# ---- design 1 ----
**Design 1: met3 routing**

Scale bar: 20 um.
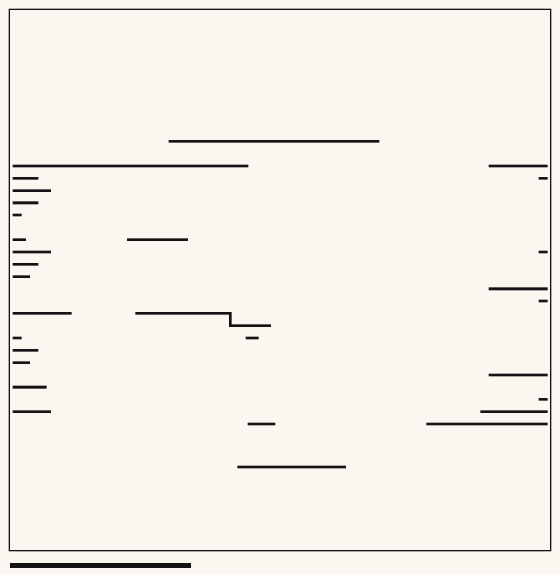
**Design 1: local utilization**

12 x 12 tiles, from black (low) to pale yellow (high), 0 to 100% covered.
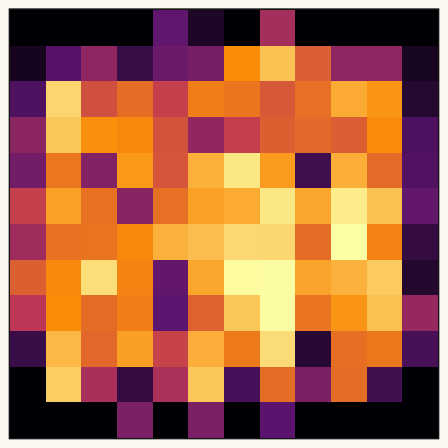
## src/rtl/serial_adder_pkg.sv

```systemverilog
// Shared types and constants for the serial 2-bit-per-cycle adder controller.
package serial_adder_pkg;

   typedef enum logic [1:0] {IDLE, RUN, DONE} state_t;

   localparam int CHUNK = 2;

   // Chunk index width: $clog2(width/CHUNK), never narrower than one bit.
   function automatic int cnt_w(input int width);
      int w;
      w = $clog2(width / CHUNK);
      return (w < 1) ? 1 : w;
   endfunction

endpackage

```

## src/rtl/two_bit_adder_cin.sv

```systemverilog
// Shared 2-bit adder slice with carry in/out.
// Latency: combinational. Backpressure: none.
module two_bit_adder_cin (
   input  logic [1:0] x,
   input  logic [1:0] y,
   input  logic       cin,
   output logic [1:0] z,
   output logic       carry
);

   logic [2:0] s;

   assign s     = {1'b0, x} + {1'b0, y} + {2'b00, cin};
   assign z     = s[1:0];
   assign carry = s[2];

endmodule

```

## src/rtl/serial_adder_ctrl.sv

```systemverilog
// Serial WIDTH-bit adder reusing one 2-bit slice, LS chunk first; SERIAL_ADDER_OVF_EN adds ovf.
// Latency: WIDTH/2 cycles from accepted start to done; one result per WIDTH/2+1 cycles.
// Backpressure: start is accepted only when not busy; start during RUN is ignored.
module serial_adder_ctrl
   import serial_adder_pkg::*;
#(
   parameter int WIDTH = 8
) (
   input  logic             clk,
   input  logic             rstn,
   input  logic             start,
   input  logic [WIDTH-1:0] a,
   input  logic [WIDTH-1:0] b,
   output logic             busy,
   output logic             done,
   output logic [WIDTH-1:0] sum,
   output logic             cout
`ifdef SERIAL_ADDER_OVF_EN
   ,
   output logic             ovf
`endif
);

   localparam int            CW   = cnt_w(WIDTH);
   localparam logic [CW-1:0] LAST = CW'(WIDTH / CHUNK - 1);

   state_t           state, nxt;
   logic [CW-1:0]    idx;
   logic [WIDTH-1:0] opa, opb, acc, acc_nxt;
   logic             carry;
   logic [1:0]       z;
   logic             co;

   two_bit_adder_cin u_slice (
      .x     (opa[1:0]),
      .y     (opb[1:0]),
      .cin   (carry),
      .z     (z),
      .carry (co)
   );

   // New chunk enters at the top; after WIDTH/2 shifts acc holds the full sum.
   assign acc_nxt = WIDTH'({z, acc} >> CHUNK);

   always_ff @(posedge clk) begin
      if (!rstn) state <= IDLE;
      else       state <= nxt;
   end

   always_comb begin
      nxt  = state;
      busy = 1'b0;
      done = 1'b0;
      case (state)
         IDLE: if (start) nxt = RUN;
         RUN: begin
            busy = 1'b1;
            if (idx == LAST) nxt = DONE;
         end
         DONE: begin
            done = 1'b1;
            nxt  = start ? RUN : IDLE;
         end
         default: nxt = IDLE;
      endcase
   end

   always_ff @(posedge clk) begin
      if (!rstn) begin
         opa   <= '0;
         opb   <= '0;
         acc   <= '0;
         carry <= 1'b0;
         idx   <= '0;
         sum   <= '0;
         cout  <= 1'b0;
`ifdef SERIAL_ADDER_OVF_EN
         ovf   <= 1'b0;
`endif
      end else if (state != RUN) begin
         if (start) begin
            opa   <= a;
            opb   <= b;
            carry <= 1'b0;
            idx   <= '0;
         end
      end else begin
         opa   <= opa >> CHUNK;
         opb   <= opb >> CHUNK;
         acc   <= acc_nxt;
         carry <= co;
         idx   <= idx + CW'(1);
         if (idx == LAST) begin
            sum  <= acc_nxt;
            cout <= co;
`ifdef SERIAL_ADDER_OVF_EN
            // Carry into the MSB is recovered from the MSB sum bit.
            ovf  <= co ^ (z[1] ^ opa[1] ^ opb[1]);
`endif
         end
      end
   end

endmodule
```

## config.mk

```make
export PLATFORM = sky130hd
export DESIGN_NAME = serial_adder_ctrl
export DESIGN_NICKNAME = d
export VERILOG_FILES = /design/src/rtl/serial_adder_pkg.sv /design/src/rtl/two_bit_adder_cin.sv /design/src/rtl/serial_adder_ctrl.sv
export SDC_FILE = /design/constraint.sdc
export NUM_CORES = 1
export LEC_CHECK = 0
export ABC_AREA = 0
export CAP_MARGIN = 20
export CORE_UTILIZATION = 45
export DETAILED_ROUTE_END_ITERATION = 10
export GPL_ROUTABILITY_DRIVEN = 1
export GPL_TIMING_DRIVEN = 0
export PLACE_DENSITY = 0.77
export REMOVE_ABC_BUFFERS = 1
export SYNTH_ARGS = -nofsm -noshare
export SYNTH_HDL_FRONTEND = slang
export SYNTH_SLANG_ARGS = --single-unit
```

## constraint.sdc

```tcl
create_clock -name clk -period 1.6 [get_ports clk]
set_clock_uncertainty 0.05 [all_clocks]
set_input_delay 0.32 -clock clk [delete_from_list [all_inputs] [get_ports clk]]
set_output_delay 0.32 -clock clk [all_outputs]
set_load 0.01 [all_outputs]
```

==> summary.txt <==
The flow completed. Per the post-CTS timing run, clock transition at the registers of the reported paths is 0.09 ns. Recorded from the global router log, the overflow total was 0. The worst hold path belongs to the class register to register.

For this run the detailed placement stage logged an HPWL of 1.73 mm. The synthesized design contains 0 enable-type register cells. OpenROAD emitted warnings numbering 26.

The largest cell class by area is flip-flops and latches. The flow ran to the end, and the final reports show no timing, DRC or antenna violations. Clock network power share landed at 25.6%.

Worst slack on hold paths landed at 0.397 ns. Post-route non-filler standard cell count landed at 243. Share of flip-flops with an asynchronous set or reset after synthesis landed at 0%. Number of cells on the worst reg-to-reg path landed at 5. Vertical die dimension landed at 59.8 um. After synthesis, the netlist uses 31 different library cells.

Total clock network power landed at 411 uW. Ranked by total cell area, the synthesized netlist is headed by dfxtp_1 48%, nand2_1 8.3%, a21oi_1 8.0%, nand3_1 4.3%, o21ai_0 4.0%. Net switching is 25.4% of the power. Met1 wire length landed at 1.29 mm. Looking at the reg2reg group, the worst path ends at sum[7]$_SDFFE_PN0P_. The later pin in the worst-skew pair is clocked with a latency of 0.33 ns. dfxtp_1 is the most common cell in the netlist.

The number of global-route vias before repair was 1144. 0 antenna diodes ended up in the layout. Number of cell instances after yosys synthesis landed at 171. Maximum number of pins on one net before global-route repair landed at 40.
## Picture notes: 'met3 routing' of design 1
The wires run mostly horizontal. 27 nets have wire on it. The layer holds 5.8% of the routed length. The layer carries 166 um of wire. The longest straight run is 25.8 um.
via count of the routed design: 1216
GR met3 Demand/Resource: 6.06%
drt total wl: 2.85 mm

## Picture notes: 'local utilization' of design 1
28% of the tiles are over 75% full. 14% of the tiles are nearly empty. The mean over all tiles is 51%. The densest ninth of the die: centre.
area inside the core boundary: 3100 um2
starting density of the core: 48.4%
utilization after layout: 60.4%


# ---- design 2 ----
--- src/rtl/framebuffer_pixel_writer.sv ---
// ============================================================================
// framebuffer_pixel_writer: buffers x/y/colour pixels and writes them to the framebuffer RAM.
// Rev 1.0
// ============================================================================
`default_nettype none

module framebuffer_pixel_writer #(
  parameter int SCREEN_W   = 160,
  parameter int SCREEN_H   = 120,
  parameter int FIFO_DEPTH = 4
) (
  input  logic        clk,
  input  logic        reset,
  input  logic        in_valid,
  output logic        in_ready,
  input  logic [7:0]  in_x,
  input  logic [6:0]  in_y,
  input  logic [8:0]  in_colour,
  input  logic        in_last,
  output logic [14:0] mem_address,
  output logic [8:0]  mem_data,
  output logic        mem_wren,
  output logic [14:0] pixel_count,
  output logic        frame_done,
  output logic        oob_err
);

  localparam int              PTR_W   = (FIFO_DEPTH > 1) ? $clog2(FIFO_DEPTH) : 1;
  localparam int              CNT_W   = PTR_W + 1;
  localparam int              ENTRY_W = 8 + 7 + 9 + 1;
  localparam logic [CNT_W-1:0] DEPTH_C = CNT_W'(FIFO_DEPTH);
  localparam logic [14:0]     PIX_MAX = 15'(SCREEN_W * SCREEN_H);
  localparam logic [7:0]      X_LIM   = 8'(SCREEN_W);
  localparam logic [7:0]      Y_LIM   = 8'(SCREEN_H);

  localparam logic [0:0] ST_IDLE  = 1'b0;
  localparam logic [0:0] ST_WRITE = 1'b1;

  logic [ENTRY_W-1:0] fifo_mem_q [FIFO_DEPTH];
  logic [PTR_W-1:0]   wr_ptr_q, rd_ptr_q;
  logic [CNT_W-1:0]   count_q, count_d;
  logic               in_ready_q;
  logic [0:0]         state_q, state_d;
  logic               push, pop;

  logic               s1_valid_q;
  logic [ENTRY_W-1:0] s1_entry_q;

  logic [7:0]  s1_x;
  logic [6:0]  s1_y;
  logic [8:0]  s1_colour;
  logic        s1_last;
  logic        s1_in_range;
  logic        s1_write;
  logic [14:0] s1_address;

  logic        mem_wren_q, mem_wren_d;
  logic [14:0] mem_address_q, mem_address_d;
  logic [8:0]  mem_data_q, mem_data_d;
  logic [14:0] pixel_count_q, pixel_count_d, count_base;
  logic        frame_done_q, frame_done_d;
  logic        oob_err_q, oob_err_d;

  // ---------------------------------------------------------------- FIFO
  assign push    = in_valid && in_ready_q;
  assign count_d = count_q + CNT_W'(push) - CNT_W'(pop);

  always_ff @(posedge clk) begin
    if (push) begin
      fifo_mem_q[wr_ptr_q] <= {in_x, in_y, in_colour, in_last};
    end
  end

  always_ff @(posedge clk) begin
    if (reset) begin
      wr_ptr_q   <= '0;
      rd_ptr_q   <= '0;
      count_q    <= '0;
      in_ready_q <= 1'b1;
    end else begin
      if (push) wr_ptr_q <= wr_ptr_q + PTR_W'(1);
      if (pop)  rd_ptr_q <= rd_ptr_q + PTR_W'(1);
      count_q    <= count_d;
      in_ready_q <= (count_d != DEPTH_C);
    end
  end

  // ---------------------------------------------------------- write FSM
  always_ff @(posedge clk) begin
    if (reset) state_q <= ST_IDLE;
    else       state_q <= state_d;
  end

  always_comb begin
    state_d = ST_IDLE;
    if (count_d != '0) state_d = ST_WRITE;
  end

  always_comb begin
    pop = 1'b0;
    if (state_q == ST_WRITE) pop = 1'b1;
  end

  // Popped entry is held one cycle so address math sits in its own stage.
  always_ff @(posedge clk) begin
    if (reset) begin
      s1_valid_q <= 1'b0;
      s1_entry_q <= '0;
    end else begin
      s1_valid_q <= pop;
      if (pop) s1_entry_q <= fifo_mem_q[rd_ptr_q];
    end
  end

  // ------------------------------------------------------- output stage
  assign {s1_x, s1_y, s1_colour, s1_last} = s1_entry_q;
  assign s1_in_range = (s1_x < X_LIM) && ({1'b0, s1_y} < Y_LIM);
  assign s1_write    = s1_valid_q && s1_in_range;
  assign s1_address  = 15'(s1_y) * 15'(SCREEN_W) + 15'(s1_x);

  always_comb begin
    mem_wren_d    = s1_write;
    mem_address_d = mem_address_q;
    mem_data_d    = mem_data_q;
    if (s1_write) begin
      mem_address_d = s1_address;
      mem_data_d    = s1_colour;
    end
    frame_done_d  = s1_valid_q && s1_last;
    oob_err_d     = oob_err_q || (s1_valid_q && !s1_in_range);
    // The pass restarts on the edge after frame_done, even if a write lands then.
    count_base    = frame_done_q ? 15'd0 : pixel_count_q;
    pixel_count_d = count_base;
    if (s1_write && (count_base != PIX_MAX)) pixel_count_d = count_base + 15'd1;
  end

  always_ff @(posedge clk) begin
    if (reset) begin
      mem_wren_q    <= 1'b0;
      mem_address_q <= '0;
      mem_data_q    <= '0;
      pixel_count_q <= '0;
      frame_done_q  <= 1'b0;
      oob_err_q     <= 1'b0;
    end else begin
      mem_wren_q    <= mem_wren_d;
      mem_address_q <= mem_address_d;
      mem_data_q    <= mem_data_d;
      pixel_count_q <= pixel_count_d;
      frame_done_q  <= frame_done_d;
      oob_err_q     <= oob_err_d;
    end
  end

  assign in_ready    = in_ready_q;
  assign mem_wren    = mem_wren_q;
  assign mem_address = mem_address_q;
  assign mem_data    = mem_data_q;
  assign pixel_count = pixel_count_q;
  assign frame_done  = frame_done_q;
  assign oob_err     = oob_err_q;

endmodule

`default_nettype wire

--- config.mk ---
export PLATFORM = sky130hd
export DESIGN_NAME = framebuffer_pixel_writer
export DESIGN_NICKNAME = d
export VERILOG_FILES = /design/src/rtl/framebuffer_pixel_writer.sv
export SDC_FILE = /design/constraint.sdc
export NUM_CORES = 1
export LEC_CHECK = 0
export CORE_MARGIN = 4
export CORE_UTILIZATION = 45
export DETAILED_ROUTE_END_ITERATION = 8
export PLACE_DENSITY = 0.68
export SYNTH_ARGS = -nofsm -noshare
export SYNTH_HDL_FRONTEND = slang
export SYNTH_SLANG_ARGS = --single-unit
--- constraint.sdc ---
create_clock -name clk -period 3.4 [get_ports clk]
set_input_delay 0.51 -clock clk [delete_from_list [all_inputs] [get_ports clk]]
set_output_delay 0.51 -clock clk [all_outputs]
set_load 0.1 [all_outputs]
**Design 2: cell placement**

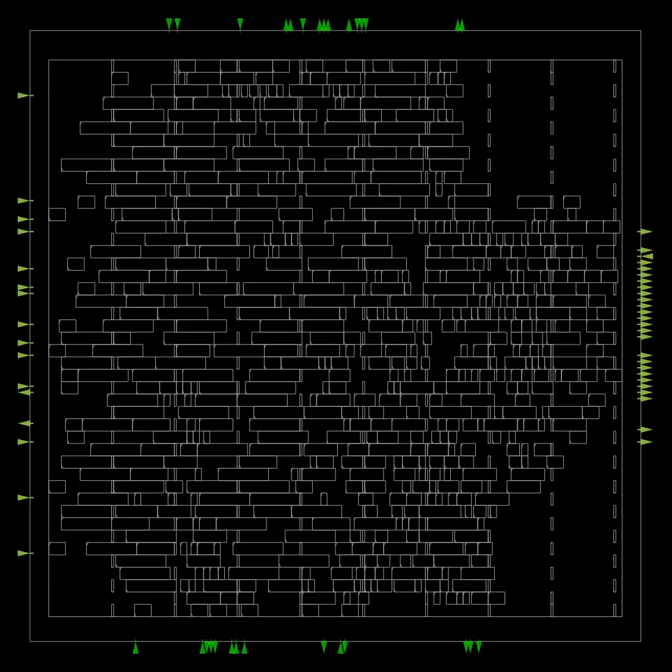
utilization after layout: 56.3%
area inside the core boundary: 15400 um2

**Design 2: met3 routing**

Scale bar: 50 um.
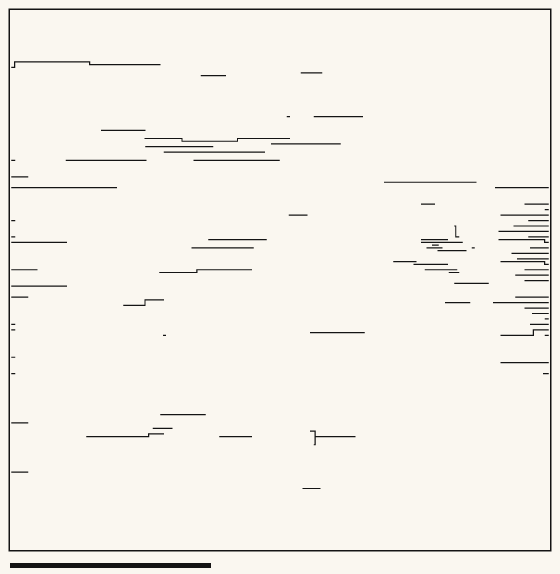
The longest straight run is 26.0 um. The wires run mostly horizontal. The layer carries 720 um of wire. The layer holds 5.2% of the routed length.
via count of the routed design: 4389
GR met3 Demand/Resource: 3.94%
drt total wl: 13.9 mm

==> summary.txt <==
The flow completed. The flow ran to the end, and the final reports show no timing, DRC or antenna violations. Sequential cell count of the final layout landed at 177. Looking at the power breakdown, combinational cells take 29.4% of the total. Per the OpenROAD power report, leakage power amounts to 3.04 nW. Counting endpoints that fail hold in the final report gives 0.

For the final routed database, the setup TNS stands at 0 ns. At the later pin of the worst-skew pair, clock insertion delay measures 0.42 ns. I/O pin count landed at 71. Counting the warning lines in the Yosys log gives 0. The script computed the net switching share of total power as 32.4%.

Summing the sequential cell areas from Yosys gives 63.3% of the chip area. In this run the number of cells on the critical path is 1. Die extent in x landed at 134 um. The first global-routing pass estimated 22.5 mm of wire. The congestion estimate from routability-driven global placement came to 0.839.
**Design 2: local utilization**

13 x 13 tiles, from black (low) to pale yellow (high), 0 to 100% covered.
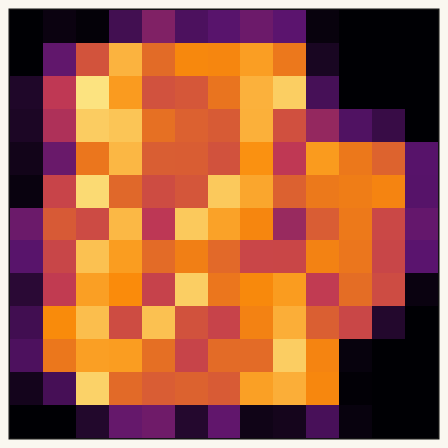
The emptiest ninth of the die: north-east. 19% of the tiles are over 75% full. The fullest tile reaches 94%. 14% of the tiles are nearly empty.
starting density of the core: 46.5%


# ---- design 3 ----
**Design 3: local utilization**

9 x 9 tiles, from black (low) to pale yellow (high), 0 to 100% covered.
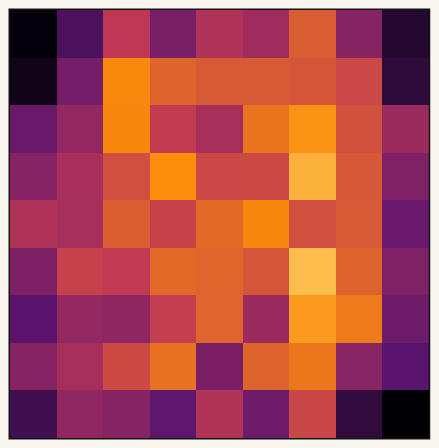
**Design 3: cell placement**

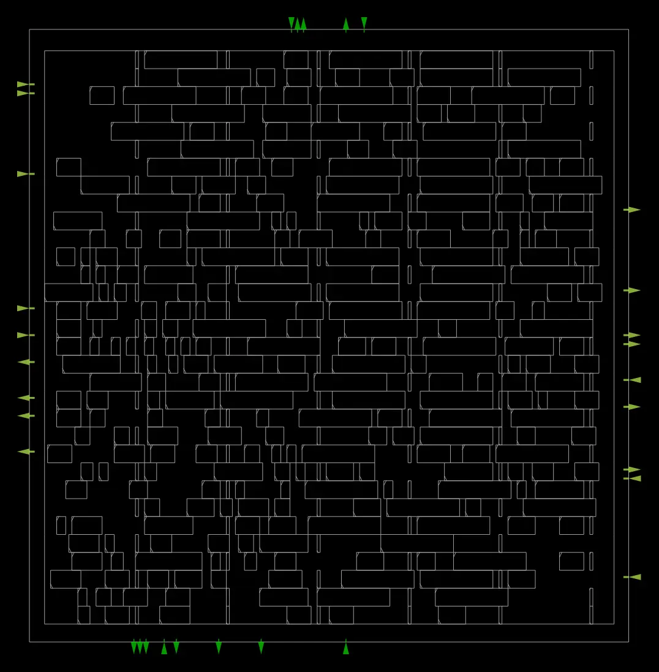
--- src/rtl/sync_fifo_param.sv ---
// Parametrised single-clock FIFO with occupancy count, programmable almost flags,
// overflow/underflow pulses and a selectable standard or first-word-fall-through read port.
module sync_fifo_param #(
  parameter int DW        = 8,
  parameter int AW        = 3,
  parameter int AF_THRESH = 6,
  parameter int AE_THRESH = 1,
  parameter int FWFT      = 0
) (
  input  logic          clk,
  input  logic          rst,
  input  logic          we,
  input  logic [DW-1:0] wdata,
  input  logic          re,
  output logic [DW-1:0] rdata,
  output logic          rvalid,
  output logic          full,
  output logic          empty,
  output logic          almost_full,
  output logic          almost_empty,
  output logic [AW:0]   count,
  output logic          overflow,
  output logic          underflow
);

  localparam int DEPTH = 1 << AW;
  localparam logic [AW:0] DEPTH_C = (AW+1)'(DEPTH);
  localparam logic [AW:0] AF_C    = (AW+1)'(AF_THRESH);
  localparam logic [AW:0] AE_C    = (AW+1)'(AE_THRESH);
  localparam logic [AW:0] ONE_C   = (AW+1)'(1);
  localparam logic [AW-1:0] PTR_ONE_C = AW'(1);

  generate
    if (AW < 1 || AF_THRESH < 1 || AF_THRESH > DEPTH ||
        AE_THRESH < 0 || AE_THRESH > DEPTH - 1) begin : g_param_check
      $error("sync_fifo_param: illegal AW/AF_THRESH/AE_THRESH combination");
    end
  endgenerate

  logic [DW-1:0] mem [DEPTH];
  logic [AW-1:0] wptr_reg, rptr_reg;
  logic [AW:0]   count_reg, count_next;
  logic          overflow_reg, underflow_reg;
  logic          rd_ok, wr_ok;

  // Every flag decodes from the registered count only, never from this cycle's requests.
  assign empty        = (count_reg == '0);
  assign full         = (count_reg == DEPTH_C);
  assign almost_full  = (count_reg >= AF_C);
  assign almost_empty = (count_reg <= AE_C);
  assign count        = count_reg;
  assign overflow     = overflow_reg;
  assign underflow    = underflow_reg;

  // A pop frees the slot a simultaneous write needs, so full does not block that write.
  assign rd_ok = re && !empty;
  assign wr_ok = we && (!full || rd_ok);

  always_comb begin
    count_next = count_reg;
    if (wr_ok && !rd_ok) begin
      count_next = count_reg + ONE_C;
    end else if (rd_ok && !wr_ok) begin
      count_next = count_reg - ONE_C;
    end
  end

  always_ff @(posedge clk) begin
    if (!rst) begin
      wptr_reg      <= '0;
      rptr_reg      <= '0;
      count_reg     <= '0;
      overflow_reg  <= 1'b0;
      underflow_reg <= 1'b0;
    end else begin
      count_reg     <= count_next;
      overflow_reg  <= we && !wr_ok;
      underflow_reg <= re && !rd_ok;
      if (wr_ok) wptr_reg <= wptr_reg + PTR_ONE_C;
      if (rd_ok) rptr_reg <= rptr_reg + PTR_ONE_C;
    end
  end

  // Storage is never cleared; writes are blocked while reset is held.
  always_ff @(posedge clk) begin
    if (rst && wr_ok) mem[wptr_reg] <= wdata;
  end

  generate
    if (FWFT != 0) begin : g_fwft
      assign rdata  = mem[rptr_reg];
      assign rvalid = !empty;
    end else begin : g_std
      logic [DW-1:0] rdata_reg;
      logic          rvalid_reg;

      always_ff @(posedge clk) begin
        if (!rst) begin
          rdata_reg  <= '0;
          rvalid_reg <= 1'b0;
        end else begin
          rvalid_reg <= rd_ok;
          if (rd_ok) rdata_reg <= mem[rptr_reg];
        end
      end

      assign rdata  = rdata_reg;
      assign rvalid = rvalid_reg;
    end
  endgenerate

endmodule

--- config.mk ---
export PLATFORM = sky130hd
export DESIGN_NAME = sync_fifo_param
export DESIGN_NICKNAME = d
export VERILOG_FILES = /design/src/rtl/sync_fifo_param.sv
export SDC_FILE = /design/constraint.sdc
export NUM_CORES = 1
export LEC_CHECK = 0
export CELL_PAD_IN_SITES_DETAIL_PLACEMENT = 1
export CELL_PAD_IN_SITES_GLOBAL_PLACEMENT = 1
export CORE_AREA = 2 2 89 91
export CTS_CLUSTER_DIAMETER = 80
export DETAILED_ROUTE_END_ITERATION = 12
export DIE_AREA = 0 0 91 93
export GPL_TIMING_DRIVEN = 0
export HOLD_SLACK_MARGIN = 0.05
export PLACE_DENSITY_LB_ADDON = 0.1
export RECOVER_POWER = 50
export SLEW_MARGIN = 20
export SYNTH_ARGS = -nofsm -noshare
export SYNTH_HDL_FRONTEND = slang
export SYNTH_SLANG_ARGS = --single-unit
--- constraint.sdc ---
create_clock -name clk -period 2.65 [get_ports clk]
set_clock_uncertainty 0.2 [all_clocks]
set_input_delay 0.3975 -clock clk [delete_from_list [all_inputs] [get_ports clk]]
set_output_delay 0.3975 -clock clk [all_outputs]
set_load 0.01 [all_outputs]
==> summary.txt <==
The flow completed. The flow ran to the end, and the final reports show no timing, DRC or antenna violations. Number of cells on the worst reg-to-reg path landed at 8. On the critical path, the stage with the largest delay is an instance of nor3_2. For reference, the critical path is captured by mem[1][3]$_DFFE_PP_. Number of design-rule violations left by the first detailed-router iteration landed at 53.

Tally of OpenROAD warnings landed at 31. For this run, the post-layout net count is 297. Met1 wire length landed at 3.33 mm. Setup repair after global routing could not meet its margin everywhere. Number of signal-net buffers in the layout landed at 40. Final worst-path cycle share landed at 97.2%. The number of nets in the synthesized netlist is 254.

Per the placement report, the placed cell count is 368. Counting only logic cells after layout, the most numerous master is edfxtp_1. The detailed router reports a met2 wire length of 3.63 mm.

The script parses the final routing iteration and logs DRC violations as 0. Maximum number of pins on one net before global-route repair landed at 17. Clock-cell share of area landed at 5.00%. The CTS report gives the tree buffer count as 9. Mean routed wirelength per cell landed at 19.2 um. Register share after synthesis landed at 67.9%. In the detailed route, the total length drawn on met3 is 264 um. Number of cell instances after yosys synthesis landed at 234. Clock network power share landed at 24.8%.
## Picture notes: 'local utilization' of design 3
The mean over all tiles is 47%. The densest ninth of the die: centre. 2.5% of the tiles are nearly empty. The fullest tile reaches 86%. 6.2% of the tiles are over 75% full.
starting density of the core: 45.8%
area inside the core boundary: 7530 um2
utilization after layout: 54.9%

## Picture notes: 'cell placement' of design 3
final standard cell count with taps included and fillers excluded: 384
share of the final layout cell area in sequential cells: 56.8%
number of core rows: 32
fill cell count: 781
number of sequential cells in the layout: 85


# ---- design 4 ----
**Design 4: gate families picked out**

Scale bar: 20 um.
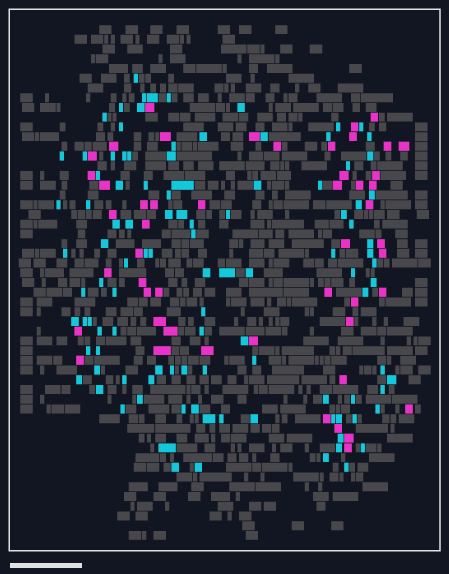
**Design 4: local utilization**

12 x 15 tiles, from black (low) to pale yellow (high), 0 to 100% covered.
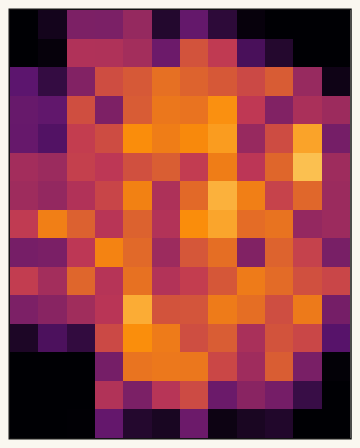
[src/rtl/rc_cmp_pkg.sv]
// Shared types and helpers for the RC model equivalence sequencer.
package rc_cmp_pkg;

  localparam int DEF_WIDTH = 25;
  localparam int DEF_CNT_W = 16;

  typedef enum logic [1:0] {
    IDLE  = 2'd0,
    RESET = 2'd1,
    RUN   = 2'd2,
    DONE  = 2'd3
  } state_t;

  // Increment that sticks at maxVal instead of wrapping back to zero.
  function automatic logic [31:0] sat_inc(input logic [31:0] val, input logic [31:0] maxVal);
    return (val >= maxVal) ? val : val + 32'd1;
  endfunction

endpackage

[src/rtl/rc_cmp_window_checker.sv]
// Compares fast and slow model outputs on each compare strobe and keeps
// running statistics: a saturating mismatch count and the largest |diff|.
module rc_cmp_window_checker
  import rc_cmp_pkg::*;
#(
  parameter int          WIDTH = DEF_WIDTH,
  parameter int unsigned TOL   = 1,
  parameter int          CNT_W = DEF_CNT_W
) (
  input  logic             clk_i,
  input  logic             rst_i,
  input  logic             clear_i,
  input  logic             cmp_v_i,
  input  logic [WIDTH-1:0] v_fast_i,
  input  logic [WIDTH-1:0] v_slow_i,
  output logic [CNT_W-1:0] mismatch_cnt_o,
  output logic [WIDTH:0]   max_abs_diff_o
);

  localparam logic [CNT_W-1:0] CntMax = '1;
  localparam logic [WIDTH:0]   TolVal = (WIDTH+1)'(TOL);

  logic [WIDTH:0]   diff;
  logic [WIDTH:0]   absDiff;
  logic [CNT_W-1:0] mismatchCnt_q, mismatchCnt_d;
  logic [WIDTH:0]   maxAbsDiff_q, maxAbsDiff_d;

  // One extra bit of headroom makes both the difference and its magnitude
  // exact, even for most-negative minus most-positive.
  always_comb begin
    diff    = {v_fast_i[WIDTH-1], v_fast_i} - {v_slow_i[WIDTH-1], v_slow_i};
    absDiff = diff[WIDTH] ? (~diff + 1'b1) : diff;
  end

  // Fold the current sample into the statistics only on a compare strobe.
  always_comb begin
    mismatchCnt_d = mismatchCnt_q;
    maxAbsDiff_d  = maxAbsDiff_q;
    if (clear_i) begin
      mismatchCnt_d = '0;
      maxAbsDiff_d  = '0;
    end else if (cmp_v_i) begin
      if (absDiff > TolVal) begin
        mismatchCnt_d = CNT_W'(sat_inc(32'(mismatchCnt_q), 32'(CntMax)));
      end
      if (absDiff > maxAbsDiff_q) begin
        maxAbsDiff_d = absDiff;
      end
    end
  end

  // Statistics registers.
  always_ff @(posedge clk_i) begin
    if (rst_i) begin
      mismatchCnt_q <= '0;
      maxAbsDiff_q  <= '0;
    end else begin
      mismatchCnt_q <= mismatchCnt_d;
      maxAbsDiff_q  <= maxAbsDiff_d;
    end
  end

  assign mismatch_cnt_o = mismatchCnt_q;
  assign max_abs_diff_o = maxAbsDiff_q;

endmodule

[src/rtl/rc_cmp_sequencer.sv]
// Drives a fast/slow RC model pair: holds them in reset, then enables the
// fast model every cycle and the slow model every RATIO cycles, comparing
// their outputs one cycle after each slow step once the settle window ends.
module rc_cmp_sequencer
  import rc_cmp_pkg::*;
#(
  parameter int          WIDTH     = DEF_WIDTH,
  parameter int          RATIO     = 4,
  parameter int unsigned TOL       = 1,
  parameter int          SETTLE    = 8,
  parameter int          NUM_STEPS = 256,
  parameter int          RST_CYC   = 2,
  parameter int          CNT_W     = DEF_CNT_W
) (
  input  logic             clk_i,
  input  logic             rst_i,
  input  logic             start_i,
  output logic             model_rst_o,
  output logic             fast_en_o,
  output logic             slow_en_o,
  input  logic [WIDTH-1:0] v_fast_i,
  input  logic [WIDTH-1:0] v_slow_i,
  output logic             busy_o,
  output logic             done_o,
  output logic             pass_o,
  output logic [CNT_W-1:0] mismatch_cnt_o,
  output logic [WIDTH:0]   max_abs_diff_o
);

  localparam int PH_W   = (RATIO > 1) ? $clog2(RATIO) : 1;
  localparam int STEP_W = $clog2(NUM_STEPS + 1);
  localparam int RST_W  = (RST_CYC > 1) ? $clog2(RST_CYC) : 1;

  state_t            state_q, state_d;
  logic [RST_W-1:0]  rstCnt_q, rstCnt_d;
  logic [PH_W-1:0]   phase_q, phase_d;
  logic [STEP_W-1:0] stepCnt_q, stepCnt_d;
  logic              cmpV_q, cmpV_d;
  logic              lastCmp_q, lastCmp_d;
  logic              slowEn;
  logic              clearStats;

  // Next-state and Moore outputs; the final compare strobe is what ends RUN.
  always_comb begin
    state_d     = state_q;
    rstCnt_d    = rstCnt_q;
    phase_d     = phase_q;
    stepCnt_d   = stepCnt_q;
    cmpV_d      = 1'b0;
    lastCmp_d   = 1'b0;
    slowEn      = 1'b0;
    clearStats  = 1'b0;
    model_rst_o = 1'b1;
    fast_en_o   = 1'b0;
    busy_o      = 1'b0;
    done_o      = 1'b0;
    case (state_q)
      IDLE: begin
        if (start_i) begin
          state_d  = RESET;
          rstCnt_d = '0;
        end
      end
      RESET: begin
        busy_o     = 1'b1;
        clearStats = 1'b1;
        phase_d    = '0;
        stepCnt_d  = '0;
        if (rstCnt_q == RST_W'(RST_CYC - 1)) begin
          state_d  = RUN;
          rstCnt_d = '0;
        end else begin
          rstCnt_d = rstCnt_q + 1'b1;
        end
      end
      RUN: begin
        model_rst_o = 1'b0;
        busy_o      = 1'b1;
        fast_en_o   = 1'b1;
        slowEn      = (phase_q == PH_W'(RATIO - 1));
        phase_d     = slowEn ? '0 : phase_q + 1'b1;
        if (slowEn) begin
          stepCnt_d = stepCnt_q + 1'b1;
          cmpV_d    = (stepCnt_q >= STEP_W'(SETTLE));
          lastCmp_d = (stepCnt_q == STEP_W'(NUM_STEPS - 1));
        end
        if (lastCmp_q) begin
          state_d = DONE;
        end
      end
      DONE: begin
        model_rst_o = 1'b0;
        done_o      = 1'b1;
        if (start_i) begin
          state_d  = RESET;
          rstCnt_d = '0;
        end
      end
      default: state_d = IDLE;
    endcase
  end

  // State, counters and the one-cycle-delayed compare strobes.
  always_ff @(posedge clk_i) begin
    if (rst_i) begin
      state_q   <= IDLE;
      rstCnt_q  <= '0;
      phase_q   <= '0;
      stepCnt_q <= '0;
      cmpV_q    <= 1'b0;
      lastCmp_q <= 1'b0;
    end else begin
      state_q   <= state_d;
      rstCnt_q  <= rstCnt_d;
      phase_q   <= phase_d;
      stepCnt_q <= stepCnt_d;
      cmpV_q    <= cmpV_d;
      lastCmp_q <= lastCmp_d;
    end
  end

  assign slow_en_o = slowEn;
  assign pass_o    = done_o && (mismatch_cnt_o == '0);

  rc_cmp_window_checker #(
    .WIDTH (WIDTH),
    .TOL   (TOL),
    .CNT_W (CNT_W)
  ) u_checker (
    .clk_i          (clk_i),
    .rst_i          (rst_i),
    .clear_i        (clearStats),
    .cmp_v_i        (cmpV_q),
    .v_fast_i       (v_fast_i),
    .v_slow_i       (v_slow_i),
    .mismatch_cnt_o (mismatch_cnt_o),
    .max_abs_diff_o (max_abs_diff_o)
  );

endmodule

[config.mk]
export PLATFORM = sky130hd
export DESIGN_NAME = rc_cmp_sequencer
export DESIGN_NICKNAME = d
export VERILOG_FILES = /design/src/rtl/rc_cmp_pkg.sv /design/src/rtl/rc_cmp_window_checker.sv /design/src/rtl/rc_cmp_sequencer.sv
export SDC_FILE = /design/constraint.sdc
export NUM_CORES = 1
export LEC_CHECK = 0
export CAP_MARGIN = 25
export CORE_AREA = 2 2 118 149
export CTS_CLUSTER_SIZE = 12
export DETAILED_ROUTE_END_ITERATION = 10
export DIE_AREA = 0 0 120 151
export GPL_TIMING_DRIVEN = 0
export PLACE_DENSITY_LB_ADDON = 0.2
export SLEW_MARGIN = 40
export SYNTH_ARGS = -nofsm -noshare
export SYNTH_HDL_FRONTEND = slang
export SYNTH_SLANG_ARGS = --single-unit
[constraint.sdc]
create_clock -name clk_i -period 7.35 [get_ports clk_i]
set_input_delay 2.205 -clock clk_i [delete_from_list [all_inputs] [get_ports clk_i]]
set_output_delay 2.205 -clock clk_i [all_outputs]
set_load 0.03 [all_outputs]
==> summary.txt <==
The flow completed. Global placer's final weighted congestion landed at 0.825. The synthesized design spends more area on one cell type than any other, namely dfxtp_1. The max-slew check reports its worst relative slack as 41.3%. Worst slack at placement landed at -0.939 ns. Count of input and output buffers landed at 99. The gate-level netlist out of Yosys references 79 unique cell types. The flow ran to the end, and the final reports show no timing, DRC or antenna violations. Post-synth area from yosys stat landed at 5760 um2. Met2 usage in global routing landed at 33.3%. Non-clock buffer share of cell area landed at 17.5%.

Broken down by cell family, the worst path's largest delay share belongs to AND-OR/OR-AND gates. The registers of the reported paths see a clock transition of 0.05 ns. For reference, the mux area share after synthesis is 0.717%. Final worst-path cycle share landed at 97.0%. Number of H-tree branching levels landed at 3.

According to the timing report, the critical path is captured at u_checker.max_abs_diff_o[4]$_SDFFE_PP0P_. Area of the die landed at 18100 um2. Multi-input combinational gate total landed at 618. Looking at the reg2reg group, the worst path ends at u_checker.max_abs_diff_o[4]$_SDFFE_PP0P_. Summed negative setup slack over all endpoints landed at 0 ns. The final timing report counts setup violations totalling 0. Per the OpenROAD power report, leakage power amounts to 3.00 nW.

Mean routed wirelength per cell landed at 14.4 um. Number of antenna diodes landed at 0. Per report_power, the Combinational row totals 717 uW. Among the non-sequential cells, AND-OR/OR-AND gates take the most area. Number of synthesized flops with an enable pin landed at 0.

Area of placed instances landed at 7020 um2. For reference, the final report shows the max-slew violation count at 0. Counting the fill cells in the layout gives 1692.
About 'gate families picked out' of design 4:
AND and OR gates: drawn in magenta, cells 50. NAND gates: drawn in cyan, cells 106.
logic share of the area: 57.8%
final standard cell count with taps included and fillers excluded: 1132
most used logic cell in the final layout: clkdlybuf4s50_1

About 'local utilization' of design 4:
The fullest tile reaches 86%. 12% of the tiles are nearly empty. 5.6% of the tiles are over 75% full.
starting density of the core: 34.6%
utilization after layout: 47.8%


# ---- design 5 ----
**Design 5: gate families picked out**

Scale bar: 50 um.
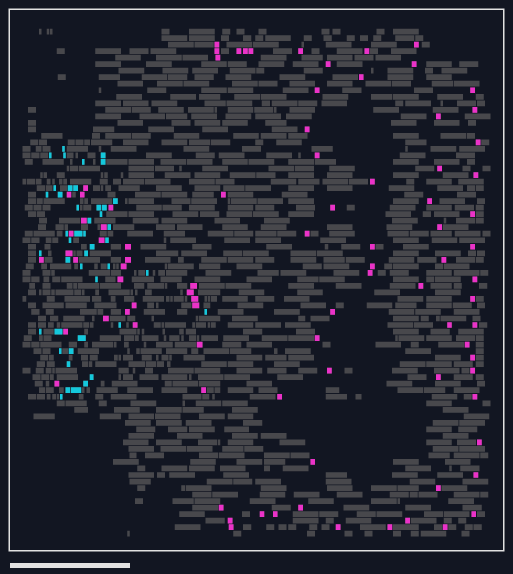
**Design 5: met3 routing**

Scale bar: 50 um.
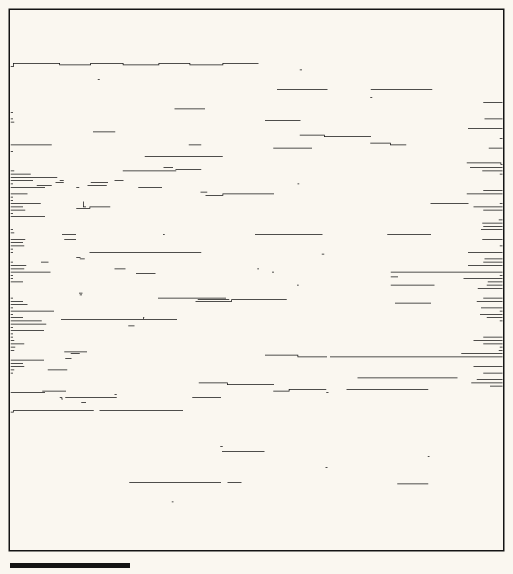
**config.mk**
```make
export PLATFORM = sky130hd
export DESIGN_NAME = fetch_unit
export DESIGN_NICKNAME = d
export VERILOG_FILES = /design/src/rtl/fetch_unit.sv
export SDC_FILE = /design/constraint.sdc
export NUM_CORES = 1
export LEC_CHECK = 0
export CORE_ASPECT_RATIO = 1.1
export CORE_MARGIN = 5
export CORE_UTILIZATION = 40
export DETAILED_ROUTE_END_ITERATION = 10
export HOLD_SLACK_MARGIN = 0.15
export PLACE_DENSITY_LB_ADDON = 0.3
export SYNTH_ARGS = -nofsm -noshare
export SYNTH_HDL_FRONTEND = slang
export SYNTH_SLANG_ARGS = --single-unit
```
**constraint.sdc**
```tcl
create_clock -name clk -period 9.4 [get_ports clk]
set_input_delay 0.94 -clock clk [delete_from_list [all_inputs] [get_ports clk]]
set_output_delay 0.94 -clock clk [all_outputs]
set_load 0.03 [all_outputs]
```
**src/rtl/fetch_unit.sv**
```systemverilog
// fetch_unit: decoupled fetch front end owning the PC, issuing word requests
// to a variable-latency instruction memory and buffering responses in a
// DEPTH-entry prefetch FIFO that feeds decode.
// Ports: clk, rst (async, active low), fetch_en,
//        imem_req_{valid,ready,addr}, imem_rsp_{valid,data},
//        inst_{valid,ready,data,pc}, redirect_{valid,pc}.
// Define FETCH_PERF_EN to add perf_fetched/perf_dropped/perf_stall counters.
module fetch_unit #(
  parameter int XLEN = 32,
  parameter logic [XLEN-1:0] RESET_VECTOR = '0,
  parameter int DEPTH = 4
) (
  input  logic            clk,
  input  logic            rst,
  input  logic            fetch_en,
  output logic            imem_req_valid,
  input  logic            imem_req_ready,
  output logic [XLEN-1:0] imem_req_addr,
  input  logic            imem_rsp_valid,
  input  logic [31:0]     imem_rsp_data,
  output logic            inst_valid,
  input  logic            inst_ready,
  output logic [31:0]     inst_data,
  output logic [XLEN-1:0] inst_pc,
  input  logic            redirect_valid,
  input  logic [XLEN-1:0] redirect_pc
`ifdef FETCH_PERF_EN
  ,
  output logic [31:0]     perf_fetched,
  output logic [31:0]     perf_dropped,
  output logic [31:0]     perf_stall
`endif
);

  localparam int CW = $clog2(DEPTH);

  typedef enum logic {IDLE, RUN} state_t;

  state_t          state;
  logic [XLEN-1:0] fetch_pc;
  logic [CW:0]     outstanding;
  logic [CW:0]     drop;
  logic [CW:0]     count;
  logic [CW-1:0]   tag_wr;
  logic [CW-1:0]   tag_rd;
  logic [CW-1:0]   fifo_wr;
  logic [CW-1:0]   fifo_rd;

  logic [XLEN-1:0] tag_q  [DEPTH];
  logic [XLEN-1:0] pc_q   [DEPTH];
  logic [31:0]     data_q [DEPTH];

  logic [CW+2:0] used;
  logic          credit;
  logic          req_fire;
  logic          rsp_keep;
  logic          rsp_drop;
  logic          push;
  logic          pop;
  logic          unused;

  assign unused = ^redirect_pc[1:0];

  // Every slot that may still be filled counts against the FIFO,
  // including responses already marked for discard.
  assign used = {2'b00, outstanding}
              + {2'b00, count}
              + {2'b00, drop};
  assign credit = used < (CW+3)'(DEPTH);

  assign imem_req_valid = (state == RUN) & credit & ~redirect_valid;
  assign imem_req_addr  = fetch_pc;
  assign req_fire       = imem_req_valid & imem_req_ready;

  assign rsp_drop = imem_rsp_valid & (drop != '0);
  assign rsp_keep = imem_rsp_valid & (drop == '0);
  assign push     = rsp_keep & ~redirect_valid;

  assign inst_valid = count != '0;
  assign pop        = inst_valid & inst_ready;
  assign inst_pc    = inst_valid ? pc_q[fifo_rd] : '0;
  assign inst_data  = inst_valid ? data_q[fifo_rd] : 32'd0;

  always_ff @(posedge clk or negedge rst) begin
    if (!rst) begin
      state       <= IDLE;
      fetch_pc    <= RESET_VECTOR;
      outstanding <= '0;
      drop        <= '0;
      count       <= '0;
      tag_wr      <= '0;
      tag_rd      <= '0;
      fifo_wr     <= '0;
      fifo_rd     <= '0;
    end else begin
      state <= fetch_en ? RUN : IDLE;
      if (redirect_valid) begin
        fetch_pc    <= {redirect_pc[XLEN-1:2], 2'b00};
        // Everything still in flight becomes garbage; a response
        // landing now is consumed from that total either way.
        drop        <= drop + outstanding
                     - {{CW{1'b0}}, imem_rsp_valid};
        outstanding <= '0;
        count       <= '0;
        tag_wr      <= '0;
        tag_rd      <= '0;
        fifo_wr     <= '0;
        fifo_rd     <= '0;
      end else begin
        if (req_fire) begin
          fetch_pc <= fetch_pc + XLEN'(4);
          tag_wr   <= tag_wr + CW'(1);
        end
        if (rsp_keep) begin
          tag_rd  <= tag_rd + CW'(1);
          fifo_wr <= fifo_wr + CW'(1);
        end
        if (pop) begin
          fifo_rd <= fifo_rd + CW'(1);
        end
        outstanding <= outstanding
                     + {{CW{1'b0}}, req_fire}
                     - {{CW{1'b0}}, rsp_keep};
        drop  <= drop - {{CW{1'b0}}, rsp_drop};
        count <= count
               + {{CW{1'b0}}, push}
               - {{CW{1'b0}}, pop};
      end
    end
  end

  always_ff @(posedge clk) begin
    if (req_fire) begin
      tag_q[tag_wr] <= fetch_pc;
    end
    if (push) begin
      pc_q[fifo_wr]   <= tag_q[tag_rd];
      data_q[fifo_wr] <= imem_rsp_data;
    end
  end

`ifdef FETCH_PERF_EN
  always_ff @(posedge clk or negedge rst) begin
    if (!rst) begin
      perf_fetched <= '0;
      perf_dropped <= '0;
      perf_stall   <= '0;
    end else begin
      if (push) begin
        perf_fetched <= perf_fetched + 32'd1;
      end
      if (rsp_drop || (rsp_keep && redirect_valid)) begin
        perf_dropped <= perf_dropped + 32'd1;
      end
      if (state == RUN && !req_fire) begin
        perf_stall <= perf_stall + 32'd1;
      end
    end
  end
`endif

`ifndef SYNTHESIS
  // Memory must never answer a request it was not given.
  a_rsp_legal: assert property (
    @(posedge clk) disable iff (!rst)
    rsp_keep |-> (outstanding != '0 &&
                  count != (CW+1)'(DEPTH)));
`endif

endmodule

```
==> summary.txt <==
The flow completed. In the power breakdown, the biggest contributor is sequential cells. Number of design-rule violations left by the first detailed-router iteration landed at 404. Power density over the cells landed at 270 nW/um2. Summed negative setup slack over all endpoints landed at 0 ns. Register share after synthesis landed at 72.7%. The final timing summary puts the cycle share of the worst path at 47.3%.

By area, the combinational part of the netlist is dominated by multiplexers. The synthesized design contains 368 enable-type register cells. The post-placement cell area is 19000 um2. Area used by sequential logic in the layout landed at 12300 um2. TritonCTS built the clock tree. Registers represent a cell area share of 60.1%. Note, the detailed placer reported a final HPWL of 20.5 mm. The register with the most flip-flops in the layout has 128 of them. Per the area breakdown, the dominant cell category is flip-flops and latches. Number of search-and-repair iterations in the first detailed-routing pass landed at 5. Layout filler cell count landed at 3465.

Combinational gate area landed at 4300 um2. According to the tapcell log, the count of inserted taps is 560. Power attributed to the clock group is 1.63 mW. The fraction of final cell area spent on clock buffers and inverters in this run is 6.64%.

STA classifies the critical path endpoint as an output pin. Measured along the x axis, the die boundary spans 206 um. The cell sequence reported for the critical path is buf_4 -> mux4_2 -> and2_1 -> clkdlybuf4s50_1. The flow ran to the end, and the final reports show no timing, DRC or antenna violations. The synth_stat.txt file lists the number of cells as 882. Per the STA report, the cell with the highest stage delay on the worst path is buf_4. Xor and xnor area share after synthesis landed at 0.624%.

Met3 global-route usage landed at 3.09%. The flow reports power dissipated in combinational cells as 1.58 mW.
## Picture notes: 'gate families picked out' of design 5
AND and OR gates: drawn in magenta, cells 89, where all over the die. NAND gates: drawn in cyan, cells 44.
final standard cell count with taps included and fillers excluded: 1647
logic share of the area: 21.1%
most used logic cell in the final layout: edfxtp_1

## Picture notes: 'met3 routing' of design 5
The layer holds 5.4% of the routed length. The longest straight run is 71.6 um.
via count of the routed design: 8596
drt total wl: 34.7 mm


# ---- design 6 ----
**Design 6: cell placement**

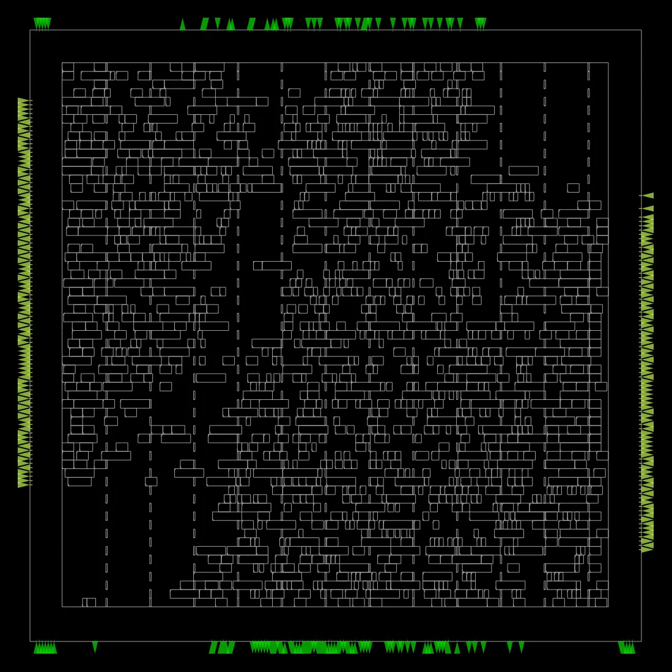
File: src/rtl/mem_stage_pkg.sv
// Shared encodings and helpers for the memory pipeline stage: write-back
// select codes, funct3 access codes, FSM state type and store lane helpers.
package mem_stage_pkg;

  localparam logic [1:0] WB_ALU = 2'b00;
  localparam logic [1:0] WB_MEM = 2'b01;
  localparam logic [1:0] WB_PC4 = 2'b10;

  localparam logic [2:0] F3_LB  = 3'b000;
  localparam logic [2:0] F3_LH  = 3'b001;
  localparam logic [2:0] F3_LW  = 3'b010;
  localparam logic [2:0] F3_LBU = 3'b100;
  localparam logic [2:0] F3_LHU = 3'b101;
  localparam logic [2:0] F3_SB  = 3'b000;
  localparam logic [2:0] F3_SH  = 3'b001;
  localparam logic [2:0] F3_SW  = 3'b010;

  typedef enum logic [1:0] {
    IDLE = 2'd0,
    REQ  = 2'd1,
    RESP = 2'd2
  } state_t;

  // size is funct3[1:0]: 00 byte, 01 half, otherwise word
  function automatic logic access_aligned(input logic [1:0] size, input logic [1:0] offset);
    logic ok;
    case (size)
      2'b00:   ok = 1'b1;
      2'b01:   ok = ~offset[0];
      default: ok = (offset == 2'b00);
    endcase
    return ok;
  endfunction

  function automatic logic [3:0] store_be(input logic [1:0] size, input logic [1:0] offset);
    logic [3:0] be;
    case (size)
      2'b00:   be = 4'b0001 << offset;
      2'b01:   be = 4'b0011 << offset;
      default: be = 4'b1111;
    endcase
    return be;
  endfunction

  function automatic logic [31:0] store_wdata(input logic [1:0] size, input logic [31:0] data);
    logic [31:0] wdata;
    case (size)
      2'b00:   wdata = {4{data[7:0]}};
      2'b01:   wdata = {2{data[15:0]}};
      default: wdata = data;
    endcase
    return wdata;
  endfunction

endpackage

File: src/rtl/mem_stage_load_formatter.sv
// Selects the addressed byte/half/word from a read word and sign- or
// zero-extends it according to the load funct3.
module load_formatter
  import mem_stage_pkg::*;
(
  input  logic [31:0] rdata,
  input  logic [1:0]  offset,
  input  logic [2:0]  funct3,
  output logic [31:0] result
);

  logic signed [7:0]  byte_s;
  logic signed [15:0] half_s;

  assign byte_s = rdata[{offset, 3'b000} +: 8];
  assign half_s = offset[1] ? rdata[31:16] : rdata[15:0];

  always_comb begin
    result = rdata;
    case (funct3)
      F3_LB:   result = {{24{byte_s[7]}}, byte_s};
      F3_LBU:  result = {24'd0, byte_s};
      F3_LH:   result = {{16{half_s[15]}}, half_s};
      F3_LHU:  result = {16'd0, half_s};
      default: result = rdata;
    endcase
  end

endmodule

File: src/rtl/mem_stage.sv
// Memory pipeline stage: issues registered data-memory requests for aligned
// loads/stores, stalls upstream while one is in flight, and forms the WB bundle.
module mem_stage
  import mem_stage_pkg::*;
#(
  parameter int AW          = 32,
  parameter bit NOLOAD_EXCP = 1'b1
) (
  input  logic          clk,
  input  logic          rst,
  input  logic          MEM_useful,
  input  logic [31:0]   MEM_pc,
  input  logic [31:0]   MEM_from_alu,
  input  logic [4:0]    MEM_wR,
  input  logic [31:0]   MEM_data2,
  input  logic [6:0]    MEM_opcode,
  input  logic          MEM_regWEn,
  input  logic          MEM_memRW,
  input  logic [1:0]    MEM_wbSel,
  input  logic [2:0]    MEM_funct3,
  output logic          mem_stall,
  output logic          dm_req,
  output logic          dm_we,
  output logic [AW-1:0] dm_addr,
  output logic [3:0]    dm_be,
  output logic [31:0]   dm_wdata,
  input  logic          dm_ack,
  input  logic [31:0]   dm_rdata,
  output logic          WB_useful,
  output logic [31:0]   WB_pc,
  output logic [4:0]    WB_wR,
  output logic [31:0]   WB_wD,
  output logic          WB_regWEn,
  output logic          WB_excp
);

  logic [1:0]    offset;
  logic          is_access;
  logic          is_aligned;
  logic          mem_op;
  logic          misaligned;
  logic [AW-1:0] word_addr;
  state_t        state;
  state_t        state_nx;
  logic [31:0]   rdata_p1;
  logic [1:0]    offset_p1;
  logic [2:0]    funct3_p1;
  logic [31:0]   load_data;
  logic [31:0]   wd;
  logic          unused_opcode;

  assign offset     = MEM_from_alu[1:0];
  assign is_access  = MEM_useful & (MEM_memRW | (MEM_wbSel == WB_MEM));
  assign is_aligned = access_aligned(MEM_funct3[1:0], offset);
  assign mem_op     = is_access & is_aligned;
  assign misaligned = is_access & ~is_aligned;
  assign word_addr  = AW'(MEM_from_alu) & ~AW'(32'd3);
  assign unused_opcode = ^MEM_opcode;

  always_ff @(posedge clk or negedge rst) begin
    if (!rst) state <= IDLE;
    else      state <= state_nx;
  end

  // The RESP cycle is the only unstalled cycle of a memory op: the EX/MEM
  // register still holds the op, so the WB bundle is built from it then.
  always_comb begin
    state_nx  = state;
    mem_stall = 1'b0;
    case (state)
      IDLE: begin
        if (mem_op) begin
          mem_stall = 1'b1;
          state_nx  = REQ;
        end
      end
      REQ: begin
        mem_stall = 1'b1;
        if (dm_ack) state_nx = RESP;
      end
      RESP:    state_nx = IDLE;
      default: state_nx = IDLE;
    endcase
    if (!rst) mem_stall = 1'b0;
  end

  load_formatter u_load_formatter (
    .rdata  (rdata_p1),
    .offset (offset_p1),
    .funct3 (funct3_p1),
    .result (load_data)
  );

  always_comb begin
    wd = MEM_from_alu;
    case (MEM_wbSel)
      WB_MEM:  wd = load_data;
      WB_PC4:  wd = MEM_pc + 32'd4;
      default: wd = MEM_from_alu;
    endcase
  end

  // Stage p1: request issue/capture and the write-back bundle
  always_ff @(posedge clk or negedge rst) begin
    if (!rst) begin
      dm_req    <= 1'b0;
      dm_we     <= 1'b0;
      dm_addr   <= '0;
      dm_be     <= 4'b0000;
      dm_wdata  <= 32'd0;
      rdata_p1  <= 32'd0;
      offset_p1 <= 2'b00;
      funct3_p1 <= 3'b000;
      WB_useful <= 1'b0;
      WB_pc     <= 32'd0;
      WB_wR     <= 5'd0;
      WB_wD     <= 32'd0;
      WB_regWEn <= 1'b0;
      WB_excp   <= 1'b0;
    end else begin
      if (state == IDLE && mem_op) begin
        dm_req    <= 1'b1;
        dm_we     <= MEM_memRW;
        dm_addr   <= word_addr;
        dm_be     <= store_be(MEM_funct3[1:0], offset);
        dm_wdata  <= store_wdata(MEM_funct3[1:0], MEM_data2);
        offset_p1 <= offset;
        funct3_p1 <= MEM_funct3;
      end else if (state == REQ && dm_ack) begin
        dm_req   <= 1'b0;
        rdata_p1 <= dm_rdata;
      end

      if (mem_stall) begin
        WB_useful <= 1'b0;
        WB_regWEn <= 1'b0;
        WB_excp   <= 1'b0;
      end else begin
        WB_useful <= MEM_useful;
        WB_pc     <= MEM_pc;
        WB_wR     <= MEM_wR;
        WB_wD     <= wd;
        WB_regWEn <= MEM_regWEn & MEM_useful & ~misaligned;
        WB_excp   <= misaligned & NOLOAD_EXCP;
      end
    end
  end

endmodule

File: config.mk
export PLATFORM = sky130hd
export DESIGN_NAME = mem_stage
export DESIGN_NICKNAME = d
export VERILOG_FILES = /design/src/rtl/mem_stage_pkg.sv /design/src/rtl/mem_stage_load_formatter.sv /design/src/rtl/mem_stage.sv
export SDC_FILE = /design/constraint.sdc
export NUM_CORES = 1
export LEC_CHECK = 0
export CORE_MARGIN = 10
export CORE_UTILIZATION = 30
export DETAILED_ROUTE_END_ITERATION = 10
export GPL_TIMING_DRIVEN = 0
export PLACE_DENSITY = 0.57
export SYNTH_ARGS = -nofsm -noshare
export SYNTH_HDL_FRONTEND = slang
export SYNTH_SLANG_ARGS = --single-unit
File: constraint.sdc
create_clock -name clk -period 4.35 [get_ports clk]
set_clock_uncertainty 0.15 [all_clocks]
set_input_delay 0.87 -clock clk [delete_from_list [all_inputs] [get_ports clk]]
set_output_delay 0.87 -clock clk [all_outputs]
set_load 0.02 [all_outputs]
==> summary.txt <==
The flow completed. Entering global routing, the biggest net connects 98 pins. The layout report lists the clock-cell share of area as 4.66%. Mean routed wirelength per cell landed at 21.8 um. OpenSTA lists the critical path startpoint as MEM_wbSel[0]. Top fanout value on the critical path landed at 10. Power dissipated in sequential cells landed at 2.42 mW.

Clock transition at the registers of the reported paths landed at 0.08 ns. The run finished with clean final reports. The most common logic cell in the final layout is clkdlybuf4s50_1. Total length of routed met2 wires landed at 16.9 mm.

For reference, the post-synthesis area per instance comes to 9.36 um2. The routed design uses 3.37 mm of met3 wire. Combinational gate area landed at 4040 um2.

Derived from the worst setup path, the maximum achievable clock frequency is 0.244 GHz. Tally of OpenROAD warnings landed at 34. The final timing report derives a shortest allowable period of 4.10 ns. The design has 179 sequential cells. The timing report lists the critical path depth as 9 cells.

Global placer's final weighted congestion landed at 0.873. Post-synthesis mux area share landed at 9.13%. Setup repair after global routing left no endpoint under its margin. Hold-check failures listed in the final report amount to 0. In this run the most used layer during global routing was met2. In the synthesized netlist the dominant register cell turns out to be dfrtp_1.
Notes on 'cell placement' of design 6 above:
fill cell count: 2911
area inside the core boundary: 29500 um2


# ---- design 7 ----
**Design 7: met3 routing**

Scale bar: 50 um.
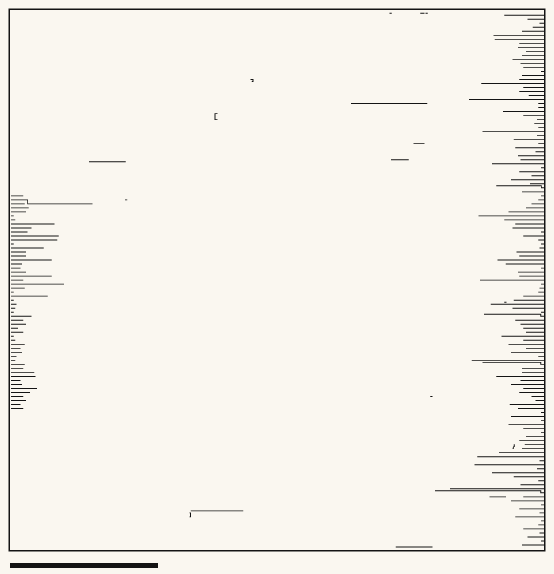
**Design 7: gate families picked out**

Scale bar: 50 um.
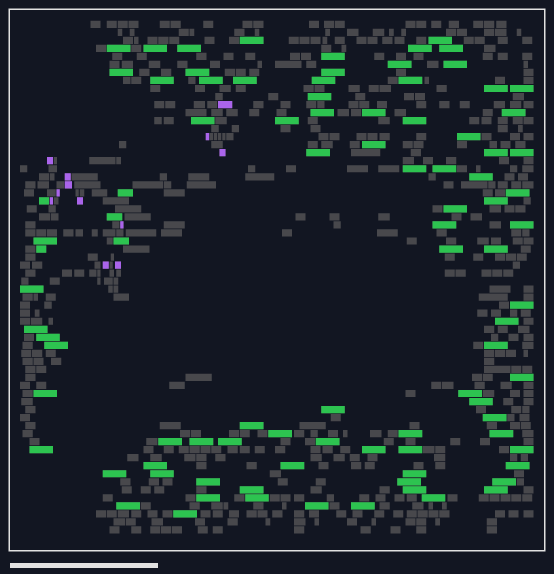
===== config.mk =====
export PLATFORM = sky130hd
export DESIGN_NAME = axi_write_arbiter_flat
export DESIGN_NICKNAME = d
export VERILOG_FILES = /design/src/rtl/axi_write_arbiter_if.sv /design/src/rtl/axi_write_arbiter.sv /design/src/flat_wrapper.sv
export SDC_FILE = /design/constraint.sdc
export NUM_CORES = 1
export LEC_CHECK = 0
export CAP_MARGIN = 0
export CORE_AREA = 3 3 178 180
export CTS_CLUSTER_DIAMETER = 30
export CTS_CLUSTER_SIZE = 8
export DETAILED_ROUTE_END_ITERATION = 8
export DIE_AREA = 0 0 181 183
export PLACE_DENSITY = 0.4
export SLEW_MARGIN = 20
export SYNTH_ARGS = -nofsm -noshare
export SYNTH_HDL_FRONTEND = slang
export SYNTH_SLANG_ARGS = --single-unit

===== constraint.sdc =====
create_clock -name clk -period 2.32 [get_ports clk]
set_clock_uncertainty 0.2 [all_clocks]
set_input_delay 0.348 -clock clk [delete_from_list [all_inputs] [get_ports clk]]
set_output_delay 0.348 -clock clk [all_outputs]
set_load 0.03 [all_outputs]

===== src/rtl/axi_write_arbiter_if.sv =====
// ---------------------------------------------------------------------------
// axi_write_arbiter_if
// Bundles the NB_SLAVE requesting AXI write ports (AW + W channels) and the
// single downstream master port that the arbiter drives.
//   s_aw_*  : per-port AW channel. Packed arrays are indexed by port.
//   s_w_*   : per-port W channel. Packed arrays are indexed by port.
//   m_aw_*  : merged AW channel. The port index is prepended to the ID.
//   m_w_*   : merged W channel.
// Modports:
//   slave  : the arbiter's view. It consumes requests and drives the master
//            channel.
//   master : the environment's view. It is made up of the requesters and the
//            downstream slave.
// ---------------------------------------------------------------------------
interface axi_write_arbiter_if #(
    parameter int NB_SLAVE       = 4,
    parameter int AXI_ADDR_WIDTH = 32,
    parameter int AXI_DATA_WIDTH = 32,
    parameter int AXI_ID_WIDTH   = 10
);
    localparam int AXI_ID_OUT = AXI_ID_WIDTH + $clog2(NB_SLAVE);
    localparam int STRB_W     = AXI_DATA_WIDTH / 8;

    logic [NB_SLAVE-1:0]                     s_aw_valid_i;
    logic [NB_SLAVE-1:0]                     s_aw_ready_o;
    logic [NB_SLAVE-1:0][AXI_ADDR_WIDTH-1:0] s_aw_addr_i;
    logic [NB_SLAVE-1:0][AXI_ID_WIDTH-1:0]   s_aw_id_i;
    logic [NB_SLAVE-1:0][7:0]                s_aw_len_i;

    logic [NB_SLAVE-1:0]                     s_w_valid_i;
    logic [NB_SLAVE-1:0]                     s_w_ready_o;
    logic [NB_SLAVE-1:0][AXI_DATA_WIDTH-1:0] s_w_data_i;
    logic [NB_SLAVE-1:0][STRB_W-1:0]         s_w_strb_i;
    logic [NB_SLAVE-1:0]                     s_w_last_i;

    logic                                    m_aw_valid_o;
    logic                                    m_aw_ready_i;
    logic [AXI_ADDR_WIDTH-1:0]               m_aw_addr_o;
    logic [AXI_ID_OUT-1:0]                   m_aw_id_o;
    logic [7:0]                              m_aw_len_o;

    logic                                    m_w_valid_o;
    logic                                    m_w_ready_i;
    logic [AXI_DATA_WIDTH-1:0]               m_w_data_o;
    logic [STRB_W-1:0]                       m_w_strb_o;
    logic                                    m_w_last_o;

    modport slave (
        input  s_aw_valid_i, s_aw_addr_i, s_aw_id_i, s_aw_len_i,
        output s_aw_ready_o,
        input  s_w_valid_i, s_w_data_i, s_w_strb_i, s_w_last_i,
        output s_w_ready_o,
        output m_aw_valid_o, m_aw_addr_o, m_aw_id_o, m_aw_len_o,
        input  m_aw_ready_i,
        output m_w_valid_o, m_w_data_o, m_w_strb_o, m_w_last_o,
        input  m_w_ready_i
    );

    modport master (
        output s_aw_valid_i, s_aw_addr_i, s_aw_id_i, s_aw_len_i,
        input  s_aw_ready_o,
        output s_w_valid_i, s_w_data_i, s_w_strb_i, s_w_last_i,
        input  s_w_ready_o,
        input  m_aw_valid_o, m_aw_addr_o, m_aw_id_o, m_aw_len_o,
        output m_aw_ready_i,
        input  m_w_valid_o, m_w_data_o, m_w_strb_o, m_w_last_o,
        output m_w_ready_i
    );
endinterface


===== src/rtl/axi_write_arbiter.sv =====
// ---------------------------------------------------------------------------
// axi_write_arbiter
// Merges NB_SLAVE AXI write ports onto one master port. Only one burst is in
// flight at a time. A burst is one AW handshake followed by W beats up to and
// including WLAST. The winner is chosen by a round-robin pointer.
// Ports:
//   clk          : rising-edge clock.
//   rst_n        : asynchronous active-low reset.
//   bus          : axi_write_arbiter_if.slave. It carries the per-port
//                  AW and W channels and the merged master AW and W channels.
//   dbg_state_o  : current FSM state. 0 = IDLE, 1 = AW, 2 = W.
// Handshake semantics: a transfer happens on a rising edge where valid and
// ready are both high. A valid, once raised, must hold its payload stable
// until the transfer completes; ready may be raised or dropped freely.
// ---------------------------------------------------------------------------
module axi_write_arbiter #(
    parameter int NB_SLAVE       = 4,
    parameter int AXI_ADDR_WIDTH = 32,
    parameter int AXI_DATA_WIDTH = 32,
    parameter int AXI_ID_WIDTH   = 10
) (
    input  logic                clk,
    input  logic                rst_n,
    axi_write_arbiter_if.slave  bus,
    output logic [1:0]          dbg_state_o
);
    localparam int IDX_W      = $clog2(NB_SLAVE);
    localparam int AXI_ID_OUT = AXI_ID_WIDTH + IDX_W;

    typedef enum logic [1:0] {
        ST_IDLE = 2'd0,
        ST_AW   = 2'd1,
        ST_W    = 2'd2
    } state_e;

    state_e           state_q, state_d;
    logic [IDX_W-1:0] gnt_q, gnt_d;
    logic [IDX_W-1:0] rr_q, rr_d;
    logic [IDX_W-1:0] winner;
    logic             any_req;
    logic [IDX_W:0]   scan_sum;
    logic [IDX_W-1:0] scan_idx;

    // Round-robin search. Scan ports rr_q, rr_q+1, ... modulo NB_SLAVE and
    // take the first one that is requesting. The extra sum bit lets the wrap
    // work even when NB_SLAVE is not a power of two.
    always_comb begin
        winner   = '0;
        any_req  = 1'b0;
        scan_sum = '0;
        scan_idx = '0;
        for (int i = 0; i < NB_SLAVE; i++) begin
            scan_sum = {1'b0, rr_q} + (IDX_W+1)'(i);
            if (scan_sum >= (IDX_W+1)'(NB_SLAVE)) begin
                scan_sum = scan_sum - (IDX_W+1)'(NB_SLAVE);
            end
            scan_idx = scan_sum[IDX_W-1:0];
            if (!any_req && bus.s_aw_valid_i[scan_idx]) begin
                any_req = 1'b1;
                winner  = scan_idx;
            end
        end
    end

    always_ff @(posedge clk or negedge rst_n) begin
        if (!rst_n) begin
            state_q <= ST_IDLE;
            gnt_q   <= '0;
            rr_q    <= '0;
        end else begin
            state_q <= state_d;
            gnt_q   <= gnt_d;
            rr_q    <= rr_d;
        end
    end

    always_comb begin
        state_d = state_q;
        gnt_d   = gnt_q;
        rr_d    = rr_q;
        case (state_q)
            ST_IDLE: begin
                if (any_req) begin
                    gnt_d   = winner;
                    rr_d    = (winner == IDX_W'(NB_SLAVE-1)) ? '0 : winner + 1'b1;
                    state_d = ST_AW;
                end
            end
            ST_AW: begin
                if (bus.m_aw_ready_i) begin
                    state_d = ST_W;
                end
            end
            ST_W: begin
                // WLAST alone closes the burst. AWLEN is not cross-checked.
                if (bus.s_w_valid_i[gnt_q] && bus.m_w_ready_i && bus.s_w_last_i[gnt_q]) begin
                    state_d = ST_IDLE;
                end
            end
            default: state_d = ST_IDLE;
        endcase
    end

    // Payloads always follow the granted port. Only the valid and ready
    // signals are gated by state, so requesters that are not granted cannot
    // disturb the master side.
    always_comb begin
        bus.m_aw_valid_o = 1'b0;
        bus.s_aw_ready_o = '0;
        bus.m_w_valid_o  = 1'b0;
        bus.s_w_ready_o  = '0;
        bus.m_aw_addr_o  = bus.s_aw_addr_i[gnt_q];
        bus.m_aw_id_o    = AXI_ID_OUT'({gnt_q, bus.s_aw_id_i[gnt_q]});
        bus.m_aw_len_o   = bus.s_aw_len_i[gnt_q];
        bus.m_w_data_o   = bus.s_w_data_i[gnt_q];
        bus.m_w_strb_o   = bus.s_w_strb_i[gnt_q];
        bus.m_w_last_o   = bus.s_w_last_i[gnt_q];
        case (state_q)
            ST_AW: begin
                bus.m_aw_valid_o        = 1'b1;
                bus.s_aw_ready_o[gnt_q] = bus.m_aw_ready_i;
            end
            ST_W: begin
                bus.m_w_valid_o        = bus.s_w_valid_i[gnt_q];
                bus.s_w_ready_o[gnt_q] = bus.m_w_ready_i;
            end
            default: ;
        endcase
    end

    assign dbg_state_o = state_q;

endmodule

===== src/flat_wrapper.sv =====
// flat-port wrapper written by rule: the top's interface ports become plain ports
module axi_write_arbiter_flat 
#(
    parameter int NB_SLAVE       = 4,
    parameter int AXI_ADDR_WIDTH = 32,
    parameter int AXI_DATA_WIDTH = 32,
    parameter int AXI_ID_WIDTH   = 10
)
  (clk, rst_n, dbg_state_o, bus_s_aw_valid_i, bus_s_aw_addr_i, bus_s_aw_id_i, bus_s_aw_len_i, bus_s_aw_ready_o, bus_s_w_valid_i, bus_s_w_data_i, bus_s_w_strb_i, bus_s_w_last_i, bus_s_w_ready_o, bus_m_aw_valid_o, bus_m_aw_addr_o, bus_m_aw_id_o, bus_m_aw_len_o, bus_m_aw_ready_i, bus_m_w_valid_o, bus_m_w_data_o, bus_m_w_strb_o, bus_m_w_last_o, bus_m_w_ready_i);
  axi_write_arbiter_if #(.NB_SLAVE(NB_SLAVE), .AXI_ADDR_WIDTH(AXI_ADDR_WIDTH), .AXI_DATA_WIDTH(AXI_DATA_WIDTH), .AXI_ID_WIDTH(AXI_ID_WIDTH)) bus_i ();
  input  logic clk;
  input  logic rst_n;
  output logic [1:0] dbg_state_o;
  input wire logic [$bits(bus_i.s_aw_valid_i)-1:0] bus_s_aw_valid_i;
  input wire logic [$bits(bus_i.s_aw_addr_i)-1:0] bus_s_aw_addr_i;
  input wire logic [$bits(bus_i.s_aw_id_i)-1:0] bus_s_aw_id_i;
  input wire logic [$bits(bus_i.s_aw_len_i)-1:0] bus_s_aw_len_i;
  output wire logic [$bits(bus_i.s_aw_ready_o)-1:0] bus_s_aw_ready_o;
  input wire logic [$bits(bus_i.s_w_valid_i)-1:0] bus_s_w_valid_i;
  input wire logic [$bits(bus_i.s_w_data_i)-1:0] bus_s_w_data_i;
  input wire logic [$bits(bus_i.s_w_strb_i)-1:0] bus_s_w_strb_i;
  input wire logic [$bits(bus_i.s_w_last_i)-1:0] bus_s_w_last_i;
  output wire logic [$bits(bus_i.s_w_ready_o)-1:0] bus_s_w_ready_o;
  output wire logic [$bits(bus_i.m_aw_valid_o)-1:0] bus_m_aw_valid_o;
  output wire logic [$bits(bus_i.m_aw_addr_o)-1:0] bus_m_aw_addr_o;
  output wire logic [$bits(bus_i.m_aw_id_o)-1:0] bus_m_aw_id_o;
  output wire logic [$bits(bus_i.m_aw_len_o)-1:0] bus_m_aw_len_o;
  input wire logic [$bits(bus_i.m_aw_ready_i)-1:0] bus_m_aw_ready_i;
  output wire logic [$bits(bus_i.m_w_valid_o)-1:0] bus_m_w_valid_o;
  output wire logic [$bits(bus_i.m_w_data_o)-1:0] bus_m_w_data_o;
  output wire logic [$bits(bus_i.m_w_strb_o)-1:0] bus_m_w_strb_o;
  output wire logic [$bits(bus_i.m_w_last_o)-1:0] bus_m_w_last_o;
  input wire logic [$bits(bus_i.m_w_ready_i)-1:0] bus_m_w_ready_i;
  assign bus_i.s_aw_valid_i = bus_s_aw_valid_i;
  assign bus_i.s_aw_addr_i = bus_s_aw_addr_i;
  assign bus_i.s_aw_id_i = bus_s_aw_id_i;
  assign bus_i.s_aw_len_i = bus_s_aw_len_i;
  assign bus_s_aw_ready_o = bus_i.s_aw_ready_o;
  assign bus_i.s_w_valid_i = bus_s_w_valid_i;
  assign bus_i.s_w_data_i = bus_s_w_data_i;
  assign bus_i.s_w_strb_i = bus_s_w_strb_i;
  assign bus_i.s_w_last_i = bus_s_w_last_i;
  assign bus_s_w_ready_o = bus_i.s_w_ready_o;
  assign bus_m_aw_valid_o = bus_i.m_aw_valid_o;
  assign bus_m_aw_addr_o = bus_i.m_aw_addr_o;
  assign bus_m_aw_id_o = bus_i.m_aw_id_o;
  assign bus_m_aw_len_o = bus_i.m_aw_len_o;
  assign bus_i.m_aw_ready_i = bus_m_aw_ready_i;
  assign bus_m_w_valid_o = bus_i.m_w_valid_o;
  assign bus_m_w_data_o = bus_i.m_w_data_o;
  assign bus_m_w_strb_o = bus_i.m_w_strb_o;
  assign bus_m_w_last_o = bus_i.m_w_last_o;
  assign bus_i.m_w_ready_i = bus_m_w_ready_i;
  axi_write_arbiter #(.NB_SLAVE(NB_SLAVE), .AXI_ADDR_WIDTH(AXI_ADDR_WIDTH), .AXI_DATA_WIDTH(AXI_DATA_WIDTH), .AXI_ID_WIDTH(AXI_ID_WIDTH)) u_core (.clk(clk), .rst_n(rst_n), .bus(bus_i), .dbg_state_o(dbg_state_o));
endmodule

==> summary.txt <==
The flow completed. For this design the total switching power over the nets is 4.35 mW. Number of cells on the critical path landed at 6. Mean routed wirelength per cell landed at 22.1 um. Switching part of the total landed at 47.9%.

After detailed routing, no signal wire sits above met4. The final timing report derives a shortest allowable period of 2.42 ns. Across the whole layout, storage elements account for 158 um2. In this run, power in flip-flops and latches comes to 254 uW.

The final timing report counts setup violations totalling 49. Wire segments on met2 add up to 12.8 mm in the final route. Met2 usage in global routing landed at 24.0%. The timing report attributes the biggest portion of critical-path delay to buffers and inverters. In this run the critical register-to-register path is launched from u_core.rr_q[0]$_DFFE_PN0P_. The critical path maximum fanout is 6.

Clock network power share landed at 3.0%. For this run, global-route usage on met1 was measured as 13.9%. The final reports fail on setup timing. Number of core rows landed at 64. Internal power summed over all cells landed at 4.73 mW.

The run finished, with violations left. Number of design rule violations left after detail routing landed at 0. In the final report, the number of hold violations comes to 0. The total overflow left after global routing is 0. Once layout is complete, the utilization of the core stands at 26.9%. The final timing report gives a worst setup slack of -0.105 ns. Xor and xnor area share after synthesis landed at 0%. The post-CTS hold buffer count recorded in the log is 0.
Notes on 'met3 routing' of design 7 above:
The layer holds 6.5% of the routed length. The wires run mostly horizontal. 198 nets have wire on it. The layer carries 1500 um of wire. The longest straight run is 35.7 um.
GR met3 Demand/Resource: 2.46%
via count of the routed design: 3846
drt total wl: 23.1 mm

Notes on 'gate families picked out' of design 7 above:
multiplexers: drawn in green, cells 92, where all over the die. NAND gates: drawn in purple, cells 12.
most used logic cell in the final layout: clkdlybuf4s50_1
logic share of the area: 28.0%
final standard cell count with taps included and fillers excluded: 1045


# ---- design 8 ----
$ cat src/rtl/spi_temp_reader_pkg.sv
// Shared definitions for the SPI temperature reader.
//   spi_state_t    : frame sequencer states
//   COUNT_WRAP     : last value of the free-running period counter
//   FRAME_BITS_DEF : default number of bits per sensor frame
package spi_temp_pkg;

  typedef enum logic [1:0] {IDLE, SETUP, SHIFT, DONE} spi_state_t;

  localparam logic [23:0]  COUNT_WRAP     = 24'd999900;
  localparam int unsigned  FRAME_BITS_DEF = 16;

endpackage

$ cat src/rtl/spi_temp_reader_if.sv
// SPI bus between the temperature reader (master) and the sensor (slave).
//   spi_sclk : SPI clock, CPOL=0, driven by master
//   spi_cs_n : chip select, active-low, driven by master
//   spi_miso : sensor data out, asynchronous to the master clock
interface spi_temp_reader_if;

  logic spi_sclk;
  logic spi_cs_n;
  logic spi_miso;

  modport master (output spi_sclk, output spi_cs_n, input spi_miso);
  modport slave  (input spi_sclk, input spi_cs_n, output spi_miso);

endinterface

$ cat src/rtl/spi_temp_reader_sync.sv
// Two-flop synchronizer for a single asynchronous bit.
//   clk : destination clock
//   rst : asynchronous, active-high; clears both stages to 0
//   d_i : asynchronous input
//   q_o : synchronized output (2 clk latency)
module sync_2ff (
  input  logic clk,
  input  logic rst,
  input  logic d_i,
  output logic q_o
);

  logic meta_q;
  logic sync_q;

  always_ff @(posedge clk or posedge rst) begin
    if (rst) begin
      meta_q <= 1'b0;
      sync_q <= 1'b0;
    end else begin
      meta_q <= d_i;
      sync_q <= meta_q;
    end
  end

  assign q_o = sync_q;

endmodule

$ cat src/rtl/spi_temp_reader.sv
// Periodic SPI master read of the temperature sensor.
// A read-only frame starts when the period counter equals TRIG_VALUE while idle.
// FRAME_BITS bits are shifted in MSB first on SCLK rising edges; the completed
// word is presented on temp_data with a one-cycle data_valid strobe.
//   clk, rst   : system clock, asynchronous active-high reset
//   count      : free-running period counter (wraps COUNT_WRAP -> 0)
//   spi        : SPI bus, master side
//   temp_data  : last completed frame, held until the next completes
//   data_valid : 1-cycle pulse when temp_data updates
//   busy       : high from cs_n fall until the completion cycle
//   overrun    : 1-cycle pulse when a trigger arrives while not idle
module spi_temp_reader
  import spi_temp_pkg::*;
#(
  parameter logic [23:0] TRIG_VALUE = 24'd0,
  parameter int unsigned CLK_DIV    = 4,
  parameter int unsigned FRAME_BITS = FRAME_BITS_DEF
) (
  input  logic                  clk,
  input  logic                  rst,
  input  logic [23:0]           count,
  spi_temp_reader_if.master     spi,
  output logic [FRAME_BITS-1:0] temp_data,
  output logic                  data_valid,
  output logic                  busy,
  output logic                  overrun
);

  localparam int unsigned DIV_W = $clog2(CLK_DIV);
  localparam int unsigned BIT_W = $clog2(FRAME_BITS + 1);
  localparam logic [DIV_W-1:0] DIV_LAST  = DIV_W'(CLK_DIV - 1);
  localparam logic [BIT_W-1:0] BITS_LAST = BIT_W'(FRAME_BITS);

  spi_state_t            state_q, state_d;
  logic [DIV_W-1:0]      div_q, div_d;
  logic [BIT_W-1:0]      bit_q, bit_d;
  logic [FRAME_BITS-1:0] shreg_q, shreg_d;
  logic [FRAME_BITS-1:0] temp_q, temp_d;
  logic                  sclk_q, sclk_d;
  logic                  cs_n_q, cs_n_d;
  logic                  busy_q, busy_d;
  logic                  valid_q, valid_d;
  logic                  overrun_q, overrun_d;
  logic                  miso_sync;
  logic                  trig;
  logic                  div_end;

  sync_2ff u_miso_sync (
    .clk (clk),
    .rst (rst),
    .d_i (spi.spi_miso),
    .q_o (miso_sync)
  );

  // A trigger value beyond the counter wrap can never match.
  assign trig    = (TRIG_VALUE <= COUNT_WRAP) && (count == TRIG_VALUE);
  assign div_end = (div_q == DIV_LAST);

  always_ff @(posedge clk or posedge rst) begin
    if (rst) begin
      state_q   <= IDLE;
      div_q     <= '0;
      bit_q     <= '0;
      shreg_q   <= '0;
      temp_q    <= '0;
      sclk_q    <= 1'b0;
      cs_n_q    <= 1'b1;
      busy_q    <= 1'b0;
      valid_q   <= 1'b0;
      overrun_q <= 1'b0;
    end else begin
      state_q   <= state_d;
      div_q     <= div_d;
      bit_q     <= bit_d;
      shreg_q   <= shreg_d;
      temp_q    <= temp_d;
      sclk_q    <= sclk_d;
      cs_n_q    <= cs_n_d;
      busy_q    <= busy_d;
      valid_q   <= valid_d;
      overrun_q <= overrun_d;
    end
  end

  always_comb begin
    state_d   = state_q;
    div_d     = div_q;
    bit_d     = bit_q;
    shreg_d   = shreg_q;
    temp_d    = temp_q;
    sclk_d    = sclk_q;
    cs_n_d    = cs_n_q;
    busy_d    = busy_q;
    valid_d   = 1'b0;
    overrun_d = trig && (state_q != IDLE);

    unique case (state_q)
      IDLE: begin
        if (trig) begin
          state_d = SETUP;
          cs_n_d  = 1'b0;
          busy_d  = 1'b1;
          div_d   = '0;
          bit_d   = '0;
          shreg_d = '0;
        end
      end
      SETUP, SHIFT: begin
        if (!div_end) begin
          div_d = div_q + 1'b1;
        end else begin
          div_d = '0;
          // SETUP always ends in the first rising edge; SHIFT alternates.
          if (state_q == SETUP || !sclk_q) begin
            state_d = SHIFT;
            sclk_d  = 1'b1;
            shreg_d = {shreg_q[FRAME_BITS-2:0], miso_sync};
            bit_d   = bit_q + 1'b1;
          end else begin
            sclk_d = 1'b0;
            if (bit_q == BITS_LAST) begin
              state_d = DONE;
              cs_n_d  = 1'b1;
              busy_d  = 1'b0;
              temp_d  = shreg_q;
              valid_d = 1'b1;
            end
          end
        end
      end
      DONE: begin
        state_d = IDLE;
      end
      default: begin
        state_d = IDLE;
      end
    endcase
  end

  assign spi.spi_sclk = sclk_q;
  assign spi.spi_cs_n = cs_n_q;
  assign temp_data    = temp_q;
  assign data_valid   = valid_q;
  assign busy         = busy_q;
  assign overrun      = overrun_q;

endmodule

$ cat src/flat_wrapper.sv
// flat-port wrapper written by rule: the top's interface ports become plain ports
module spi_temp_reader_flat import spi_temp_pkg::*;
#(
  parameter logic [23:0] TRIG_VALUE = 24'd0,
  parameter int unsigned CLK_DIV    = 4,
  parameter int unsigned FRAME_BITS = FRAME_BITS_DEF
)
  (clk, rst, count, temp_data, data_valid, busy, overrun, spi_spi_sclk, spi_spi_cs_n, spi_spi_miso);
  spi_temp_reader_if spi_i ();
  input  logic clk;
  input  logic rst;
  input  logic [23:0] count;
  output logic [FRAME_BITS-1:0] temp_data;
  output logic data_valid;
  output logic busy;
  output logic overrun;
  output wire logic [$bits(spi_i.spi_sclk)-1:0] spi_spi_sclk;
  output wire logic [$bits(spi_i.spi_cs_n)-1:0] spi_spi_cs_n;
  input wire logic [$bits(spi_i.spi_miso)-1:0] spi_spi_miso;
  assign spi_spi_sclk = spi_i.spi_sclk;
  assign spi_spi_cs_n = spi_i.spi_cs_n;
  assign spi_i.spi_miso = spi_spi_miso;
  spi_temp_reader #(.TRIG_VALUE(TRIG_VALUE), .CLK_DIV(CLK_DIV), .FRAME_BITS(FRAME_BITS)) u_core (.clk(clk), .rst(rst), .count(count), .spi(spi_i), .temp_data(temp_data), .data_valid(data_valid), .busy(busy), .overrun(overrun));
endmodule
$ cat config.mk
export PLATFORM = sky130hd
export DESIGN_NAME = spi_temp_reader_flat
export DESIGN_NICKNAME = d
export VERILOG_FILES = /design/src/rtl/spi_temp_reader_pkg.sv /design/src/rtl/spi_temp_reader_if.sv /design/src/rtl/spi_temp_reader_sync.sv /design/src/rtl/spi_temp_reader.sv /design/src/flat_wrapper.sv
export SDC_FILE = /design/constraint.sdc
export NUM_CORES = 1
export LEC_CHECK = 0
export CAP_MARGIN = 20
export CORE_MARGIN = 2
export CORE_UTILIZATION = 45
export CTS_CLUSTER_SIZE = 14
export DETAILED_ROUTE_END_ITERATION = 8
export PLACE_DENSITY = 0.73
export SLEW_MARGIN = 20
export SYNTH_ARGS = -nofsm -noshare
export SYNTH_HDL_FRONTEND = slang
export SYNTH_SLANG_ARGS = --single-unit
$ cat constraint.sdc
create_clock -name clk -period 3.15 [get_ports clk]
set_clock_uncertainty 0.2 [all_clocks]
set_input_delay 0.7875 -clock clk [delete_from_list [all_inputs] [get_ports clk]]
set_output_delay 0.7875 -clock clk [all_outputs]
set_load 0.1 [all_outputs]
**Design 8: gate families picked out**

Scale bar: 20 um.
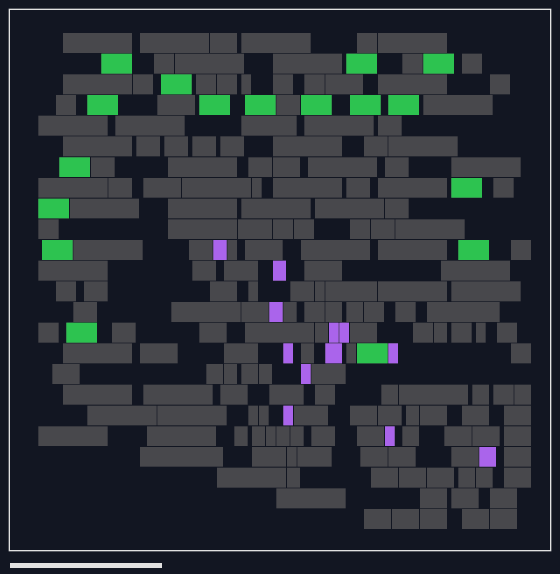
NAND gates: drawn in purple, cells 12. multiplexers: drawn in green, cells 17.
final standard cell count with taps included and fillers excluded: 261
logic share of the area: 28.6%
most used logic cell in the final layout: dfrtp_1

**Design 8: cell placement**

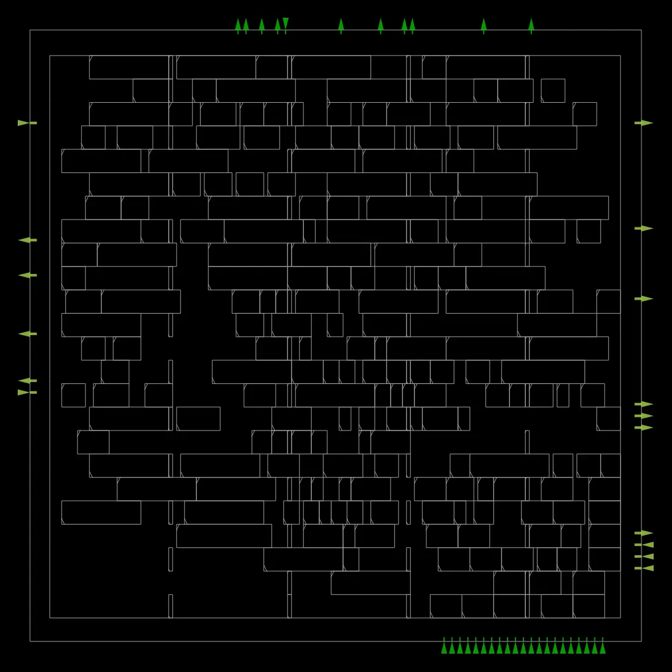
number of sequential cells in the layout: 48
utilization after layout: 61.3%
fill cell count: 353
share of the final layout cell area in sequential cells: 45.4%
area inside the core boundary: 4320 um2

==> summary.txt <==
The flow completed. Per the post-synthesis report, the nets total 187. TritonCTS built the clock tree. Per the cell usage report, the commonest logic cells after layout are 47 x dfrtp_1, 26 x clkdlybuf4s50_1, 26 x buf_4, 19 x a22o_1, 17 x mux2_2. Max-slew violation count landed at 0. Worst path buffer plus inverter count landed at 1. The launch point of the worst register-to-register path is recorded as u_core.state_q[0]$_DFFE_PP0P_.

The synthesis report gives the async set-or-reset register share as 100%. The power report lists the clock group at 463 uW. Detailed-route iteration 0 reported a violation count of 85. The synthesis report lists the Yosys warning total as 0. Max fanout on the critical path was recorded as 6. Largest stage delay on the critical path landed at 0.41 ns.

The capture point of the critical path was reported as u_core.bit_q[0]$_DFFE_PP0P_. The layout has 6 clock buffers. Sorting the synthesized cells by how often they occur yields 47 x dfrtp_1, 19 x a22o_1, 17 x mux2_2. Combinational logic is responsible for 32.3% of the overall power. Relative to the synthesized area, the layout overhead comes to 31.4%.

Area of the die landed at 5040 um2. First-pass GRT wire length landed at 6.74 mm. The synthesized design devotes to its leading area cell type 58.3% of total area. Combinational gate area landed at 757 um2. Actual transition at the worst max-transition pin landed at 0.494 ns.

The run finished with clean final reports. Maximum resistive drop on vdd landed at 0.302 mV. For this run, the final setup violation count is recorded as 0. Internal power comes to 1.15 mW.
**Design 8: met3 routing**

Scale bar: 20 um.
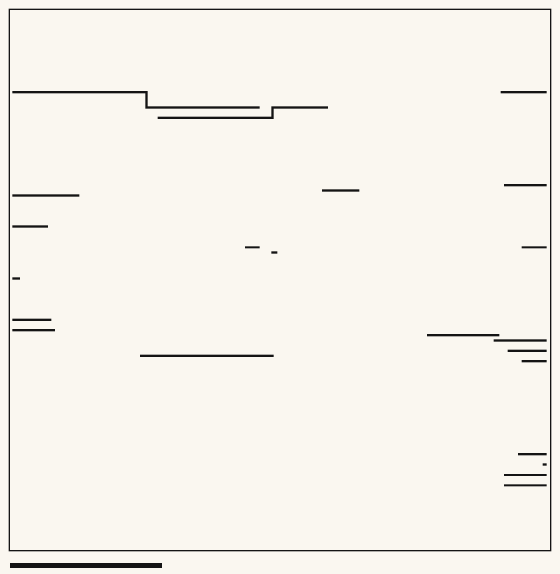
The longest straight run is 17.5 um. The wires run mostly horizontal. The layer carries 157 um of wire. The layer holds 3.8% of the routed length.
drt total wl: 4.13 mm
GR met3 Demand/Resource: 4.99%
via count of the routed design: 1429


# ---- design 9 ----
**Design 9: met3 routing**

Scale bar: 20 um.
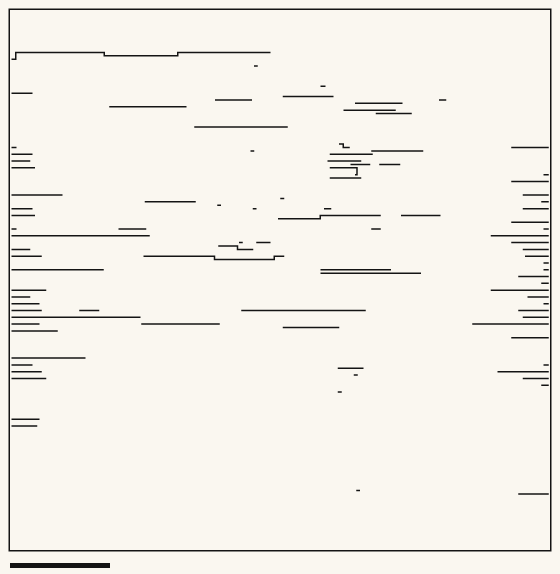
**Design 9: cell placement**

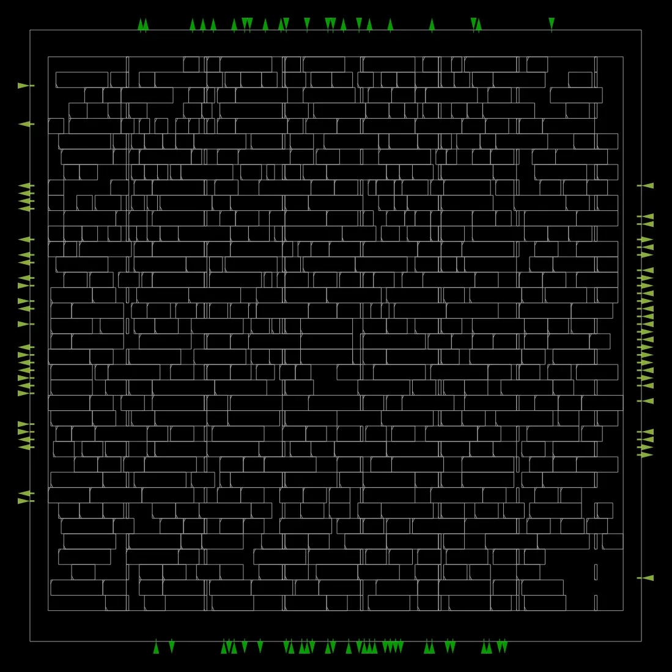
### src/rtl/alu_writeback_stage.sv
// ALU writeback stage: 2-entry in-order packet queue, condition evaluation against
// the architectural NZCV register, and register-file write with ack handshake.
module alu_writeback_stage #(
    parameter int DATA_W     = 32,
    parameter int REG_ADDR_W = 4
) (
    input  logic                  clk,
    input  logic                  rst_n,
    input  logic                  in_valid,
    output logic                  in_ready,
    input  logic [DATA_W-1:0]     in_result,
    input  logic [3:0]            in_flags,
    input  logic [REG_ADDR_W-1:0] in_dest,
    input  logic                  in_wr_en,
    input  logic                  in_set_flags,
    input  logic [3:0]            in_cond,
    output logic                  rf_wr_en,
    output logic [REG_ADDR_W-1:0] rf_wr_addr,
    output logic [DATA_W-1:0]     rf_wr_data,
    input  logic                  rf_wr_ack,
    output logic [3:0]            nzcv,
    output logic [15:0]           retire_cnt
);

    typedef enum logic [3:0] {
        EQ = 4'h0, NE = 4'h1, CS = 4'h2, CC = 4'h3,
        MI = 4'h4, PL = 4'h5, VS = 4'h6, VC = 4'h7,
        HI = 4'h8, LS = 4'h9, GE = 4'hA, LT = 4'hB,
        GT = 4'hC, LE = 4'hD, AL = 4'hE, NV = 4'hF
    } cond_e;

    typedef struct packed {
        logic [DATA_W-1:0]     result;
        logic [3:0]            flags;
        logic [REG_ADDR_W-1:0] dest;
        logic                  wr_en;
        logic                  set_flags;
        cond_e                 cond;
    } entry_t;

    entry_t     q [2];
    logic       rd_ptr;
    logic       wr_ptr;
    logic [1:0] count;
    logic       ready_en;

    entry_t     head;
    logic       head_valid;
    logic       pass;
    logic       push;
    logic       pop;
    logic       retire;

    function automatic logic cond_pass(input cond_e cond, input logic [3:0] f);
        logic n, z, c, v;
        {n, z, c, v} = f;
        case (cond)
            EQ:      return z;
            NE:      return ~z;
            CS:      return c;
            CC:      return ~c;
            MI:      return n;
            PL:      return ~n;
            VS:      return v;
            VC:      return ~v;
            HI:      return c & ~z;
            LS:      return ~c | z;
            GE:      return n == v;
            LT:      return n != v;
            GT:      return ~z & (n == v);
            LE:      return z | (n != v);
            AL:      return 1'b1;
            default: return 1'b0;
        endcase
    endfunction

    // ready_en holds in_ready low for the first cycle after reset release
    assign in_ready = ready_en && (count < 2'd2);
    assign push     = in_valid && in_ready;

    always_comb begin
        head       = q[rd_ptr];
        head_valid = (count != 2'd0);
        pass       = cond_pass(head.cond, nzcv);
        rf_wr_en   = 1'b0;
        rf_wr_addr = '0;
        rf_wr_data = '0;
        pop        = 1'b0;
        retire     = 1'b0;
        if (head_valid) begin
            if (!pass) begin
                pop = 1'b1;
            end else if (!head.wr_en) begin
                pop    = 1'b1;
                retire = 1'b1;
            end else begin
                rf_wr_en   = 1'b1;
                rf_wr_addr = head.dest;
                rf_wr_data = head.result;
                pop        = rf_wr_ack;
                retire     = rf_wr_ack;
            end
        end
    end

    always_ff @(posedge clk or negedge rst_n) begin
        if (!rst_n) begin
            q[0]       <= '0;
            q[1]       <= '0;
            rd_ptr     <= 1'b0;
            wr_ptr     <= 1'b0;
            count      <= '0;
            ready_en   <= 1'b0;
            nzcv       <= '0;
            retire_cnt <= '0;
        end else begin
            ready_en <= 1'b1;
            if (push) begin
                q[wr_ptr] <= '{result:    in_result,
                               flags:     {in_flags[3], ~in_flags[2], in_flags[1], in_flags[0]},
                               dest:      in_dest,
                               wr_en:     in_wr_en,
                               set_flags: in_set_flags,
                               cond:      cond_e'(in_cond)};
                wr_ptr <= ~wr_ptr;
            end
            if (pop) rd_ptr <= ~rd_ptr;
            if (push && !pop)      count <= count + 2'd1;
            else if (!push && pop) count <= count - 2'd1;
            if (retire) begin
                retire_cnt <= retire_cnt + 16'd1;
                if (head.set_flags) nzcv <= head.flags;
            end
        end
    end

endmodule
### config.mk
export PLATFORM = sky130hd
export DESIGN_NAME = alu_writeback_stage
export DESIGN_NICKNAME = d
export VERILOG_FILES = /design/src/rtl/alu_writeback_stage.sv
export SDC_FILE = /design/constraint.sdc
export NUM_CORES = 1
export LEC_CHECK = 0
export CORE_MARGIN = 3
export CORE_UTILIZATION = 52
export CTS_CLUSTER_SIZE = 8
export DETAILED_ROUTE_END_ITERATION = 7
export HOLD_SLACK_MARGIN = 0.12
export PLACE_DENSITY = 0.8
export SYNTH_ARGS = -nofsm -noshare
export SYNTH_HDL_FRONTEND = slang
export SYNTH_SLANG_ARGS = --single-unit
### constraint.sdc
create_clock -name clk -period 3.08 [get_ports clk]
set_clock_uncertainty 0.2 [all_clocks]
set_input_delay 0.308 -clock clk [delete_from_list [all_inputs] [get_ports clk]]
set_output_delay 0.308 -clock clk [all_outputs]
set_load 0.1 [all_outputs]
==> summary.txt <==
The flow completed. In the synthesized netlist the dominant register cell turns out to be dfrtp_1. Area used by sequential logic in the layout landed at 2940 um2. Number of clock sinks seen by CTS landed at 117.

Looking at the reg2reg group, the worst path starts from rd_ptr$_DFFE_PN0P_. Looking at the gate-level netlist, the highest instance count belongs to dfrtp_1. Inverter count of the layout excluding clock inverters landed at 4.

The run finished, with violations left. The synthesized instance count is 420. Area overhead of the layout relative to synthesis landed at 48.0%.

CTS built an H-tree with a depth of 4. Counting flops per register, the top entry is q. Yosys synthesis warning count landed at 0. Flip-flop count of the largest register, all copies and words added landed at 92.

In this run the worst hold path is classified as primary input to async pin. Minimum setup slack in the final design landed at -0.227 ns. Actual transition at the worst max-transition pin landed at 0.697 ns.

Tap insertion was completed with 133 tapcells. Final-report setup violation count landed at 38. The timing report attributes the biggest portion of critical-path delay to simple AND/OR/NAND/NOR gates. Share of cells above drive strength 1 landed at 47.1%. In the Yosys report the total cell count is 420. The checks that failed: setup timing.
About 'met3 routing' of design 9:
The longest straight run is 27.4 um. 78 nets have wire on it.
via count of the routed design: 3807
drt total wl: 13.3 mm
GR met3 Demand/Resource: 6.03%

About 'cell placement' of design 9:
fill cell count: 546
share of the final layout cell area in sequential cells: 36.6%
area inside the core boundary: 9950 um2


# ---- design 10 ----
==> src/rtl/instr_fetch_unit.sv <==
// Instruction fetch stage: owns the fetch PC, issues sequential reads to a
// one-cycle-latency program memory, and buffers returned words with their PCs
// in a small circular queue. Decode drains the queue over a valid/ready
// handshake. Redirects flush all queued and in-flight words. A configurable
// halt opcode stops fetching once that word has been enqueued.
module instr_fetch_unit #(
   parameter int               XLEN        = 32,
   parameter int               ADDR_W      = 12,
   parameter logic [XLEN-1:0]  RESET_PC    = '0,
   parameter int               QDEPTH      = 2,
   parameter logic [6:0]       HALT_OPCODE = 7'h7F
) (
   input  logic              clk,
   input  logic              rst,
   output logic              imem_req,
   output logic [ADDR_W-1:0] imem_addr,
   input  logic [XLEN-1:0]   imem_rdata,
   input  logic              redirect_valid,
   input  logic [XLEN-1:0]   redirect_pc,
   output logic              if_valid,
   input  logic              if_ready,
   output logic [XLEN-1:0]   if_pc,
   output logic [XLEN-1:0]   if_instr,
   output logic              halted
);

   localparam int PW = (QDEPTH > 1) ? $clog2(QDEPTH) : 1;
   localparam int CW = $clog2(QDEPTH + 1);

   // Request stage (p0) and response stage (p1) state.
   logic [XLEN-1:0] pc_p0;
   logic            inflight_p1;
   logic [XLEN-1:0] issued_pc_p1;
   logic            halted_r;

   // Fetch queue: data storage is not reset, only the pointers/count are.
   logic [XLEN-1:0] q_pc    [QDEPTH];
   logic [XLEN-1:0] q_instr [QDEPTH];
   logic [PW-1:0]   head;
   logic [PW-1:0]   tail;
   logic [CW-1:0]   count;
   logic            valid_r;

   logic            pop;
   logic            push;
   logic            halt_arriving;
   logic [CW:0]     occupancy;
   logic [CW-1:0]   count_next;

   // Low target bits are forced to zero, so they are intentionally not read.
   logic unused_redirect_lsbs;
   assign unused_redirect_lsbs = ^redirect_pc[1:0];

   function automatic logic [PW-1:0] ptr_inc(input logic [PW-1:0] p);
      return (p == PW'(QDEPTH - 1)) ? '0 : p + PW'(1);
   endfunction

   // Handshake, response acceptance and issue decision for this cycle.
   // No kill flag is kept: nothing is issued in a redirect cycle, so the only
   // response that must be discarded is the one arriving alongside the redirect.
   always_comb begin
      pop           = valid_r & if_ready;
      push          = inflight_p1 & ~redirect_valid;
      halt_arriving = inflight_p1 & (imem_rdata[6:0] == HALT_OPCODE);
      occupancy     = {1'b0, count} + (CW+1)'(inflight_p1) - (CW+1)'(pop);
      imem_req      = ~rst & ~halted_r & ~redirect_valid & ~halt_arriving &
                      (occupancy < (CW+1)'(QDEPTH));
      if (redirect_valid)
         count_next = '0;
      else
         count_next = count + CW'(push) - CW'(pop);
   end

   assign imem_addr = pc_p0[ADDR_W-1:0];
   assign if_valid  = valid_r;
   assign if_pc     = q_pc[head];
   assign if_instr  = q_instr[head];
   assign halted    = halted_r;

   // Control state: PC, in-flight flag, queue pointers/count and halt flag.
   always_ff @(posedge clk) begin
      if (rst) begin
         pc_p0       <= RESET_PC;
         inflight_p1 <= 1'b0;
         halted_r    <= 1'b0;
         head        <= '0;
         tail        <= '0;
         count       <= '0;
         valid_r     <= 1'b0;
      end else begin
         inflight_p1 <= imem_req;
         count       <= count_next;
         valid_r     <= (count_next != '0);
         if (redirect_valid) begin
            pc_p0    <= {redirect_pc[XLEN-1:2], 2'b00};
            halted_r <= 1'b0;
            head     <= '0;
            tail     <= '0;
         end else begin
            if (imem_req)
               pc_p0 <= pc_p0 + XLEN'(4);
            if (push) begin
               tail <= ptr_inc(tail);
               if (halt_arriving)
                  halted_r <= 1'b1;
            end
            if (pop)
               head <= ptr_inc(head);
         end
      end
   end

   // Data path: remember the issued PC and write returned words into the queue.
   always_ff @(posedge clk) begin
      if (imem_req)
         issued_pc_p1 <= pc_p0;
      if (push) begin
         q_pc[tail]    <= issued_pc_p1;
         q_instr[tail] <= imem_rdata;
      end
   end

endmodule

==> config.mk <==
export PLATFORM = sky130hd
export DESIGN_NAME = instr_fetch_unit
export DESIGN_NICKNAME = d
export VERILOG_FILES = /design/src/rtl/instr_fetch_unit.sv
export SDC_FILE = /design/constraint.sdc
export NUM_CORES = 1
export LEC_CHECK = 0
export ABC_AREA = 0
export CAP_MARGIN = 20
export CELL_PAD_IN_SITES_DETAIL_PLACEMENT = 1
export CELL_PAD_IN_SITES_GLOBAL_PLACEMENT = 1
export CORE_ASPECT_RATIO = 1.25
export CORE_UTILIZATION = 46
export CTS_CLUSTER_DIAMETER = 80
export DETAILED_ROUTE_END_ITERATION = 12
export MAX_ROUTING_LAYER = met4
export PLACE_DENSITY_LB_ADDON = 0.15
export RECOVER_POWER = 50
export SLEW_MARGIN = 15
export SYNTH_ARGS = -nofsm -noshare
export SYNTH_HDL_FRONTEND = slang
export SYNTH_SLANG_ARGS = --single-unit
==> constraint.sdc <==
create_clock -name clk -period 11.31 [get_ports clk]
set_input_delay 2.262 -clock clk [delete_from_list [all_inputs] [get_ports clk]]
set_output_delay 2.262 -clock clk [all_outputs]
set_load 0.005 [all_outputs]
**Design 10: port wiring**

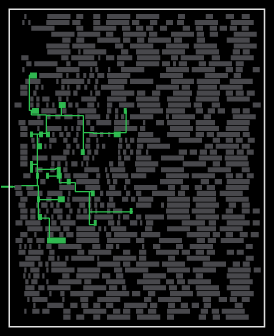
redirect_valid: drawn in green, direction input, edge west, end cells 24, buffers 1, wire 274 um.
Buffers on Ports: 140
total I/O pin count: 147

==> summary.txt <==
The flow completed. The group that draws the most power in this run is sequential cells. The violation tally recorded at the end of detailed-routing iteration 0 is 271. The checks that failed: capacitance limit, slew limit. Initial antenna violation count landed at 1. The highest clock rate this design can be run at is 0.129 GHz. In the final design database the tool counted 713 nets.

Final-report setup violation count landed at 0. Max capacitance violation total landed at 2. Net switching power landed at 305 uW.

Per the summary, power density relative to cell area is 152 nW/um2. Max-slew violation count landed at 92. The register with the most flip-flops in the layout has 64 of them. Post-synthesis mux area share landed at 9.44%. The region available for standard cell placement spans 16200 um2. The highest layer touched by signal routing is met4. The final layout report lists a filler cell count of 1553. Setup repair after global routing left no endpoint under its margin. The run finished, with violations left.

# ---- design 11 ----
[src/rtl/util.sv]
// Shared pipeline-register types, state encodings and access-size codes
// for the RV32 core; every pipeline stage imports this package.
package util_pkg;

   localparam int XLEN = 32;

   localparam logic [1:0] SIZE_BYTE = 2'b00;
   localparam logic [1:0] SIZE_HALF = 2'b01;
   localparam logic [1:0] SIZE_WORD = 2'b10;

   typedef struct packed {
      logic            valid;
      logic [XLEN-1:0] pc_plus_four;
      logic [XLEN-1:0] alu_result;
      logic [XLEN-1:0] dmem_data;
      logic            dmem_rd_en;
      logic            dmem_wr_en;
      logic [1:0]      dmem_size;
      logic            dmem_sign;
      logic            reg_wr_en;
      logic [1:0]      reg_wr_sel;
      logic [4:0]      reg_wr_addr;
   } ex_ma_reg_t;

   typedef struct packed {
      logic            valid;
      logic            reg_wr_en;
      logic [1:0]      reg_wr_sel;
      logic [4:0]      reg_wr_addr;
      logic [XLEN-1:0] alu_result;
      logic [XLEN-1:0] pc_plus_four;
      logic [XLEN-1:0] load_data;
   } ma_wb_reg_t;

   typedef enum logic [1:0] {
      IDLE        = 2'd0,
      WAIT_GNT    = 2'd1,
      WAIT_RVALID = 2'd2,
      HOLD        = 2'd3
   } ma_state_t;

endpackage

[src/rtl/stage_ma_load_align.sv]
// Load lane extraction: shift the read word down to the access offset, then select and extend.
// Latency: purely combinational.
// Backpressure: none; it is a datapath function only.
module dmem_load_align
   import util_pkg::*;
(
   input  logic [XLEN-1:0] rdata,
   input  logic [1:0]      offset,
   input  logic [1:0]      size,
   input  logic            sign,
   output logic [XLEN-1:0] load_data
);

   logic [XLEN-1:0] shifted;

   // A set sign bit selects the unsigned variant (LBU/LHU).
   always_comb begin
      shifted   = rdata >> {offset, 3'b000};
      load_data = shifted;
      case (size)
         SIZE_BYTE: load_data = sign ? {24'h000000, shifted[7:0]}
                                     : {{24{shifted[7]}}, shifted[7:0]};
         SIZE_HALF: load_data = sign ? {16'h0000, shifted[15:0]}
                                     : {{16{shifted[15]}}, shifted[15:0]};
         default:   load_data = shifted;
      endcase
   end

endmodule

[src/rtl/stage_ma.sv]
// Memory-access stage: drives the req/gnt/rvalid data port and builds the MA-WB register.
// Latency: non-memory ops 0 added cycles; stores wait for grant; loads wait for grant plus rvalid.
// Backpressure: ma_stall_o freezes upstream while an access is open; stall_i holds MA-WB and parks completed ops in HOLD.
module stage_ma
   import util_pkg::*;
(
   input  logic        clk,
   input  logic        rst_i,
   input  ex_ma_reg_t  ex_ma_i,
   input  logic        stall_i,
   output logic        ma_stall_o,
   output logic        misalign_o,
   output logic        dmem_req_o,
   output logic        dmem_we_o,
   output logic [31:0] dmem_addr_o,
   output logic [3:0]  dmem_be_o,
   output logic [31:0] dmem_wdata_o,
   input  logic        dmem_gnt_i,
   input  logic        dmem_rvalid_i,
   input  logic [31:0] dmem_rdata_i,
   output ma_wb_reg_t  ma_wb_reg_o
);

   ma_state_t       state;
   logic [XLEN-1:0] load_buf;
   logic [XLEN-1:0] load_ext;
   logic            misalign_seen;
   logic [1:0]      offset;
   logic            mem_op;
   logic            misaligned;
   logic            aligned_op;
   logic            granted;
   logic            store_done;
   logic            load_done;

   assign offset = ex_ma_i.alu_result[1:0];
   assign mem_op = ex_ma_i.valid & (ex_ma_i.dmem_rd_en | ex_ma_i.dmem_wr_en);

   always_comb begin
      misaligned = 1'b0;
      case (ex_ma_i.dmem_size)
         SIZE_BYTE: misaligned = 1'b0;
         SIZE_HALF: misaligned = offset[0];
         default:   misaligned = (offset != 2'b00);
      endcase
   end

   assign aligned_op = mem_op & ~misaligned;

   // The request is a pure function of ex_ma_i and state, so it stays stable while ungranted.
   assign dmem_req_o   = ~rst_i & aligned_op & ((state == IDLE) | (state == WAIT_GNT));
   assign dmem_we_o    = ex_ma_i.dmem_wr_en;
   assign dmem_addr_o  = {ex_ma_i.alu_result[31:2], 2'b00};
   assign granted      = dmem_req_o & dmem_gnt_i;
   assign store_done   = granted & ex_ma_i.dmem_wr_en;
   assign load_done    = ~rst_i & (state == WAIT_RVALID) & dmem_rvalid_i;

   // One pulse per instruction even when stall_i keeps it sitting in MA.
   assign misalign_o = ~rst_i & mem_op & misaligned & ~misalign_seen & (state == IDLE);

   always_comb begin
      ma_stall_o = 1'b0;
      if (!rst_i) begin
         case (state)
            IDLE, WAIT_GNT: ma_stall_o = aligned_op & ~store_done;
            WAIT_RVALID:    ma_stall_o = ~dmem_rvalid_i;
            default:        ma_stall_o = 1'b0;
         endcase
      end
   end

   always_comb begin
      dmem_be_o    = 4'b1111;
      dmem_wdata_o = ex_ma_i.dmem_data;
      case (ex_ma_i.dmem_size)
         SIZE_BYTE: begin
            dmem_be_o    = 4'b0001 << offset;
            dmem_wdata_o = {4{ex_ma_i.dmem_data[7:0]}};
         end
         SIZE_HALF: begin
            dmem_be_o    = 4'b0011 << offset;
            dmem_wdata_o = {2{ex_ma_i.dmem_data[15:0]}};
         end
         default: begin
            dmem_be_o    = 4'b1111;
            dmem_wdata_o = ex_ma_i.dmem_data;
         end
      endcase
   end

   dmem_load_align u_load_align (
      .rdata     (dmem_rdata_i),
      .offset    (offset),
      .size      (ex_ma_i.dmem_size),
      .sign      (ex_ma_i.dmem_sign),
      .load_data (load_ext)
   );

   always_ff @(posedge clk) begin
      if (rst_i) begin
         state         <= IDLE;
         misalign_seen <= 1'b0;
      end else begin
         misalign_seen <= stall_i & (misalign_seen | misalign_o);
         case (state)
            IDLE, WAIT_GNT: begin
               if (store_done)
                  state <= stall_i ? HOLD : IDLE;
               else if (granted)
                  state <= WAIT_RVALID;
               else if (dmem_req_o)
                  state <= WAIT_GNT;
               else
                  state <= IDLE;
            end
            WAIT_RVALID: begin
               if (dmem_rvalid_i)
                  state <= stall_i ? HOLD : IDLE;
            end
            HOLD: begin
               // The op already completed; leaving only on stall release keeps a store from reissuing.
               if (!stall_i)
                  state <= IDLE;
            end
            default: state <= IDLE;
         endcase
      end
   end

   always_ff @(posedge clk) begin
      if (load_done)
         load_buf <= load_ext;
   end

   always_ff @(posedge clk) begin
      if (rst_i) begin
         ma_wb_reg_o.valid     <= 1'b0;
         ma_wb_reg_o.reg_wr_en <= 1'b0;
      end else if (!stall_i) begin
         if (ma_stall_o) begin
            ma_wb_reg_o.valid     <= 1'b0;
            ma_wb_reg_o.reg_wr_en <= 1'b0;
         end else begin
            ma_wb_reg_o.valid        <= ex_ma_i.valid;
            ma_wb_reg_o.reg_wr_en    <= ex_ma_i.valid & ex_ma_i.reg_wr_en & ~(mem_op & misaligned);
            ma_wb_reg_o.reg_wr_sel   <= ex_ma_i.reg_wr_sel;
            ma_wb_reg_o.reg_wr_addr  <= ex_ma_i.reg_wr_addr;
            ma_wb_reg_o.alu_result   <= ex_ma_i.alu_result;
            ma_wb_reg_o.pc_plus_four <= ex_ma_i.pc_plus_four;
            ma_wb_reg_o.load_data    <= (state == HOLD) ? load_buf : load_ext;
         end
      end
   end

endmodule

[config.mk]
export PLATFORM = sky130hd
export DESIGN_NAME = stage_ma
export DESIGN_NICKNAME = d
export VERILOG_FILES = /design/src/rtl/util.sv /design/src/rtl/stage_ma_load_align.sv /design/src/rtl/stage_ma.sv
export SDC_FILE = /design/constraint.sdc
export NUM_CORES = 1
export LEC_CHECK = 0
export ABC_AREA = 1
export CORE_MARGIN = 10
export CORE_UTILIZATION = 40
export DETAILED_ROUTE_END_ITERATION = 6
export GPL_TIMING_DRIVEN = 0
export PLACE_DENSITY_LB_ADDON = 0.2
export SYNTH_ARGS = -nofsm -noshare
export SYNTH_HDL_FRONTEND = slang
export SYNTH_HIERARCHICAL = 1
export SYNTH_SLANG_ARGS = --single-unit
export TNS_END_PERCENT = 20
[constraint.sdc]
create_clock -name clk -period 6.2 [get_ports clk]
set_clock_uncertainty 0.15 [all_clocks]
set_input_delay 0.62 -clock clk [delete_from_list [all_inputs] [get_ports clk]]
set_output_delay 0.62 -clock clk [all_outputs]
set_load 0.005 [all_outputs]
**Design 11: met3 routing**

Scale bar: 50 um.
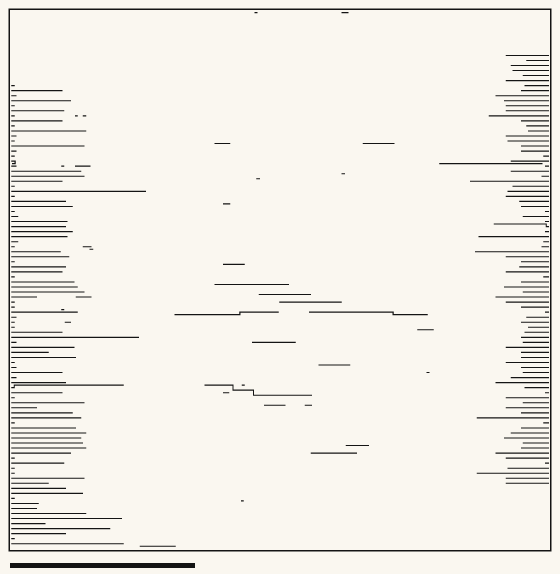
The longest straight run is 36.1 um. The layer carries 2010 um of wire. The layer holds 9.9% of the routed length. 195 nets have wire on it.
GR met3 Demand/Resource: 7.51%
drt total wl: 20.3 mm
via count of the routed design: 5346

**Design 11: port wiring**

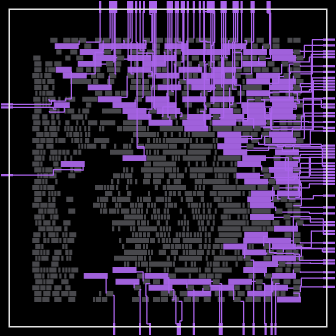
ma_wb_reg_o: drawn in purple, direction output, edge 48 east, 41 north, 13 south, 3 west, end cells 105, buffers 105, wire 3300 um.
total I/O pin count: 324
Buffers on Ports: 321

==> summary.txt <==
The flow completed. The number of setup buffers added after CTS is 0. Along the worst path, the maximum fanout reaches 11. The script logs the mean routed wire length per placed instance as 17.5 um.

The cell type that accounts for the most area after synthesis is edfxtp_1. In this run the static leakage power is 4.30 nW. Counting instances, the worst hold path has a depth of 2. Per the STA report, the cell with the highest stage delay on the worst path is clkdlybuf4s50_1. The run finished with clean final reports.

Worst slack on hold paths landed at 0.310 ns. Per the CTS log, the root buffer master is clkbuf_16. Number of cells on the critical path landed at 6.

Per the layout report, the design carries 23 clock buffers. Per the log, the first TritonRoute iteration ended with a DRC count of 246. Per the hold report, the tightest min-delay path originates at ma_wb_reg_o[104]$_SDFFE_PP0N_. For this run, combinational gates with multiple inputs come to 356. The number of placed instances, taps included, is 1128. In the global route stage, overall resource usage came out at 18.7%. The congestion estimate from routability-driven global placement came to 0.861. The area fraction of the largest cell type after synthesis is 63.9%. The floorplan report lists the tap cell count as 211. In this run, the synthesized area fraction spent on AND-OR/OR-AND gates is recorded as 3.99%. Summing all multi-input logic gate instances after layout gives 1630 um2.

# ---- design 12 ----
File: config.mk
export PLATFORM = sky130hd
export DESIGN_NAME = stepper_sequencer_flat
export DESIGN_NICKNAME = d
export VERILOG_FILES = /design/src/rtl/stepper_sequencer_if.sv /design/src/rtl/stepper_sequencer.sv /design/src/flat_wrapper.sv
export SDC_FILE = /design/constraint.sdc
export NUM_CORES = 1
export LEC_CHECK = 0
export CAP_MARGIN = 20
export CORE_ASPECT_RATIO = 1.5
export CORE_UTILIZATION = 53
export CTS_CLUSTER_DIAMETER = 120
export DETAILED_ROUTE_END_ITERATION = 7
export PLACE_DENSITY = 0.91
export SLEW_MARGIN = 20
export SYNTH_ARGS = -nofsm -noshare
export SYNTH_HDL_FRONTEND = slang
export SYNTH_SLANG_ARGS = --single-unit
File: constraint.sdc
create_clock -name clk -period 2.9 [get_ports clk]
set_input_delay 0.435 -clock clk [delete_from_list [all_inputs] [get_ports clk]]
set_output_delay 0.435 -clock clk [all_outputs]
set_load 0.01 [all_outputs]
File: src/rtl/stepper_sequencer_if.sv
// ---------------------------------------------------------------------------
// stepper_sequencer_if
// Groups the command handshake and the motor-side status of the stepper
// sequencer.
//   master : upstream controller (drives command and abort, reads status)
//   slave  : the sequencer itself
// Signals:
//   cmd_valid / cmd_ready  move-command handshake
//   cmd_dir                1 = up (phase +1), 0 = down (phase -1)
//   cmd_steps              number of full steps in the command
//   abort                  stop the running move
//   motor_signals          4-bit full-step phase pattern
//   busy / done            move in progress / one-cycle completion pulse
//   steps_left             remaining steps of current or last command
// ---------------------------------------------------------------------------
interface stepper_sequencer_if #(
  parameter int CNT_W = 16
);
  logic             cmd_valid;
  logic             cmd_ready;
  logic             cmd_dir;
  logic [CNT_W-1:0] cmd_steps;
  logic             abort;
  logic [3:0]       motor_signals;
  logic             busy;
  logic             done;
  logic [CNT_W-1:0] steps_left;

  modport master (
    output cmd_valid, cmd_dir, cmd_steps, abort,
    input  cmd_ready, motor_signals, busy, done, steps_left
  );

  modport slave (
    input  cmd_valid, cmd_dir, cmd_steps, abort,
    output cmd_ready, motor_signals, busy, done, steps_left
  );
endinterface

File: src/rtl/stepper_sequencer.sv
// ---------------------------------------------------------------------------
// stepper_sequencer
// Accepts a move command (direction, step count), paces full steps with a
// clock divider of STEP_DIV cycles per step and drives the registered 4-bit
// phase pattern to the motor driver / encoder. A one-cycle done pulse marks
// completion or abort.
// Ports:
//   clk    system clock, rising edge
//   reset  asynchronous, active-high reset
//   sif    stepper_sequencer_if.slave (command handshake, abort, status)
//
// state  | meaning
// -------+-----------------------------------------------------------
// S_IDLE | waiting for a command, cmd_ready=1, pattern held
// S_RUN  | divider running, one phase step per STEP_DIV cycles
// S_DONE | one-cycle done pulse, then back to S_IDLE
// ---------------------------------------------------------------------------
module stepper_sequencer #(
  parameter int STEP_DIV = 50000,
  parameter int CNT_W    = 16
) (
  input  logic                clk,
  input  logic                reset,
  stepper_sequencer_if.slave  sif
);

  localparam int DIV_W = (STEP_DIV > 2) ? $clog2(STEP_DIV) : 1;
  localparam logic [DIV_W-1:0] DIV_TC = DIV_W'(STEP_DIV - 1);

  typedef enum logic [1:0] {
    S_IDLE = 2'd0,
    S_RUN  = 2'd1,
    S_DONE = 2'd2
  } state_t;

  state_t           r_state;
  state_t           w_next_state;
  logic [1:0]       r_phase;
  logic [3:0]       r_motor;
  logic             r_dir;
  logic [CNT_W-1:0] r_steps_left;
  logic [DIV_W-1:0] r_div;

  logic             w_tc;
  logic             w_step;
  logic [1:0]       w_phase_nxt;

  function automatic logic [3:0] phase_pattern(input logic [1:0] p);
    case (p)
      2'd0:    phase_pattern = 4'b1001;
      2'd1:    phase_pattern = 4'b1100;
      2'd2:    phase_pattern = 4'b0110;
      default: phase_pattern = 4'b0011;
    endcase
  endfunction

  assign w_tc        = (r_div == DIV_TC);
  // Abort wins over a coincident terminal count: no step on that edge.
  assign w_step      = (r_state == S_RUN) && !sif.abort && w_tc &&
                       (r_steps_left != '0);
  assign w_phase_nxt = r_dir ? (r_phase + 2'd1) : (r_phase - 2'd1);

  always_ff @(posedge clk or posedge reset) begin
    if (reset) r_state <= S_IDLE;
    else       r_state <= w_next_state;
  end

  always_comb begin
    w_next_state = r_state;
    case (r_state)
      S_IDLE: begin
        if (sif.cmd_valid)
          w_next_state = (sif.cmd_steps == '0) ? S_DONE : S_RUN;
      end
      S_RUN: begin
        if (sif.abort)
          w_next_state = S_DONE;
        else if (w_step && (r_steps_left == CNT_W'(1)))
          w_next_state = S_DONE;
      end
      S_DONE:  w_next_state = S_IDLE;
      default: w_next_state = S_IDLE;
    endcase
  end

  always_ff @(posedge clk or posedge reset) begin
    if (reset) begin
      r_phase      <= 2'd0;
      r_motor      <= 4'b1001;
      r_dir        <= 1'b0;
      r_steps_left <= '0;
      r_div        <= '0;
    end else begin
      case (r_state)
        S_IDLE: begin
          if (sif.cmd_valid) begin
            r_dir        <= sif.cmd_dir;
            r_steps_left <= sif.cmd_steps;
            r_div        <= '0;
          end
        end
        S_RUN: begin
          if (sif.abort || w_tc) begin
            r_div <= '0;
          end else begin
            r_div <= r_div + 1'b1;
          end
          if (w_step) begin
            r_phase      <= w_phase_nxt;
            r_motor      <= phase_pattern(w_phase_nxt);
            r_steps_left <= r_steps_left - 1'b1;
          end
        end
        default: ;
      endcase
    end
  end

  assign sif.cmd_ready     = (r_state == S_IDLE);
  assign sif.busy          = (r_state == S_RUN);
  assign sif.done          = (r_state == S_DONE);
  assign sif.motor_signals = r_motor;
  assign sif.steps_left    = r_steps_left;

endmodule

File: src/flat_wrapper.sv
// flat-port wrapper written by rule: the top's interface ports become plain ports
module stepper_sequencer_flat 
#(
  parameter int STEP_DIV = 50000,
  parameter int CNT_W    = 16
)
  (clk, reset, sif_cmd_valid, sif_cmd_dir, sif_cmd_steps, sif_abort, sif_cmd_ready, sif_motor_signals, sif_busy, sif_done, sif_steps_left);
  stepper_sequencer_if #(.CNT_W(CNT_W)) sif_i ();
  input  logic clk;
  input  logic reset;
  input wire logic [$bits(sif_i.cmd_valid)-1:0] sif_cmd_valid;
  input wire logic [$bits(sif_i.cmd_dir)-1:0] sif_cmd_dir;
  input wire logic [$bits(sif_i.cmd_steps)-1:0] sif_cmd_steps;
  input wire logic [$bits(sif_i.abort)-1:0] sif_abort;
  output wire logic [$bits(sif_i.cmd_ready)-1:0] sif_cmd_ready;
  output wire logic [$bits(sif_i.motor_signals)-1:0] sif_motor_signals;
  output wire logic [$bits(sif_i.busy)-1:0] sif_busy;
  output wire logic [$bits(sif_i.done)-1:0] sif_done;
  output wire logic [$bits(sif_i.steps_left)-1:0] sif_steps_left;
  assign sif_i.cmd_valid = sif_cmd_valid;
  assign sif_i.cmd_dir = sif_cmd_dir;
  assign sif_i.cmd_steps = sif_cmd_steps;
  assign sif_i.abort = sif_abort;
  assign sif_cmd_ready = sif_i.cmd_ready;
  assign sif_motor_signals = sif_i.motor_signals;
  assign sif_busy = sif_i.busy;
  assign sif_done = sif_i.done;
  assign sif_steps_left = sif_i.steps_left;
  stepper_sequencer #(.STEP_DIV(STEP_DIV), .CNT_W(CNT_W)) u_core (.clk(clk), .reset(reset), .sif(sif_i));
endmodule
**Design 12: gate families picked out**

Scale bar: 20 um.
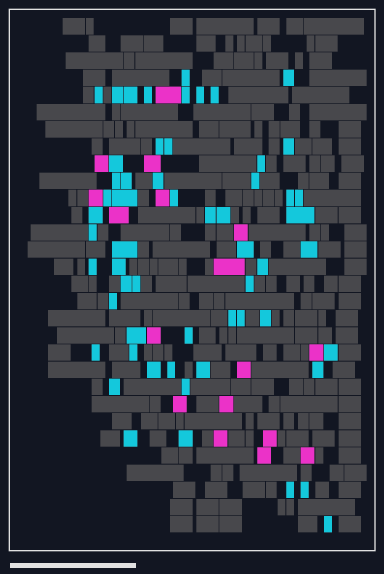
NAND gates: drawn in cyan, cells 57. AND and OR gates: drawn in magenta, cells 17.
logic share of the area: 43.6%
final standard cell count with taps included and fillers excluded: 372
most used logic cell in the final layout: clkdlybuf4s50_1

==> summary.txt <==
The flow completed. The layout has 5 clock buffers. Summing all non-filler instances in the final layout gives an area of 3060 um2. In the final design database the tool counted 347 nets.

Clock transition at the registers of the reported paths landed at 0.09 ns. Multi-input combinational gate total landed at 218. The final reports fail on DRC. The placement summary gives the final routability congestion estimate as 0.879.

Entering global routing, the biggest net connects 42 pins. In this run the maximum-capacitance check reported violations numbering 0. The flow ran to the end, but the final reports show violations.

Per the synth stats, the proportion of register bits with asynchronous set or reset is 100%. Top fanout value on the critical path landed at 22. Number of design rule violations left after detail routing landed at 4. Final cell utilization of the core landed at 68.0%. The detailed placer reported the number of placed instances as 364. The tree built by TritonCTS fans out to 41 sinks. I/O pin count landed at 44. Combinational gate area landed at 1340 um2.

# ---- design 13 ----
--- config.mk ---
export PLATFORM = sky130hd
export DESIGN_NAME = seg7_scan_ctrl
export DESIGN_NICKNAME = d
export VERILOG_FILES = /design/src/rtl/seg7_scan_ctrl.sv
export SDC_FILE = /design/constraint.sdc
export NUM_CORES = 1
export LEC_CHECK = 0
export CAP_MARGIN = 30
export CORE_MARGIN = 3
export CORE_UTILIZATION = 58
export DETAILED_ROUTE_END_ITERATION = 10
export GPL_TIMING_DRIVEN = 0
export HOLD_SLACK_MARGIN = 0.08
export PLACE_DENSITY_LB_ADDON = 0.25
export SETUP_SLACK_MARGIN = 0.2
export SYNTH_ARGS = -nofsm -noshare
export SYNTH_HDL_FRONTEND = slang
export SYNTH_HIERARCHICAL = 1
export SYNTH_SLANG_ARGS = --single-unit
--- constraint.sdc ---
create_clock -name Clk -period 4.35 [get_ports Clk]
set_input_delay 0.6525 -clock Clk [delete_from_list [all_inputs] [get_ports Clk]]
set_output_delay 0.6525 -clock Clk [all_outputs]
set_load 0.005 [all_outputs]
--- src/rtl/seg7_scan_ctrl.sv ---
// Scan controller for an 8-digit common-anode seven-segment display.
// Double-buffers the CPU-written hex value and swaps it in only at frame boundaries.

module seg7_digit_dec (
    input  logic [3:0] nib_i,
    output logic [6:0] seg_o
);
    // Active-high gfedcba pattern; the top level inverts for the common-anode pins.
    always_comb begin
        seg_o = 7'h00;
        case (nib_i)
            4'h0: seg_o = 7'h3F;
            4'h1: seg_o = 7'h06;
            4'h2: seg_o = 7'h5B;
            4'h3: seg_o = 7'h4F;
            4'h4: seg_o = 7'h66;
            4'h5: seg_o = 7'h6D;
            4'h6: seg_o = 7'h7D;
            4'h7: seg_o = 7'h07;
            4'h8: seg_o = 7'h7F;
            4'h9: seg_o = 7'h6F;
            4'hA: seg_o = 7'h77;
            4'hB: seg_o = 7'h7C;
            4'hC: seg_o = 7'h39;
            4'hD: seg_o = 7'h5E;
            4'hE: seg_o = 7'h79;
            4'hF: seg_o = 7'h71;
            default: seg_o = 7'h00;
        endcase
    end
endmodule

module seg7_scan_ctrl #(
    parameter int DIV_CYCLES   = 50000,
    parameter int BLANK_CYCLES = 1000
) (
    input  logic        Clk,
    input  logic        Rst,
    input  logic        wr_en,
    input  logic [31:0] wr_data,
    input  logic [7:0]  dig_en,
    input  logic [7:0]  dp_mask,
    output logic [7:0]  o_seg,
    output logic [7:0]  o_sel,
    output logic        frame_done,
    output logic        pending
);
    localparam int NUM_DIGITS = 8;
    localparam int CNT_W      = (DIV_CYCLES > 2) ? $clog2(DIV_CYCLES) : 1;
    localparam logic [CNT_W-1:0] LAST_K = CNT_W'(DIV_CYCLES - 1);

    logic [CNT_W-1:0] k_q, k_d;
    logic [2:0]       d_q, d_d;
    logic [31:0]      shadow_q, shadow_d;
    logic [31:0]      display_q, display_d;
    logic             pending_q, pending_d;
    logic [7:0]       seg_q, seg_d;
    logic [7:0]       sel_q, sel_d;
    logic             frame_done_q, frame_done_d;
    logic             last_k, commit, blank_next;

    logic [NUM_DIGITS-1:0][6:0] dig_pat;

    // Decode the value that will be on display next cycle, so registered outputs line up.
    for (genvar i = 0; i < NUM_DIGITS; i++) begin : g_dec
        seg7_digit_dec u_dec (
            .nib_i (display_d[4*i +: 4]),
            .seg_o (dig_pat[i])
        );
    end

    always_comb begin
        last_k    = (k_q == LAST_K);
        commit    = last_k && (d_q == 3'd7);
        k_d       = last_k ? '0 : k_q + 1'b1;
        d_d       = last_k ? d_q + 3'd1 : d_q;
        shadow_d  = wr_en ? wr_data : shadow_q;
        display_d = display_q;
        pending_d = pending_q;
        if (commit) begin
            // A write landing on the commit cycle goes straight to the display.
            if (wr_en)
                display_d = wr_data;
            else if (pending_q)
                display_d = shadow_q;
            pending_d = 1'b0;
        end else if (wr_en) begin
            pending_d = 1'b1;
        end
    end

    if (BLANK_CYCLES == 0) begin : g_no_blank
        assign blank_next = 1'b0;
    end else begin : g_blank
        localparam logic [CNT_W-1:0] BLANK_K = CNT_W'(BLANK_CYCLES);
        assign blank_next = (k_d < BLANK_K);
    end

    always_comb begin
        sel_d        = 8'hFF;
        seg_d        = 8'hFF;
        frame_done_d = (k_d == LAST_K) && (d_d == 3'd7);
        if (!blank_next) begin
            seg_d = {~dp_mask[d_d], ~dig_pat[d_d]};
            if (dig_en[d_d])
                sel_d = ~(8'b1 << d_d);
        end
    end

    always_ff @(posedge Clk or posedge Rst) begin
        if (Rst) begin
            k_q          <= '0;
            d_q          <= '0;
            shadow_q     <= '0;
            display_q    <= '0;
            pending_q    <= 1'b0;
            seg_q        <= 8'hFF;
            sel_q        <= 8'hFF;
            frame_done_q <= 1'b0;
        end else begin
            k_q          <= k_d;
            d_q          <= d_d;
            shadow_q     <= shadow_d;
            display_q    <= display_d;
            pending_q    <= pending_d;
            seg_q        <= seg_d;
            sel_q        <= sel_d;
            frame_done_q <= frame_done_d;
        end
    end

    assign o_seg      = seg_q;
    assign o_sel      = sel_q;
    assign frame_done = frame_done_q;
    assign pending    = pending_q;
endmodule
**Design 13: cell placement**

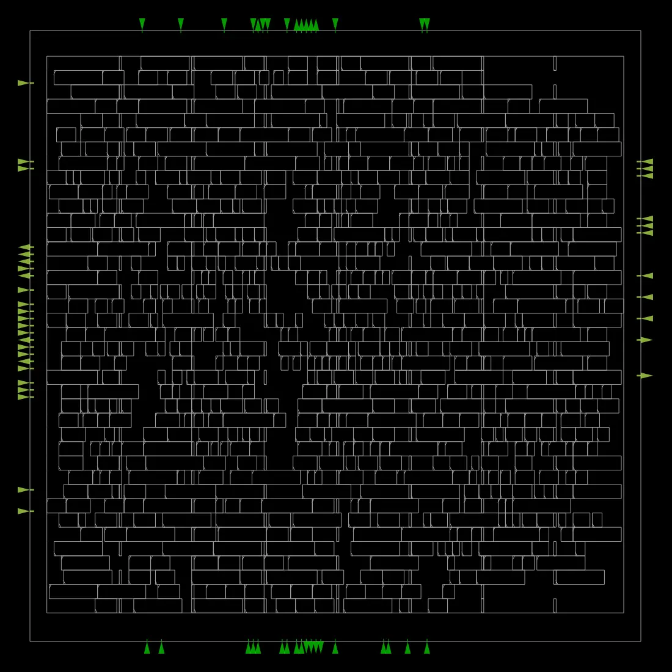
number of core rows: 39
share of the final layout cell area in sequential cells: 30.3%
inserted tap cell count: 143
fill cell count: 847
final standard cell count with taps included and fillers excluded: 925

**Design 13: port wiring**

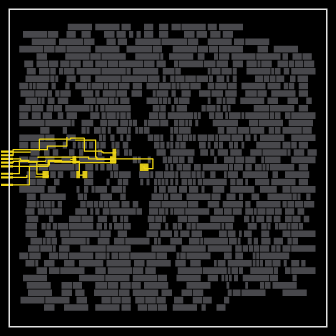
dp_mask: drawn in yellow, direction input, edge west, end cells 8, buffers 8, wire 279 um.
Buffers on Ports: 67
total I/O pin count: 69

==> summary.txt <==
The flow completed. Multi-input gates account for 50.3% of the area. The final layout report lists a non-clock inverter count of 46. Summing all multiplexer cells gives an area fraction of 19.0%. Placeable core region landed at 11700 um2. The area recorded from the Yosys report for this design is 7070 um2.

The run finished with clean final reports. The main area contributors are dfrtp_1 30%, mux2_2 13%, ha_1 10%, dfstp_2 5.9%, mux4_1 3.0%. Total grt overflow landed at 0. Xor and xnor area share after synthesis landed at 1.73%. Once layout is done, the placed cells without fillers occupy 8420 um2. The timing report shows that the slowest cell on the worst path is dfrtp_2. Clock network power share landed at 44.3%. For the worst min-delay path, the startpoint reported by OpenROAD is shadow_q[3]$_DFFE_PP0P_. Total track usage landed at 27.1%.

Summed over all layers, the routed wires come to 17.7 mm. Number of H-tree branching levels landed at 3. Per the synthesis report, the adder-cell share of the synthesized area is 10.4%. After detailed placement, the design holds a cell count of 907.

For reference, the most critical setup path is categorized as register to register. TritonCTS built the clock tree. The logs give a warning total of 75. Register-to-register setup slack landed at 0.34 ns.

For reference, the critical path is captured by o_seg[6]$_DFF_PP1_. In this run, the number of DRC markers left after iteration 0 of detailed routing was 437. Maximum number of pins on one net before global-route repair landed at 60. Upper clock frequency limit landed at 0.249 GHz. Multi-input combinational gate total landed at 509.

# ---- design 14 ----
**Design 14: cell placement**

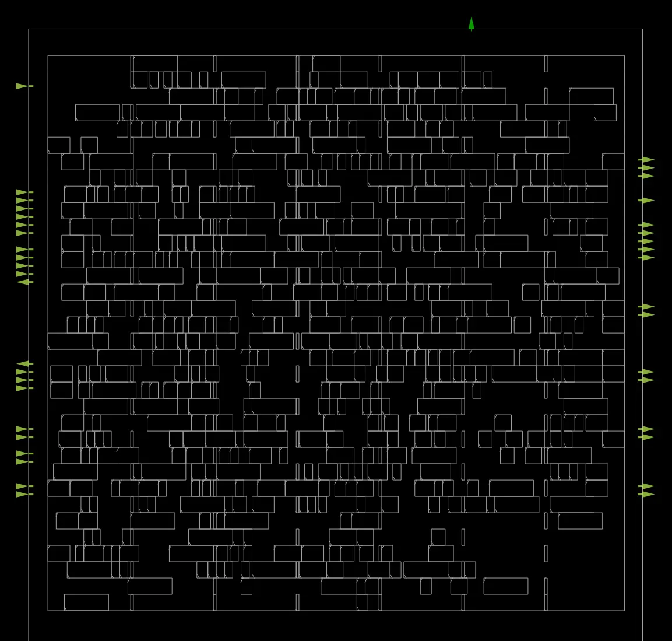
**Design 14: gate families picked out**

Scale bar: 20 um.
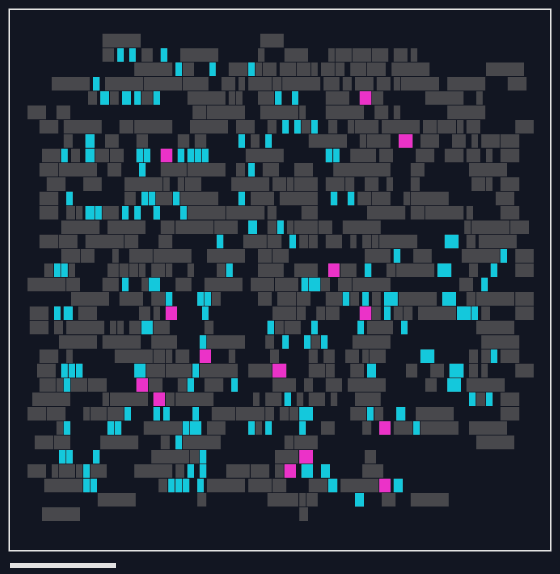
==> src/rtl/arith_iter_unit.sv <==
// Multi-cycle unsigned multiply (shift-add) / integer square root (restoring bit-pair).
// Latency: start at edge 0 -> done high after edge N+1 (N = WIDTH for MUL, WIDTH/2 for SQRT).
// Backpressure: none; start is ignored while busy, and results hold until the next DONE entry.
module arith_iter_unit #(
  parameter int WIDTH = 8
) (
  input  logic             clk,
  input  logic             rst,
  input  logic             start,
  input  logic             mode,
  input  logic [WIDTH-1:0] op_a,
  input  logic [WIDTH-1:0] op_b,
  output logic             busy,
  output logic             done,
  output logic [WIDTH-1:0] res_hi,
  output logic [WIDTH-1:0] res_lo,
  output logic             carry,
  output logic             exact
);

  localparam int HW = WIDTH / 2;           // root width
  localparam int RW = HW + 1;              // remainder width
  localparam int TW = HW + 3;              // trial width: {rem, pair} and {0, root, 01}
  localparam int CW = $clog2(WIDTH + 1);   // iteration counter width
  localparam logic [CW-1:0] N_MUL = CW'(WIDTH);
  localparam logic [CW-1:0] N_SQ  = CW'(HW);

  if ((WIDTH % 2) != 0 || WIDTH < 4) begin : g_bad_width
    $error("arith_iter_unit: WIDTH must be even and >= 4");
  end

  typedef enum logic [1:0] {IDLE, CALC, DONE} state_t;

  state_t state, state_nxt;
  logic   accept;   // operation captured this edge
  logic   iter;     // one iteration performed this edge
  logic   finish;   // last CALC cycle: publish results

  logic                 mode_q;
  logic [CW-1:0]        cnt;
  logic [2*WIDTH-1:0]   acc;
  logic [2*WIDTH-1:0]   mcand;
  logic [WIDTH-1:0]     mplier;
  logic [WIDTH-1:0]     rad;
  logic [RW-1:0]        rem;
  logic [HW-1:0]        root;

  logic [TW-1:0]        sq_cur;
  logic [TW-1:0]        sq_sub;
  logic [RW-1:0]        sq_dif;
  logic                 sq_ge;

  // State register
  always_ff @(posedge clk) begin
    if (rst) state <= IDLE;
    else     state <= state_nxt;
  end

  // Next-state and control strobes
  always_comb begin
    state_nxt = state;
    accept    = 1'b0;
    iter      = 1'b0;
    finish    = 1'b0;
    case (state)
      IDLE: begin
        if (start) begin
          accept    = 1'b1;
          state_nxt = CALC;
        end
      end
      CALC: begin
        if (cnt == '0) begin
          finish    = 1'b1;
          state_nxt = DONE;
        end else begin
          iter = 1'b1;
        end
      end
      DONE: begin
        if (start) begin
          accept    = 1'b1;
          state_nxt = CALC;
        end else begin
          state_nxt = IDLE;
        end
      end
      default: state_nxt = IDLE;
    endcase
  end

  // Square-root trial subtraction; the true difference always fits the remainder width
  always_comb begin
    sq_cur = {rem, rad[WIDTH-1 -: 2]};
    sq_sub = {1'b0, root, 2'b01};
    sq_ge  = (sq_cur >= sq_sub);
    sq_dif = sq_cur[RW-1:0] - sq_sub[RW-1:0];
  end

  assign busy = (state == CALC);
  assign done = (state == DONE);

  // Operand capture, iteration datapath and result registers
  always_ff @(posedge clk) begin
    if (rst) begin
      mode_q <= 1'b0;
      cnt    <= '0;
      acc    <= '0;
      mcand  <= '0;
      mplier <= '0;
      rad    <= '0;
      rem    <= '0;
      root   <= '0;
      res_hi <= '0;
      res_lo <= '0;
      carry  <= 1'b0;
      exact  <= 1'b0;
    end else begin
      if (accept) begin
        mode_q <= mode;
        cnt    <= mode ? N_SQ : N_MUL;
        acc    <= '0;
        mcand  <= {{WIDTH{1'b0}}, op_a};
        mplier <= op_b;
        rad    <= op_a;
        rem    <= '0;
        root   <= '0;
      end else if (iter) begin
        cnt <= cnt - CW'(1);
        if (!mode_q) begin
          if (mplier[0]) acc <= acc + mcand;
          mcand  <= mcand << 1;
          mplier <= mplier >> 1;
        end else begin
          rem  <= sq_ge ? sq_dif : sq_cur[RW-1:0];
          root <= {root[HW-2:0], sq_ge};
          rad  <= rad << 2;
        end
      end
      if (finish) begin
        if (!mode_q) begin
          res_hi <= acc[2*WIDTH-1:WIDTH];
          res_lo <= acc[WIDTH-1:0];
          carry  <= |acc[2*WIDTH-1:WIDTH];
          exact  <= 1'b1;
        end else begin
          res_hi <= {{(WIDTH-RW){1'b0}}, rem};
          res_lo <= {{(WIDTH-HW){1'b0}}, root};
          carry  <= 1'b0;
          exact  <= (rem == '0);
        end
      end
    end
  end

endmodule

==> config.mk <==
export PLATFORM = sky130hd
export DESIGN_NAME = arith_iter_unit
export DESIGN_NICKNAME = d
export VERILOG_FILES = /design/src/rtl/arith_iter_unit.sv
export SDC_FILE = /design/constraint.sdc
export NUM_CORES = 1
export LEC_CHECK = 0
export CORE_MARGIN = 3
export CORE_UTILIZATION = 45
export CTS_BUF_LIST = sky130_fd_sc_hd__clkbuf_2 sky130_fd_sc_hd__clkbuf_4 sky130_fd_sc_hd__clkbuf_8
export DETAILED_ROUTE_END_ITERATION = 8
export PLACE_DENSITY_LB_ADDON = 0.12
export SLEW_MARGIN = 20
export SYNTH_ARGS = -nofsm -noshare
export SYNTH_HDL_FRONTEND = slang
export SYNTH_SLANG_ARGS = --single-unit
==> constraint.sdc <==
create_clock -name clk -period 4.45 [get_ports clk]
set_input_delay 1.335 -clock clk [delete_from_list [all_inputs] [get_ports clk]]
set_output_delay 1.335 -clock clk [all_outputs]
set_load 0.01 [all_outputs]
==> summary.txt <==
The flow completed. According to the I/O placement log, the pin count is 40. First-pass GRT wire length landed at 16.3 mm. In this run, synthesis inferred 0 flip-flops with an integrated enable. The group that draws the most power in this run is sequential cells. The highest layer touched by signal routing is met4. In the per-layer breakdown of the detailed-route log, met1 shows 4.92 mm. Register share after synthesis landed at 39.3%.

Basic-gate share of the synthesized area counting and, or, nand and nor cells landed at 21.9%. The final antenna diode tally reported by the flow is 0. Initial antenna violation count landed at 0. Final critical delay including setup and external delays landed at 2.93 ns. The finished cells cover 4820 um2.

met2 track demand over resource after global routing is 30.7%. Buffers placed on the I/O ports in this run total 39. Multi-input combinational gate total landed at 389. Per the run summary, max-cap violations total 0. The tree is rooted in a clkbuf_8. Layout clock buffer count landed at 9. The type recorded for the worst min-delay path is register to register.

TritonCTS built the clock tree. The final max-slew violation count recorded for this run is 0. Number of signal-net buffers in the layout landed at 45.

Looking at the cell usage after synthesis, the top flip-flop cell is dfxtp_1. Prior to clock tree synthesis, the placed netlist has a worst setup slack of 1.25 ns. The run finished with clean final reports.

Per the Yosys statistics, synthesis produced 515 cells. Cells with a size suffix above 1 make up 6.42% of the layout. Per the gpl log, the routability congestion estimate is 0.917. The critical path in the final layout is reported with a setup slack of 1.52 ns.
## Picture notes: 'cell placement' of design 14
inserted tap cell count: 108
fill cell count: 844
utilization after layout: 54.2%
number of sequential cells in the layout: 82

## Picture notes: 'gate families picked out' of design 14
NAND gates: drawn in cyan, cells 135, where all over the die. AND and OR gates: drawn in magenta, cells 14.
final standard cell count with taps included and fillers excluded: 653
most used logic cell in the final layout: nand2_1
logic share of the area: 49.0%


# ---- design 15 ----
==> config.mk <==
export PLATFORM = sky130hd
export DESIGN_NAME = leds_cmd_encoder
export DESIGN_NICKNAME = d
export VERILOG_FILES = /design/src/rtl/leds_pkg.sv /design/src/rtl/leds_btn_debounce.sv /design/src/rtl/leds_cmd_encoder.sv
export SDC_FILE = /design/constraint.sdc
export NUM_CORES = 1
export LEC_CHECK = 0
export ABC_AREA = 1
export ABC_CLOCK_PERIOD_IN_PS = 1800
export CORE_MARGIN = 1
export CORE_UTILIZATION = 60
export DETAILED_ROUTE_END_ITERATION = 8
export GPL_ROUTABILITY_DRIVEN = 1
export PLACE_DENSITY = 0.9
export SLEW_MARGIN = 20
export SYNTH_ARGS = -nofsm -noshare
export SYNTH_HDL_FRONTEND = slang
export SYNTH_SLANG_ARGS = --single-unit
==> constraint.sdc <==
create_clock -name clk -period 1.8 [get_ports clk]
set_input_delay 0.36 -clock clk [delete_from_list [all_inputs] [get_ports clk]]
set_output_delay 0.36 -clock clk [all_outputs]
set_load 0.03 [all_outputs]
==> src/rtl/leds_pkg.sv <==
// leds_pkg -- shared definitions for the LED command path.
//   Command encodings consumed by the Leds block (one-hot or none), the
//   encoder FSM state type, and a helper that picks the winning press.
//   No ports; imported by leds_cmd_encoder, leds_btn_debounce and Leds.
package leds_pkg;

  localparam logic [2:0] CMD_NONE = 3'b000;
  localparam logic [2:0] CMD_LED1 = 3'b001;
  localparam logic [2:0] CMD_LED2 = 3'b010;
  localparam logic [2:0] CMD_LED3 = 3'b100;

  typedef enum logic {
    ST_IDLE   = 1'b0,
    ST_ACTIVE = 1'b1
  } state_t;

  // Lowest-index press wins; the remaining simultaneous presses are dropped.
  function automatic logic [2:0] lowest_press(input logic [2:0] press);
    logic [2:0] sel;
    sel = CMD_NONE;
    if (press[0])      sel = CMD_LED1;
    else if (press[1]) sel = CMD_LED2;
    else if (press[2]) sel = CMD_LED3;
    return sel;
  endfunction

endpackage

==> src/rtl/leds_btn_debounce.sv <==
// leds_btn_debounce -- one push-button channel: 2-flop synchroniser,
// debounce filter and rising-edge detect.
//   Macro LEDS_CMD_DEBOUNCE_EN: when defined the debounce filter is built;
//   when undefined the accepted level is the synchroniser output directly.
// Ports:
//   clk    in  system clock, rising edge
//   reset  in  asynchronous active-high reset
//   btn    in  raw asynchronous button level
//   press  out one-cycle pulse when the accepted level rises
module leds_btn_debounce
  import leds_pkg::*;
#(
  parameter int DEBOUNCE_CYCLES = 1_000_000
) (
  input  logic clk,
  input  logic reset,
  input  logic btn,
  output logic press
);

  logic sync_p0;
  logic sync_p1;
  logic level;
  logic level_d;

  // Stage p0/p1: metastability synchroniser
  always_ff @(posedge clk or posedge reset) begin
    if (reset) begin
      sync_p0 <= 1'b0;
      sync_p1 <= 1'b0;
    end else begin
      sync_p0 <= btn;
      sync_p1 <= sync_p0;
    end
  end

`ifdef LEDS_CMD_DEBOUNCE_EN
  localparam int CNT_W = $clog2(DEBOUNCE_CYCLES + 1);
  localparam logic [CNT_W-1:0] CNT_LAST = CNT_W'(DEBOUNCE_CYCLES - 1);

  logic [CNT_W-1:0] cnt;

  // Debounce stage: the level is accepted only after DEBOUNCE_CYCLES
  // consecutive cycles of disagreement; any agreement restarts the count.
  always_ff @(posedge clk or posedge reset) begin
    if (reset) begin
      cnt   <= '0;
      level <= 1'b0;
    end else if (sync_p1 == level) begin
      cnt <= '0;
    end else if (cnt == CNT_LAST) begin
      cnt   <= '0;
      level <= sync_p1;
    end else begin
      cnt <= cnt + 1'b1;
    end
  end
`else
  localparam int unused_debounce_cycles = DEBOUNCE_CYCLES;
  assign level = sync_p1;
`endif

  // Edge-detect stage: only rising accepted levels are commands
  always_ff @(posedge clk or posedge reset) begin
    if (reset) level_d <= 1'b0;
    else       level_d <= level;
  end

  assign press = level & ~level_d;

endmodule

==> src/rtl/leds_cmd_encoder.sv <==
// leds_cmd_encoder -- turns debounced button presses into the one-hot LED
// command for the Leds block, with toggle-off and inactivity auto-release.
//   Macro LEDS_CMD_DEBOUNCE_EN selects the debounce filter inside
//   leds_btn_debounce (undefined: filter bypassed, 3-edge latency).
// Ports:
//   clk         in  50 MHz system clock, rising edge
//   reset       in  asynchronous active-high reset
//   btn[2:0]    in  raw push-buttons, btn[i] selects LED i+1
//   cmd[2:0]    out registered one-hot command, 000 = automatic mode
//   cmd_strobe  out one-cycle pulse in the cycle cmd takes a new value
//   active      out high while cmd is non-zero
module leds_cmd_encoder
  import leds_pkg::*;
#(
  parameter int DEBOUNCE_CYCLES = 1_000_000,
  parameter int HOLD_CYCLES     = 250_000_000
) (
  input  logic       clk,
  input  logic       reset,
  input  logic [2:0] btn,
  output logic [2:0] cmd,
  output logic       cmd_strobe,
  output logic       active
);

  localparam bit TIMEOUT_EN = (HOLD_CYCLES > 0);
  localparam int TW = TIMEOUT_EN ? $clog2(HOLD_CYCLES + 1) : 1;
  localparam logic [TW-1:0] T_LAST = TW'(TIMEOUT_EN ? HOLD_CYCLES - 1 : 0);
  localparam logic [TW-1:0] T_MAX  = TW'(TIMEOUT_EN ? HOLD_CYCLES : 0);

  logic [2:0]    press;
  logic [2:0]    sel;
  state_t        state, state_n;
  logic [2:0]    cmd_n;
  logic          strobe_n;
  logic [TW-1:0] timer, timer_n;

  for (genvar i = 0; i < 3; i++) begin : g_btn
    leds_btn_debounce #(
      .DEBOUNCE_CYCLES(DEBOUNCE_CYCLES)
    ) u_btn (
      .clk  (clk),
      .reset(reset),
      .btn  (btn[i]),
      .press(press[i])
    );
  end

  always_comb begin
    state_n  = state;
    cmd_n    = cmd;
    strobe_n = 1'b0;
    timer_n  = timer;
    sel      = lowest_press(press);
    case (state)
      ST_IDLE: begin
        timer_n = '0;
        if (sel != CMD_NONE) begin
          state_n  = ST_ACTIVE;
          cmd_n    = sel;
          strobe_n = 1'b1;
        end
      end
      ST_ACTIVE: begin
        // A press always beats a timeout landing in the same cycle
        if (sel != CMD_NONE) begin
          timer_n  = '0;
          strobe_n = 1'b1;
          if (sel == cmd) begin
            state_n = ST_IDLE;
            cmd_n   = CMD_NONE;
          end else begin
            cmd_n = sel;
          end
        end else if (TIMEOUT_EN && timer == T_LAST) begin
          state_n  = ST_IDLE;
          cmd_n    = CMD_NONE;
          strobe_n = 1'b1;
          timer_n  = '0;
        end else if (TIMEOUT_EN && timer != T_MAX) begin
          timer_n = timer + 1'b1;
        end
      end
      default: begin
        state_n = ST_IDLE;
        cmd_n   = CMD_NONE;
        timer_n = '0;
      end
    endcase
  end

  always_ff @(posedge clk or posedge reset) begin
    if (reset) begin
      state      <= ST_IDLE;
      cmd        <= CMD_NONE;
      cmd_strobe <= 1'b0;
      timer      <= '0;
    end else begin
      state      <= state_n;
      cmd        <= cmd_n;
      cmd_strobe <= strobe_n;
      timer      <= timer_n;
    end
  end

  assign active = (cmd != CMD_NONE);

endmodule
**Design 15: cell placement**

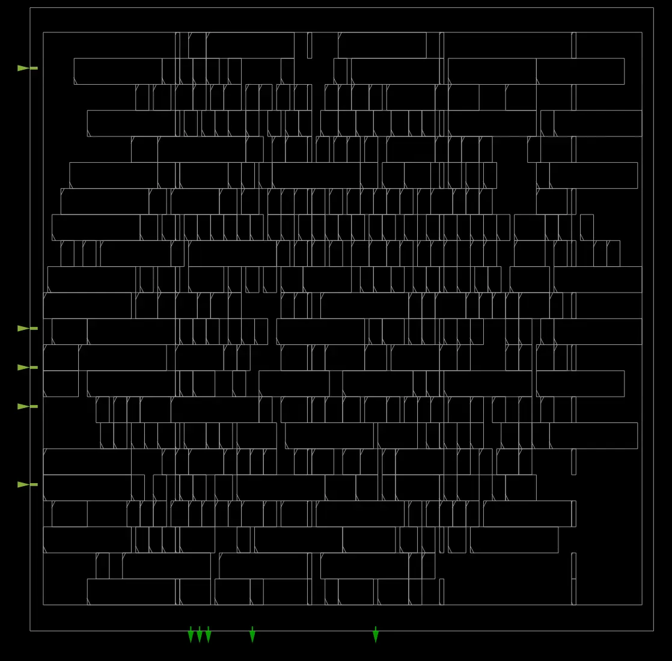
inserted tap cell count: 48
share of the final layout cell area in sequential cells: 39.0%

**Design 15: port wiring**

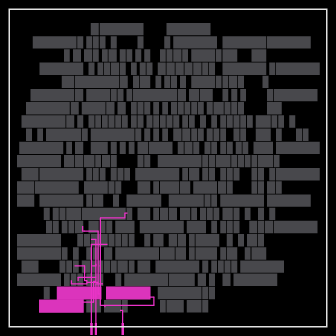
cmd: drawn in magenta, direction output, edge south, end cells 3, buffers 3, wire 124 um.
Buffers on Ports: 9
total I/O pin count: 10

**Design 15: gate families picked out**

Scale bar: 20 um.
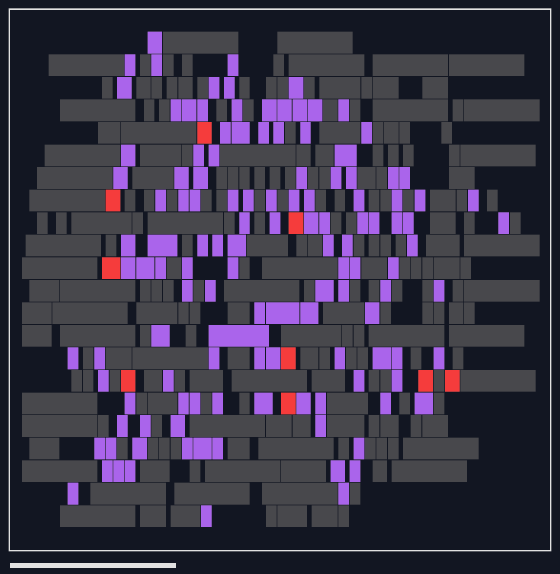
NAND gates: drawn in purple, cells 125. inverting AOI/OAI gates: drawn in red, cells 9.
most used logic cell in the final layout: nand2_1
logic share of the area: 42.8%

==> summary.txt <==
The flow completed. Combinational gate area landed at 1150 um2. The power report puts the net switching power at 563 uW. The cell sitting at the root of the clock tree is a clkbuf_8. The synthesis stats list as the most numerous cell nand2_1. In this run the most used layer during global routing was met2. Share of cells above drive strength 1 landed at 8.43%. The run finished with clean final reports. Listed in order, past its start point the critical path passes clkdlybuf4s50_1. Total clock network power landed at 716 uW. Power spread over the standard cell area amounts to 764 nW/um2. The synthesis report lists the Yosys warning total as 0. Sequential cell count of the final layout landed at 42. Clock-pin slew was measured on the worst setup and hold paths at 0.08 ns.

Ranked by flip-flop count, first place goes to timer. The global routing report lists met2 layer usage as 50.0%.

# ---- design 16 ----
**Design 16: local utilization**

14 x 14 tiles, from black (low) to pale yellow (high), 0 to 100% covered.
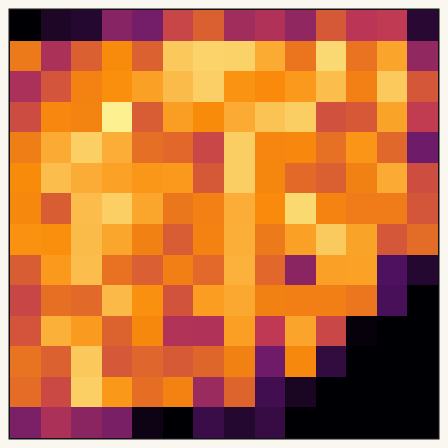
**Design 16: cell placement**

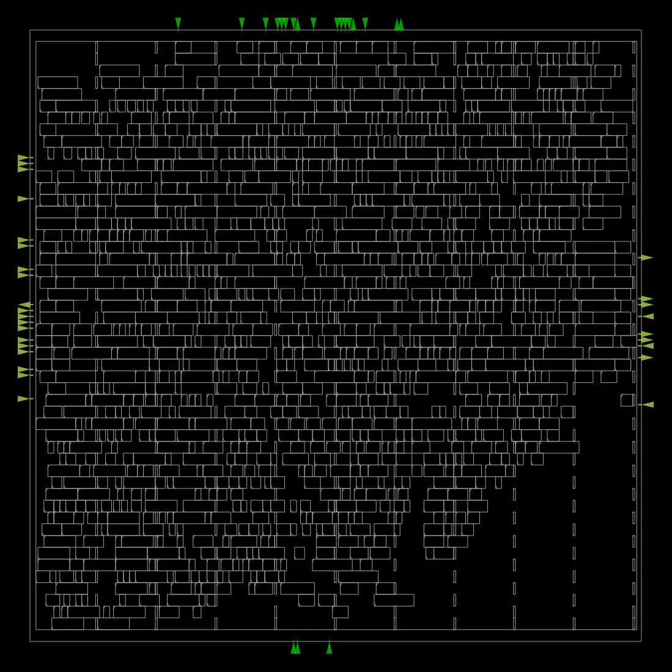
**Design 16: port wiring**

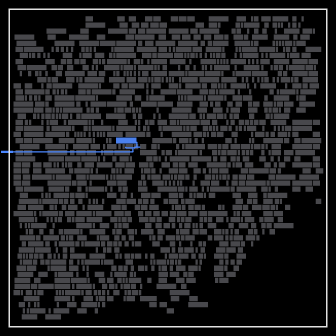
$ cat src/rtl/dt_estimator_pkg.sv
// Shared types, constants and saturation helper for the dT estimator.
package dt_est_pkg;

    localparam int unsigned DW       = 8;
    localparam int unsigned PW       = 2 * DW + 1;
    localparam int unsigned DMAX_CAP = 127;

    typedef enum logic [2:0] {
        IDLE,
        DIFF,
        SCALE,
        FILT,
        OUT
    } state_e;

    // Sample operands captured when start is accepted.
    typedef struct packed {
        logic [DW-1:0] t;
        logic [DW-1:0] alpha;
        logic [DW-1:0] k_dt;
        logic [DW-1:0] d_max;
    } sample_t;

    // Clamp a wide signed value to +/-mag (mag <= DMAX_CAP).
    function automatic logic signed [DW-1:0] sat_s8(input logic signed [PW-1:0] v,
                                                    input logic [DW-1:0] mag);
        logic signed [PW-1:0] hi;
        logic signed [PW-1:0] lo;
        hi = $signed(PW'(mag));
        lo = -hi;
        if (v > hi)
            return DW'(hi);
        else if (v < lo)
            return DW'(lo);
        else
            return DW'(v);
    endfunction

endpackage

$ cat src/rtl/dt_estimator_if.sv
// Control/data bundle between the MMIO block, the estimator and the fuzzy stage.
interface dt_estimator_if #(
    parameter int unsigned W = 8
);
    logic         start;
    logic         init;
    logic         en;
    logic [W-1:0] T_in;
    logic [W-1:0] alpha;
    logic [W-1:0] k_dt;
    logic [W-1:0] d_max;
    logic [W-1:0] dT_out;
    logic         busy;
    logic         valid;
    logic         sat;

    modport master (
        output start, init, en, T_in, alpha, k_dt, d_max,
        input  dT_out, busy, valid, sat
    );

    modport slave (
        input  start, init, en, T_in, alpha, k_dt, d_max,
        output dT_out, busy, valid, sat
    );
endinterface

$ cat src/rtl/dt_estimator_ema.sv
// Combinational EMA update: y + ((x - y) * alpha >>> ASHIFT), clamped to +/-dmax_eff.
module dt_ema
    import dt_est_pkg::*;
#(
    parameter int unsigned W      = 8,
    parameter int unsigned ASHIFT = 8
) (
    input  logic signed [W-1:0] x,
    input  logic signed [W-1:0] y,
    input  logic        [W-1:0] alpha,
    input  logic        [W-1:0] dmax_eff,
    output logic signed [W-1:0] y_next_c
);
    localparam int unsigned EW = W + 1;
    localparam int unsigned MW = 2 * W + 1;

    logic signed [EW-1:0] e_c;
    logic signed [MW-1:0] m_c;
    logic signed [MW-1:0] step_c;
    logic signed [MW-1:0] sum_c;

    // Arithmetic shift floors toward -inf; the final clamp absorbs a lowered d_max.
    always_comb begin
        e_c      = EW'(x) - EW'(y);
        m_c      = MW'(e_c) * MW'($signed({1'b0, alpha}));
        step_c   = m_c >>> ASHIFT;
        sum_c    = MW'(y) + step_c;
        y_next_c = sat_s8(sum_c, dmax_eff);
    end
endmodule

$ cat src/rtl/dt_estimator.sv
// Temperature-derivative estimator: difference, gain, saturation and EMA per accepted sample.
module dt_estimator
    import dt_est_pkg::*;
#(
    parameter int unsigned W      = 8,
    parameter int unsigned ASHIFT = 8
) (
    input logic            clk,
    input logic            rst_n,
    dt_estimator_if.slave  bus
);
    localparam int unsigned DIFFW = W + 1;
    localparam int unsigned PRODW = 2 * W + 1;

    state_e state_q;
    state_e state_d;
    logic   accept_c;

    sample_t                 lat_q;
    logic [W-1:0]            t_prev_q;
    logic                    primed_q;
    logic signed [DIFFW-1:0] diff_q;
    logic signed [W-1:0]     x_q;
    logic                    sat_n_q;
    logic signed [W-1:0]     y_q;

    logic [W-1:0]     dt_out_q;
    logic             busy_q;
    logic             valid_q;
    logic             sat_q;

    logic [W-1:0]            dmax_eff_c;
    logic signed [PRODW-1:0] prod_c;
    logic signed [W-1:0]     x_c;
    logic signed [W-1:0]     y_next_c;

    // State register.
    always_ff @(posedge clk or negedge rst_n) begin
        if (!rst_n)
            state_q <= IDLE;
        else
            state_q <= state_d;
    end

    // Next-state and acceptance; init overrides everything.
    always_comb begin
        state_d  = state_q;
        accept_c = 1'b0;
        if (bus.init) begin
            state_d = IDLE;
        end else begin
            unique case (state_q)
                IDLE: begin
                    if (bus.start && bus.en) begin
                        accept_c = 1'b1;
                        state_d  = DIFF;
                    end
                end
                DIFF:    state_d = SCALE;
                SCALE:   state_d = FILT;
                FILT:    state_d = OUT;
                OUT:     state_d = IDLE;
                default: state_d = IDLE;
            endcase
        end
    end

    // Gain and saturation datapath for the SCALE step.
    always_comb begin
        dmax_eff_c = (lat_q.d_max > W'(DMAX_CAP)) ? W'(DMAX_CAP) : lat_q.d_max;
        prod_c     = PRODW'(diff_q) * PRODW'($signed({1'b0, lat_q.k_dt}));
        x_c        = sat_s8(prod_c, dmax_eff_c);
    end

    dt_ema #(
        .W      (W),
        .ASHIFT (ASHIFT)
    ) u_ema (
        .x        (x_q),
        .y        (y_q),
        .alpha    (lat_q.alpha),
        .dmax_eff (dmax_eff_c),
        .y_next_c (y_next_c)
    );

    // Pipeline registers and outputs.
    always_ff @(posedge clk or negedge rst_n) begin
        if (!rst_n) begin
            lat_q    <= '0;
            t_prev_q <= '0;
            primed_q <= 1'b0;
            diff_q   <= '0;
            x_q      <= '0;
            sat_n_q  <= 1'b0;
            y_q      <= '0;
            dt_out_q <= '0;
            busy_q   <= 1'b0;
            valid_q  <= 1'b0;
            sat_q    <= 1'b0;
        end else begin
            valid_q <= 1'b0;
            busy_q  <= (state_d != IDLE);
            if (bus.init) begin
                t_prev_q <= bus.T_in;
                y_q      <= '0;
                primed_q <= 1'b1;
                dt_out_q <= '0;
                sat_q    <= 1'b0;
            end else begin
                if (accept_c)
                    lat_q <= '{t: bus.T_in, alpha: bus.alpha, k_dt: bus.k_dt, d_max: bus.d_max};
                unique case (state_q)
                    DIFF: begin
                        // First sample after reset has no history: report zero slope.
                        diff_q   <= primed_q ? (DIFFW'({1'b0, lat_q.t}) - DIFFW'({1'b0, t_prev_q}))
                                             : '0;
                        primed_q <= 1'b1;
                        t_prev_q <= lat_q.t;
                    end
                    SCALE: begin
                        x_q     <= x_c;
                        sat_n_q <= (PRODW'(x_c) != prod_c);
                    end
                    FILT: y_q <= y_next_c;
                    OUT: begin
                        dt_out_q <= y_q;
                        sat_q    <= sat_n_q;
                        valid_q  <= 1'b1;
                    end
                    default: ;
                endcase
            end
        end
    end

    assign bus.dT_out = dt_out_q;
    assign bus.busy   = busy_q;
    assign bus.valid  = valid_q;
    assign bus.sat    = sat_q;

endmodule

$ cat src/flat_wrapper.sv
// flat-port wrapper written by rule: the top's interface ports become plain ports
module dt_estimator_flat import dt_est_pkg::*;
#(
    parameter int unsigned W      = 8,
    parameter int unsigned ASHIFT = 8
)
  (clk, rst_n, bus_start, bus_init, bus_en, bus_T_in, bus_alpha, bus_k_dt, bus_d_max, bus_dT_out, bus_busy, bus_valid, bus_sat);
  dt_estimator_if #(.W(W)) bus_i ();
  input logic clk;
  input logic rst_n;
  input wire logic [$bits(bus_i.start)-1:0] bus_start;
  input wire logic [$bits(bus_i.init)-1:0] bus_init;
  input wire logic [$bits(bus_i.en)-1:0] bus_en;
  input wire logic [$bits(bus_i.T_in)-1:0] bus_T_in;
  input wire logic [$bits(bus_i.alpha)-1:0] bus_alpha;
  input wire logic [$bits(bus_i.k_dt)-1:0] bus_k_dt;
  input wire logic [$bits(bus_i.d_max)-1:0] bus_d_max;
  output wire logic [$bits(bus_i.dT_out)-1:0] bus_dT_out;
  output wire logic [$bits(bus_i.busy)-1:0] bus_busy;
  output wire logic [$bits(bus_i.valid)-1:0] bus_valid;
  output wire logic [$bits(bus_i.sat)-1:0] bus_sat;
  assign bus_i.start = bus_start;
  assign bus_i.init = bus_init;
  assign bus_i.en = bus_en;
  assign bus_i.T_in = bus_T_in;
  assign bus_i.alpha = bus_alpha;
  assign bus_i.k_dt = bus_k_dt;
  assign bus_i.d_max = bus_d_max;
  assign bus_dT_out = bus_i.dT_out;
  assign bus_busy = bus_i.busy;
  assign bus_valid = bus_i.valid;
  assign bus_sat = bus_i.sat;
  dt_estimator #(.W(W), .ASHIFT(ASHIFT)) u_core (.clk(clk), .rst_n(rst_n), .bus(bus_i));
endmodule
$ cat config.mk
export PLATFORM = sky130hd
export DESIGN_NAME = dt_estimator_flat
export DESIGN_NICKNAME = d
export VERILOG_FILES = /design/src/rtl/dt_estimator_pkg.sv /design/src/rtl/dt_estimator_if.sv /design/src/rtl/dt_estimator_ema.sv /design/src/rtl/dt_estimator.sv /design/src/flat_wrapper.sv
export SDC_FILE = /design/constraint.sdc
export NUM_CORES = 1
export LEC_CHECK = 0
export CAP_MARGIN = 10
export CORE_UTILIZATION = 57
export CTS_CLUSTER_SIZE = 30
export DETAILED_ROUTE_END_ITERATION = 7
export PLACE_DENSITY = 0.76
export SLEW_MARGIN = 20
export SYNTH_ARGS = -nofsm -noshare
export SYNTH_HDL_FRONTEND = slang
export SYNTH_SLANG_ARGS = --single-unit
$ cat constraint.sdc
create_clock -name clk -period 12.1 [get_ports clk]
set_clock_uncertainty 0.15 [all_clocks]
set_input_delay 3.63 -clock clk [delete_from_list [all_inputs] [get_ports clk]]
set_output_delay 3.63 -clock clk [all_outputs]
set_load 0.02 [all_outputs]
==> summary.txt <==
The flow completed. Top fanout value on the critical path landed at 11. Total length of routed met2 wires landed at 12.0 mm. Non-clock buffer share of cell area landed at 4.12%. Area of the die landed at 20000 um2. Met3 routed wirelength landed at 1.08 mm. Detailed placement HPWL landed at 19.6 mm.

The report gives the cell count of the worst hold path as 1. For reference, XOR and XNOR gates occupy 4.43% of the area reported after synthesis. Die extent in x landed at 141 um. The most common logic cells in the final layout are 187 x inv_1, 138 x ha_1, 117 x fa_1, 116 x nand2_1, 81 x dfrtp_1. In the final report, the number of pins over their slew limit comes to 0.

Maximum root-to-sink buffer count landed at 2. OpenSTA lists the critical path endpoint as u_core.y_q[3]$_DFFE_PN0P_. Minimum setup slack in the final design landed at 2.26 ns. STA lists the startpoint of the worst hold path as u_core.bus.dT_out[1]$_DFFE_PN0P_. Post-route antenna net violation count landed at 0. The post-CTS hold buffer count recorded in the log is 0. Number of design-rule violations left by the first detailed-router iteration landed at 496. Count of instances resized after the clock tree is built landed at 0.

The flow ran to the end, and the final reports show no timing, DRC or antenna violations. According to the floorplan log, the row count is 50.
About 'local utilization' of design 16:
The mean over all tiles is 59%. 9.2% of the tiles are nearly empty. 31% of the tiles are over 75% full. The fullest tile reaches 97%. The emptiest ninth of the die: south-east.
starting density of the core: 58.6%
area inside the core boundary: 18900 um2
utilization after layout: 64.0%

About 'cell placement' of design 16:
fill cell count: 1577
inserted tap cell count: 260
share of the final layout cell area in sequential cells: 16.8%

About 'port wiring' of design 16:
bus_sat: drawn in blue, direction output, edge west, end cells 1, buffers 1, wire 65.7 um.
Buffers on Ports: 47
total I/O pin count: 48


# ---- design 17 ----
**Design 17: port wiring**

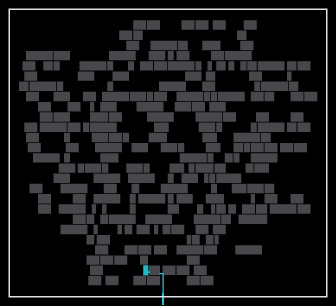
[config.mk]
export PLATFORM = sky130hd
export DESIGN_NAME = tx_word_sender
export DESIGN_NICKNAME = d
export VERILOG_FILES = /design/src/rtl/tx_word_sender.sv
export SDC_FILE = /design/constraint.sdc
export NUM_CORES = 1
export LEC_CHECK = 0
export CORE_ASPECT_RATIO = 0.9
export CORE_MARGIN = 2
export CORE_UTILIZATION = 33
export CTS_CLUSTER_SIZE = 24
export DETAILED_ROUTE_END_ITERATION = 10
export GPL_TIMING_DRIVEN = 0
export PLACE_DENSITY = 0.62
export SLEW_MARGIN = 20
export SYNTH_ARGS = -nofsm -noshare
export SYNTH_HDL_FRONTEND = slang
export SYNTH_SLANG_ARGS = --single-unit
export TNS_END_PERCENT = 1
[constraint.sdc]
create_clock -name i_clock -period 2 [get_ports i_clock]
set_input_delay 0.2 -clock i_clock [delete_from_list [all_inputs] [get_ports i_clock]]
set_output_delay 0.2 -clock i_clock [all_outputs]
set_load 0.02 [all_outputs]
[src/rtl/tx_word_sender.sv]
// Splits a wide word into bytes, least-significant byte first, and feeds them
// one at a time to the UART transmitter using a start pulse / done tick handshake.
module tx_word_sender #(
    parameter int NB_WORD = 32,
    parameter int NB_BYTE = 8
) (
    input  logic               i_clock,
    input  logic               i_reset,
    input  logic               i_word_valid,
    input  logic [NB_WORD-1:0] i_word,
    output logic               o_word_ready,
    input  logic               i_tx_done_tick,
    output logic               o_tx_start,
    output logic [NB_BYTE-1:0] o_tx_data,
    output logic               o_busy,
    output logic               o_word_done
);

    localparam int NBYTES = NB_WORD / NB_BYTE;
    localparam int NB_IDX = (NBYTES > 1) ? $clog2(NBYTES) : 1;
    localparam logic [NB_IDX-1:0] LAST_IDX = NB_IDX'(NBYTES - 1);

    typedef enum logic [1:0] {
        ST_IDLE,
        ST_SEND,
        ST_WAIT
    } state_t;

    state_t             state_q, state_d;
    logic [NB_IDX-1:0]  index_q, index_d;
    logic [NB_WORD-1:0] hold_q, hold_d;
    logic [NB_BYTE-1:0] tx_data_q, tx_data_d;
    logic               word_done_q, word_done_d;
    logic [NB_WORD-1:0] hold_shift;
    logic               last_byte;

    // The hold register shifts right on every advance, so the next byte is
    // always found in the bottom slice regardless of the index value.
    assign hold_shift = hold_q >> NB_BYTE;
    assign last_byte  = (index_q == LAST_IDX);

    always_ff @(posedge i_clock) begin
        if (i_reset) begin
            state_q     <= ST_IDLE;
            index_q     <= '0;
            hold_q      <= '0;
            tx_data_q   <= '0;
            word_done_q <= 1'b0;
        end else begin
            state_q     <= state_d;
            index_q     <= index_d;
            hold_q      <= hold_d;
            tx_data_q   <= tx_data_d;
            word_done_q <= word_done_d;
        end
    end

    always_comb begin
        state_d = state_q;
        case (state_q)
            ST_IDLE: if (i_word_valid) state_d = ST_SEND;
            ST_SEND: state_d = ST_WAIT;
            ST_WAIT: begin
                if (i_tx_done_tick) begin
                    state_d = last_byte ? ST_IDLE : ST_SEND;
                end
            end
            default: state_d = ST_IDLE;
        endcase
    end

    always_comb begin
        index_d     = index_q;
        hold_d      = hold_q;
        tx_data_d   = tx_data_q;
        word_done_d = 1'b0;
        case (state_q)
            ST_IDLE: begin
                if (i_word_valid) begin
                    hold_d    = i_word;
                    index_d   = '0;
                    tx_data_d = i_word[NB_BYTE-1:0];
                end
            end
            ST_WAIT: begin
                if (i_tx_done_tick) begin
                    if (!last_byte) begin
                        index_d   = index_q + 1'b1;
                        hold_d    = hold_shift;
                        tx_data_d = hold_shift[NB_BYTE-1:0];
                    end else begin
                        word_done_d = 1'b1;
                    end
                end
            end
            default: ;
        endcase
    end

    always_comb begin
        o_tx_start   = (state_q == ST_SEND);
        o_busy       = (state_q != ST_IDLE);
        o_word_ready = (state_q == ST_IDLE);
        o_tx_data    = tx_data_q;
        o_word_done  = word_done_q;
    end

endmodule

==> summary.txt <==
The flow completed. The flow ran to the end, and the final reports show no timing, DRC or antenna violations. Area of the die landed at 6400 um2. Number of signal-net buffers in the layout landed at 72. Adder and majority cell fraction of the synthesized area landed at 0.657%. Actual transition at the worst max-transition pin landed at 0.765 ns.

Number of cells on the critical path landed at 3. The register with the most flip-flops in the layout has 32 of them. The worst setup path is captured at an output pin. Summed negative setup slack over all endpoints landed at 0 ns. Per the synth stats, the flop cell with the highest instance count is dfxtp_1. The slowest stage of the critical path is the clkdlybuf4s50_1 cell. Post-route non-filler standard cell count landed at 302.

Warnings raised by the tools during the run amount to 26. Hold analysis lists the worst path endpoint as hold_q[0]$_SDFFE_PP0P_. Per the log, the first TritonRoute iteration ended with a DRC count of 92. Once routing completed, OpenROAD measured the worst setup slack at 0.0878 ns.

Die extent in x landed at 84.1 um.
Notes on 'port wiring' of design 17 above:
o_word_ready: drawn in cyan, direction output, edge south, end cells 1, buffers 1, wire 7.60 um.
total I/O pin count: 48
Buffers on Ports: 46


# ---- design 18 ----
## src/rtl/nlp_update_gen_pkg.sv

```systemverilog
// Shared types and helpers for NLP update producers.
// Used by nlp_update_gen and by the IF3-side producer.
package nlp_update_gen_pkg;

    localparam int IDX_LO_DEF = 3;
    localparam int IDX_W_DEF  = 6;

    typedef struct packed {
        logic [31:0] pc;
        logic [31:0] target;
        logic        should_take;
        logic [1:0]  bim;
    } nlp_upd_t;

    function automatic logic [1:0] sat_step(
        input logic [1:0] b,
        input logic       t
    );
        if (t)
            return (b == 2'd3) ? 2'd3 : b + 2'd1;
        else
            return (b == 2'd0) ? 2'd0 : b - 2'd1;
    endfunction

endpackage

```

## src/rtl/nlp_upd_fifo.sv

```systemverilog
// DEPTH-entry update FIFO with push, pop, tail rewrite and flush.
// Flush has priority over every other same-cycle operation.
module nlp_upd_fifo
    import nlp_update_gen_pkg::*;
#(
    parameter int DEPTH = 4,
    localparam int AW = $clog2(DEPTH)
) (
    input  logic        clk,
    input  logic        rst,
    input  logic        i_flush,
    input  logic        i_push,
    input  nlp_upd_t    i_push_data,
    input  logic        i_pop,
    input  logic        i_rewrite,
    input  nlp_upd_t    i_rewrite_data,
    output nlp_upd_t    o_head,
    output nlp_upd_t    o_tail,
    output logic [AW:0] o_count
);

    nlp_upd_t        r_mem [DEPTH];
    logic [AW-1:0]   r_head;
    logic [AW-1:0]   r_tail;
    logic [AW:0]     r_count;
    logic [AW-1:0]   w_tail_m1;

    assign w_tail_m1 = r_tail - AW'(1);
    assign o_head    = r_mem[r_head];
    assign o_tail    = r_mem[w_tail_m1];
    assign o_count   = r_count;

    always_ff @(posedge clk or negedge rst) begin
        if (!rst) begin
            for (int i = 0; i < DEPTH; i++)
                r_mem[i] <= '0;
            r_head  <= '0;
            r_tail  <= '0;
            r_count <= '0;
        end else if (i_flush) begin
            r_head  <= '0;
            r_tail  <= '0;
            r_count <= '0;
        end else begin
            if (i_pop)
                r_head <= r_head + AW'(1);
            if (i_push) begin
                r_mem[r_tail] <= i_push_data;
                r_tail        <= r_tail + AW'(1);
            end
            if (i_rewrite)
                r_mem[w_tail_m1] <= i_rewrite_data;
            case ({i_push, i_pop})
                2'b10:   r_count <= r_count + (AW+1)'(1);
                2'b01:   r_count <= r_count - (AW+1)'(1);
                default: r_count <= r_count;
            endcase
        end
    end

endmodule

```

## src/rtl/nlp_update_gen.sv

```systemverilog
// Filters, coalesces and queues branch resolutions into NLP update packets.
// Optional stats counters are built when NLP_UPD_STATS_EN is defined.
module nlp_update_gen
    import nlp_update_gen_pkg::*;
#(
    parameter int DEPTH  = 4,
    parameter int IDX_LO = IDX_LO_DEF,
    parameter int IDX_W  = IDX_W_DEF,
    localparam int AW = $clog2(DEPTH)
) (
    input  logic        clk,
    input  logic        rst,
    input  logic        flush,
    input  logic        ev_valid,
    input  logic [31:0] ev_pc,
    input  logic [31:0] ev_target,
    input  logic        ev_taken,
    input  logic        ev_pred_valid,
    input  logic [31:0] ev_pred_target,
    input  logic [1:0]  ev_pred_bim,
    input  logic        upd_ready,
    output logic        upd_valid,
    output logic [31:0] upd_pc,
    output logic [31:0] upd_target,
    output logic        upd_should_take,
    output logic [1:0]  upd_bim,
`ifdef NLP_UPD_STATS_EN
    output logic [31:0] stat_filtered,
    output logic [31:0] stat_coalesced,
    output logic [31:0] stat_overflow,
`endif
    output logic [AW:0] q_count
);

    localparam int IDX_HI = IDX_LO + IDX_W - 1;

    nlp_upd_t    w_head;
    nlp_upd_t    w_tail;
    nlp_upd_t    w_push_data;
    nlp_upd_t    w_rw_data;
    logic [AW:0] w_count;
    logic        w_needed;
    logic        w_live;
    logic        w_pop;
    logic        w_idx_match;
    logic        w_tail_popping;
    logic        w_coal;
    logic        w_space;
    logic        w_push;
    logic        w_ovf;

    // An event only matters if it would move the NLP entry.
    assign w_needed = !ev_pred_valid
        || (ev_taken && (ev_target != ev_pred_target))
        || (sat_step(ev_pred_bim, ev_taken) != ev_pred_bim);

    assign w_live         = ev_valid && w_needed;
    assign w_pop          = upd_valid && upd_ready;
    assign w_idx_match    = ev_pc[IDX_HI:IDX_LO] == w_tail.pc[IDX_HI:IDX_LO];
    assign w_tail_popping = w_pop && (w_count == (AW+1)'(1));
    assign w_coal  = w_live && (w_count != '0)
        && w_idx_match && !w_tail_popping;
    assign w_space = (w_count != (AW+1)'(DEPTH)) || w_pop;
    assign w_push  = w_live && !w_coal && w_space;
    assign w_ovf   = w_live && !w_coal && !w_space;

    assign w_push_data = '{pc: ev_pc, target: ev_target,
                           should_take: ev_taken, bim: ev_pred_bim};

    // Merged entry carries the older step folded into its bim.
    assign w_rw_data = '{pc: ev_pc, target: ev_target,
                         should_take: ev_taken,
                         bim: sat_step(w_tail.bim, w_tail.should_take)};

    nlp_upd_fifo #(.DEPTH(DEPTH)) u_fifo (
        .clk            (clk),
        .rst            (rst),
        .i_flush        (flush),
        .i_push         (w_push),
        .i_push_data    (w_push_data),
        .i_pop          (w_pop),
        .i_rewrite      (w_coal),
        .i_rewrite_data (w_rw_data),
        .o_head         (w_head),
        .o_tail         (w_tail),
        .o_count        (w_count)
    );

    assign q_count         = w_count;
    assign upd_valid       = (w_count != '0);
    assign upd_pc          = w_head.pc;
    assign upd_target      = w_head.target;
    assign upd_should_take = w_head.should_take;
    assign upd_bim         = w_head.bim;

`ifdef NLP_UPD_STATS_EN
    logic [31:0] r_stat_filt;
    logic [31:0] r_stat_coal;
    logic [31:0] r_stat_ovf;

    always_ff @(posedge clk or negedge rst) begin
        if (!rst) begin
            r_stat_filt <= '0;
            r_stat_coal <= '0;
            r_stat_ovf  <= '0;
        end else begin
            if (ev_valid && !w_needed && (r_stat_filt != '1))
                r_stat_filt <= r_stat_filt + 32'd1;
            if (!flush && w_coal && (r_stat_coal != '1))
                r_stat_coal <= r_stat_coal + 32'd1;
            if (!flush && w_ovf && (r_stat_ovf != '1))
                r_stat_ovf <= r_stat_ovf + 32'd1;
        end
    end

    assign stat_filtered  = r_stat_filt;
    assign stat_coalesced = r_stat_coal;
    assign stat_overflow  = r_stat_ovf;
`endif

endmodule

```

## config.mk

```make
export PLATFORM = sky130hd
export DESIGN_NAME = nlp_update_gen
export DESIGN_NICKNAME = d
export VERILOG_FILES = /design/src/rtl/nlp_update_gen_pkg.sv /design/src/rtl/nlp_upd_fifo.sv /design/src/rtl/nlp_update_gen.sv
export SDC_FILE = /design/constraint.sdc
export NUM_CORES = 1
export LEC_CHECK = 0
export CORE_UTILIZATION = 47
export CTS_CLUSTER_SIZE = 10
export DETAILED_ROUTE_END_ITERATION = 10
export PLACE_DENSITY = 0.7
export SETUP_SLACK_MARGIN = 0.02
export SLEW_MARGIN = 10
export SYNTH_ARGS = -nofsm -noshare
export SYNTH_HDL_FRONTEND = slang
export SYNTH_SLANG_ARGS = --single-unit
export TNS_END_PERCENT = 20
```

## constraint.sdc

```tcl
create_clock -name clk -period 4.7 [get_ports clk]
set_input_delay 0.47 -clock clk [delete_from_list [all_inputs] [get_ports clk]]
set_output_delay 0.47 -clock clk [all_outputs]
set_load 0.05 [all_outputs]
```

**Design 18: gate families picked out**

Scale bar: 50 um.
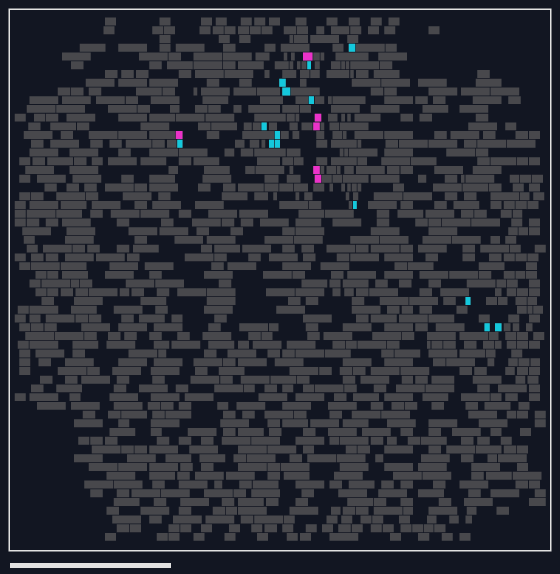
AND and OR gates: drawn in magenta, cells 6, where north. NAND gates: drawn in cyan, cells 14.
logic share of the area: 36.4%
most used logic cell in the final layout: dfrtp_1
final standard cell count with taps included and fillers excluded: 1331

**Design 18: port wiring**

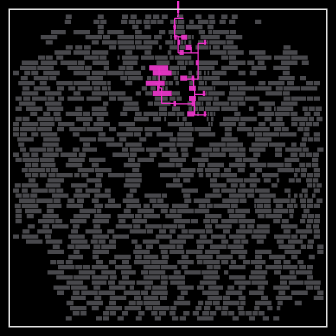
flush: drawn in magenta, direction input, edge north, end cells 22, buffers 1, wire 153 um.
total I/O pin count: 176
Buffers on Ports: 175

==> summary.txt <==
The flow completed. The run finished with clean final reports. In the final timing run, aggregate negative setup slack is 0 ns. Cell area after synthesis landed at 13000 um2. Per the area breakdown, the dominant cell category is flip-flops and latches. Internal power summed over all cells landed at 6.87 mW. Vertical die dimension landed at 168 um.

TritonCTS built the clock tree. By count the netlist is led by 275 x dfrtp_1, 144 x mux2_1, 118 x mux2_2. Synthesized net count landed at 923.

The setup path with the least slack is of type register to output pin. Global routing put the most usage on met2. The initial antenna violation count came to 1. The layout report lists the combined flip-flop and latch area as 6890 um2. The first global-routing pass estimated 46.8 mm of wire.

Layout filler cell count landed at 2085. Of the combinational cells, the family taking the most area is multiplexers. For the worst min-delay path, the startpoint reported by OpenROAD is u_fifo.r_mem[79]$_DFFE_PN0N_. For this run, the slowest stage of the critical path takes 0.89 ns. Per the layout report, the design carries 194 non-clock buffers. Clock transition at the registers of the reported paths landed at 0.06 ns. Area overhead of the layout relative to synthesis landed at 22.8%.

Total track usage landed at 21.3%.

# ---- design 19 ----
**Design 19: cell placement**

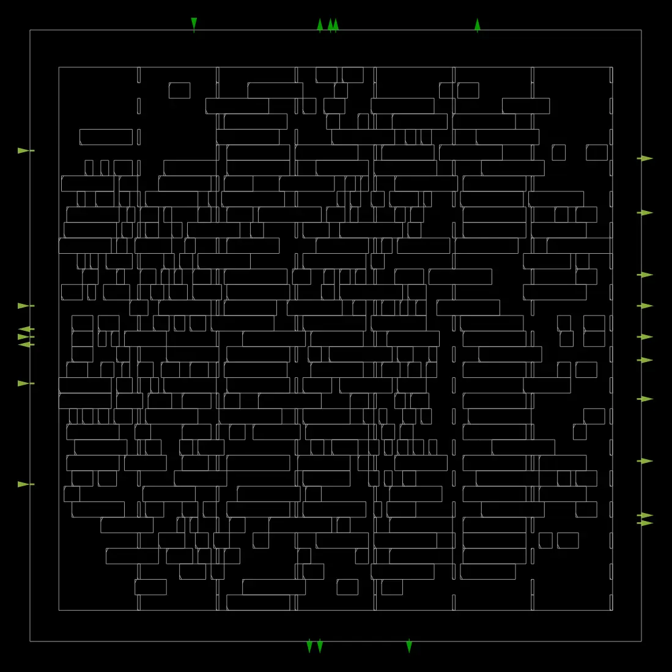
**Design 19: port wiring**

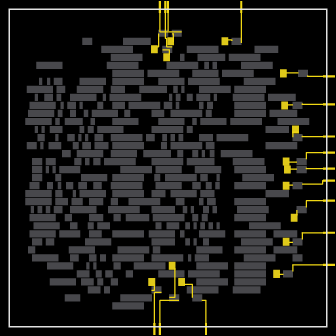
**Design 19: local utilization**

11 x 11 tiles, from black (low) to pale yellow (high), 0 to 100% covered.
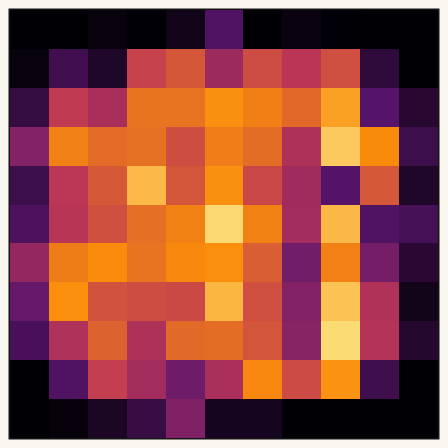
File: config.mk
export PLATFORM = sky130hd
export DESIGN_NAME = audio_stereo_in_flat
export DESIGN_NICKNAME = d
export VERILOG_FILES = /design/src/rtl/audio_stereo_in_if.sv /design/src/rtl/audio_stereo_in.sv /design/src/flat_wrapper.sv
export SDC_FILE = /design/constraint.sdc
export NUM_CORES = 1
export LEC_CHECK = 0
export CAP_MARGIN = 20
export CELL_PAD_IN_SITES_DETAIL_PLACEMENT = 1
export CELL_PAD_IN_SITES_GLOBAL_PLACEMENT = 1
export CORE_MARGIN = 5
export CORE_UTILIZATION = 45
export CTS_CLUSTER_DIAMETER = 100
export DETAILED_ROUTE_END_ITERATION = 16
export PLACE_DENSITY = 0.82
export REMOVE_ABC_BUFFERS = 1
export SYNTH_ARGS = -nofsm -noshare
export SYNTH_HDL_FRONTEND = slang
export SYNTH_SLANG_ARGS = --single-unit
File: constraint.sdc
create_clock -name clk_audio -period 2.86 [get_ports clk_audio]
set_input_delay 0.286 -clock clk_audio [delete_from_list [all_inputs] [get_ports clk_audio]]
set_output_delay 0.286 -clock clk_audio [all_outputs]
set_load 0.005 [all_outputs]
File: src/rtl/audio_stereo_in_if.sv
// Sample-stream bus between the stereo PDM front end and its consumer:
// show-ahead PCM head plus ack, and the FIFO status/overflow flags.
interface audio_stereo_in_if;
    logic [15:0] stereo_pcm;
    logic        stereo_pcm_rdy;
    logic        stereo_pcm_ack;
    logic        fifo_full;
    logic        overflow;
    logic        ovf_clr;

    modport master (
        output stereo_pcm,
        output stereo_pcm_rdy,
        output fifo_full,
        output overflow,
        input  stereo_pcm_ack,
        input  ovf_clr
    );

    modport slave (
        input  stereo_pcm,
        input  stereo_pcm_rdy,
        input  fifo_full,
        input  overflow,
        output stereo_pcm_ack,
        output ovf_clr
    );
endinterface

File: src/rtl/audio_stereo_in.sv
// Stereo 1-bit PWM/PDM to 8-bit-per-channel PCM decimator with a show-ahead
// sample FIFO, sticky overflow flag and asynchronous active-high clear.
module audio_stereo_in #(
    parameter int WINDOW     = 255,
    parameter int FIFO_DEPTH = 4
) (
    input  logic              clk_audio,
    input  logic              aclr,
    input  logic              left_in,
    input  logic              right_in,
    audio_stereo_in_if.master pcm_bus
);

    localparam int         PTR_W = (FIFO_DEPTH > 2) ? $clog2(FIFO_DEPTH) : 1;
    localparam int         CNT_W = $clog2(FIFO_DEPTH + 1);
    localparam logic [7:0] LAST  = 8'(WINDOW - 1);
    localparam logic [CNT_W-1:0] DEPTH_C = CNT_W'(FIFO_DEPTH);

    logic              left_s1, left_s2;
    logic              right_s1, right_s2;
    logic [7:0]        win_cnt;
    logic [7:0]        left_acc, right_acc;
    logic [7:0]        left_sum, right_sum;
    logic              window_end;

    logic [15:0]       mem [FIFO_DEPTH];
    logic [PTR_W-1:0]  wr_ptr, rd_ptr;
    logic [CNT_W-1:0]  count, count_next;
    logic              rdy_q, full_q, overflow_q;
    logic              push, pop, write, drop;

    // Both channel inputs are asynchronous, so each gets a two-flop synchronizer.
    always_ff @(posedge clk_audio or posedge aclr) begin
        if (aclr) begin
            left_s1  <= 1'b0;
            left_s2  <= 1'b0;
            right_s1 <= 1'b0;
            right_s2 <= 1'b0;
        end else begin
            left_s1  <= left_in;
            left_s2  <= left_s1;
            right_s1 <= right_in;
            right_s2 <= right_s1;
        end
    end

    assign window_end = (win_cnt == LAST);
    assign left_sum   = left_acc + {7'd0, left_s2};
    assign right_sum  = right_acc + {7'd0, right_s2};

    // The last cycle's bit is folded into the pushed sample, so accumulators restart from zero.
    always_ff @(posedge clk_audio or posedge aclr) begin
        if (aclr) begin
            win_cnt   <= 8'd0;
            left_acc  <= 8'd0;
            right_acc <= 8'd0;
        end else if (window_end) begin
            win_cnt   <= 8'd0;
            left_acc  <= 8'd0;
            right_acc <= 8'd0;
        end else begin
            win_cnt   <= win_cnt + 8'd1;
            left_acc  <= left_sum;
            right_acc <= right_sum;
        end
    end

    assign push  = window_end;
    assign pop   = pcm_bus.stereo_pcm_ack && rdy_q;
    assign write = push && (!full_q || pop);
    assign drop  = push && full_q && !pop;

    always_comb begin
        count_next = count;
        case ({write, pop})
            2'b10:   count_next = count + CNT_W'(1);
            2'b01:   count_next = count - CNT_W'(1);
            default: count_next = count;
        endcase
    end

    always_ff @(posedge clk_audio) begin
        if (write) begin
            mem[wr_ptr] <= {left_sum, right_sum};
        end
    end

    // Pointers wrap for free because the depth is a power of two.
    always_ff @(posedge clk_audio or posedge aclr) begin
        if (aclr) begin
            wr_ptr <= '0;
            rd_ptr <= '0;
            count  <= '0;
            rdy_q  <= 1'b0;
            full_q <= 1'b0;
        end else begin
            if (write) begin
                wr_ptr <= wr_ptr + PTR_W'(1);
            end
            if (pop) begin
                rd_ptr <= rd_ptr + PTR_W'(1);
            end
            count  <= count_next;
            rdy_q  <= (count_next != '0);
            full_q <= (count_next == DEPTH_C);
        end
    end

    // A drop on the same edge as a clear wins, so no lost sample goes unreported.
    always_ff @(posedge clk_audio or posedge aclr) begin
        if (aclr) begin
            overflow_q <= 1'b0;
        end else if (drop) begin
            overflow_q <= 1'b1;
        end else if (pcm_bus.ovf_clr) begin
            overflow_q <= 1'b0;
        end
    end

    assign pcm_bus.stereo_pcm     = rdy_q ? mem[rd_ptr] : 16'h0000;
    assign pcm_bus.stereo_pcm_rdy = rdy_q;
    assign pcm_bus.fifo_full      = full_q;
    assign pcm_bus.overflow       = overflow_q;

endmodule

File: src/flat_wrapper.sv
// flat-port wrapper written by rule: the top's interface ports become plain ports
module audio_stereo_in_flat 
#(
    parameter int WINDOW     = 255,
    parameter int FIFO_DEPTH = 4
)
  (clk_audio, aclr, left_in, right_in, pcm_bus_stereo_pcm, pcm_bus_stereo_pcm_rdy, pcm_bus_fifo_full, pcm_bus_overflow, pcm_bus_stereo_pcm_ack, pcm_bus_ovf_clr);
  audio_stereo_in_if pcm_bus_i ();
  input  logic clk_audio;
  input  logic aclr;
  input  logic left_in;
  input  logic right_in;
  output wire logic [$bits(pcm_bus_i.stereo_pcm)-1:0] pcm_bus_stereo_pcm;
  output wire logic [$bits(pcm_bus_i.stereo_pcm_rdy)-1:0] pcm_bus_stereo_pcm_rdy;
  output wire logic [$bits(pcm_bus_i.fifo_full)-1:0] pcm_bus_fifo_full;
  output wire logic [$bits(pcm_bus_i.overflow)-1:0] pcm_bus_overflow;
  input wire logic [$bits(pcm_bus_i.stereo_pcm_ack)-1:0] pcm_bus_stereo_pcm_ack;
  input wire logic [$bits(pcm_bus_i.ovf_clr)-1:0] pcm_bus_ovf_clr;
  assign pcm_bus_stereo_pcm = pcm_bus_i.stereo_pcm;
  assign pcm_bus_stereo_pcm_rdy = pcm_bus_i.stereo_pcm_rdy;
  assign pcm_bus_fifo_full = pcm_bus_i.fifo_full;
  assign pcm_bus_overflow = pcm_bus_i.overflow;
  assign pcm_bus_i.stereo_pcm_ack = pcm_bus_stereo_pcm_ack;
  assign pcm_bus_i.ovf_clr = pcm_bus_ovf_clr;
  audio_stereo_in #(.WINDOW(WINDOW), .FIFO_DEPTH(FIFO_DEPTH)) u_core (.clk_audio(clk_audio), .aclr(aclr), .left_in(left_in), .right_in(right_in), .pcm_bus(pcm_bus_i));
endmodule
==> summary.txt <==
The flow completed. The power report puts the net switching power at 1.16 mW. Top fanout value on the critical path landed at 7. TritonCTS built the clock tree. After synthesis the netlist holds a flip-flop and latch count of 102. The final report gives the standard cell area, fillers excluded, as 4890 um2.

The run finished with clean final reports. The critical path ends at u_core.pcm_bus.fifo_full$_DFF_PP0_. STA lists the startpoint of the worst register-to-register path as u_core.win_cnt[0]$_DFF_PP0_. After detailed routing, the number of vias per cell comes to 5.15. Combinational gate area landed at 1290 um2. In the routed design, unresolved DRC markers number 0. Initial antenna violation count landed at 0. Relative contribution of combinational cells to total power landed at 28.8%.

Die extent in x landed at 107 um. By area the synthesized netlist is led by edfxtp_1 45%, dfrtp_1 22%, mux4_1 4.9%, mux4_2 4.2%, ha_1 3.2%.
About 'cell placement' of design 19:
area inside the core boundary: 9240 um2
inserted tap cell count: 129
number of sequential cells in the layout: 102
fill cell count: 880

About 'port wiring' of design 19:
pcm_bus_stereo_pcm: drawn in yellow, direction output, edge 9 east, 4 north, 3 south, end cells 16, buffers 16, wire 217 um.
total I/O pin count: 25
Buffers on Ports: 24

About 'local utilization' of design 19:
11% of the tiles are over 75% full. The fullest tile reaches 92%. The mean over all tiles is 41%.
utilization after layout: 53.0%
starting density of the core: 46.0%


# ---- design 20 ----
**Design 20: met3 routing**

Scale bar: 20 um.
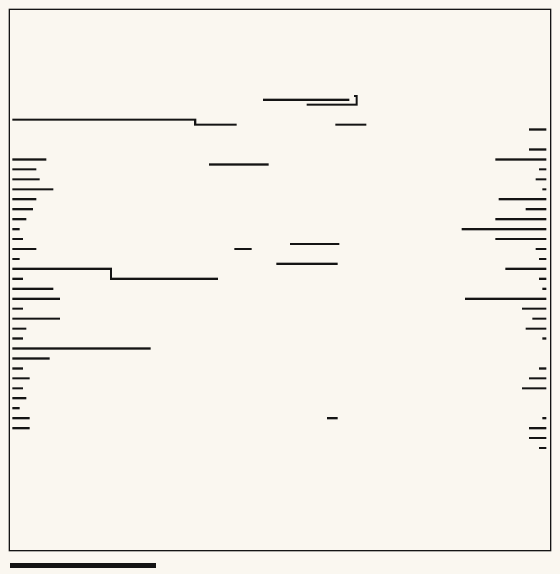
**Design 20: port wiring**

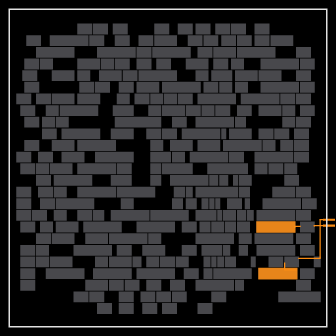
File: config.mk
export PLATFORM = sky130hd
export DESIGN_NAME = fifo_access_arbiter
export DESIGN_NICKNAME = d
export VERILOG_FILES = /design/src/rtl/fifo_access_arbiter.sv
export SDC_FILE = /design/constraint.sdc
export NUM_CORES = 1
export LEC_CHECK = 0
export CAP_MARGIN = 20
export CORE_UTILIZATION = 43
export CTS_CLUSTER_SIZE = 30
export DETAILED_ROUTE_END_ITERATION = 10
export GPL_TIMING_DRIVEN = 1
export PLACE_DENSITY = 0.94
export SYNTH_ARGS = -nofsm -noshare
export SYNTH_HDL_FRONTEND = slang
export SYNTH_SLANG_ARGS = --single-unit
File: constraint.sdc
create_clock -name clk -period 4 [get_ports clk]
set_input_delay 0.8 -clock clk [delete_from_list [all_inputs] [get_ports clk]]
set_output_delay 0.8 -clock clk [all_outputs]
set_load 0.005 [all_outputs]
File: src/rtl/fifo_access_arbiter.sv
`default_nettype none
// +----------------------------------------------------------------------------+
// | Module      : fifo_access_arbiter                                          |
// | Description : Grants two writers and one reader access to a shared FIFO.   |
// | Revision    : 1.0 - initial release                                        |
// +----------------------------------------------------------------------------+
module fifo_access_arbiter #(
   parameter int DATA_W = 32
) (
   input  logic              clk,
   input  logic              reset_n,
   input  logic [1:0]        wr_req,
   input  logic [DATA_W-1:0] wr_data0,
   input  logic [DATA_W-1:0] wr_data1,
   input  logic              rd_req,
   input  logic              fifo_full,
   input  logic              fifo_empty,
   output logic              fifo_wr_en,
   output logic [DATA_W-1:0] fifo_din,
   output logic              fifo_rd_en,
   output logic [1:0]        wr_ack,
   output logic [1:0]        wr_err,
   output logic              rd_ack,
   output logic              rd_err,
   output logic              arb_busy
);

   localparam logic [2:0] c_IDLE   = 3'b000;
   localparam logic [2:0] c_WR0    = 3'b001;
   localparam logic [2:0] c_WR1    = 3'b010;
   localparam logic [2:0] c_RD     = 3'b011;
   localparam logic [2:0] c_WR_ERR = 3'b100;
   localparam logic [2:0] c_RD_ERR = 3'b101;

   localparam logic c_CLS_READ  = 1'b0;
   localparam logic c_CLS_WRITE = 1'b1;

   logic [2:0]        r_state;
   logic [2:0]        w_next_state;
   logic              r_rr_last;
   logic              w_rr_last_next;
   logic              r_last_cls;
   logic              w_last_cls_next;

   logic              w_wr_pend;
   logic              w_take_read;
   logic              w_take_write;
   logic              w_wr_sel;

   logic              r_fifo_wr_en, w_fifo_wr_en;
   logic [DATA_W-1:0] r_fifo_din,   w_fifo_din;
   logic              r_fifo_rd_en, w_fifo_rd_en;
   logic [1:0]        r_wr_ack,     w_wr_ack;
   logic [1:0]        r_wr_err,     w_wr_err;
   logic              r_rd_ack,     w_rd_ack;
   logic              r_rd_err,     w_rd_err;
   logic              r_arb_busy,   w_arb_busy;

   // Class alternation only matters when both classes are pending at once.
   assign w_wr_pend    = |wr_req;
   assign w_take_read  = rd_req && (!w_wr_pend || (r_last_cls == c_CLS_WRITE));
   assign w_take_write = w_wr_pend && !w_take_read;
   assign w_wr_sel     = (wr_req == 2'b11) ? ~r_rr_last : wr_req[1];

   always_ff @(posedge clk or negedge reset_n) begin
      if (!reset_n) begin
         r_state      <= c_IDLE;
         r_rr_last    <= 1'b1;
         r_last_cls   <= c_CLS_READ;
         r_fifo_wr_en <= 1'b0;
         r_fifo_din   <= '0;
         r_fifo_rd_en <= 1'b0;
         r_wr_ack     <= 2'b00;
         r_wr_err     <= 2'b00;
         r_rd_ack     <= 1'b0;
         r_rd_err     <= 1'b0;
         r_arb_busy   <= 1'b0;
      end else begin
         r_state      <= w_next_state;
         r_rr_last    <= w_rr_last_next;
         r_last_cls   <= w_last_cls_next;
         r_fifo_wr_en <= w_fifo_wr_en;
         r_fifo_din   <= w_fifo_din;
         r_fifo_rd_en <= w_fifo_rd_en;
         r_wr_ack     <= w_wr_ack;
         r_wr_err     <= w_wr_err;
         r_rd_ack     <= w_rd_ack;
         r_rd_err     <= w_rd_err;
         r_arb_busy   <= w_arb_busy;
      end
   end

   always_comb begin
      w_next_state    = c_IDLE;
      w_rr_last_next  = r_rr_last;
      w_last_cls_next = r_last_cls;
      case (r_state)
         c_IDLE: begin
            if (w_take_read) begin
               w_last_cls_next = c_CLS_READ;
               w_next_state    = fifo_empty ? c_RD_ERR : c_RD;
            end else if (w_take_write) begin
               w_last_cls_next = c_CLS_WRITE;
               w_rr_last_next  = w_wr_sel;
               if (fifo_full)
                  w_next_state = c_WR_ERR;
               else
                  w_next_state = w_wr_sel ? c_WR1 : c_WR0;
            end
         end
         default: w_next_state = c_IDLE;
      endcase
   end

   // Outputs are decoded from the state being entered so they appear registered.
   always_comb begin
      w_fifo_wr_en = 1'b0;
      w_fifo_din   = r_fifo_din;
      w_fifo_rd_en = 1'b0;
      w_wr_ack     = 2'b00;
      w_wr_err     = 2'b00;
      w_rd_ack     = 1'b0;
      w_rd_err     = 1'b0;
      w_arb_busy   = (w_next_state != c_IDLE);
      case (w_next_state)
         c_WR0: begin
            w_fifo_wr_en = 1'b1;
            w_fifo_din   = wr_data0;
            w_wr_ack     = 2'b01;
         end
         c_WR1: begin
            w_fifo_wr_en = 1'b1;
            w_fifo_din   = wr_data1;
            w_wr_ack     = 2'b10;
         end
         c_RD: begin
            w_fifo_rd_en = 1'b1;
            w_rd_ack     = 1'b1;
         end
         c_WR_ERR: w_wr_err = w_rr_last_next ? 2'b10 : 2'b01;
         c_RD_ERR: w_rd_err = 1'b1;
         default: ;
      endcase
   end

   assign fifo_wr_en = r_fifo_wr_en;
   assign fifo_din   = r_fifo_din;
   assign fifo_rd_en = r_fifo_rd_en;
   assign wr_ack     = r_wr_ack;
   assign wr_err     = r_wr_err;
   assign rd_ack     = r_rd_ack;
   assign rd_err     = r_rd_err;
   assign arb_busy   = r_arb_busy;

endmodule
`default_nettype wire

==> summary.txt <==
The flow completed. The run finished with clean final reports. TritonCTS built the clock tree. Yosys mapped a number of flops with a built-in enable equal to 0. Per the synthesis report, the single largest cell type by area occupies 49.7% of cell area. For this configuration, the core starts out at a cell density of 45.7%. The most critical hold endpoint after final layout shows a slack of 0.471 ns. By area the synthesized netlist is led by dfrtp_1 50%, a2bb2oi_2 20%, o32ai_1 13%, clkbuf_1 2.2%, a2bb2oi_1 1.6%.

Logic share of the area landed at 28.0%. met2 is the most crowded layer. Tap cell count landed at 67. Total grt overflow landed at 0. At the later pin of the worst-skew pair, clock insertion delay measures 0.30 ns.

Met2 usage in global routing landed at 39.4%. Met1 usage landed at 29.2%. After its last routability iteration, the placer logged a weighted congestion of 0.770. Number of clock sinks seen by CTS landed at 45. Switching part of the total landed at 31.4%. Walking the worst path, the cells encountered are clkdlybuf4s50_1 -> nor2b_2 -> buf_4 -> o32ai_1 -> a2bb2oi_1. Register share after synthesis landed at 50.8%.
Notes on 'met3 routing' of design 20 above:
The layer holds 4.7% of the routed length. The longest straight run is 24.8 um. The wires run mostly horizontal.
drt total wl: 5.92 mm
via count of the routed design: 1889
GR met3 Demand/Resource: 3.84%

Notes on 'port wiring' of design 20 above:
wr_err: drawn in orange, direction output, edge east, end cells 2, buffers 2, wire 23.2 um.
total I/O pin count: 112
Buffers on Ports: 111


# ---- design 21 ----
### config.mk
export PLATFORM = sky130hd
export DESIGN_NAME = grid_walker
export DESIGN_NICKNAME = d
export VERILOG_FILES = /design/src/rtl/grid_walker.sv
export SDC_FILE = /design/constraint.sdc
export NUM_CORES = 1
export LEC_CHECK = 0
export ABC_AREA = 0
export CAP_MARGIN = 25
export CORE_MARGIN = 1
export CORE_UTILIZATION = 49
export DETAILED_ROUTE_END_ITERATION = 8
export PLACE_DENSITY = 0.74
export SLEW_MARGIN = 15
export SYNTH_ARGS = -nofsm -noshare
export SYNTH_HDL_FRONTEND = slang
export SYNTH_SLANG_ARGS = --single-unit
export TNS_END_PERCENT = 1
### constraint.sdc
create_clock -name clk -period 5.45 [get_ports clk]
set_input_delay 1.635 -clock clk [delete_from_list [all_inputs] [get_ports clk]]
set_output_delay 1.635 -clock clk [all_outputs]
set_load 0.005 [all_outputs]
### src/rtl/grid_walker.sv
// grid_walker: (x,y) cursor on a bounded grid, moved one command per
// rising edge of the rotary event, with a circular undo history.
//
// Ports:
//   clk, rst_n  clock and synchronous active-low reset
//   evt         rotary event level; a rising edge starts one command
//   cmd         [1:0] dir (N,E,S,W), [W+1:2] step magnitude
//   undo        revert the newest history entry instead of moving
//   x, y        current position (registered)
//   clip        one-cycle pulse: forward move clamped or wrapped
//   err         one-cycle pulse: undo with empty history
//   busy        high while the command executes
//   hist_cnt    number of valid history entries
module grid_walker #(
   parameter int W     = 4,
   parameter int XMAX  = 2**W-1,
   parameter int YMAX  = 2**W-1,
   parameter int WRAP  = 0,
   parameter int DEPTH = 8
) (
   input  logic                       clk,
   input  logic                       rst_n,
   input  logic                       evt,
   input  logic [W+1:0]               cmd,
   input  logic                       undo,
   output logic [W-1:0]               x,
   output logic [W-1:0]               y,
   output logic                       clip,
   output logic                       err,
   output logic                       busy,
   output logic [$clog2(DEPTH+1)-1:0] hist_cnt
);

   localparam int CW = $clog2(DEPTH+1);
   localparam int PW = $clog2(DEPTH);

   localparam logic [W:0]    XM      = (W+1)'(XMAX);
   localparam logic [W:0]    YM      = (W+1)'(YMAX);
   localparam logic [W:0]    XMOD    = (W+1)'(XMAX + 1);
   localparam logic [W:0]    YMOD    = (W+1)'(YMAX + 1);
   localparam logic [CW-1:0] FULL    = CW'(DEPTH);
   localparam logic [PW-1:0] LAST    = PW'(DEPTH - 1);
   localparam bit            WRAP_EN = (WRAP != 0);

   typedef enum logic {
      IDLE,
      EXEC
   } state_t;

   state_t state;
   state_t state_nx;

   logic          prev_evt;
   logic          evt_rise;
   logic [W+1:0]  num;
   logic          undo_q;

   // History entry: [1:0] dir of the move, [W+1:2] applied displacement
   logic [W+1:0]  hist [DEPTH];
   logic [PW-1:0] wr_ptr;
   logic [PW-1:0] rd_ptr;
   logic [PW-1:0] wr_nx;
   logic [CW-1:0] cnt;
   logic [W+1:0]  rd_entry;

   logic [1:0]    mv_dir;
   logic [W-1:0]  mv_mag;
   logic          mv_x;
   logic          mv_up;
   logic [W:0]    coord;
   logic [W:0]    lim;
   logic [W:0]    modv;
   logic [W:0]    red;
   logic [W:0]    red_x;
   logic [W:0]    red_y;
   logic [W:0]    sum;
   logic [W:0]    dif;
   logic [W:0]    res;
   logic          mv_clip;
   logic [W-1:0]  mv_disp;

   logic          do_move;
   logic          do_push;
   logic          do_pop;
   logic          err_nx;

   assign evt_rise = evt & ~prev_evt;
   assign busy     = (state == EXEC);
   assign hist_cnt = cnt;

   // ---------------- control FSM ----------------
   always_ff @(posedge clk) begin
      if (!rst_n) state <= IDLE;
      else        state <= state_nx;
   end

   always_comb begin
      state_nx = state;
      case (state)
         IDLE:    if (evt_rise) state_nx = EXEC;
         EXEC:    state_nx = IDLE;
         default: state_nx = IDLE;
      endcase
   end

   // ---------------- history pointers ----------------
   assign rd_ptr   = (wr_ptr == '0) ? LAST : wr_ptr - 1'b1;
   assign wr_nx    = (wr_ptr == LAST) ? '0 : wr_ptr + 1'b1;
   assign rd_entry = hist[rd_ptr];

   // ---------------- move arithmetic ----------------
   // Undo replays the stored entry with the direction reversed
   // (flipping dir[1] swaps N<->S and E<->W).
   assign mv_dir = undo_q ? (rd_entry[1:0] ^ 2'b10) : num[1:0];
   assign mv_mag = undo_q ? rd_entry[W+1:2] : num[W+1:2];
   assign mv_x   = mv_dir[0];
   assign mv_up  = ~mv_dir[1];

   assign red_x  = {1'b0, mv_mag} % XMOD;
   assign red_y  = {1'b0, mv_mag} % YMOD;

   always_comb begin
      coord   = {1'b0, (mv_x ? x : y)};
      lim     = mv_x ? XM : YM;
      modv    = mv_x ? XMOD : YMOD;
      red     = WRAP_EN ? (mv_x ? red_x : red_y) : {1'b0, mv_mag};
      sum     = coord + red;
      dif     = coord - red;
      res     = coord;
      mv_clip = 1'b0;
      if (mv_up) begin
         if (sum > lim) begin
            mv_clip = 1'b1;
            res     = WRAP_EN ? sum - modv : lim;
         end else begin
            res     = sum;
         end
      end else begin
         // red > coord is the borrow of the W+1 bit difference
         if (red > coord) begin
            mv_clip = 1'b1;
            res     = WRAP_EN ? dif + modv : '0;
         end else begin
            res     = dif;
         end
      end
      if (WRAP_EN)    mv_disp = red[W-1:0];
      else if (mv_up) mv_disp = res[W-1:0] - coord[W-1:0];
      else            mv_disp = coord[W-1:0] - res[W-1:0];
   end

   // ---------------- EXEC decisions ----------------
   always_comb begin
      do_move = 1'b0;
      do_push = 1'b0;
      do_pop  = 1'b0;
      err_nx  = 1'b0;
      if (state == EXEC) begin
         if (undo_q) begin
            if (cnt == '0) begin
               err_nx = 1'b1;
            end else begin
               do_move = 1'b1;
               do_pop  = 1'b1;
            end
         end else if (num[W+1:2] != '0) begin
            do_move = 1'b1;
            do_push = 1'b1;
         end
      end
   end

   // ---------------- datapath registers ----------------
   always_ff @(posedge clk) begin
      if (!rst_n) begin
         prev_evt <= 1'b1;
         num      <= '0;
         undo_q   <= 1'b0;
         x        <= '0;
         y        <= '0;
         clip     <= 1'b0;
         err      <= 1'b0;
         cnt      <= '0;
         wr_ptr   <= '0;
      end else begin
         prev_evt <= evt;
         clip     <= do_push & mv_clip;
         err      <= err_nx;
         if (state == IDLE && evt_rise) begin
            num    <= cmd;
            undo_q <= undo;
         end
         if (do_move) begin
            if (mv_x) x <= res[W-1:0];
            else      y <= res[W-1:0];
         end
         if (do_push) begin
            wr_ptr <= wr_nx;
            if (cnt != FULL) cnt <= cnt + 1'b1;
         end else if (do_pop) begin
            wr_ptr <= rd_ptr;
            cnt    <= cnt - 1'b1;
         end
      end
   end

   // History storage needs no reset; hist_cnt qualifies its contents.
   always_ff @(posedge clk) begin
      if (rst_n && do_push) hist[wr_ptr] <= {mv_disp, mv_dir};
   end

endmodule

==> summary.txt <==
The flow completed. Max capacitance violation total landed at 0. The area taken by sequential standard cells is reported as 1960 um2. The run finished with clean final reports. Summed negative setup slack over all endpoints landed at 0 ns.

Area overhead of the layout relative to synthesis landed at 15.5%. Tracing the worst setup path back leads to its startpoint at wr_ptr[1]$_SDFFE_PN0P_. Number of cells on the critical path landed at 20. Among all flip-flop cells after synthesis, the most frequent one is edfxtp_1. In the layout the commonest cells are 48 x edfxtp_1, 36 x nor2_1, 25 x dfxtp_1, 24 x clkdlybuf4s50_1, 21 x inv_1.

Ranked by instance count, the synthesized netlist is headed by 48 x edfxtp_1, 36 x nor2_1, 26 x dfxtp_1. The last timing report of the flow puts the setup violation total at 0. Adder and majority cell fraction of the synthesized area landed at 8.98%. Number of core rows landed at 32. The clock network consumes a total of 406 uW. The root buffer cell chosen for the clock tree is clkbuf_8. Inverter count of the layout excluding clock inverters landed at 24. Per the layout area report, the combinational gate area comes to 1780 um2. Total grt overflow landed at 0. Area fraction in compound gates after synthesis landed at 11.6%.
**Design 21: met3 routing**

Scale bar: 20 um.
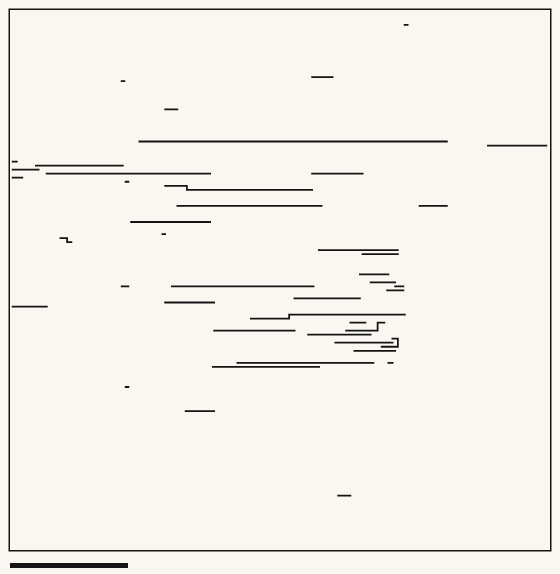
The layer holds 4.8% of the routed length. The layer carries 410 um of wire. 28 nets have wire on it. The wires run mostly horizontal.
via count of the routed design: 2745
GR met3 Demand/Resource: 2.43%


# ---- design 22 ----
**Design 22: port wiring**

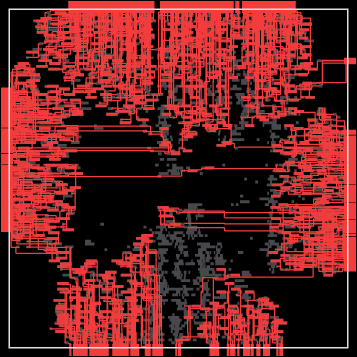
**Design 22: local utilization**

32 x 32 tiles, from black (low) to pale yellow (high), 0 to 100% covered.
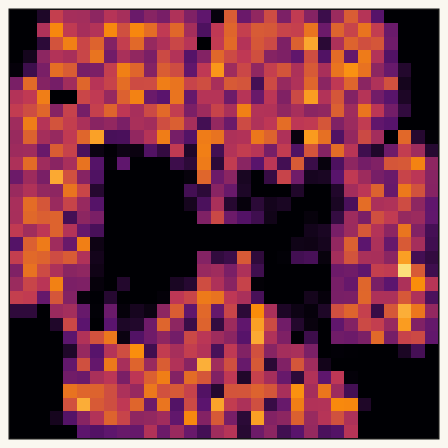
**Design 22: gate families picked out**

Scale bar: 100 um.
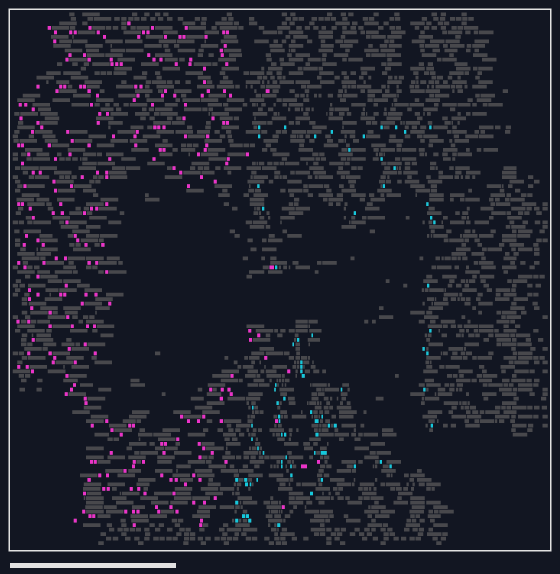
$ cat config.mk
export PLATFORM = sky130hd
export DESIGN_NAME = dict_mtf_ctrl
export DESIGN_NICKNAME = d
export VERILOG_FILES = /design/src/rtl/dict_mtf_ctrl.sv
export SDC_FILE = /design/constraint.sdc
export NUM_CORES = 1
export LEC_CHECK = 0
export CAP_MARGIN = 0
export CORE_UTILIZATION = 25
export DETAILED_ROUTE_END_ITERATION = 7
export PLACE_DENSITY = 0.47
export REMOVE_ABC_BUFFERS = 1
export SETUP_SLACK_MARGIN = 0.4
export SLEW_MARGIN = 20
export SYNTH_ARGS = -nofsm -noshare
export SYNTH_HDL_FRONTEND = slang
export SYNTH_SLANG_ARGS = --single-unit
export TNS_END_PERCENT = 10
$ cat constraint.sdc
create_clock -name i_clk -period 8 [get_ports i_clk]
set_clock_uncertainty 0.1 [all_clocks]
set_input_delay 2.4 -clock i_clk [delete_from_list [all_inputs] [get_ports i_clk]]
set_output_delay 2.4 -clock i_clk [all_outputs]
set_load 0.05 [all_outputs]
$ cat src/rtl/dict_mtf_ctrl.sv
// -----------------------------------------------------------------------------
// dict_mtf_ctrl
//   Move-to-front dictionary controller. Each accepted search result updates
//   a small dictionary. A full match moves the matched entry to the front.
//   A miss or partial match inserts the searched word at the front and drops
//   the oldest entry. A flush walks the table from the top entry down, zeroing
//   one entry per cycle.
//
// Ports
//   i_clk, i_rst_n   clock, asynchronous active-low reset
//   i_valid/o_ready  request handshake (ready only while idle)
//   i_word           word that was searched
//   i_type_matched   00 miss, 01 partial, 10 full match, 11 reserved
//   i_location       index of the full-match entry
//   i_clear          flush request (wins over a simultaneous i_valid)
//   o_dict           entry k at [k*DICT_WORD +: DICT_WORD], entry 0 most recent
//   o_valid_mask     thermometer code of o_count
//   o_count          number of valid entries
//   o_done           one-cycle pulse after each dictionary update
//   o_err            sticky illegal-request flag, cleared by a flush
// -----------------------------------------------------------------------------
module dict_mtf_ctrl #(
    parameter int DICT_ENTRY = 16,
    parameter int DICT_WORD  = 32
) (
    input  logic                               i_clk,
    input  logic                               i_rst_n,
    input  logic                               i_valid,
    output logic                               o_ready,
    input  logic [DICT_WORD-1:0]               i_word,
    input  logic [1:0]                         i_type_matched,
    input  logic [$clog2(DICT_ENTRY)-1:0]      i_location,
    input  logic                               i_clear,
    output logic [DICT_ENTRY*DICT_WORD-1:0]    o_dict,
    output logic [DICT_ENTRY-1:0]              o_valid_mask,
    output logic [$clog2(DICT_ENTRY):0]        o_count,
    output logic                               o_done,
    output logic                               o_err
);

    localparam int LOC_W = $clog2(DICT_ENTRY);
    localparam int CNT_W = LOC_W + 1;

    typedef enum logic [1:0] {IDLE, UPDATE, CLEAR} state_t;

    state_t                 state;
    state_t                 next_state;

    logic [DICT_WORD-1:0]   dict     [DICT_ENTRY];
    logic [DICT_WORD-1:0]   upd_dict [DICT_ENTRY];
    logic [DICT_ENTRY-1:0]  mask;
    logic [CNT_W-1:0]       count;
    logic                   done;
    logic                   err;
    logic [LOC_W-1:0]       clr_cnt;

    logic [DICT_WORD-1:0]   word_q;
    logic [1:0]             type_q;
    logic [LOC_W-1:0]       loc_q;
    logic                   hit;

    // Count saturates at a full dictionary.
    function automatic logic [CNT_W-1:0] sat_inc(input logic [CNT_W-1:0] v);
        return (v == CNT_W'(DICT_ENTRY)) ? v : v + 1'b1;
    endfunction

    // A full match only counts when it points at a valid entry; anything else
    // falls back to an insert.
    assign hit = (type_q == 2'b10) && ({1'b0, loc_q} < count);

    always_ff @(posedge i_clk or negedge i_rst_n) begin
        if (!i_rst_n) state <= IDLE;
        else          state <= next_state;
    end

    always_comb begin
        next_state = state;
        o_ready    = 1'b0;
        case (state)
            IDLE: begin
                o_ready = 1'b1;
                if (i_clear)      next_state = CLEAR;
                else if (i_valid) next_state = UPDATE;
            end
            UPDATE:  next_state = i_clear ? CLEAR : IDLE;
            CLEAR:   if (clr_cnt == '0) next_state = IDLE;
            default: next_state = IDLE;
        endcase
    end

    // Next dictionary image for the pending request.
    always_comb begin
        upd_dict = dict;
        if (hit) begin
            // Rotate entries 0..L right by one; entry L lands at the front.
            for (int k = 1; k < DICT_ENTRY; k++) begin
                if (k <= int'(loc_q)) upd_dict[LOC_W'(k)] = dict[LOC_W'(k - 1)];
            end
            upd_dict[0] = dict[loc_q];
        end else begin
            for (int k = 1; k < DICT_ENTRY; k++) begin
                upd_dict[LOC_W'(k)] = dict[LOC_W'(k - 1)];
            end
            upd_dict[0] = word_q;
        end
    end

    always_ff @(posedge i_clk or negedge i_rst_n) begin
        if (!i_rst_n) begin
            for (int k = 0; k < DICT_ENTRY; k++) dict[LOC_W'(k)] <= '0;
            mask    <= '0;
            count   <= '0;
            done    <= 1'b0;
            err     <= 1'b0;
            clr_cnt <= '0;
            word_q  <= '0;
            type_q  <= '0;
            loc_q   <= '0;
        end else begin
            done <= 1'b0;
            case (state)
                IDLE: begin
                    if (i_clear) begin
                        clr_cnt <= LOC_W'(DICT_ENTRY - 1);
                    end else if (i_valid) begin
                        word_q <= i_word;
                        type_q <= i_type_matched;
                        loc_q  <= i_location;
                    end
                end
                UPDATE: begin
                    dict <= upd_dict;
                    done <= 1'b1;
                    if (!hit) begin
                        mask  <= {mask[DICT_ENTRY-2:0], 1'b1};
                        count <= sat_inc(count);
                        // Reaching here with type 1x means a bad location or
                        // the reserved code.
                        if (type_q[1]) err <= 1'b1;
                    end
                    // A clear seen during the update is honoured right after it.
                    if (i_clear) clr_cnt <= LOC_W'(DICT_ENTRY - 1);
                end
                CLEAR: begin
                    dict[clr_cnt] <= '0;
                    mask[clr_cnt] <= 1'b0;
                    // Mask is a thermometer, so the remaining population is
                    // simply min(count, clr_cnt).
                    if (count > {1'b0, clr_cnt}) count <= {1'b0, clr_cnt};
                    if (clr_cnt == '0) err <= 1'b0;
                    else               clr_cnt <= clr_cnt - 1'b1;
                end
                default: ;
            endcase
        end
    end

    for (genvar g = 0; g < DICT_ENTRY; g++) begin : g_dict_out
        assign o_dict[g*DICT_WORD +: DICT_WORD] = dict[g];
    end

    assign o_valid_mask = mask;
    assign o_count      = count;
    assign o_done       = done;
    assign o_err        = err;

endmodule

==> summary.txt <==
The flow completed. The most critical hold endpoint after final layout shows a slack of 0.398 ns. By area, the class that comes first in the final layout consists of flip-flops and latches. The report counts max-capacitance violations totalling 0. In this run the deepest clock path goes through 3 buffers. The run finished with clean final reports. The power report attributes to the clock group a share of 18.2%.

Clock-cell share of area landed at 6.34%. Net switching power landed at 8.44 mW. Combinational logic is responsible for 52.2% of the overall power.

The worst hold path belongs to the class register to register. Setup repair after global routing left no endpoint under its margin. Actual transition at the worst max-transition pin landed at 1.09 ns. The capture point of the worst register-to-register path is recorded as o_dict[21]$_DFFE_PN0P_. In the placement report, post-DP HPWL is listed as 72.8 mm. Xor and xnor area share after synthesis landed at 0%. Post-synthesis area per instance landed at 14.0 um2. Die extent in x landed at 325 um.

The layout report lists the multi-input gate area as 9690 um2.
## Picture notes: 'port wiring' of design 22
o_dict: drawn in red, direction output, edge 214 north, 101 south, 99 west, 98 east, end cells 512, buffers 512, wire 37.3 mm.
total I/O pin count: 578
Buffers on Ports: 577

## Picture notes: 'local utilization' of design 22
The densest ninth of the die: north. The fullest tile reaches 93%. 24% of the tiles are nearly empty.
starting density of the core: 25.2%
area inside the core boundary: 103000 um2
utilization after layout: 34.6%

## Picture notes: 'gate families picked out' of design 22
AND and OR gates: drawn in magenta, cells 263. NAND gates: drawn in cyan, cells 77.
final standard cell count with taps included and fillers excluded: 3838
most used logic cell in the final layout: clkdlybuf4s50_1
logic share of the area: 27.1%


# ---- design 23 ----
**Design 23: cell placement**

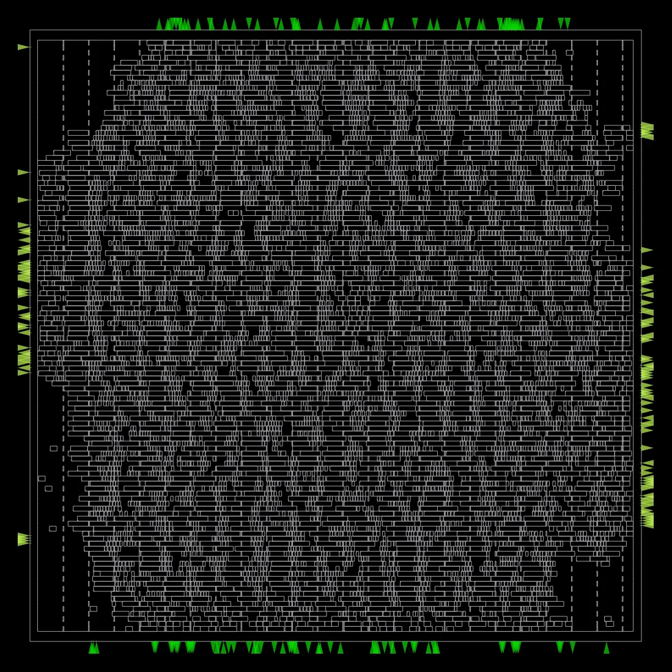
**config.mk**
```make
export PLATFORM = sky130hd
export DESIGN_NAME = obuf_responder_flat
export DESIGN_NICKNAME = d
export VERILOG_FILES = /design/src/rtl/obuf_responder_if.sv /design/src/rtl/obuf_responder.sv /design/src/flat_wrapper.sv
export SDC_FILE = /design/constraint.sdc
export NUM_CORES = 2
export LEC_CHECK = 0
export ABC_AREA = 1
export CAP_MARGIN = 20
export CORE_MARGIN = 4
export CORE_UTILIZATION = 59
export DETAILED_ROUTE_END_ITERATION = 10
export PLACE_DENSITY_LB_ADDON = 0.2
export SKIP_CTS_REPAIR_TIMING = 1
export SLEW_MARGIN = 20
export SYNTH_ARGS = -nofsm -noshare
export SYNTH_HDL_FRONTEND = slang
export SYNTH_SLANG_ARGS = --single-unit
```
**constraint.sdc**
```tcl
create_clock -name CLK -period 9.2 [get_ports CLK]
set_input_delay 1.38 -clock CLK [delete_from_list [all_inputs] [get_ports CLK]]
set_output_delay 1.38 -clock CLK [all_outputs]
set_load 0.005 [all_outputs]
```
**src/rtl/obuf_responder_if.sv**
```systemverilog
// obuf_responder_if: bundles the MAC-array memory port, the drain control
// inputs and the host-facing drain stream of the output buffer.
// The parity error outputs exist only when OBUF_PARITY_EN is defined.
interface obuf_responder_if #(
    parameter int DW = 64,
    parameter int AW = 4
);
    logic          EN_O;
    logic          RW_O;
    logic [AW-1:0] ADDR_O;
    logic [DW-1:0] WDATA_O;
    logic [DW-1:0] RDATA_O;
    logic          DRAIN_START;
    logic [AW-1:0] DRAIN_BASE;
    logic [AW:0]   DRAIN_LEN;
    logic          BUSY;
    logic [DW-1:0] OUT_DATA;
    logic          OUT_VALID;
    logic          OUT_LAST;
    logic          OUT_READY;
    logic          DRAIN_DONE;
`ifdef OBUF_PARITY_EN
    logic          PAR_ERR;
    logic [AW-1:0] ERR_ADDR;

    modport master (
        output EN_O, RW_O, ADDR_O, WDATA_O, DRAIN_START, DRAIN_BASE, DRAIN_LEN, OUT_READY,
        input  RDATA_O, BUSY, OUT_DATA, OUT_VALID, OUT_LAST, DRAIN_DONE, PAR_ERR, ERR_ADDR
    );
    modport slave (
        input  EN_O, RW_O, ADDR_O, WDATA_O, DRAIN_START, DRAIN_BASE, DRAIN_LEN, OUT_READY,
        output RDATA_O, BUSY, OUT_DATA, OUT_VALID, OUT_LAST, DRAIN_DONE, PAR_ERR, ERR_ADDR
    );
`else
    modport master (
        output EN_O, RW_O, ADDR_O, WDATA_O, DRAIN_START, DRAIN_BASE, DRAIN_LEN, OUT_READY,
        input  RDATA_O, BUSY, OUT_DATA, OUT_VALID, OUT_LAST, DRAIN_DONE
    );
    modport slave (
        input  EN_O, RW_O, ADDR_O, WDATA_O, DRAIN_START, DRAIN_BASE, DRAIN_LEN, OUT_READY,
        output RDATA_O, BUSY, OUT_DATA, OUT_VALID, OUT_LAST, DRAIN_DONE
    );
`endif
endinterface

```
**src/rtl/obuf_responder.sv**
```systemverilog
// obuf_responder: 2**AW x DW single-ported output buffer answering the MAC
// array port, plus a drain engine that streams stored words to the host over
// valid/ready. The array port always owns the storage; the drain engine only
// reads in cycles where EN_O is low.
// Optional feature macro: OBUF_PARITY_EN (per-entry even parity, sticky
// PAR_ERR and first failing ERR_ADDR).
module obuf_responder #(
    parameter int DW = 64,
    parameter int AW = 4
) (
    input logic             CLK,
    input logic             RST,
    obuf_responder_if.slave bus
);
    localparam int DEPTH = 2 ** AW;
    localparam logic [AW:0] FULL_LEN = (AW + 1)'(DEPTH);
    localparam logic [AW:0] ONE_LEN  = (AW + 1)'(1);

    typedef enum logic [2:0] {
        IDLE,
        FETCH,
        WAIT,
        PRESENT,
        DONE
    } state_t;

    logic [DW-1:0] mem [DEPTH];

    state_t        state_q, state_d;
    logic [AW-1:0] addr_q, addr_d;
    logic [AW:0]   rem_q, rem_d;
    logic [DW-1:0] out_data_q, out_data_d;
    logic          out_valid_q, out_valid_d;
    logic          out_last_q, out_last_d;
    logic          busy_q, busy_d;
    logic          done_q, done_d;
    logic [DW-1:0] rdata_q;
    logic [DW-1:0] fetch_q;

    logic          array_rd;
    logic          array_wr;
    logic          drain_rd;
    logic [AW:0]   len_sat;

    assign array_rd = bus.EN_O & ~bus.RW_O;
    assign array_wr = bus.EN_O & bus.RW_O;
    assign drain_rd = (state_q == FETCH) & ~bus.EN_O;
    assign len_sat  = (bus.DRAIN_LEN > FULL_LEN) ? FULL_LEN : bus.DRAIN_LEN;

    // Storage write port; contents deliberately survive reset.
    always_ff @(posedge CLK) begin
        if (array_wr) begin
            mem[bus.ADDR_O] <= bus.WDATA_O;
        end
    end

    // Read registers: array reads hold until the next array read, drain reads feed WAIT.
    always_ff @(posedge CLK or posedge RST) begin
        if (RST) begin
            rdata_q <= '0;
            fetch_q <= '0;
        end else begin
            if (array_rd) begin
                rdata_q <= mem[bus.ADDR_O];
            end
            if (drain_rd) begin
                fetch_q <= mem[addr_q];
            end
        end
    end

    // Drain FSM state and registered stream outputs.
    always_ff @(posedge CLK or posedge RST) begin
        if (RST) begin
            state_q     <= IDLE;
            addr_q      <= '0;
            rem_q       <= '0;
            out_data_q  <= '0;
            out_valid_q <= 1'b0;
            out_last_q  <= 1'b0;
            busy_q      <= 1'b0;
            done_q      <= 1'b0;
        end else begin
            state_q     <= state_d;
            addr_q      <= addr_d;
            rem_q       <= rem_d;
            out_data_q  <= out_data_d;
            out_valid_q <= out_valid_d;
            out_last_q  <= out_last_d;
            busy_q      <= busy_d;
            done_q      <= done_d;
        end
    end

    // Drain next-state: fetch only when the array is idle, present, then advance on handshake.
    always_comb begin
        state_d     = state_q;
        addr_d      = addr_q;
        rem_d       = rem_q;
        out_data_d  = out_data_q;
        out_valid_d = out_valid_q;
        out_last_d  = out_last_q;
        busy_d      = busy_q;
        done_d      = 1'b0;
        case (state_q)
            IDLE: begin
                if (bus.DRAIN_START) begin
                    if (len_sat == '0) begin
                        state_d = DONE;
                        done_d  = 1'b1;
                    end else begin
                        addr_d  = bus.DRAIN_BASE;
                        rem_d   = len_sat;
                        busy_d  = 1'b1;
                        state_d = FETCH;
                    end
                end
            end
            FETCH: begin
                if (!bus.EN_O) begin
                    state_d = WAIT;
                end
            end
            WAIT: begin
                out_data_d  = fetch_q;
                out_valid_d = 1'b1;
                out_last_d  = (rem_q == ONE_LEN);
                state_d     = PRESENT;
            end
            PRESENT: begin
                if (bus.OUT_READY) begin
                    out_valid_d = 1'b0;
                    out_last_d  = 1'b0;
                    addr_d      = addr_q + AW'(1);
                    rem_d       = rem_q - ONE_LEN;
                    if (rem_q == ONE_LEN) begin
                        state_d = DONE;
                        done_d  = 1'b1;
                    end else begin
                        state_d = FETCH;
                    end
                end
            end
            DONE: begin
                busy_d  = 1'b0;
                state_d = IDLE;
            end
            default: begin
                state_d = IDLE;
            end
        endcase
    end

    assign bus.RDATA_O    = rdata_q;
    assign bus.OUT_DATA   = out_data_q;
    assign bus.OUT_VALID  = out_valid_q;
    assign bus.OUT_LAST   = out_last_q;
    assign bus.BUSY       = busy_q;
    assign bus.DRAIN_DONE = done_q;

`ifdef OBUF_PARITY_EN
    logic          par_mem [DEPTH];
    logic          par_err_q;
    logic [AW-1:0] err_addr_q;
    logic [AW-1:0] chk_addr;
    logic          chk_bad;

    // Parity bit store, computed alongside every array write.
    always_ff @(posedge CLK) begin
        if (array_wr) begin
            par_mem[bus.ADDR_O] <= ^bus.WDATA_O;
        end
    end

    // Recheck parity on whichever read (array or drain) uses the storage this cycle.
    always_comb begin
        chk_addr = array_rd ? bus.ADDR_O : addr_q;
        chk_bad  = 1'b0;
        if (array_rd || drain_rd) begin
            chk_bad = ((^mem[chk_addr]) != par_mem[chk_addr]);
        end
    end

    // Sticky error flag that remembers only the first failing address.
    always_ff @(posedge CLK or posedge RST) begin
        if (RST) begin
            par_err_q  <= 1'b0;
            err_addr_q <= '0;
        end else if (chk_bad && !par_err_q) begin
            par_err_q  <= 1'b1;
            err_addr_q <= chk_addr;
        end
    end

    assign bus.PAR_ERR  = par_err_q;
    assign bus.ERR_ADDR = err_addr_q;
`endif
endmodule

```
**src/flat_wrapper.sv**
```systemverilog
// flat-port wrapper written by rule: the top's interface ports become plain ports
module obuf_responder_flat 
#(
    parameter int DW = 64,
    parameter int AW = 4
)
  (CLK, RST, bus_EN_O, bus_RW_O, bus_ADDR_O, bus_WDATA_O, bus_DRAIN_START, bus_DRAIN_BASE, bus_DRAIN_LEN, bus_OUT_READY, bus_RDATA_O, bus_BUSY, bus_OUT_DATA, bus_OUT_VALID, bus_OUT_LAST, bus_DRAIN_DONE);
  obuf_responder_if #(.DW(DW), .AW(AW)) bus_i ();
  input logic CLK;
  input logic RST;
  input wire logic [$bits(bus_i.EN_O)-1:0] bus_EN_O;
  input wire logic [$bits(bus_i.RW_O)-1:0] bus_RW_O;
  input wire logic [$bits(bus_i.ADDR_O)-1:0] bus_ADDR_O;
  input wire logic [$bits(bus_i.WDATA_O)-1:0] bus_WDATA_O;
  input wire logic [$bits(bus_i.DRAIN_START)-1:0] bus_DRAIN_START;
  input wire logic [$bits(bus_i.DRAIN_BASE)-1:0] bus_DRAIN_BASE;
  input wire logic [$bits(bus_i.DRAIN_LEN)-1:0] bus_DRAIN_LEN;
  input wire logic [$bits(bus_i.OUT_READY)-1:0] bus_OUT_READY;
  output wire logic [$bits(bus_i.RDATA_O)-1:0] bus_RDATA_O;
  output wire logic [$bits(bus_i.BUSY)-1:0] bus_BUSY;
  output wire logic [$bits(bus_i.OUT_DATA)-1:0] bus_OUT_DATA;
  output wire logic [$bits(bus_i.OUT_VALID)-1:0] bus_OUT_VALID;
  output wire logic [$bits(bus_i.OUT_LAST)-1:0] bus_OUT_LAST;
  output wire logic [$bits(bus_i.DRAIN_DONE)-1:0] bus_DRAIN_DONE;
  assign bus_i.EN_O = bus_EN_O;
  assign bus_i.RW_O = bus_RW_O;
  assign bus_i.ADDR_O = bus_ADDR_O;
  assign bus_i.WDATA_O = bus_WDATA_O;
  assign bus_i.DRAIN_START = bus_DRAIN_START;
  assign bus_i.DRAIN_BASE = bus_DRAIN_BASE;
  assign bus_i.DRAIN_LEN = bus_DRAIN_LEN;
  assign bus_i.OUT_READY = bus_OUT_READY;
  assign bus_RDATA_O = bus_i.RDATA_O;
  assign bus_BUSY = bus_i.BUSY;
  assign bus_OUT_DATA = bus_i.OUT_DATA;
  assign bus_OUT_VALID = bus_i.OUT_VALID;
  assign bus_OUT_LAST = bus_i.OUT_LAST;
  assign bus_DRAIN_DONE = bus_i.DRAIN_DONE;
  obuf_responder #(.DW(DW), .AW(AW)) u_core (.CLK(CLK), .RST(RST), .bus(bus_i));
endmodule
```
==> summary.txt <==
The flow completed. Among all flip-flop cells after synthesis, the most frequent one is edfxtp_1. The flow ran to the end, and the final reports show no timing, DRC or antenna violations. After detailed placement, the design holds a cell count of 8675. Counting the buffers created by CTS gives 134. Portion of total power attributed to sequential cells landed at 38.6%. Number of cell instances after yosys synthesis landed at 7451. Layout filler cell count landed at 8164. Post-synthesis mux area share landed at 1.16%. Per the synthesis report, the dominant area consumer among library cells is edfxtp_1.

Setup repair after global routing left no endpoint under its margin. The kind of cell with the highest combined delay along the critical path is simple AND/OR/NAND/NOR gates. After detailed routing, no signal wire sits above met5. Largest stage delay on the critical path landed at 0.98 ns. Number of cells on the critical path landed at 6. The capture point of the worst register-to-register path is recorded as u_core.fetch_q[62]$_DFFE_PP0P_. Area of the die landed at 110000 um2. Final critical delay including setup and external delays landed at 5.41 ns. Arrival time of data at the critical path endpoint landed at 5.75 ns. In this design, the critical path's most frequently occurring cell is nor2_4.

Listed in order, past its start point the critical path passes buf_6 -> inv_8 -> nor2_4 -> nand2_1 -> nor2_4 -> buf_4. The worst path meets setup with 3.79 ns of slack. Number of global-route vias before repair landed at 49500. Combinational gate area landed at 21300 um2. In this run the tightest slew margin relative to its limit is 25.5%. In the final layout, non-clock buffers account for 4.08% of the cell area. Power dissipated in sequential cells landed at 6.79 mW.
About 'cell placement' of design 23:
final standard cell count with taps included and fillers excluded: 8927
number of core rows: 118



==> layout pictures side by side <==
Cell placement.
image #1
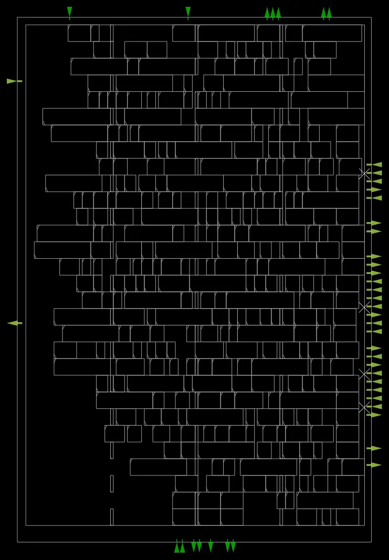
image #2
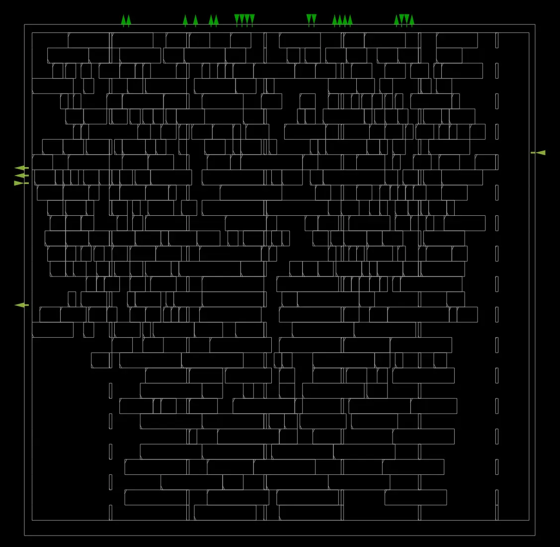
image #3
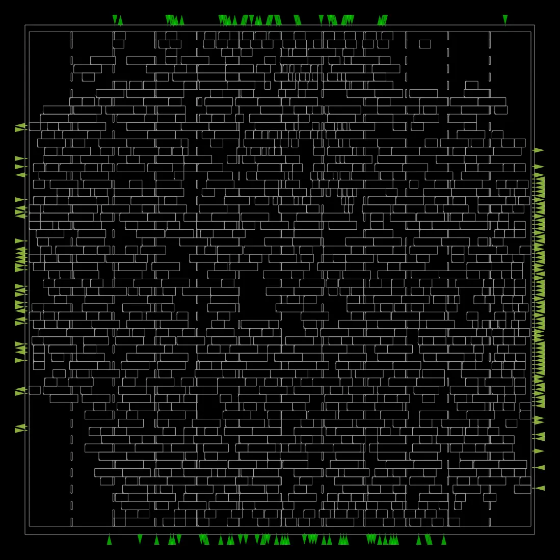
image #4
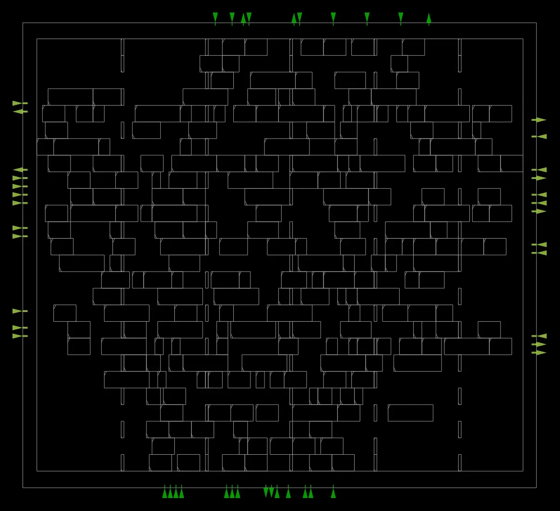
image #5
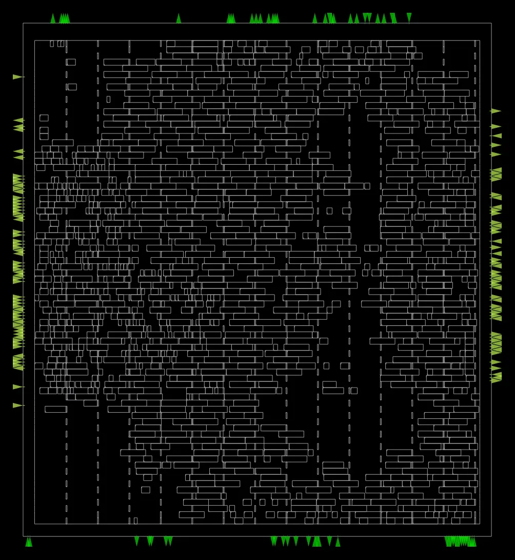
image #6
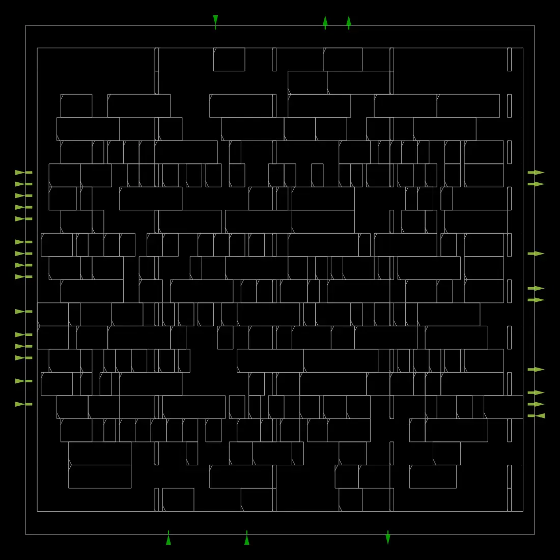
Image #5 comes from design 5.
Image #2 comes from design 21.
Image #6 comes from design 1.
Image #1 comes from design 12.
Image #3 comes from design 18.
Image #4 comes from design 17.


==> gallery <==
Local utilization.
Plate I
11 x 11 tiles, from black (low) to pale yellow (high), 0 to 100% covered.
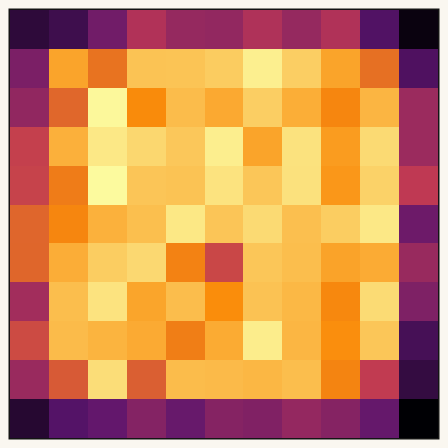
Plate II
7 x 7 tiles, from black (low) to pale yellow (high), 0 to 100% covered.
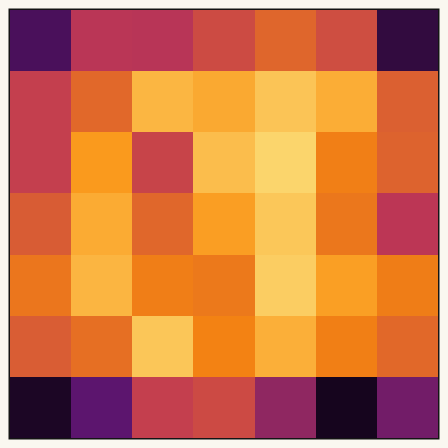
Plate III
6 x 9 tiles, from black (low) to pale yellow (high), 0 to 100% covered.
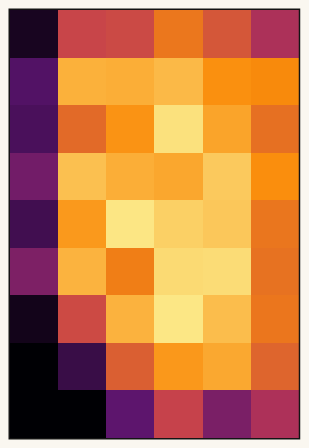
Plate IV
15 x 15 tiles, from black (low) to pale yellow (high), 0 to 100% covered.
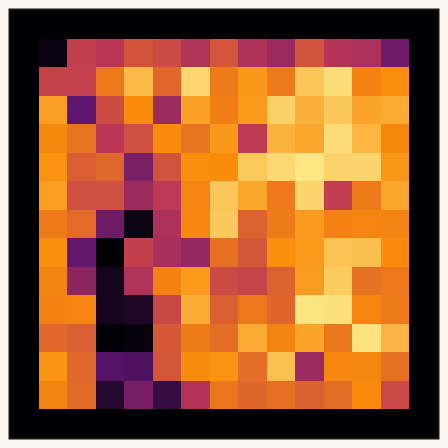
Plate V
7 x 7 tiles, from black (low) to pale yellow (high), 0 to 100% covered.
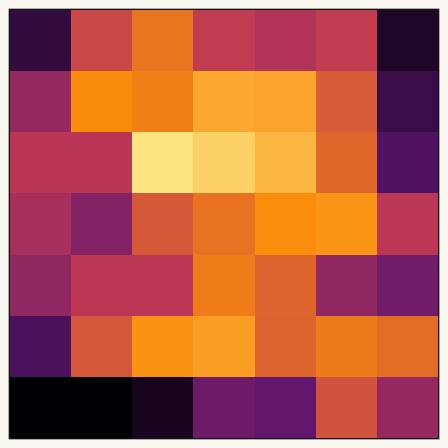
Plate VI
21 x 23 tiles, from black (low) to pale yellow (high), 0 to 100% covered.
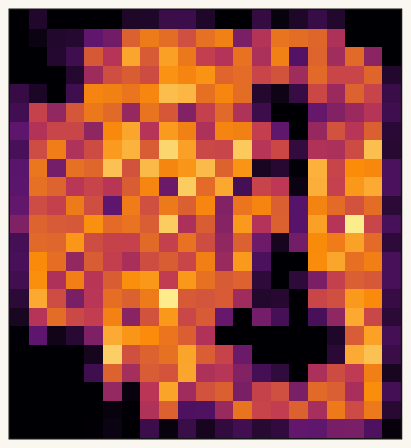
| picture | from |
|---|---|
| Plate V | design 8 |
| Plate II | design 20 |
| Plate VI | design 5 |
| Plate III | design 12 |
| Plate IV | design 11 |
| Plate I | design 9 |
The one with the lowest utilization is Plate VI.

Key to Plate V:
The fullest tile reaches 94%. The mean over all tiles is 51%. 18% of the tiles are over 75% full. The emptiest ninth of the die: south-west.

Power figures rest on the tool's default switching activity, not on a simulated workload.
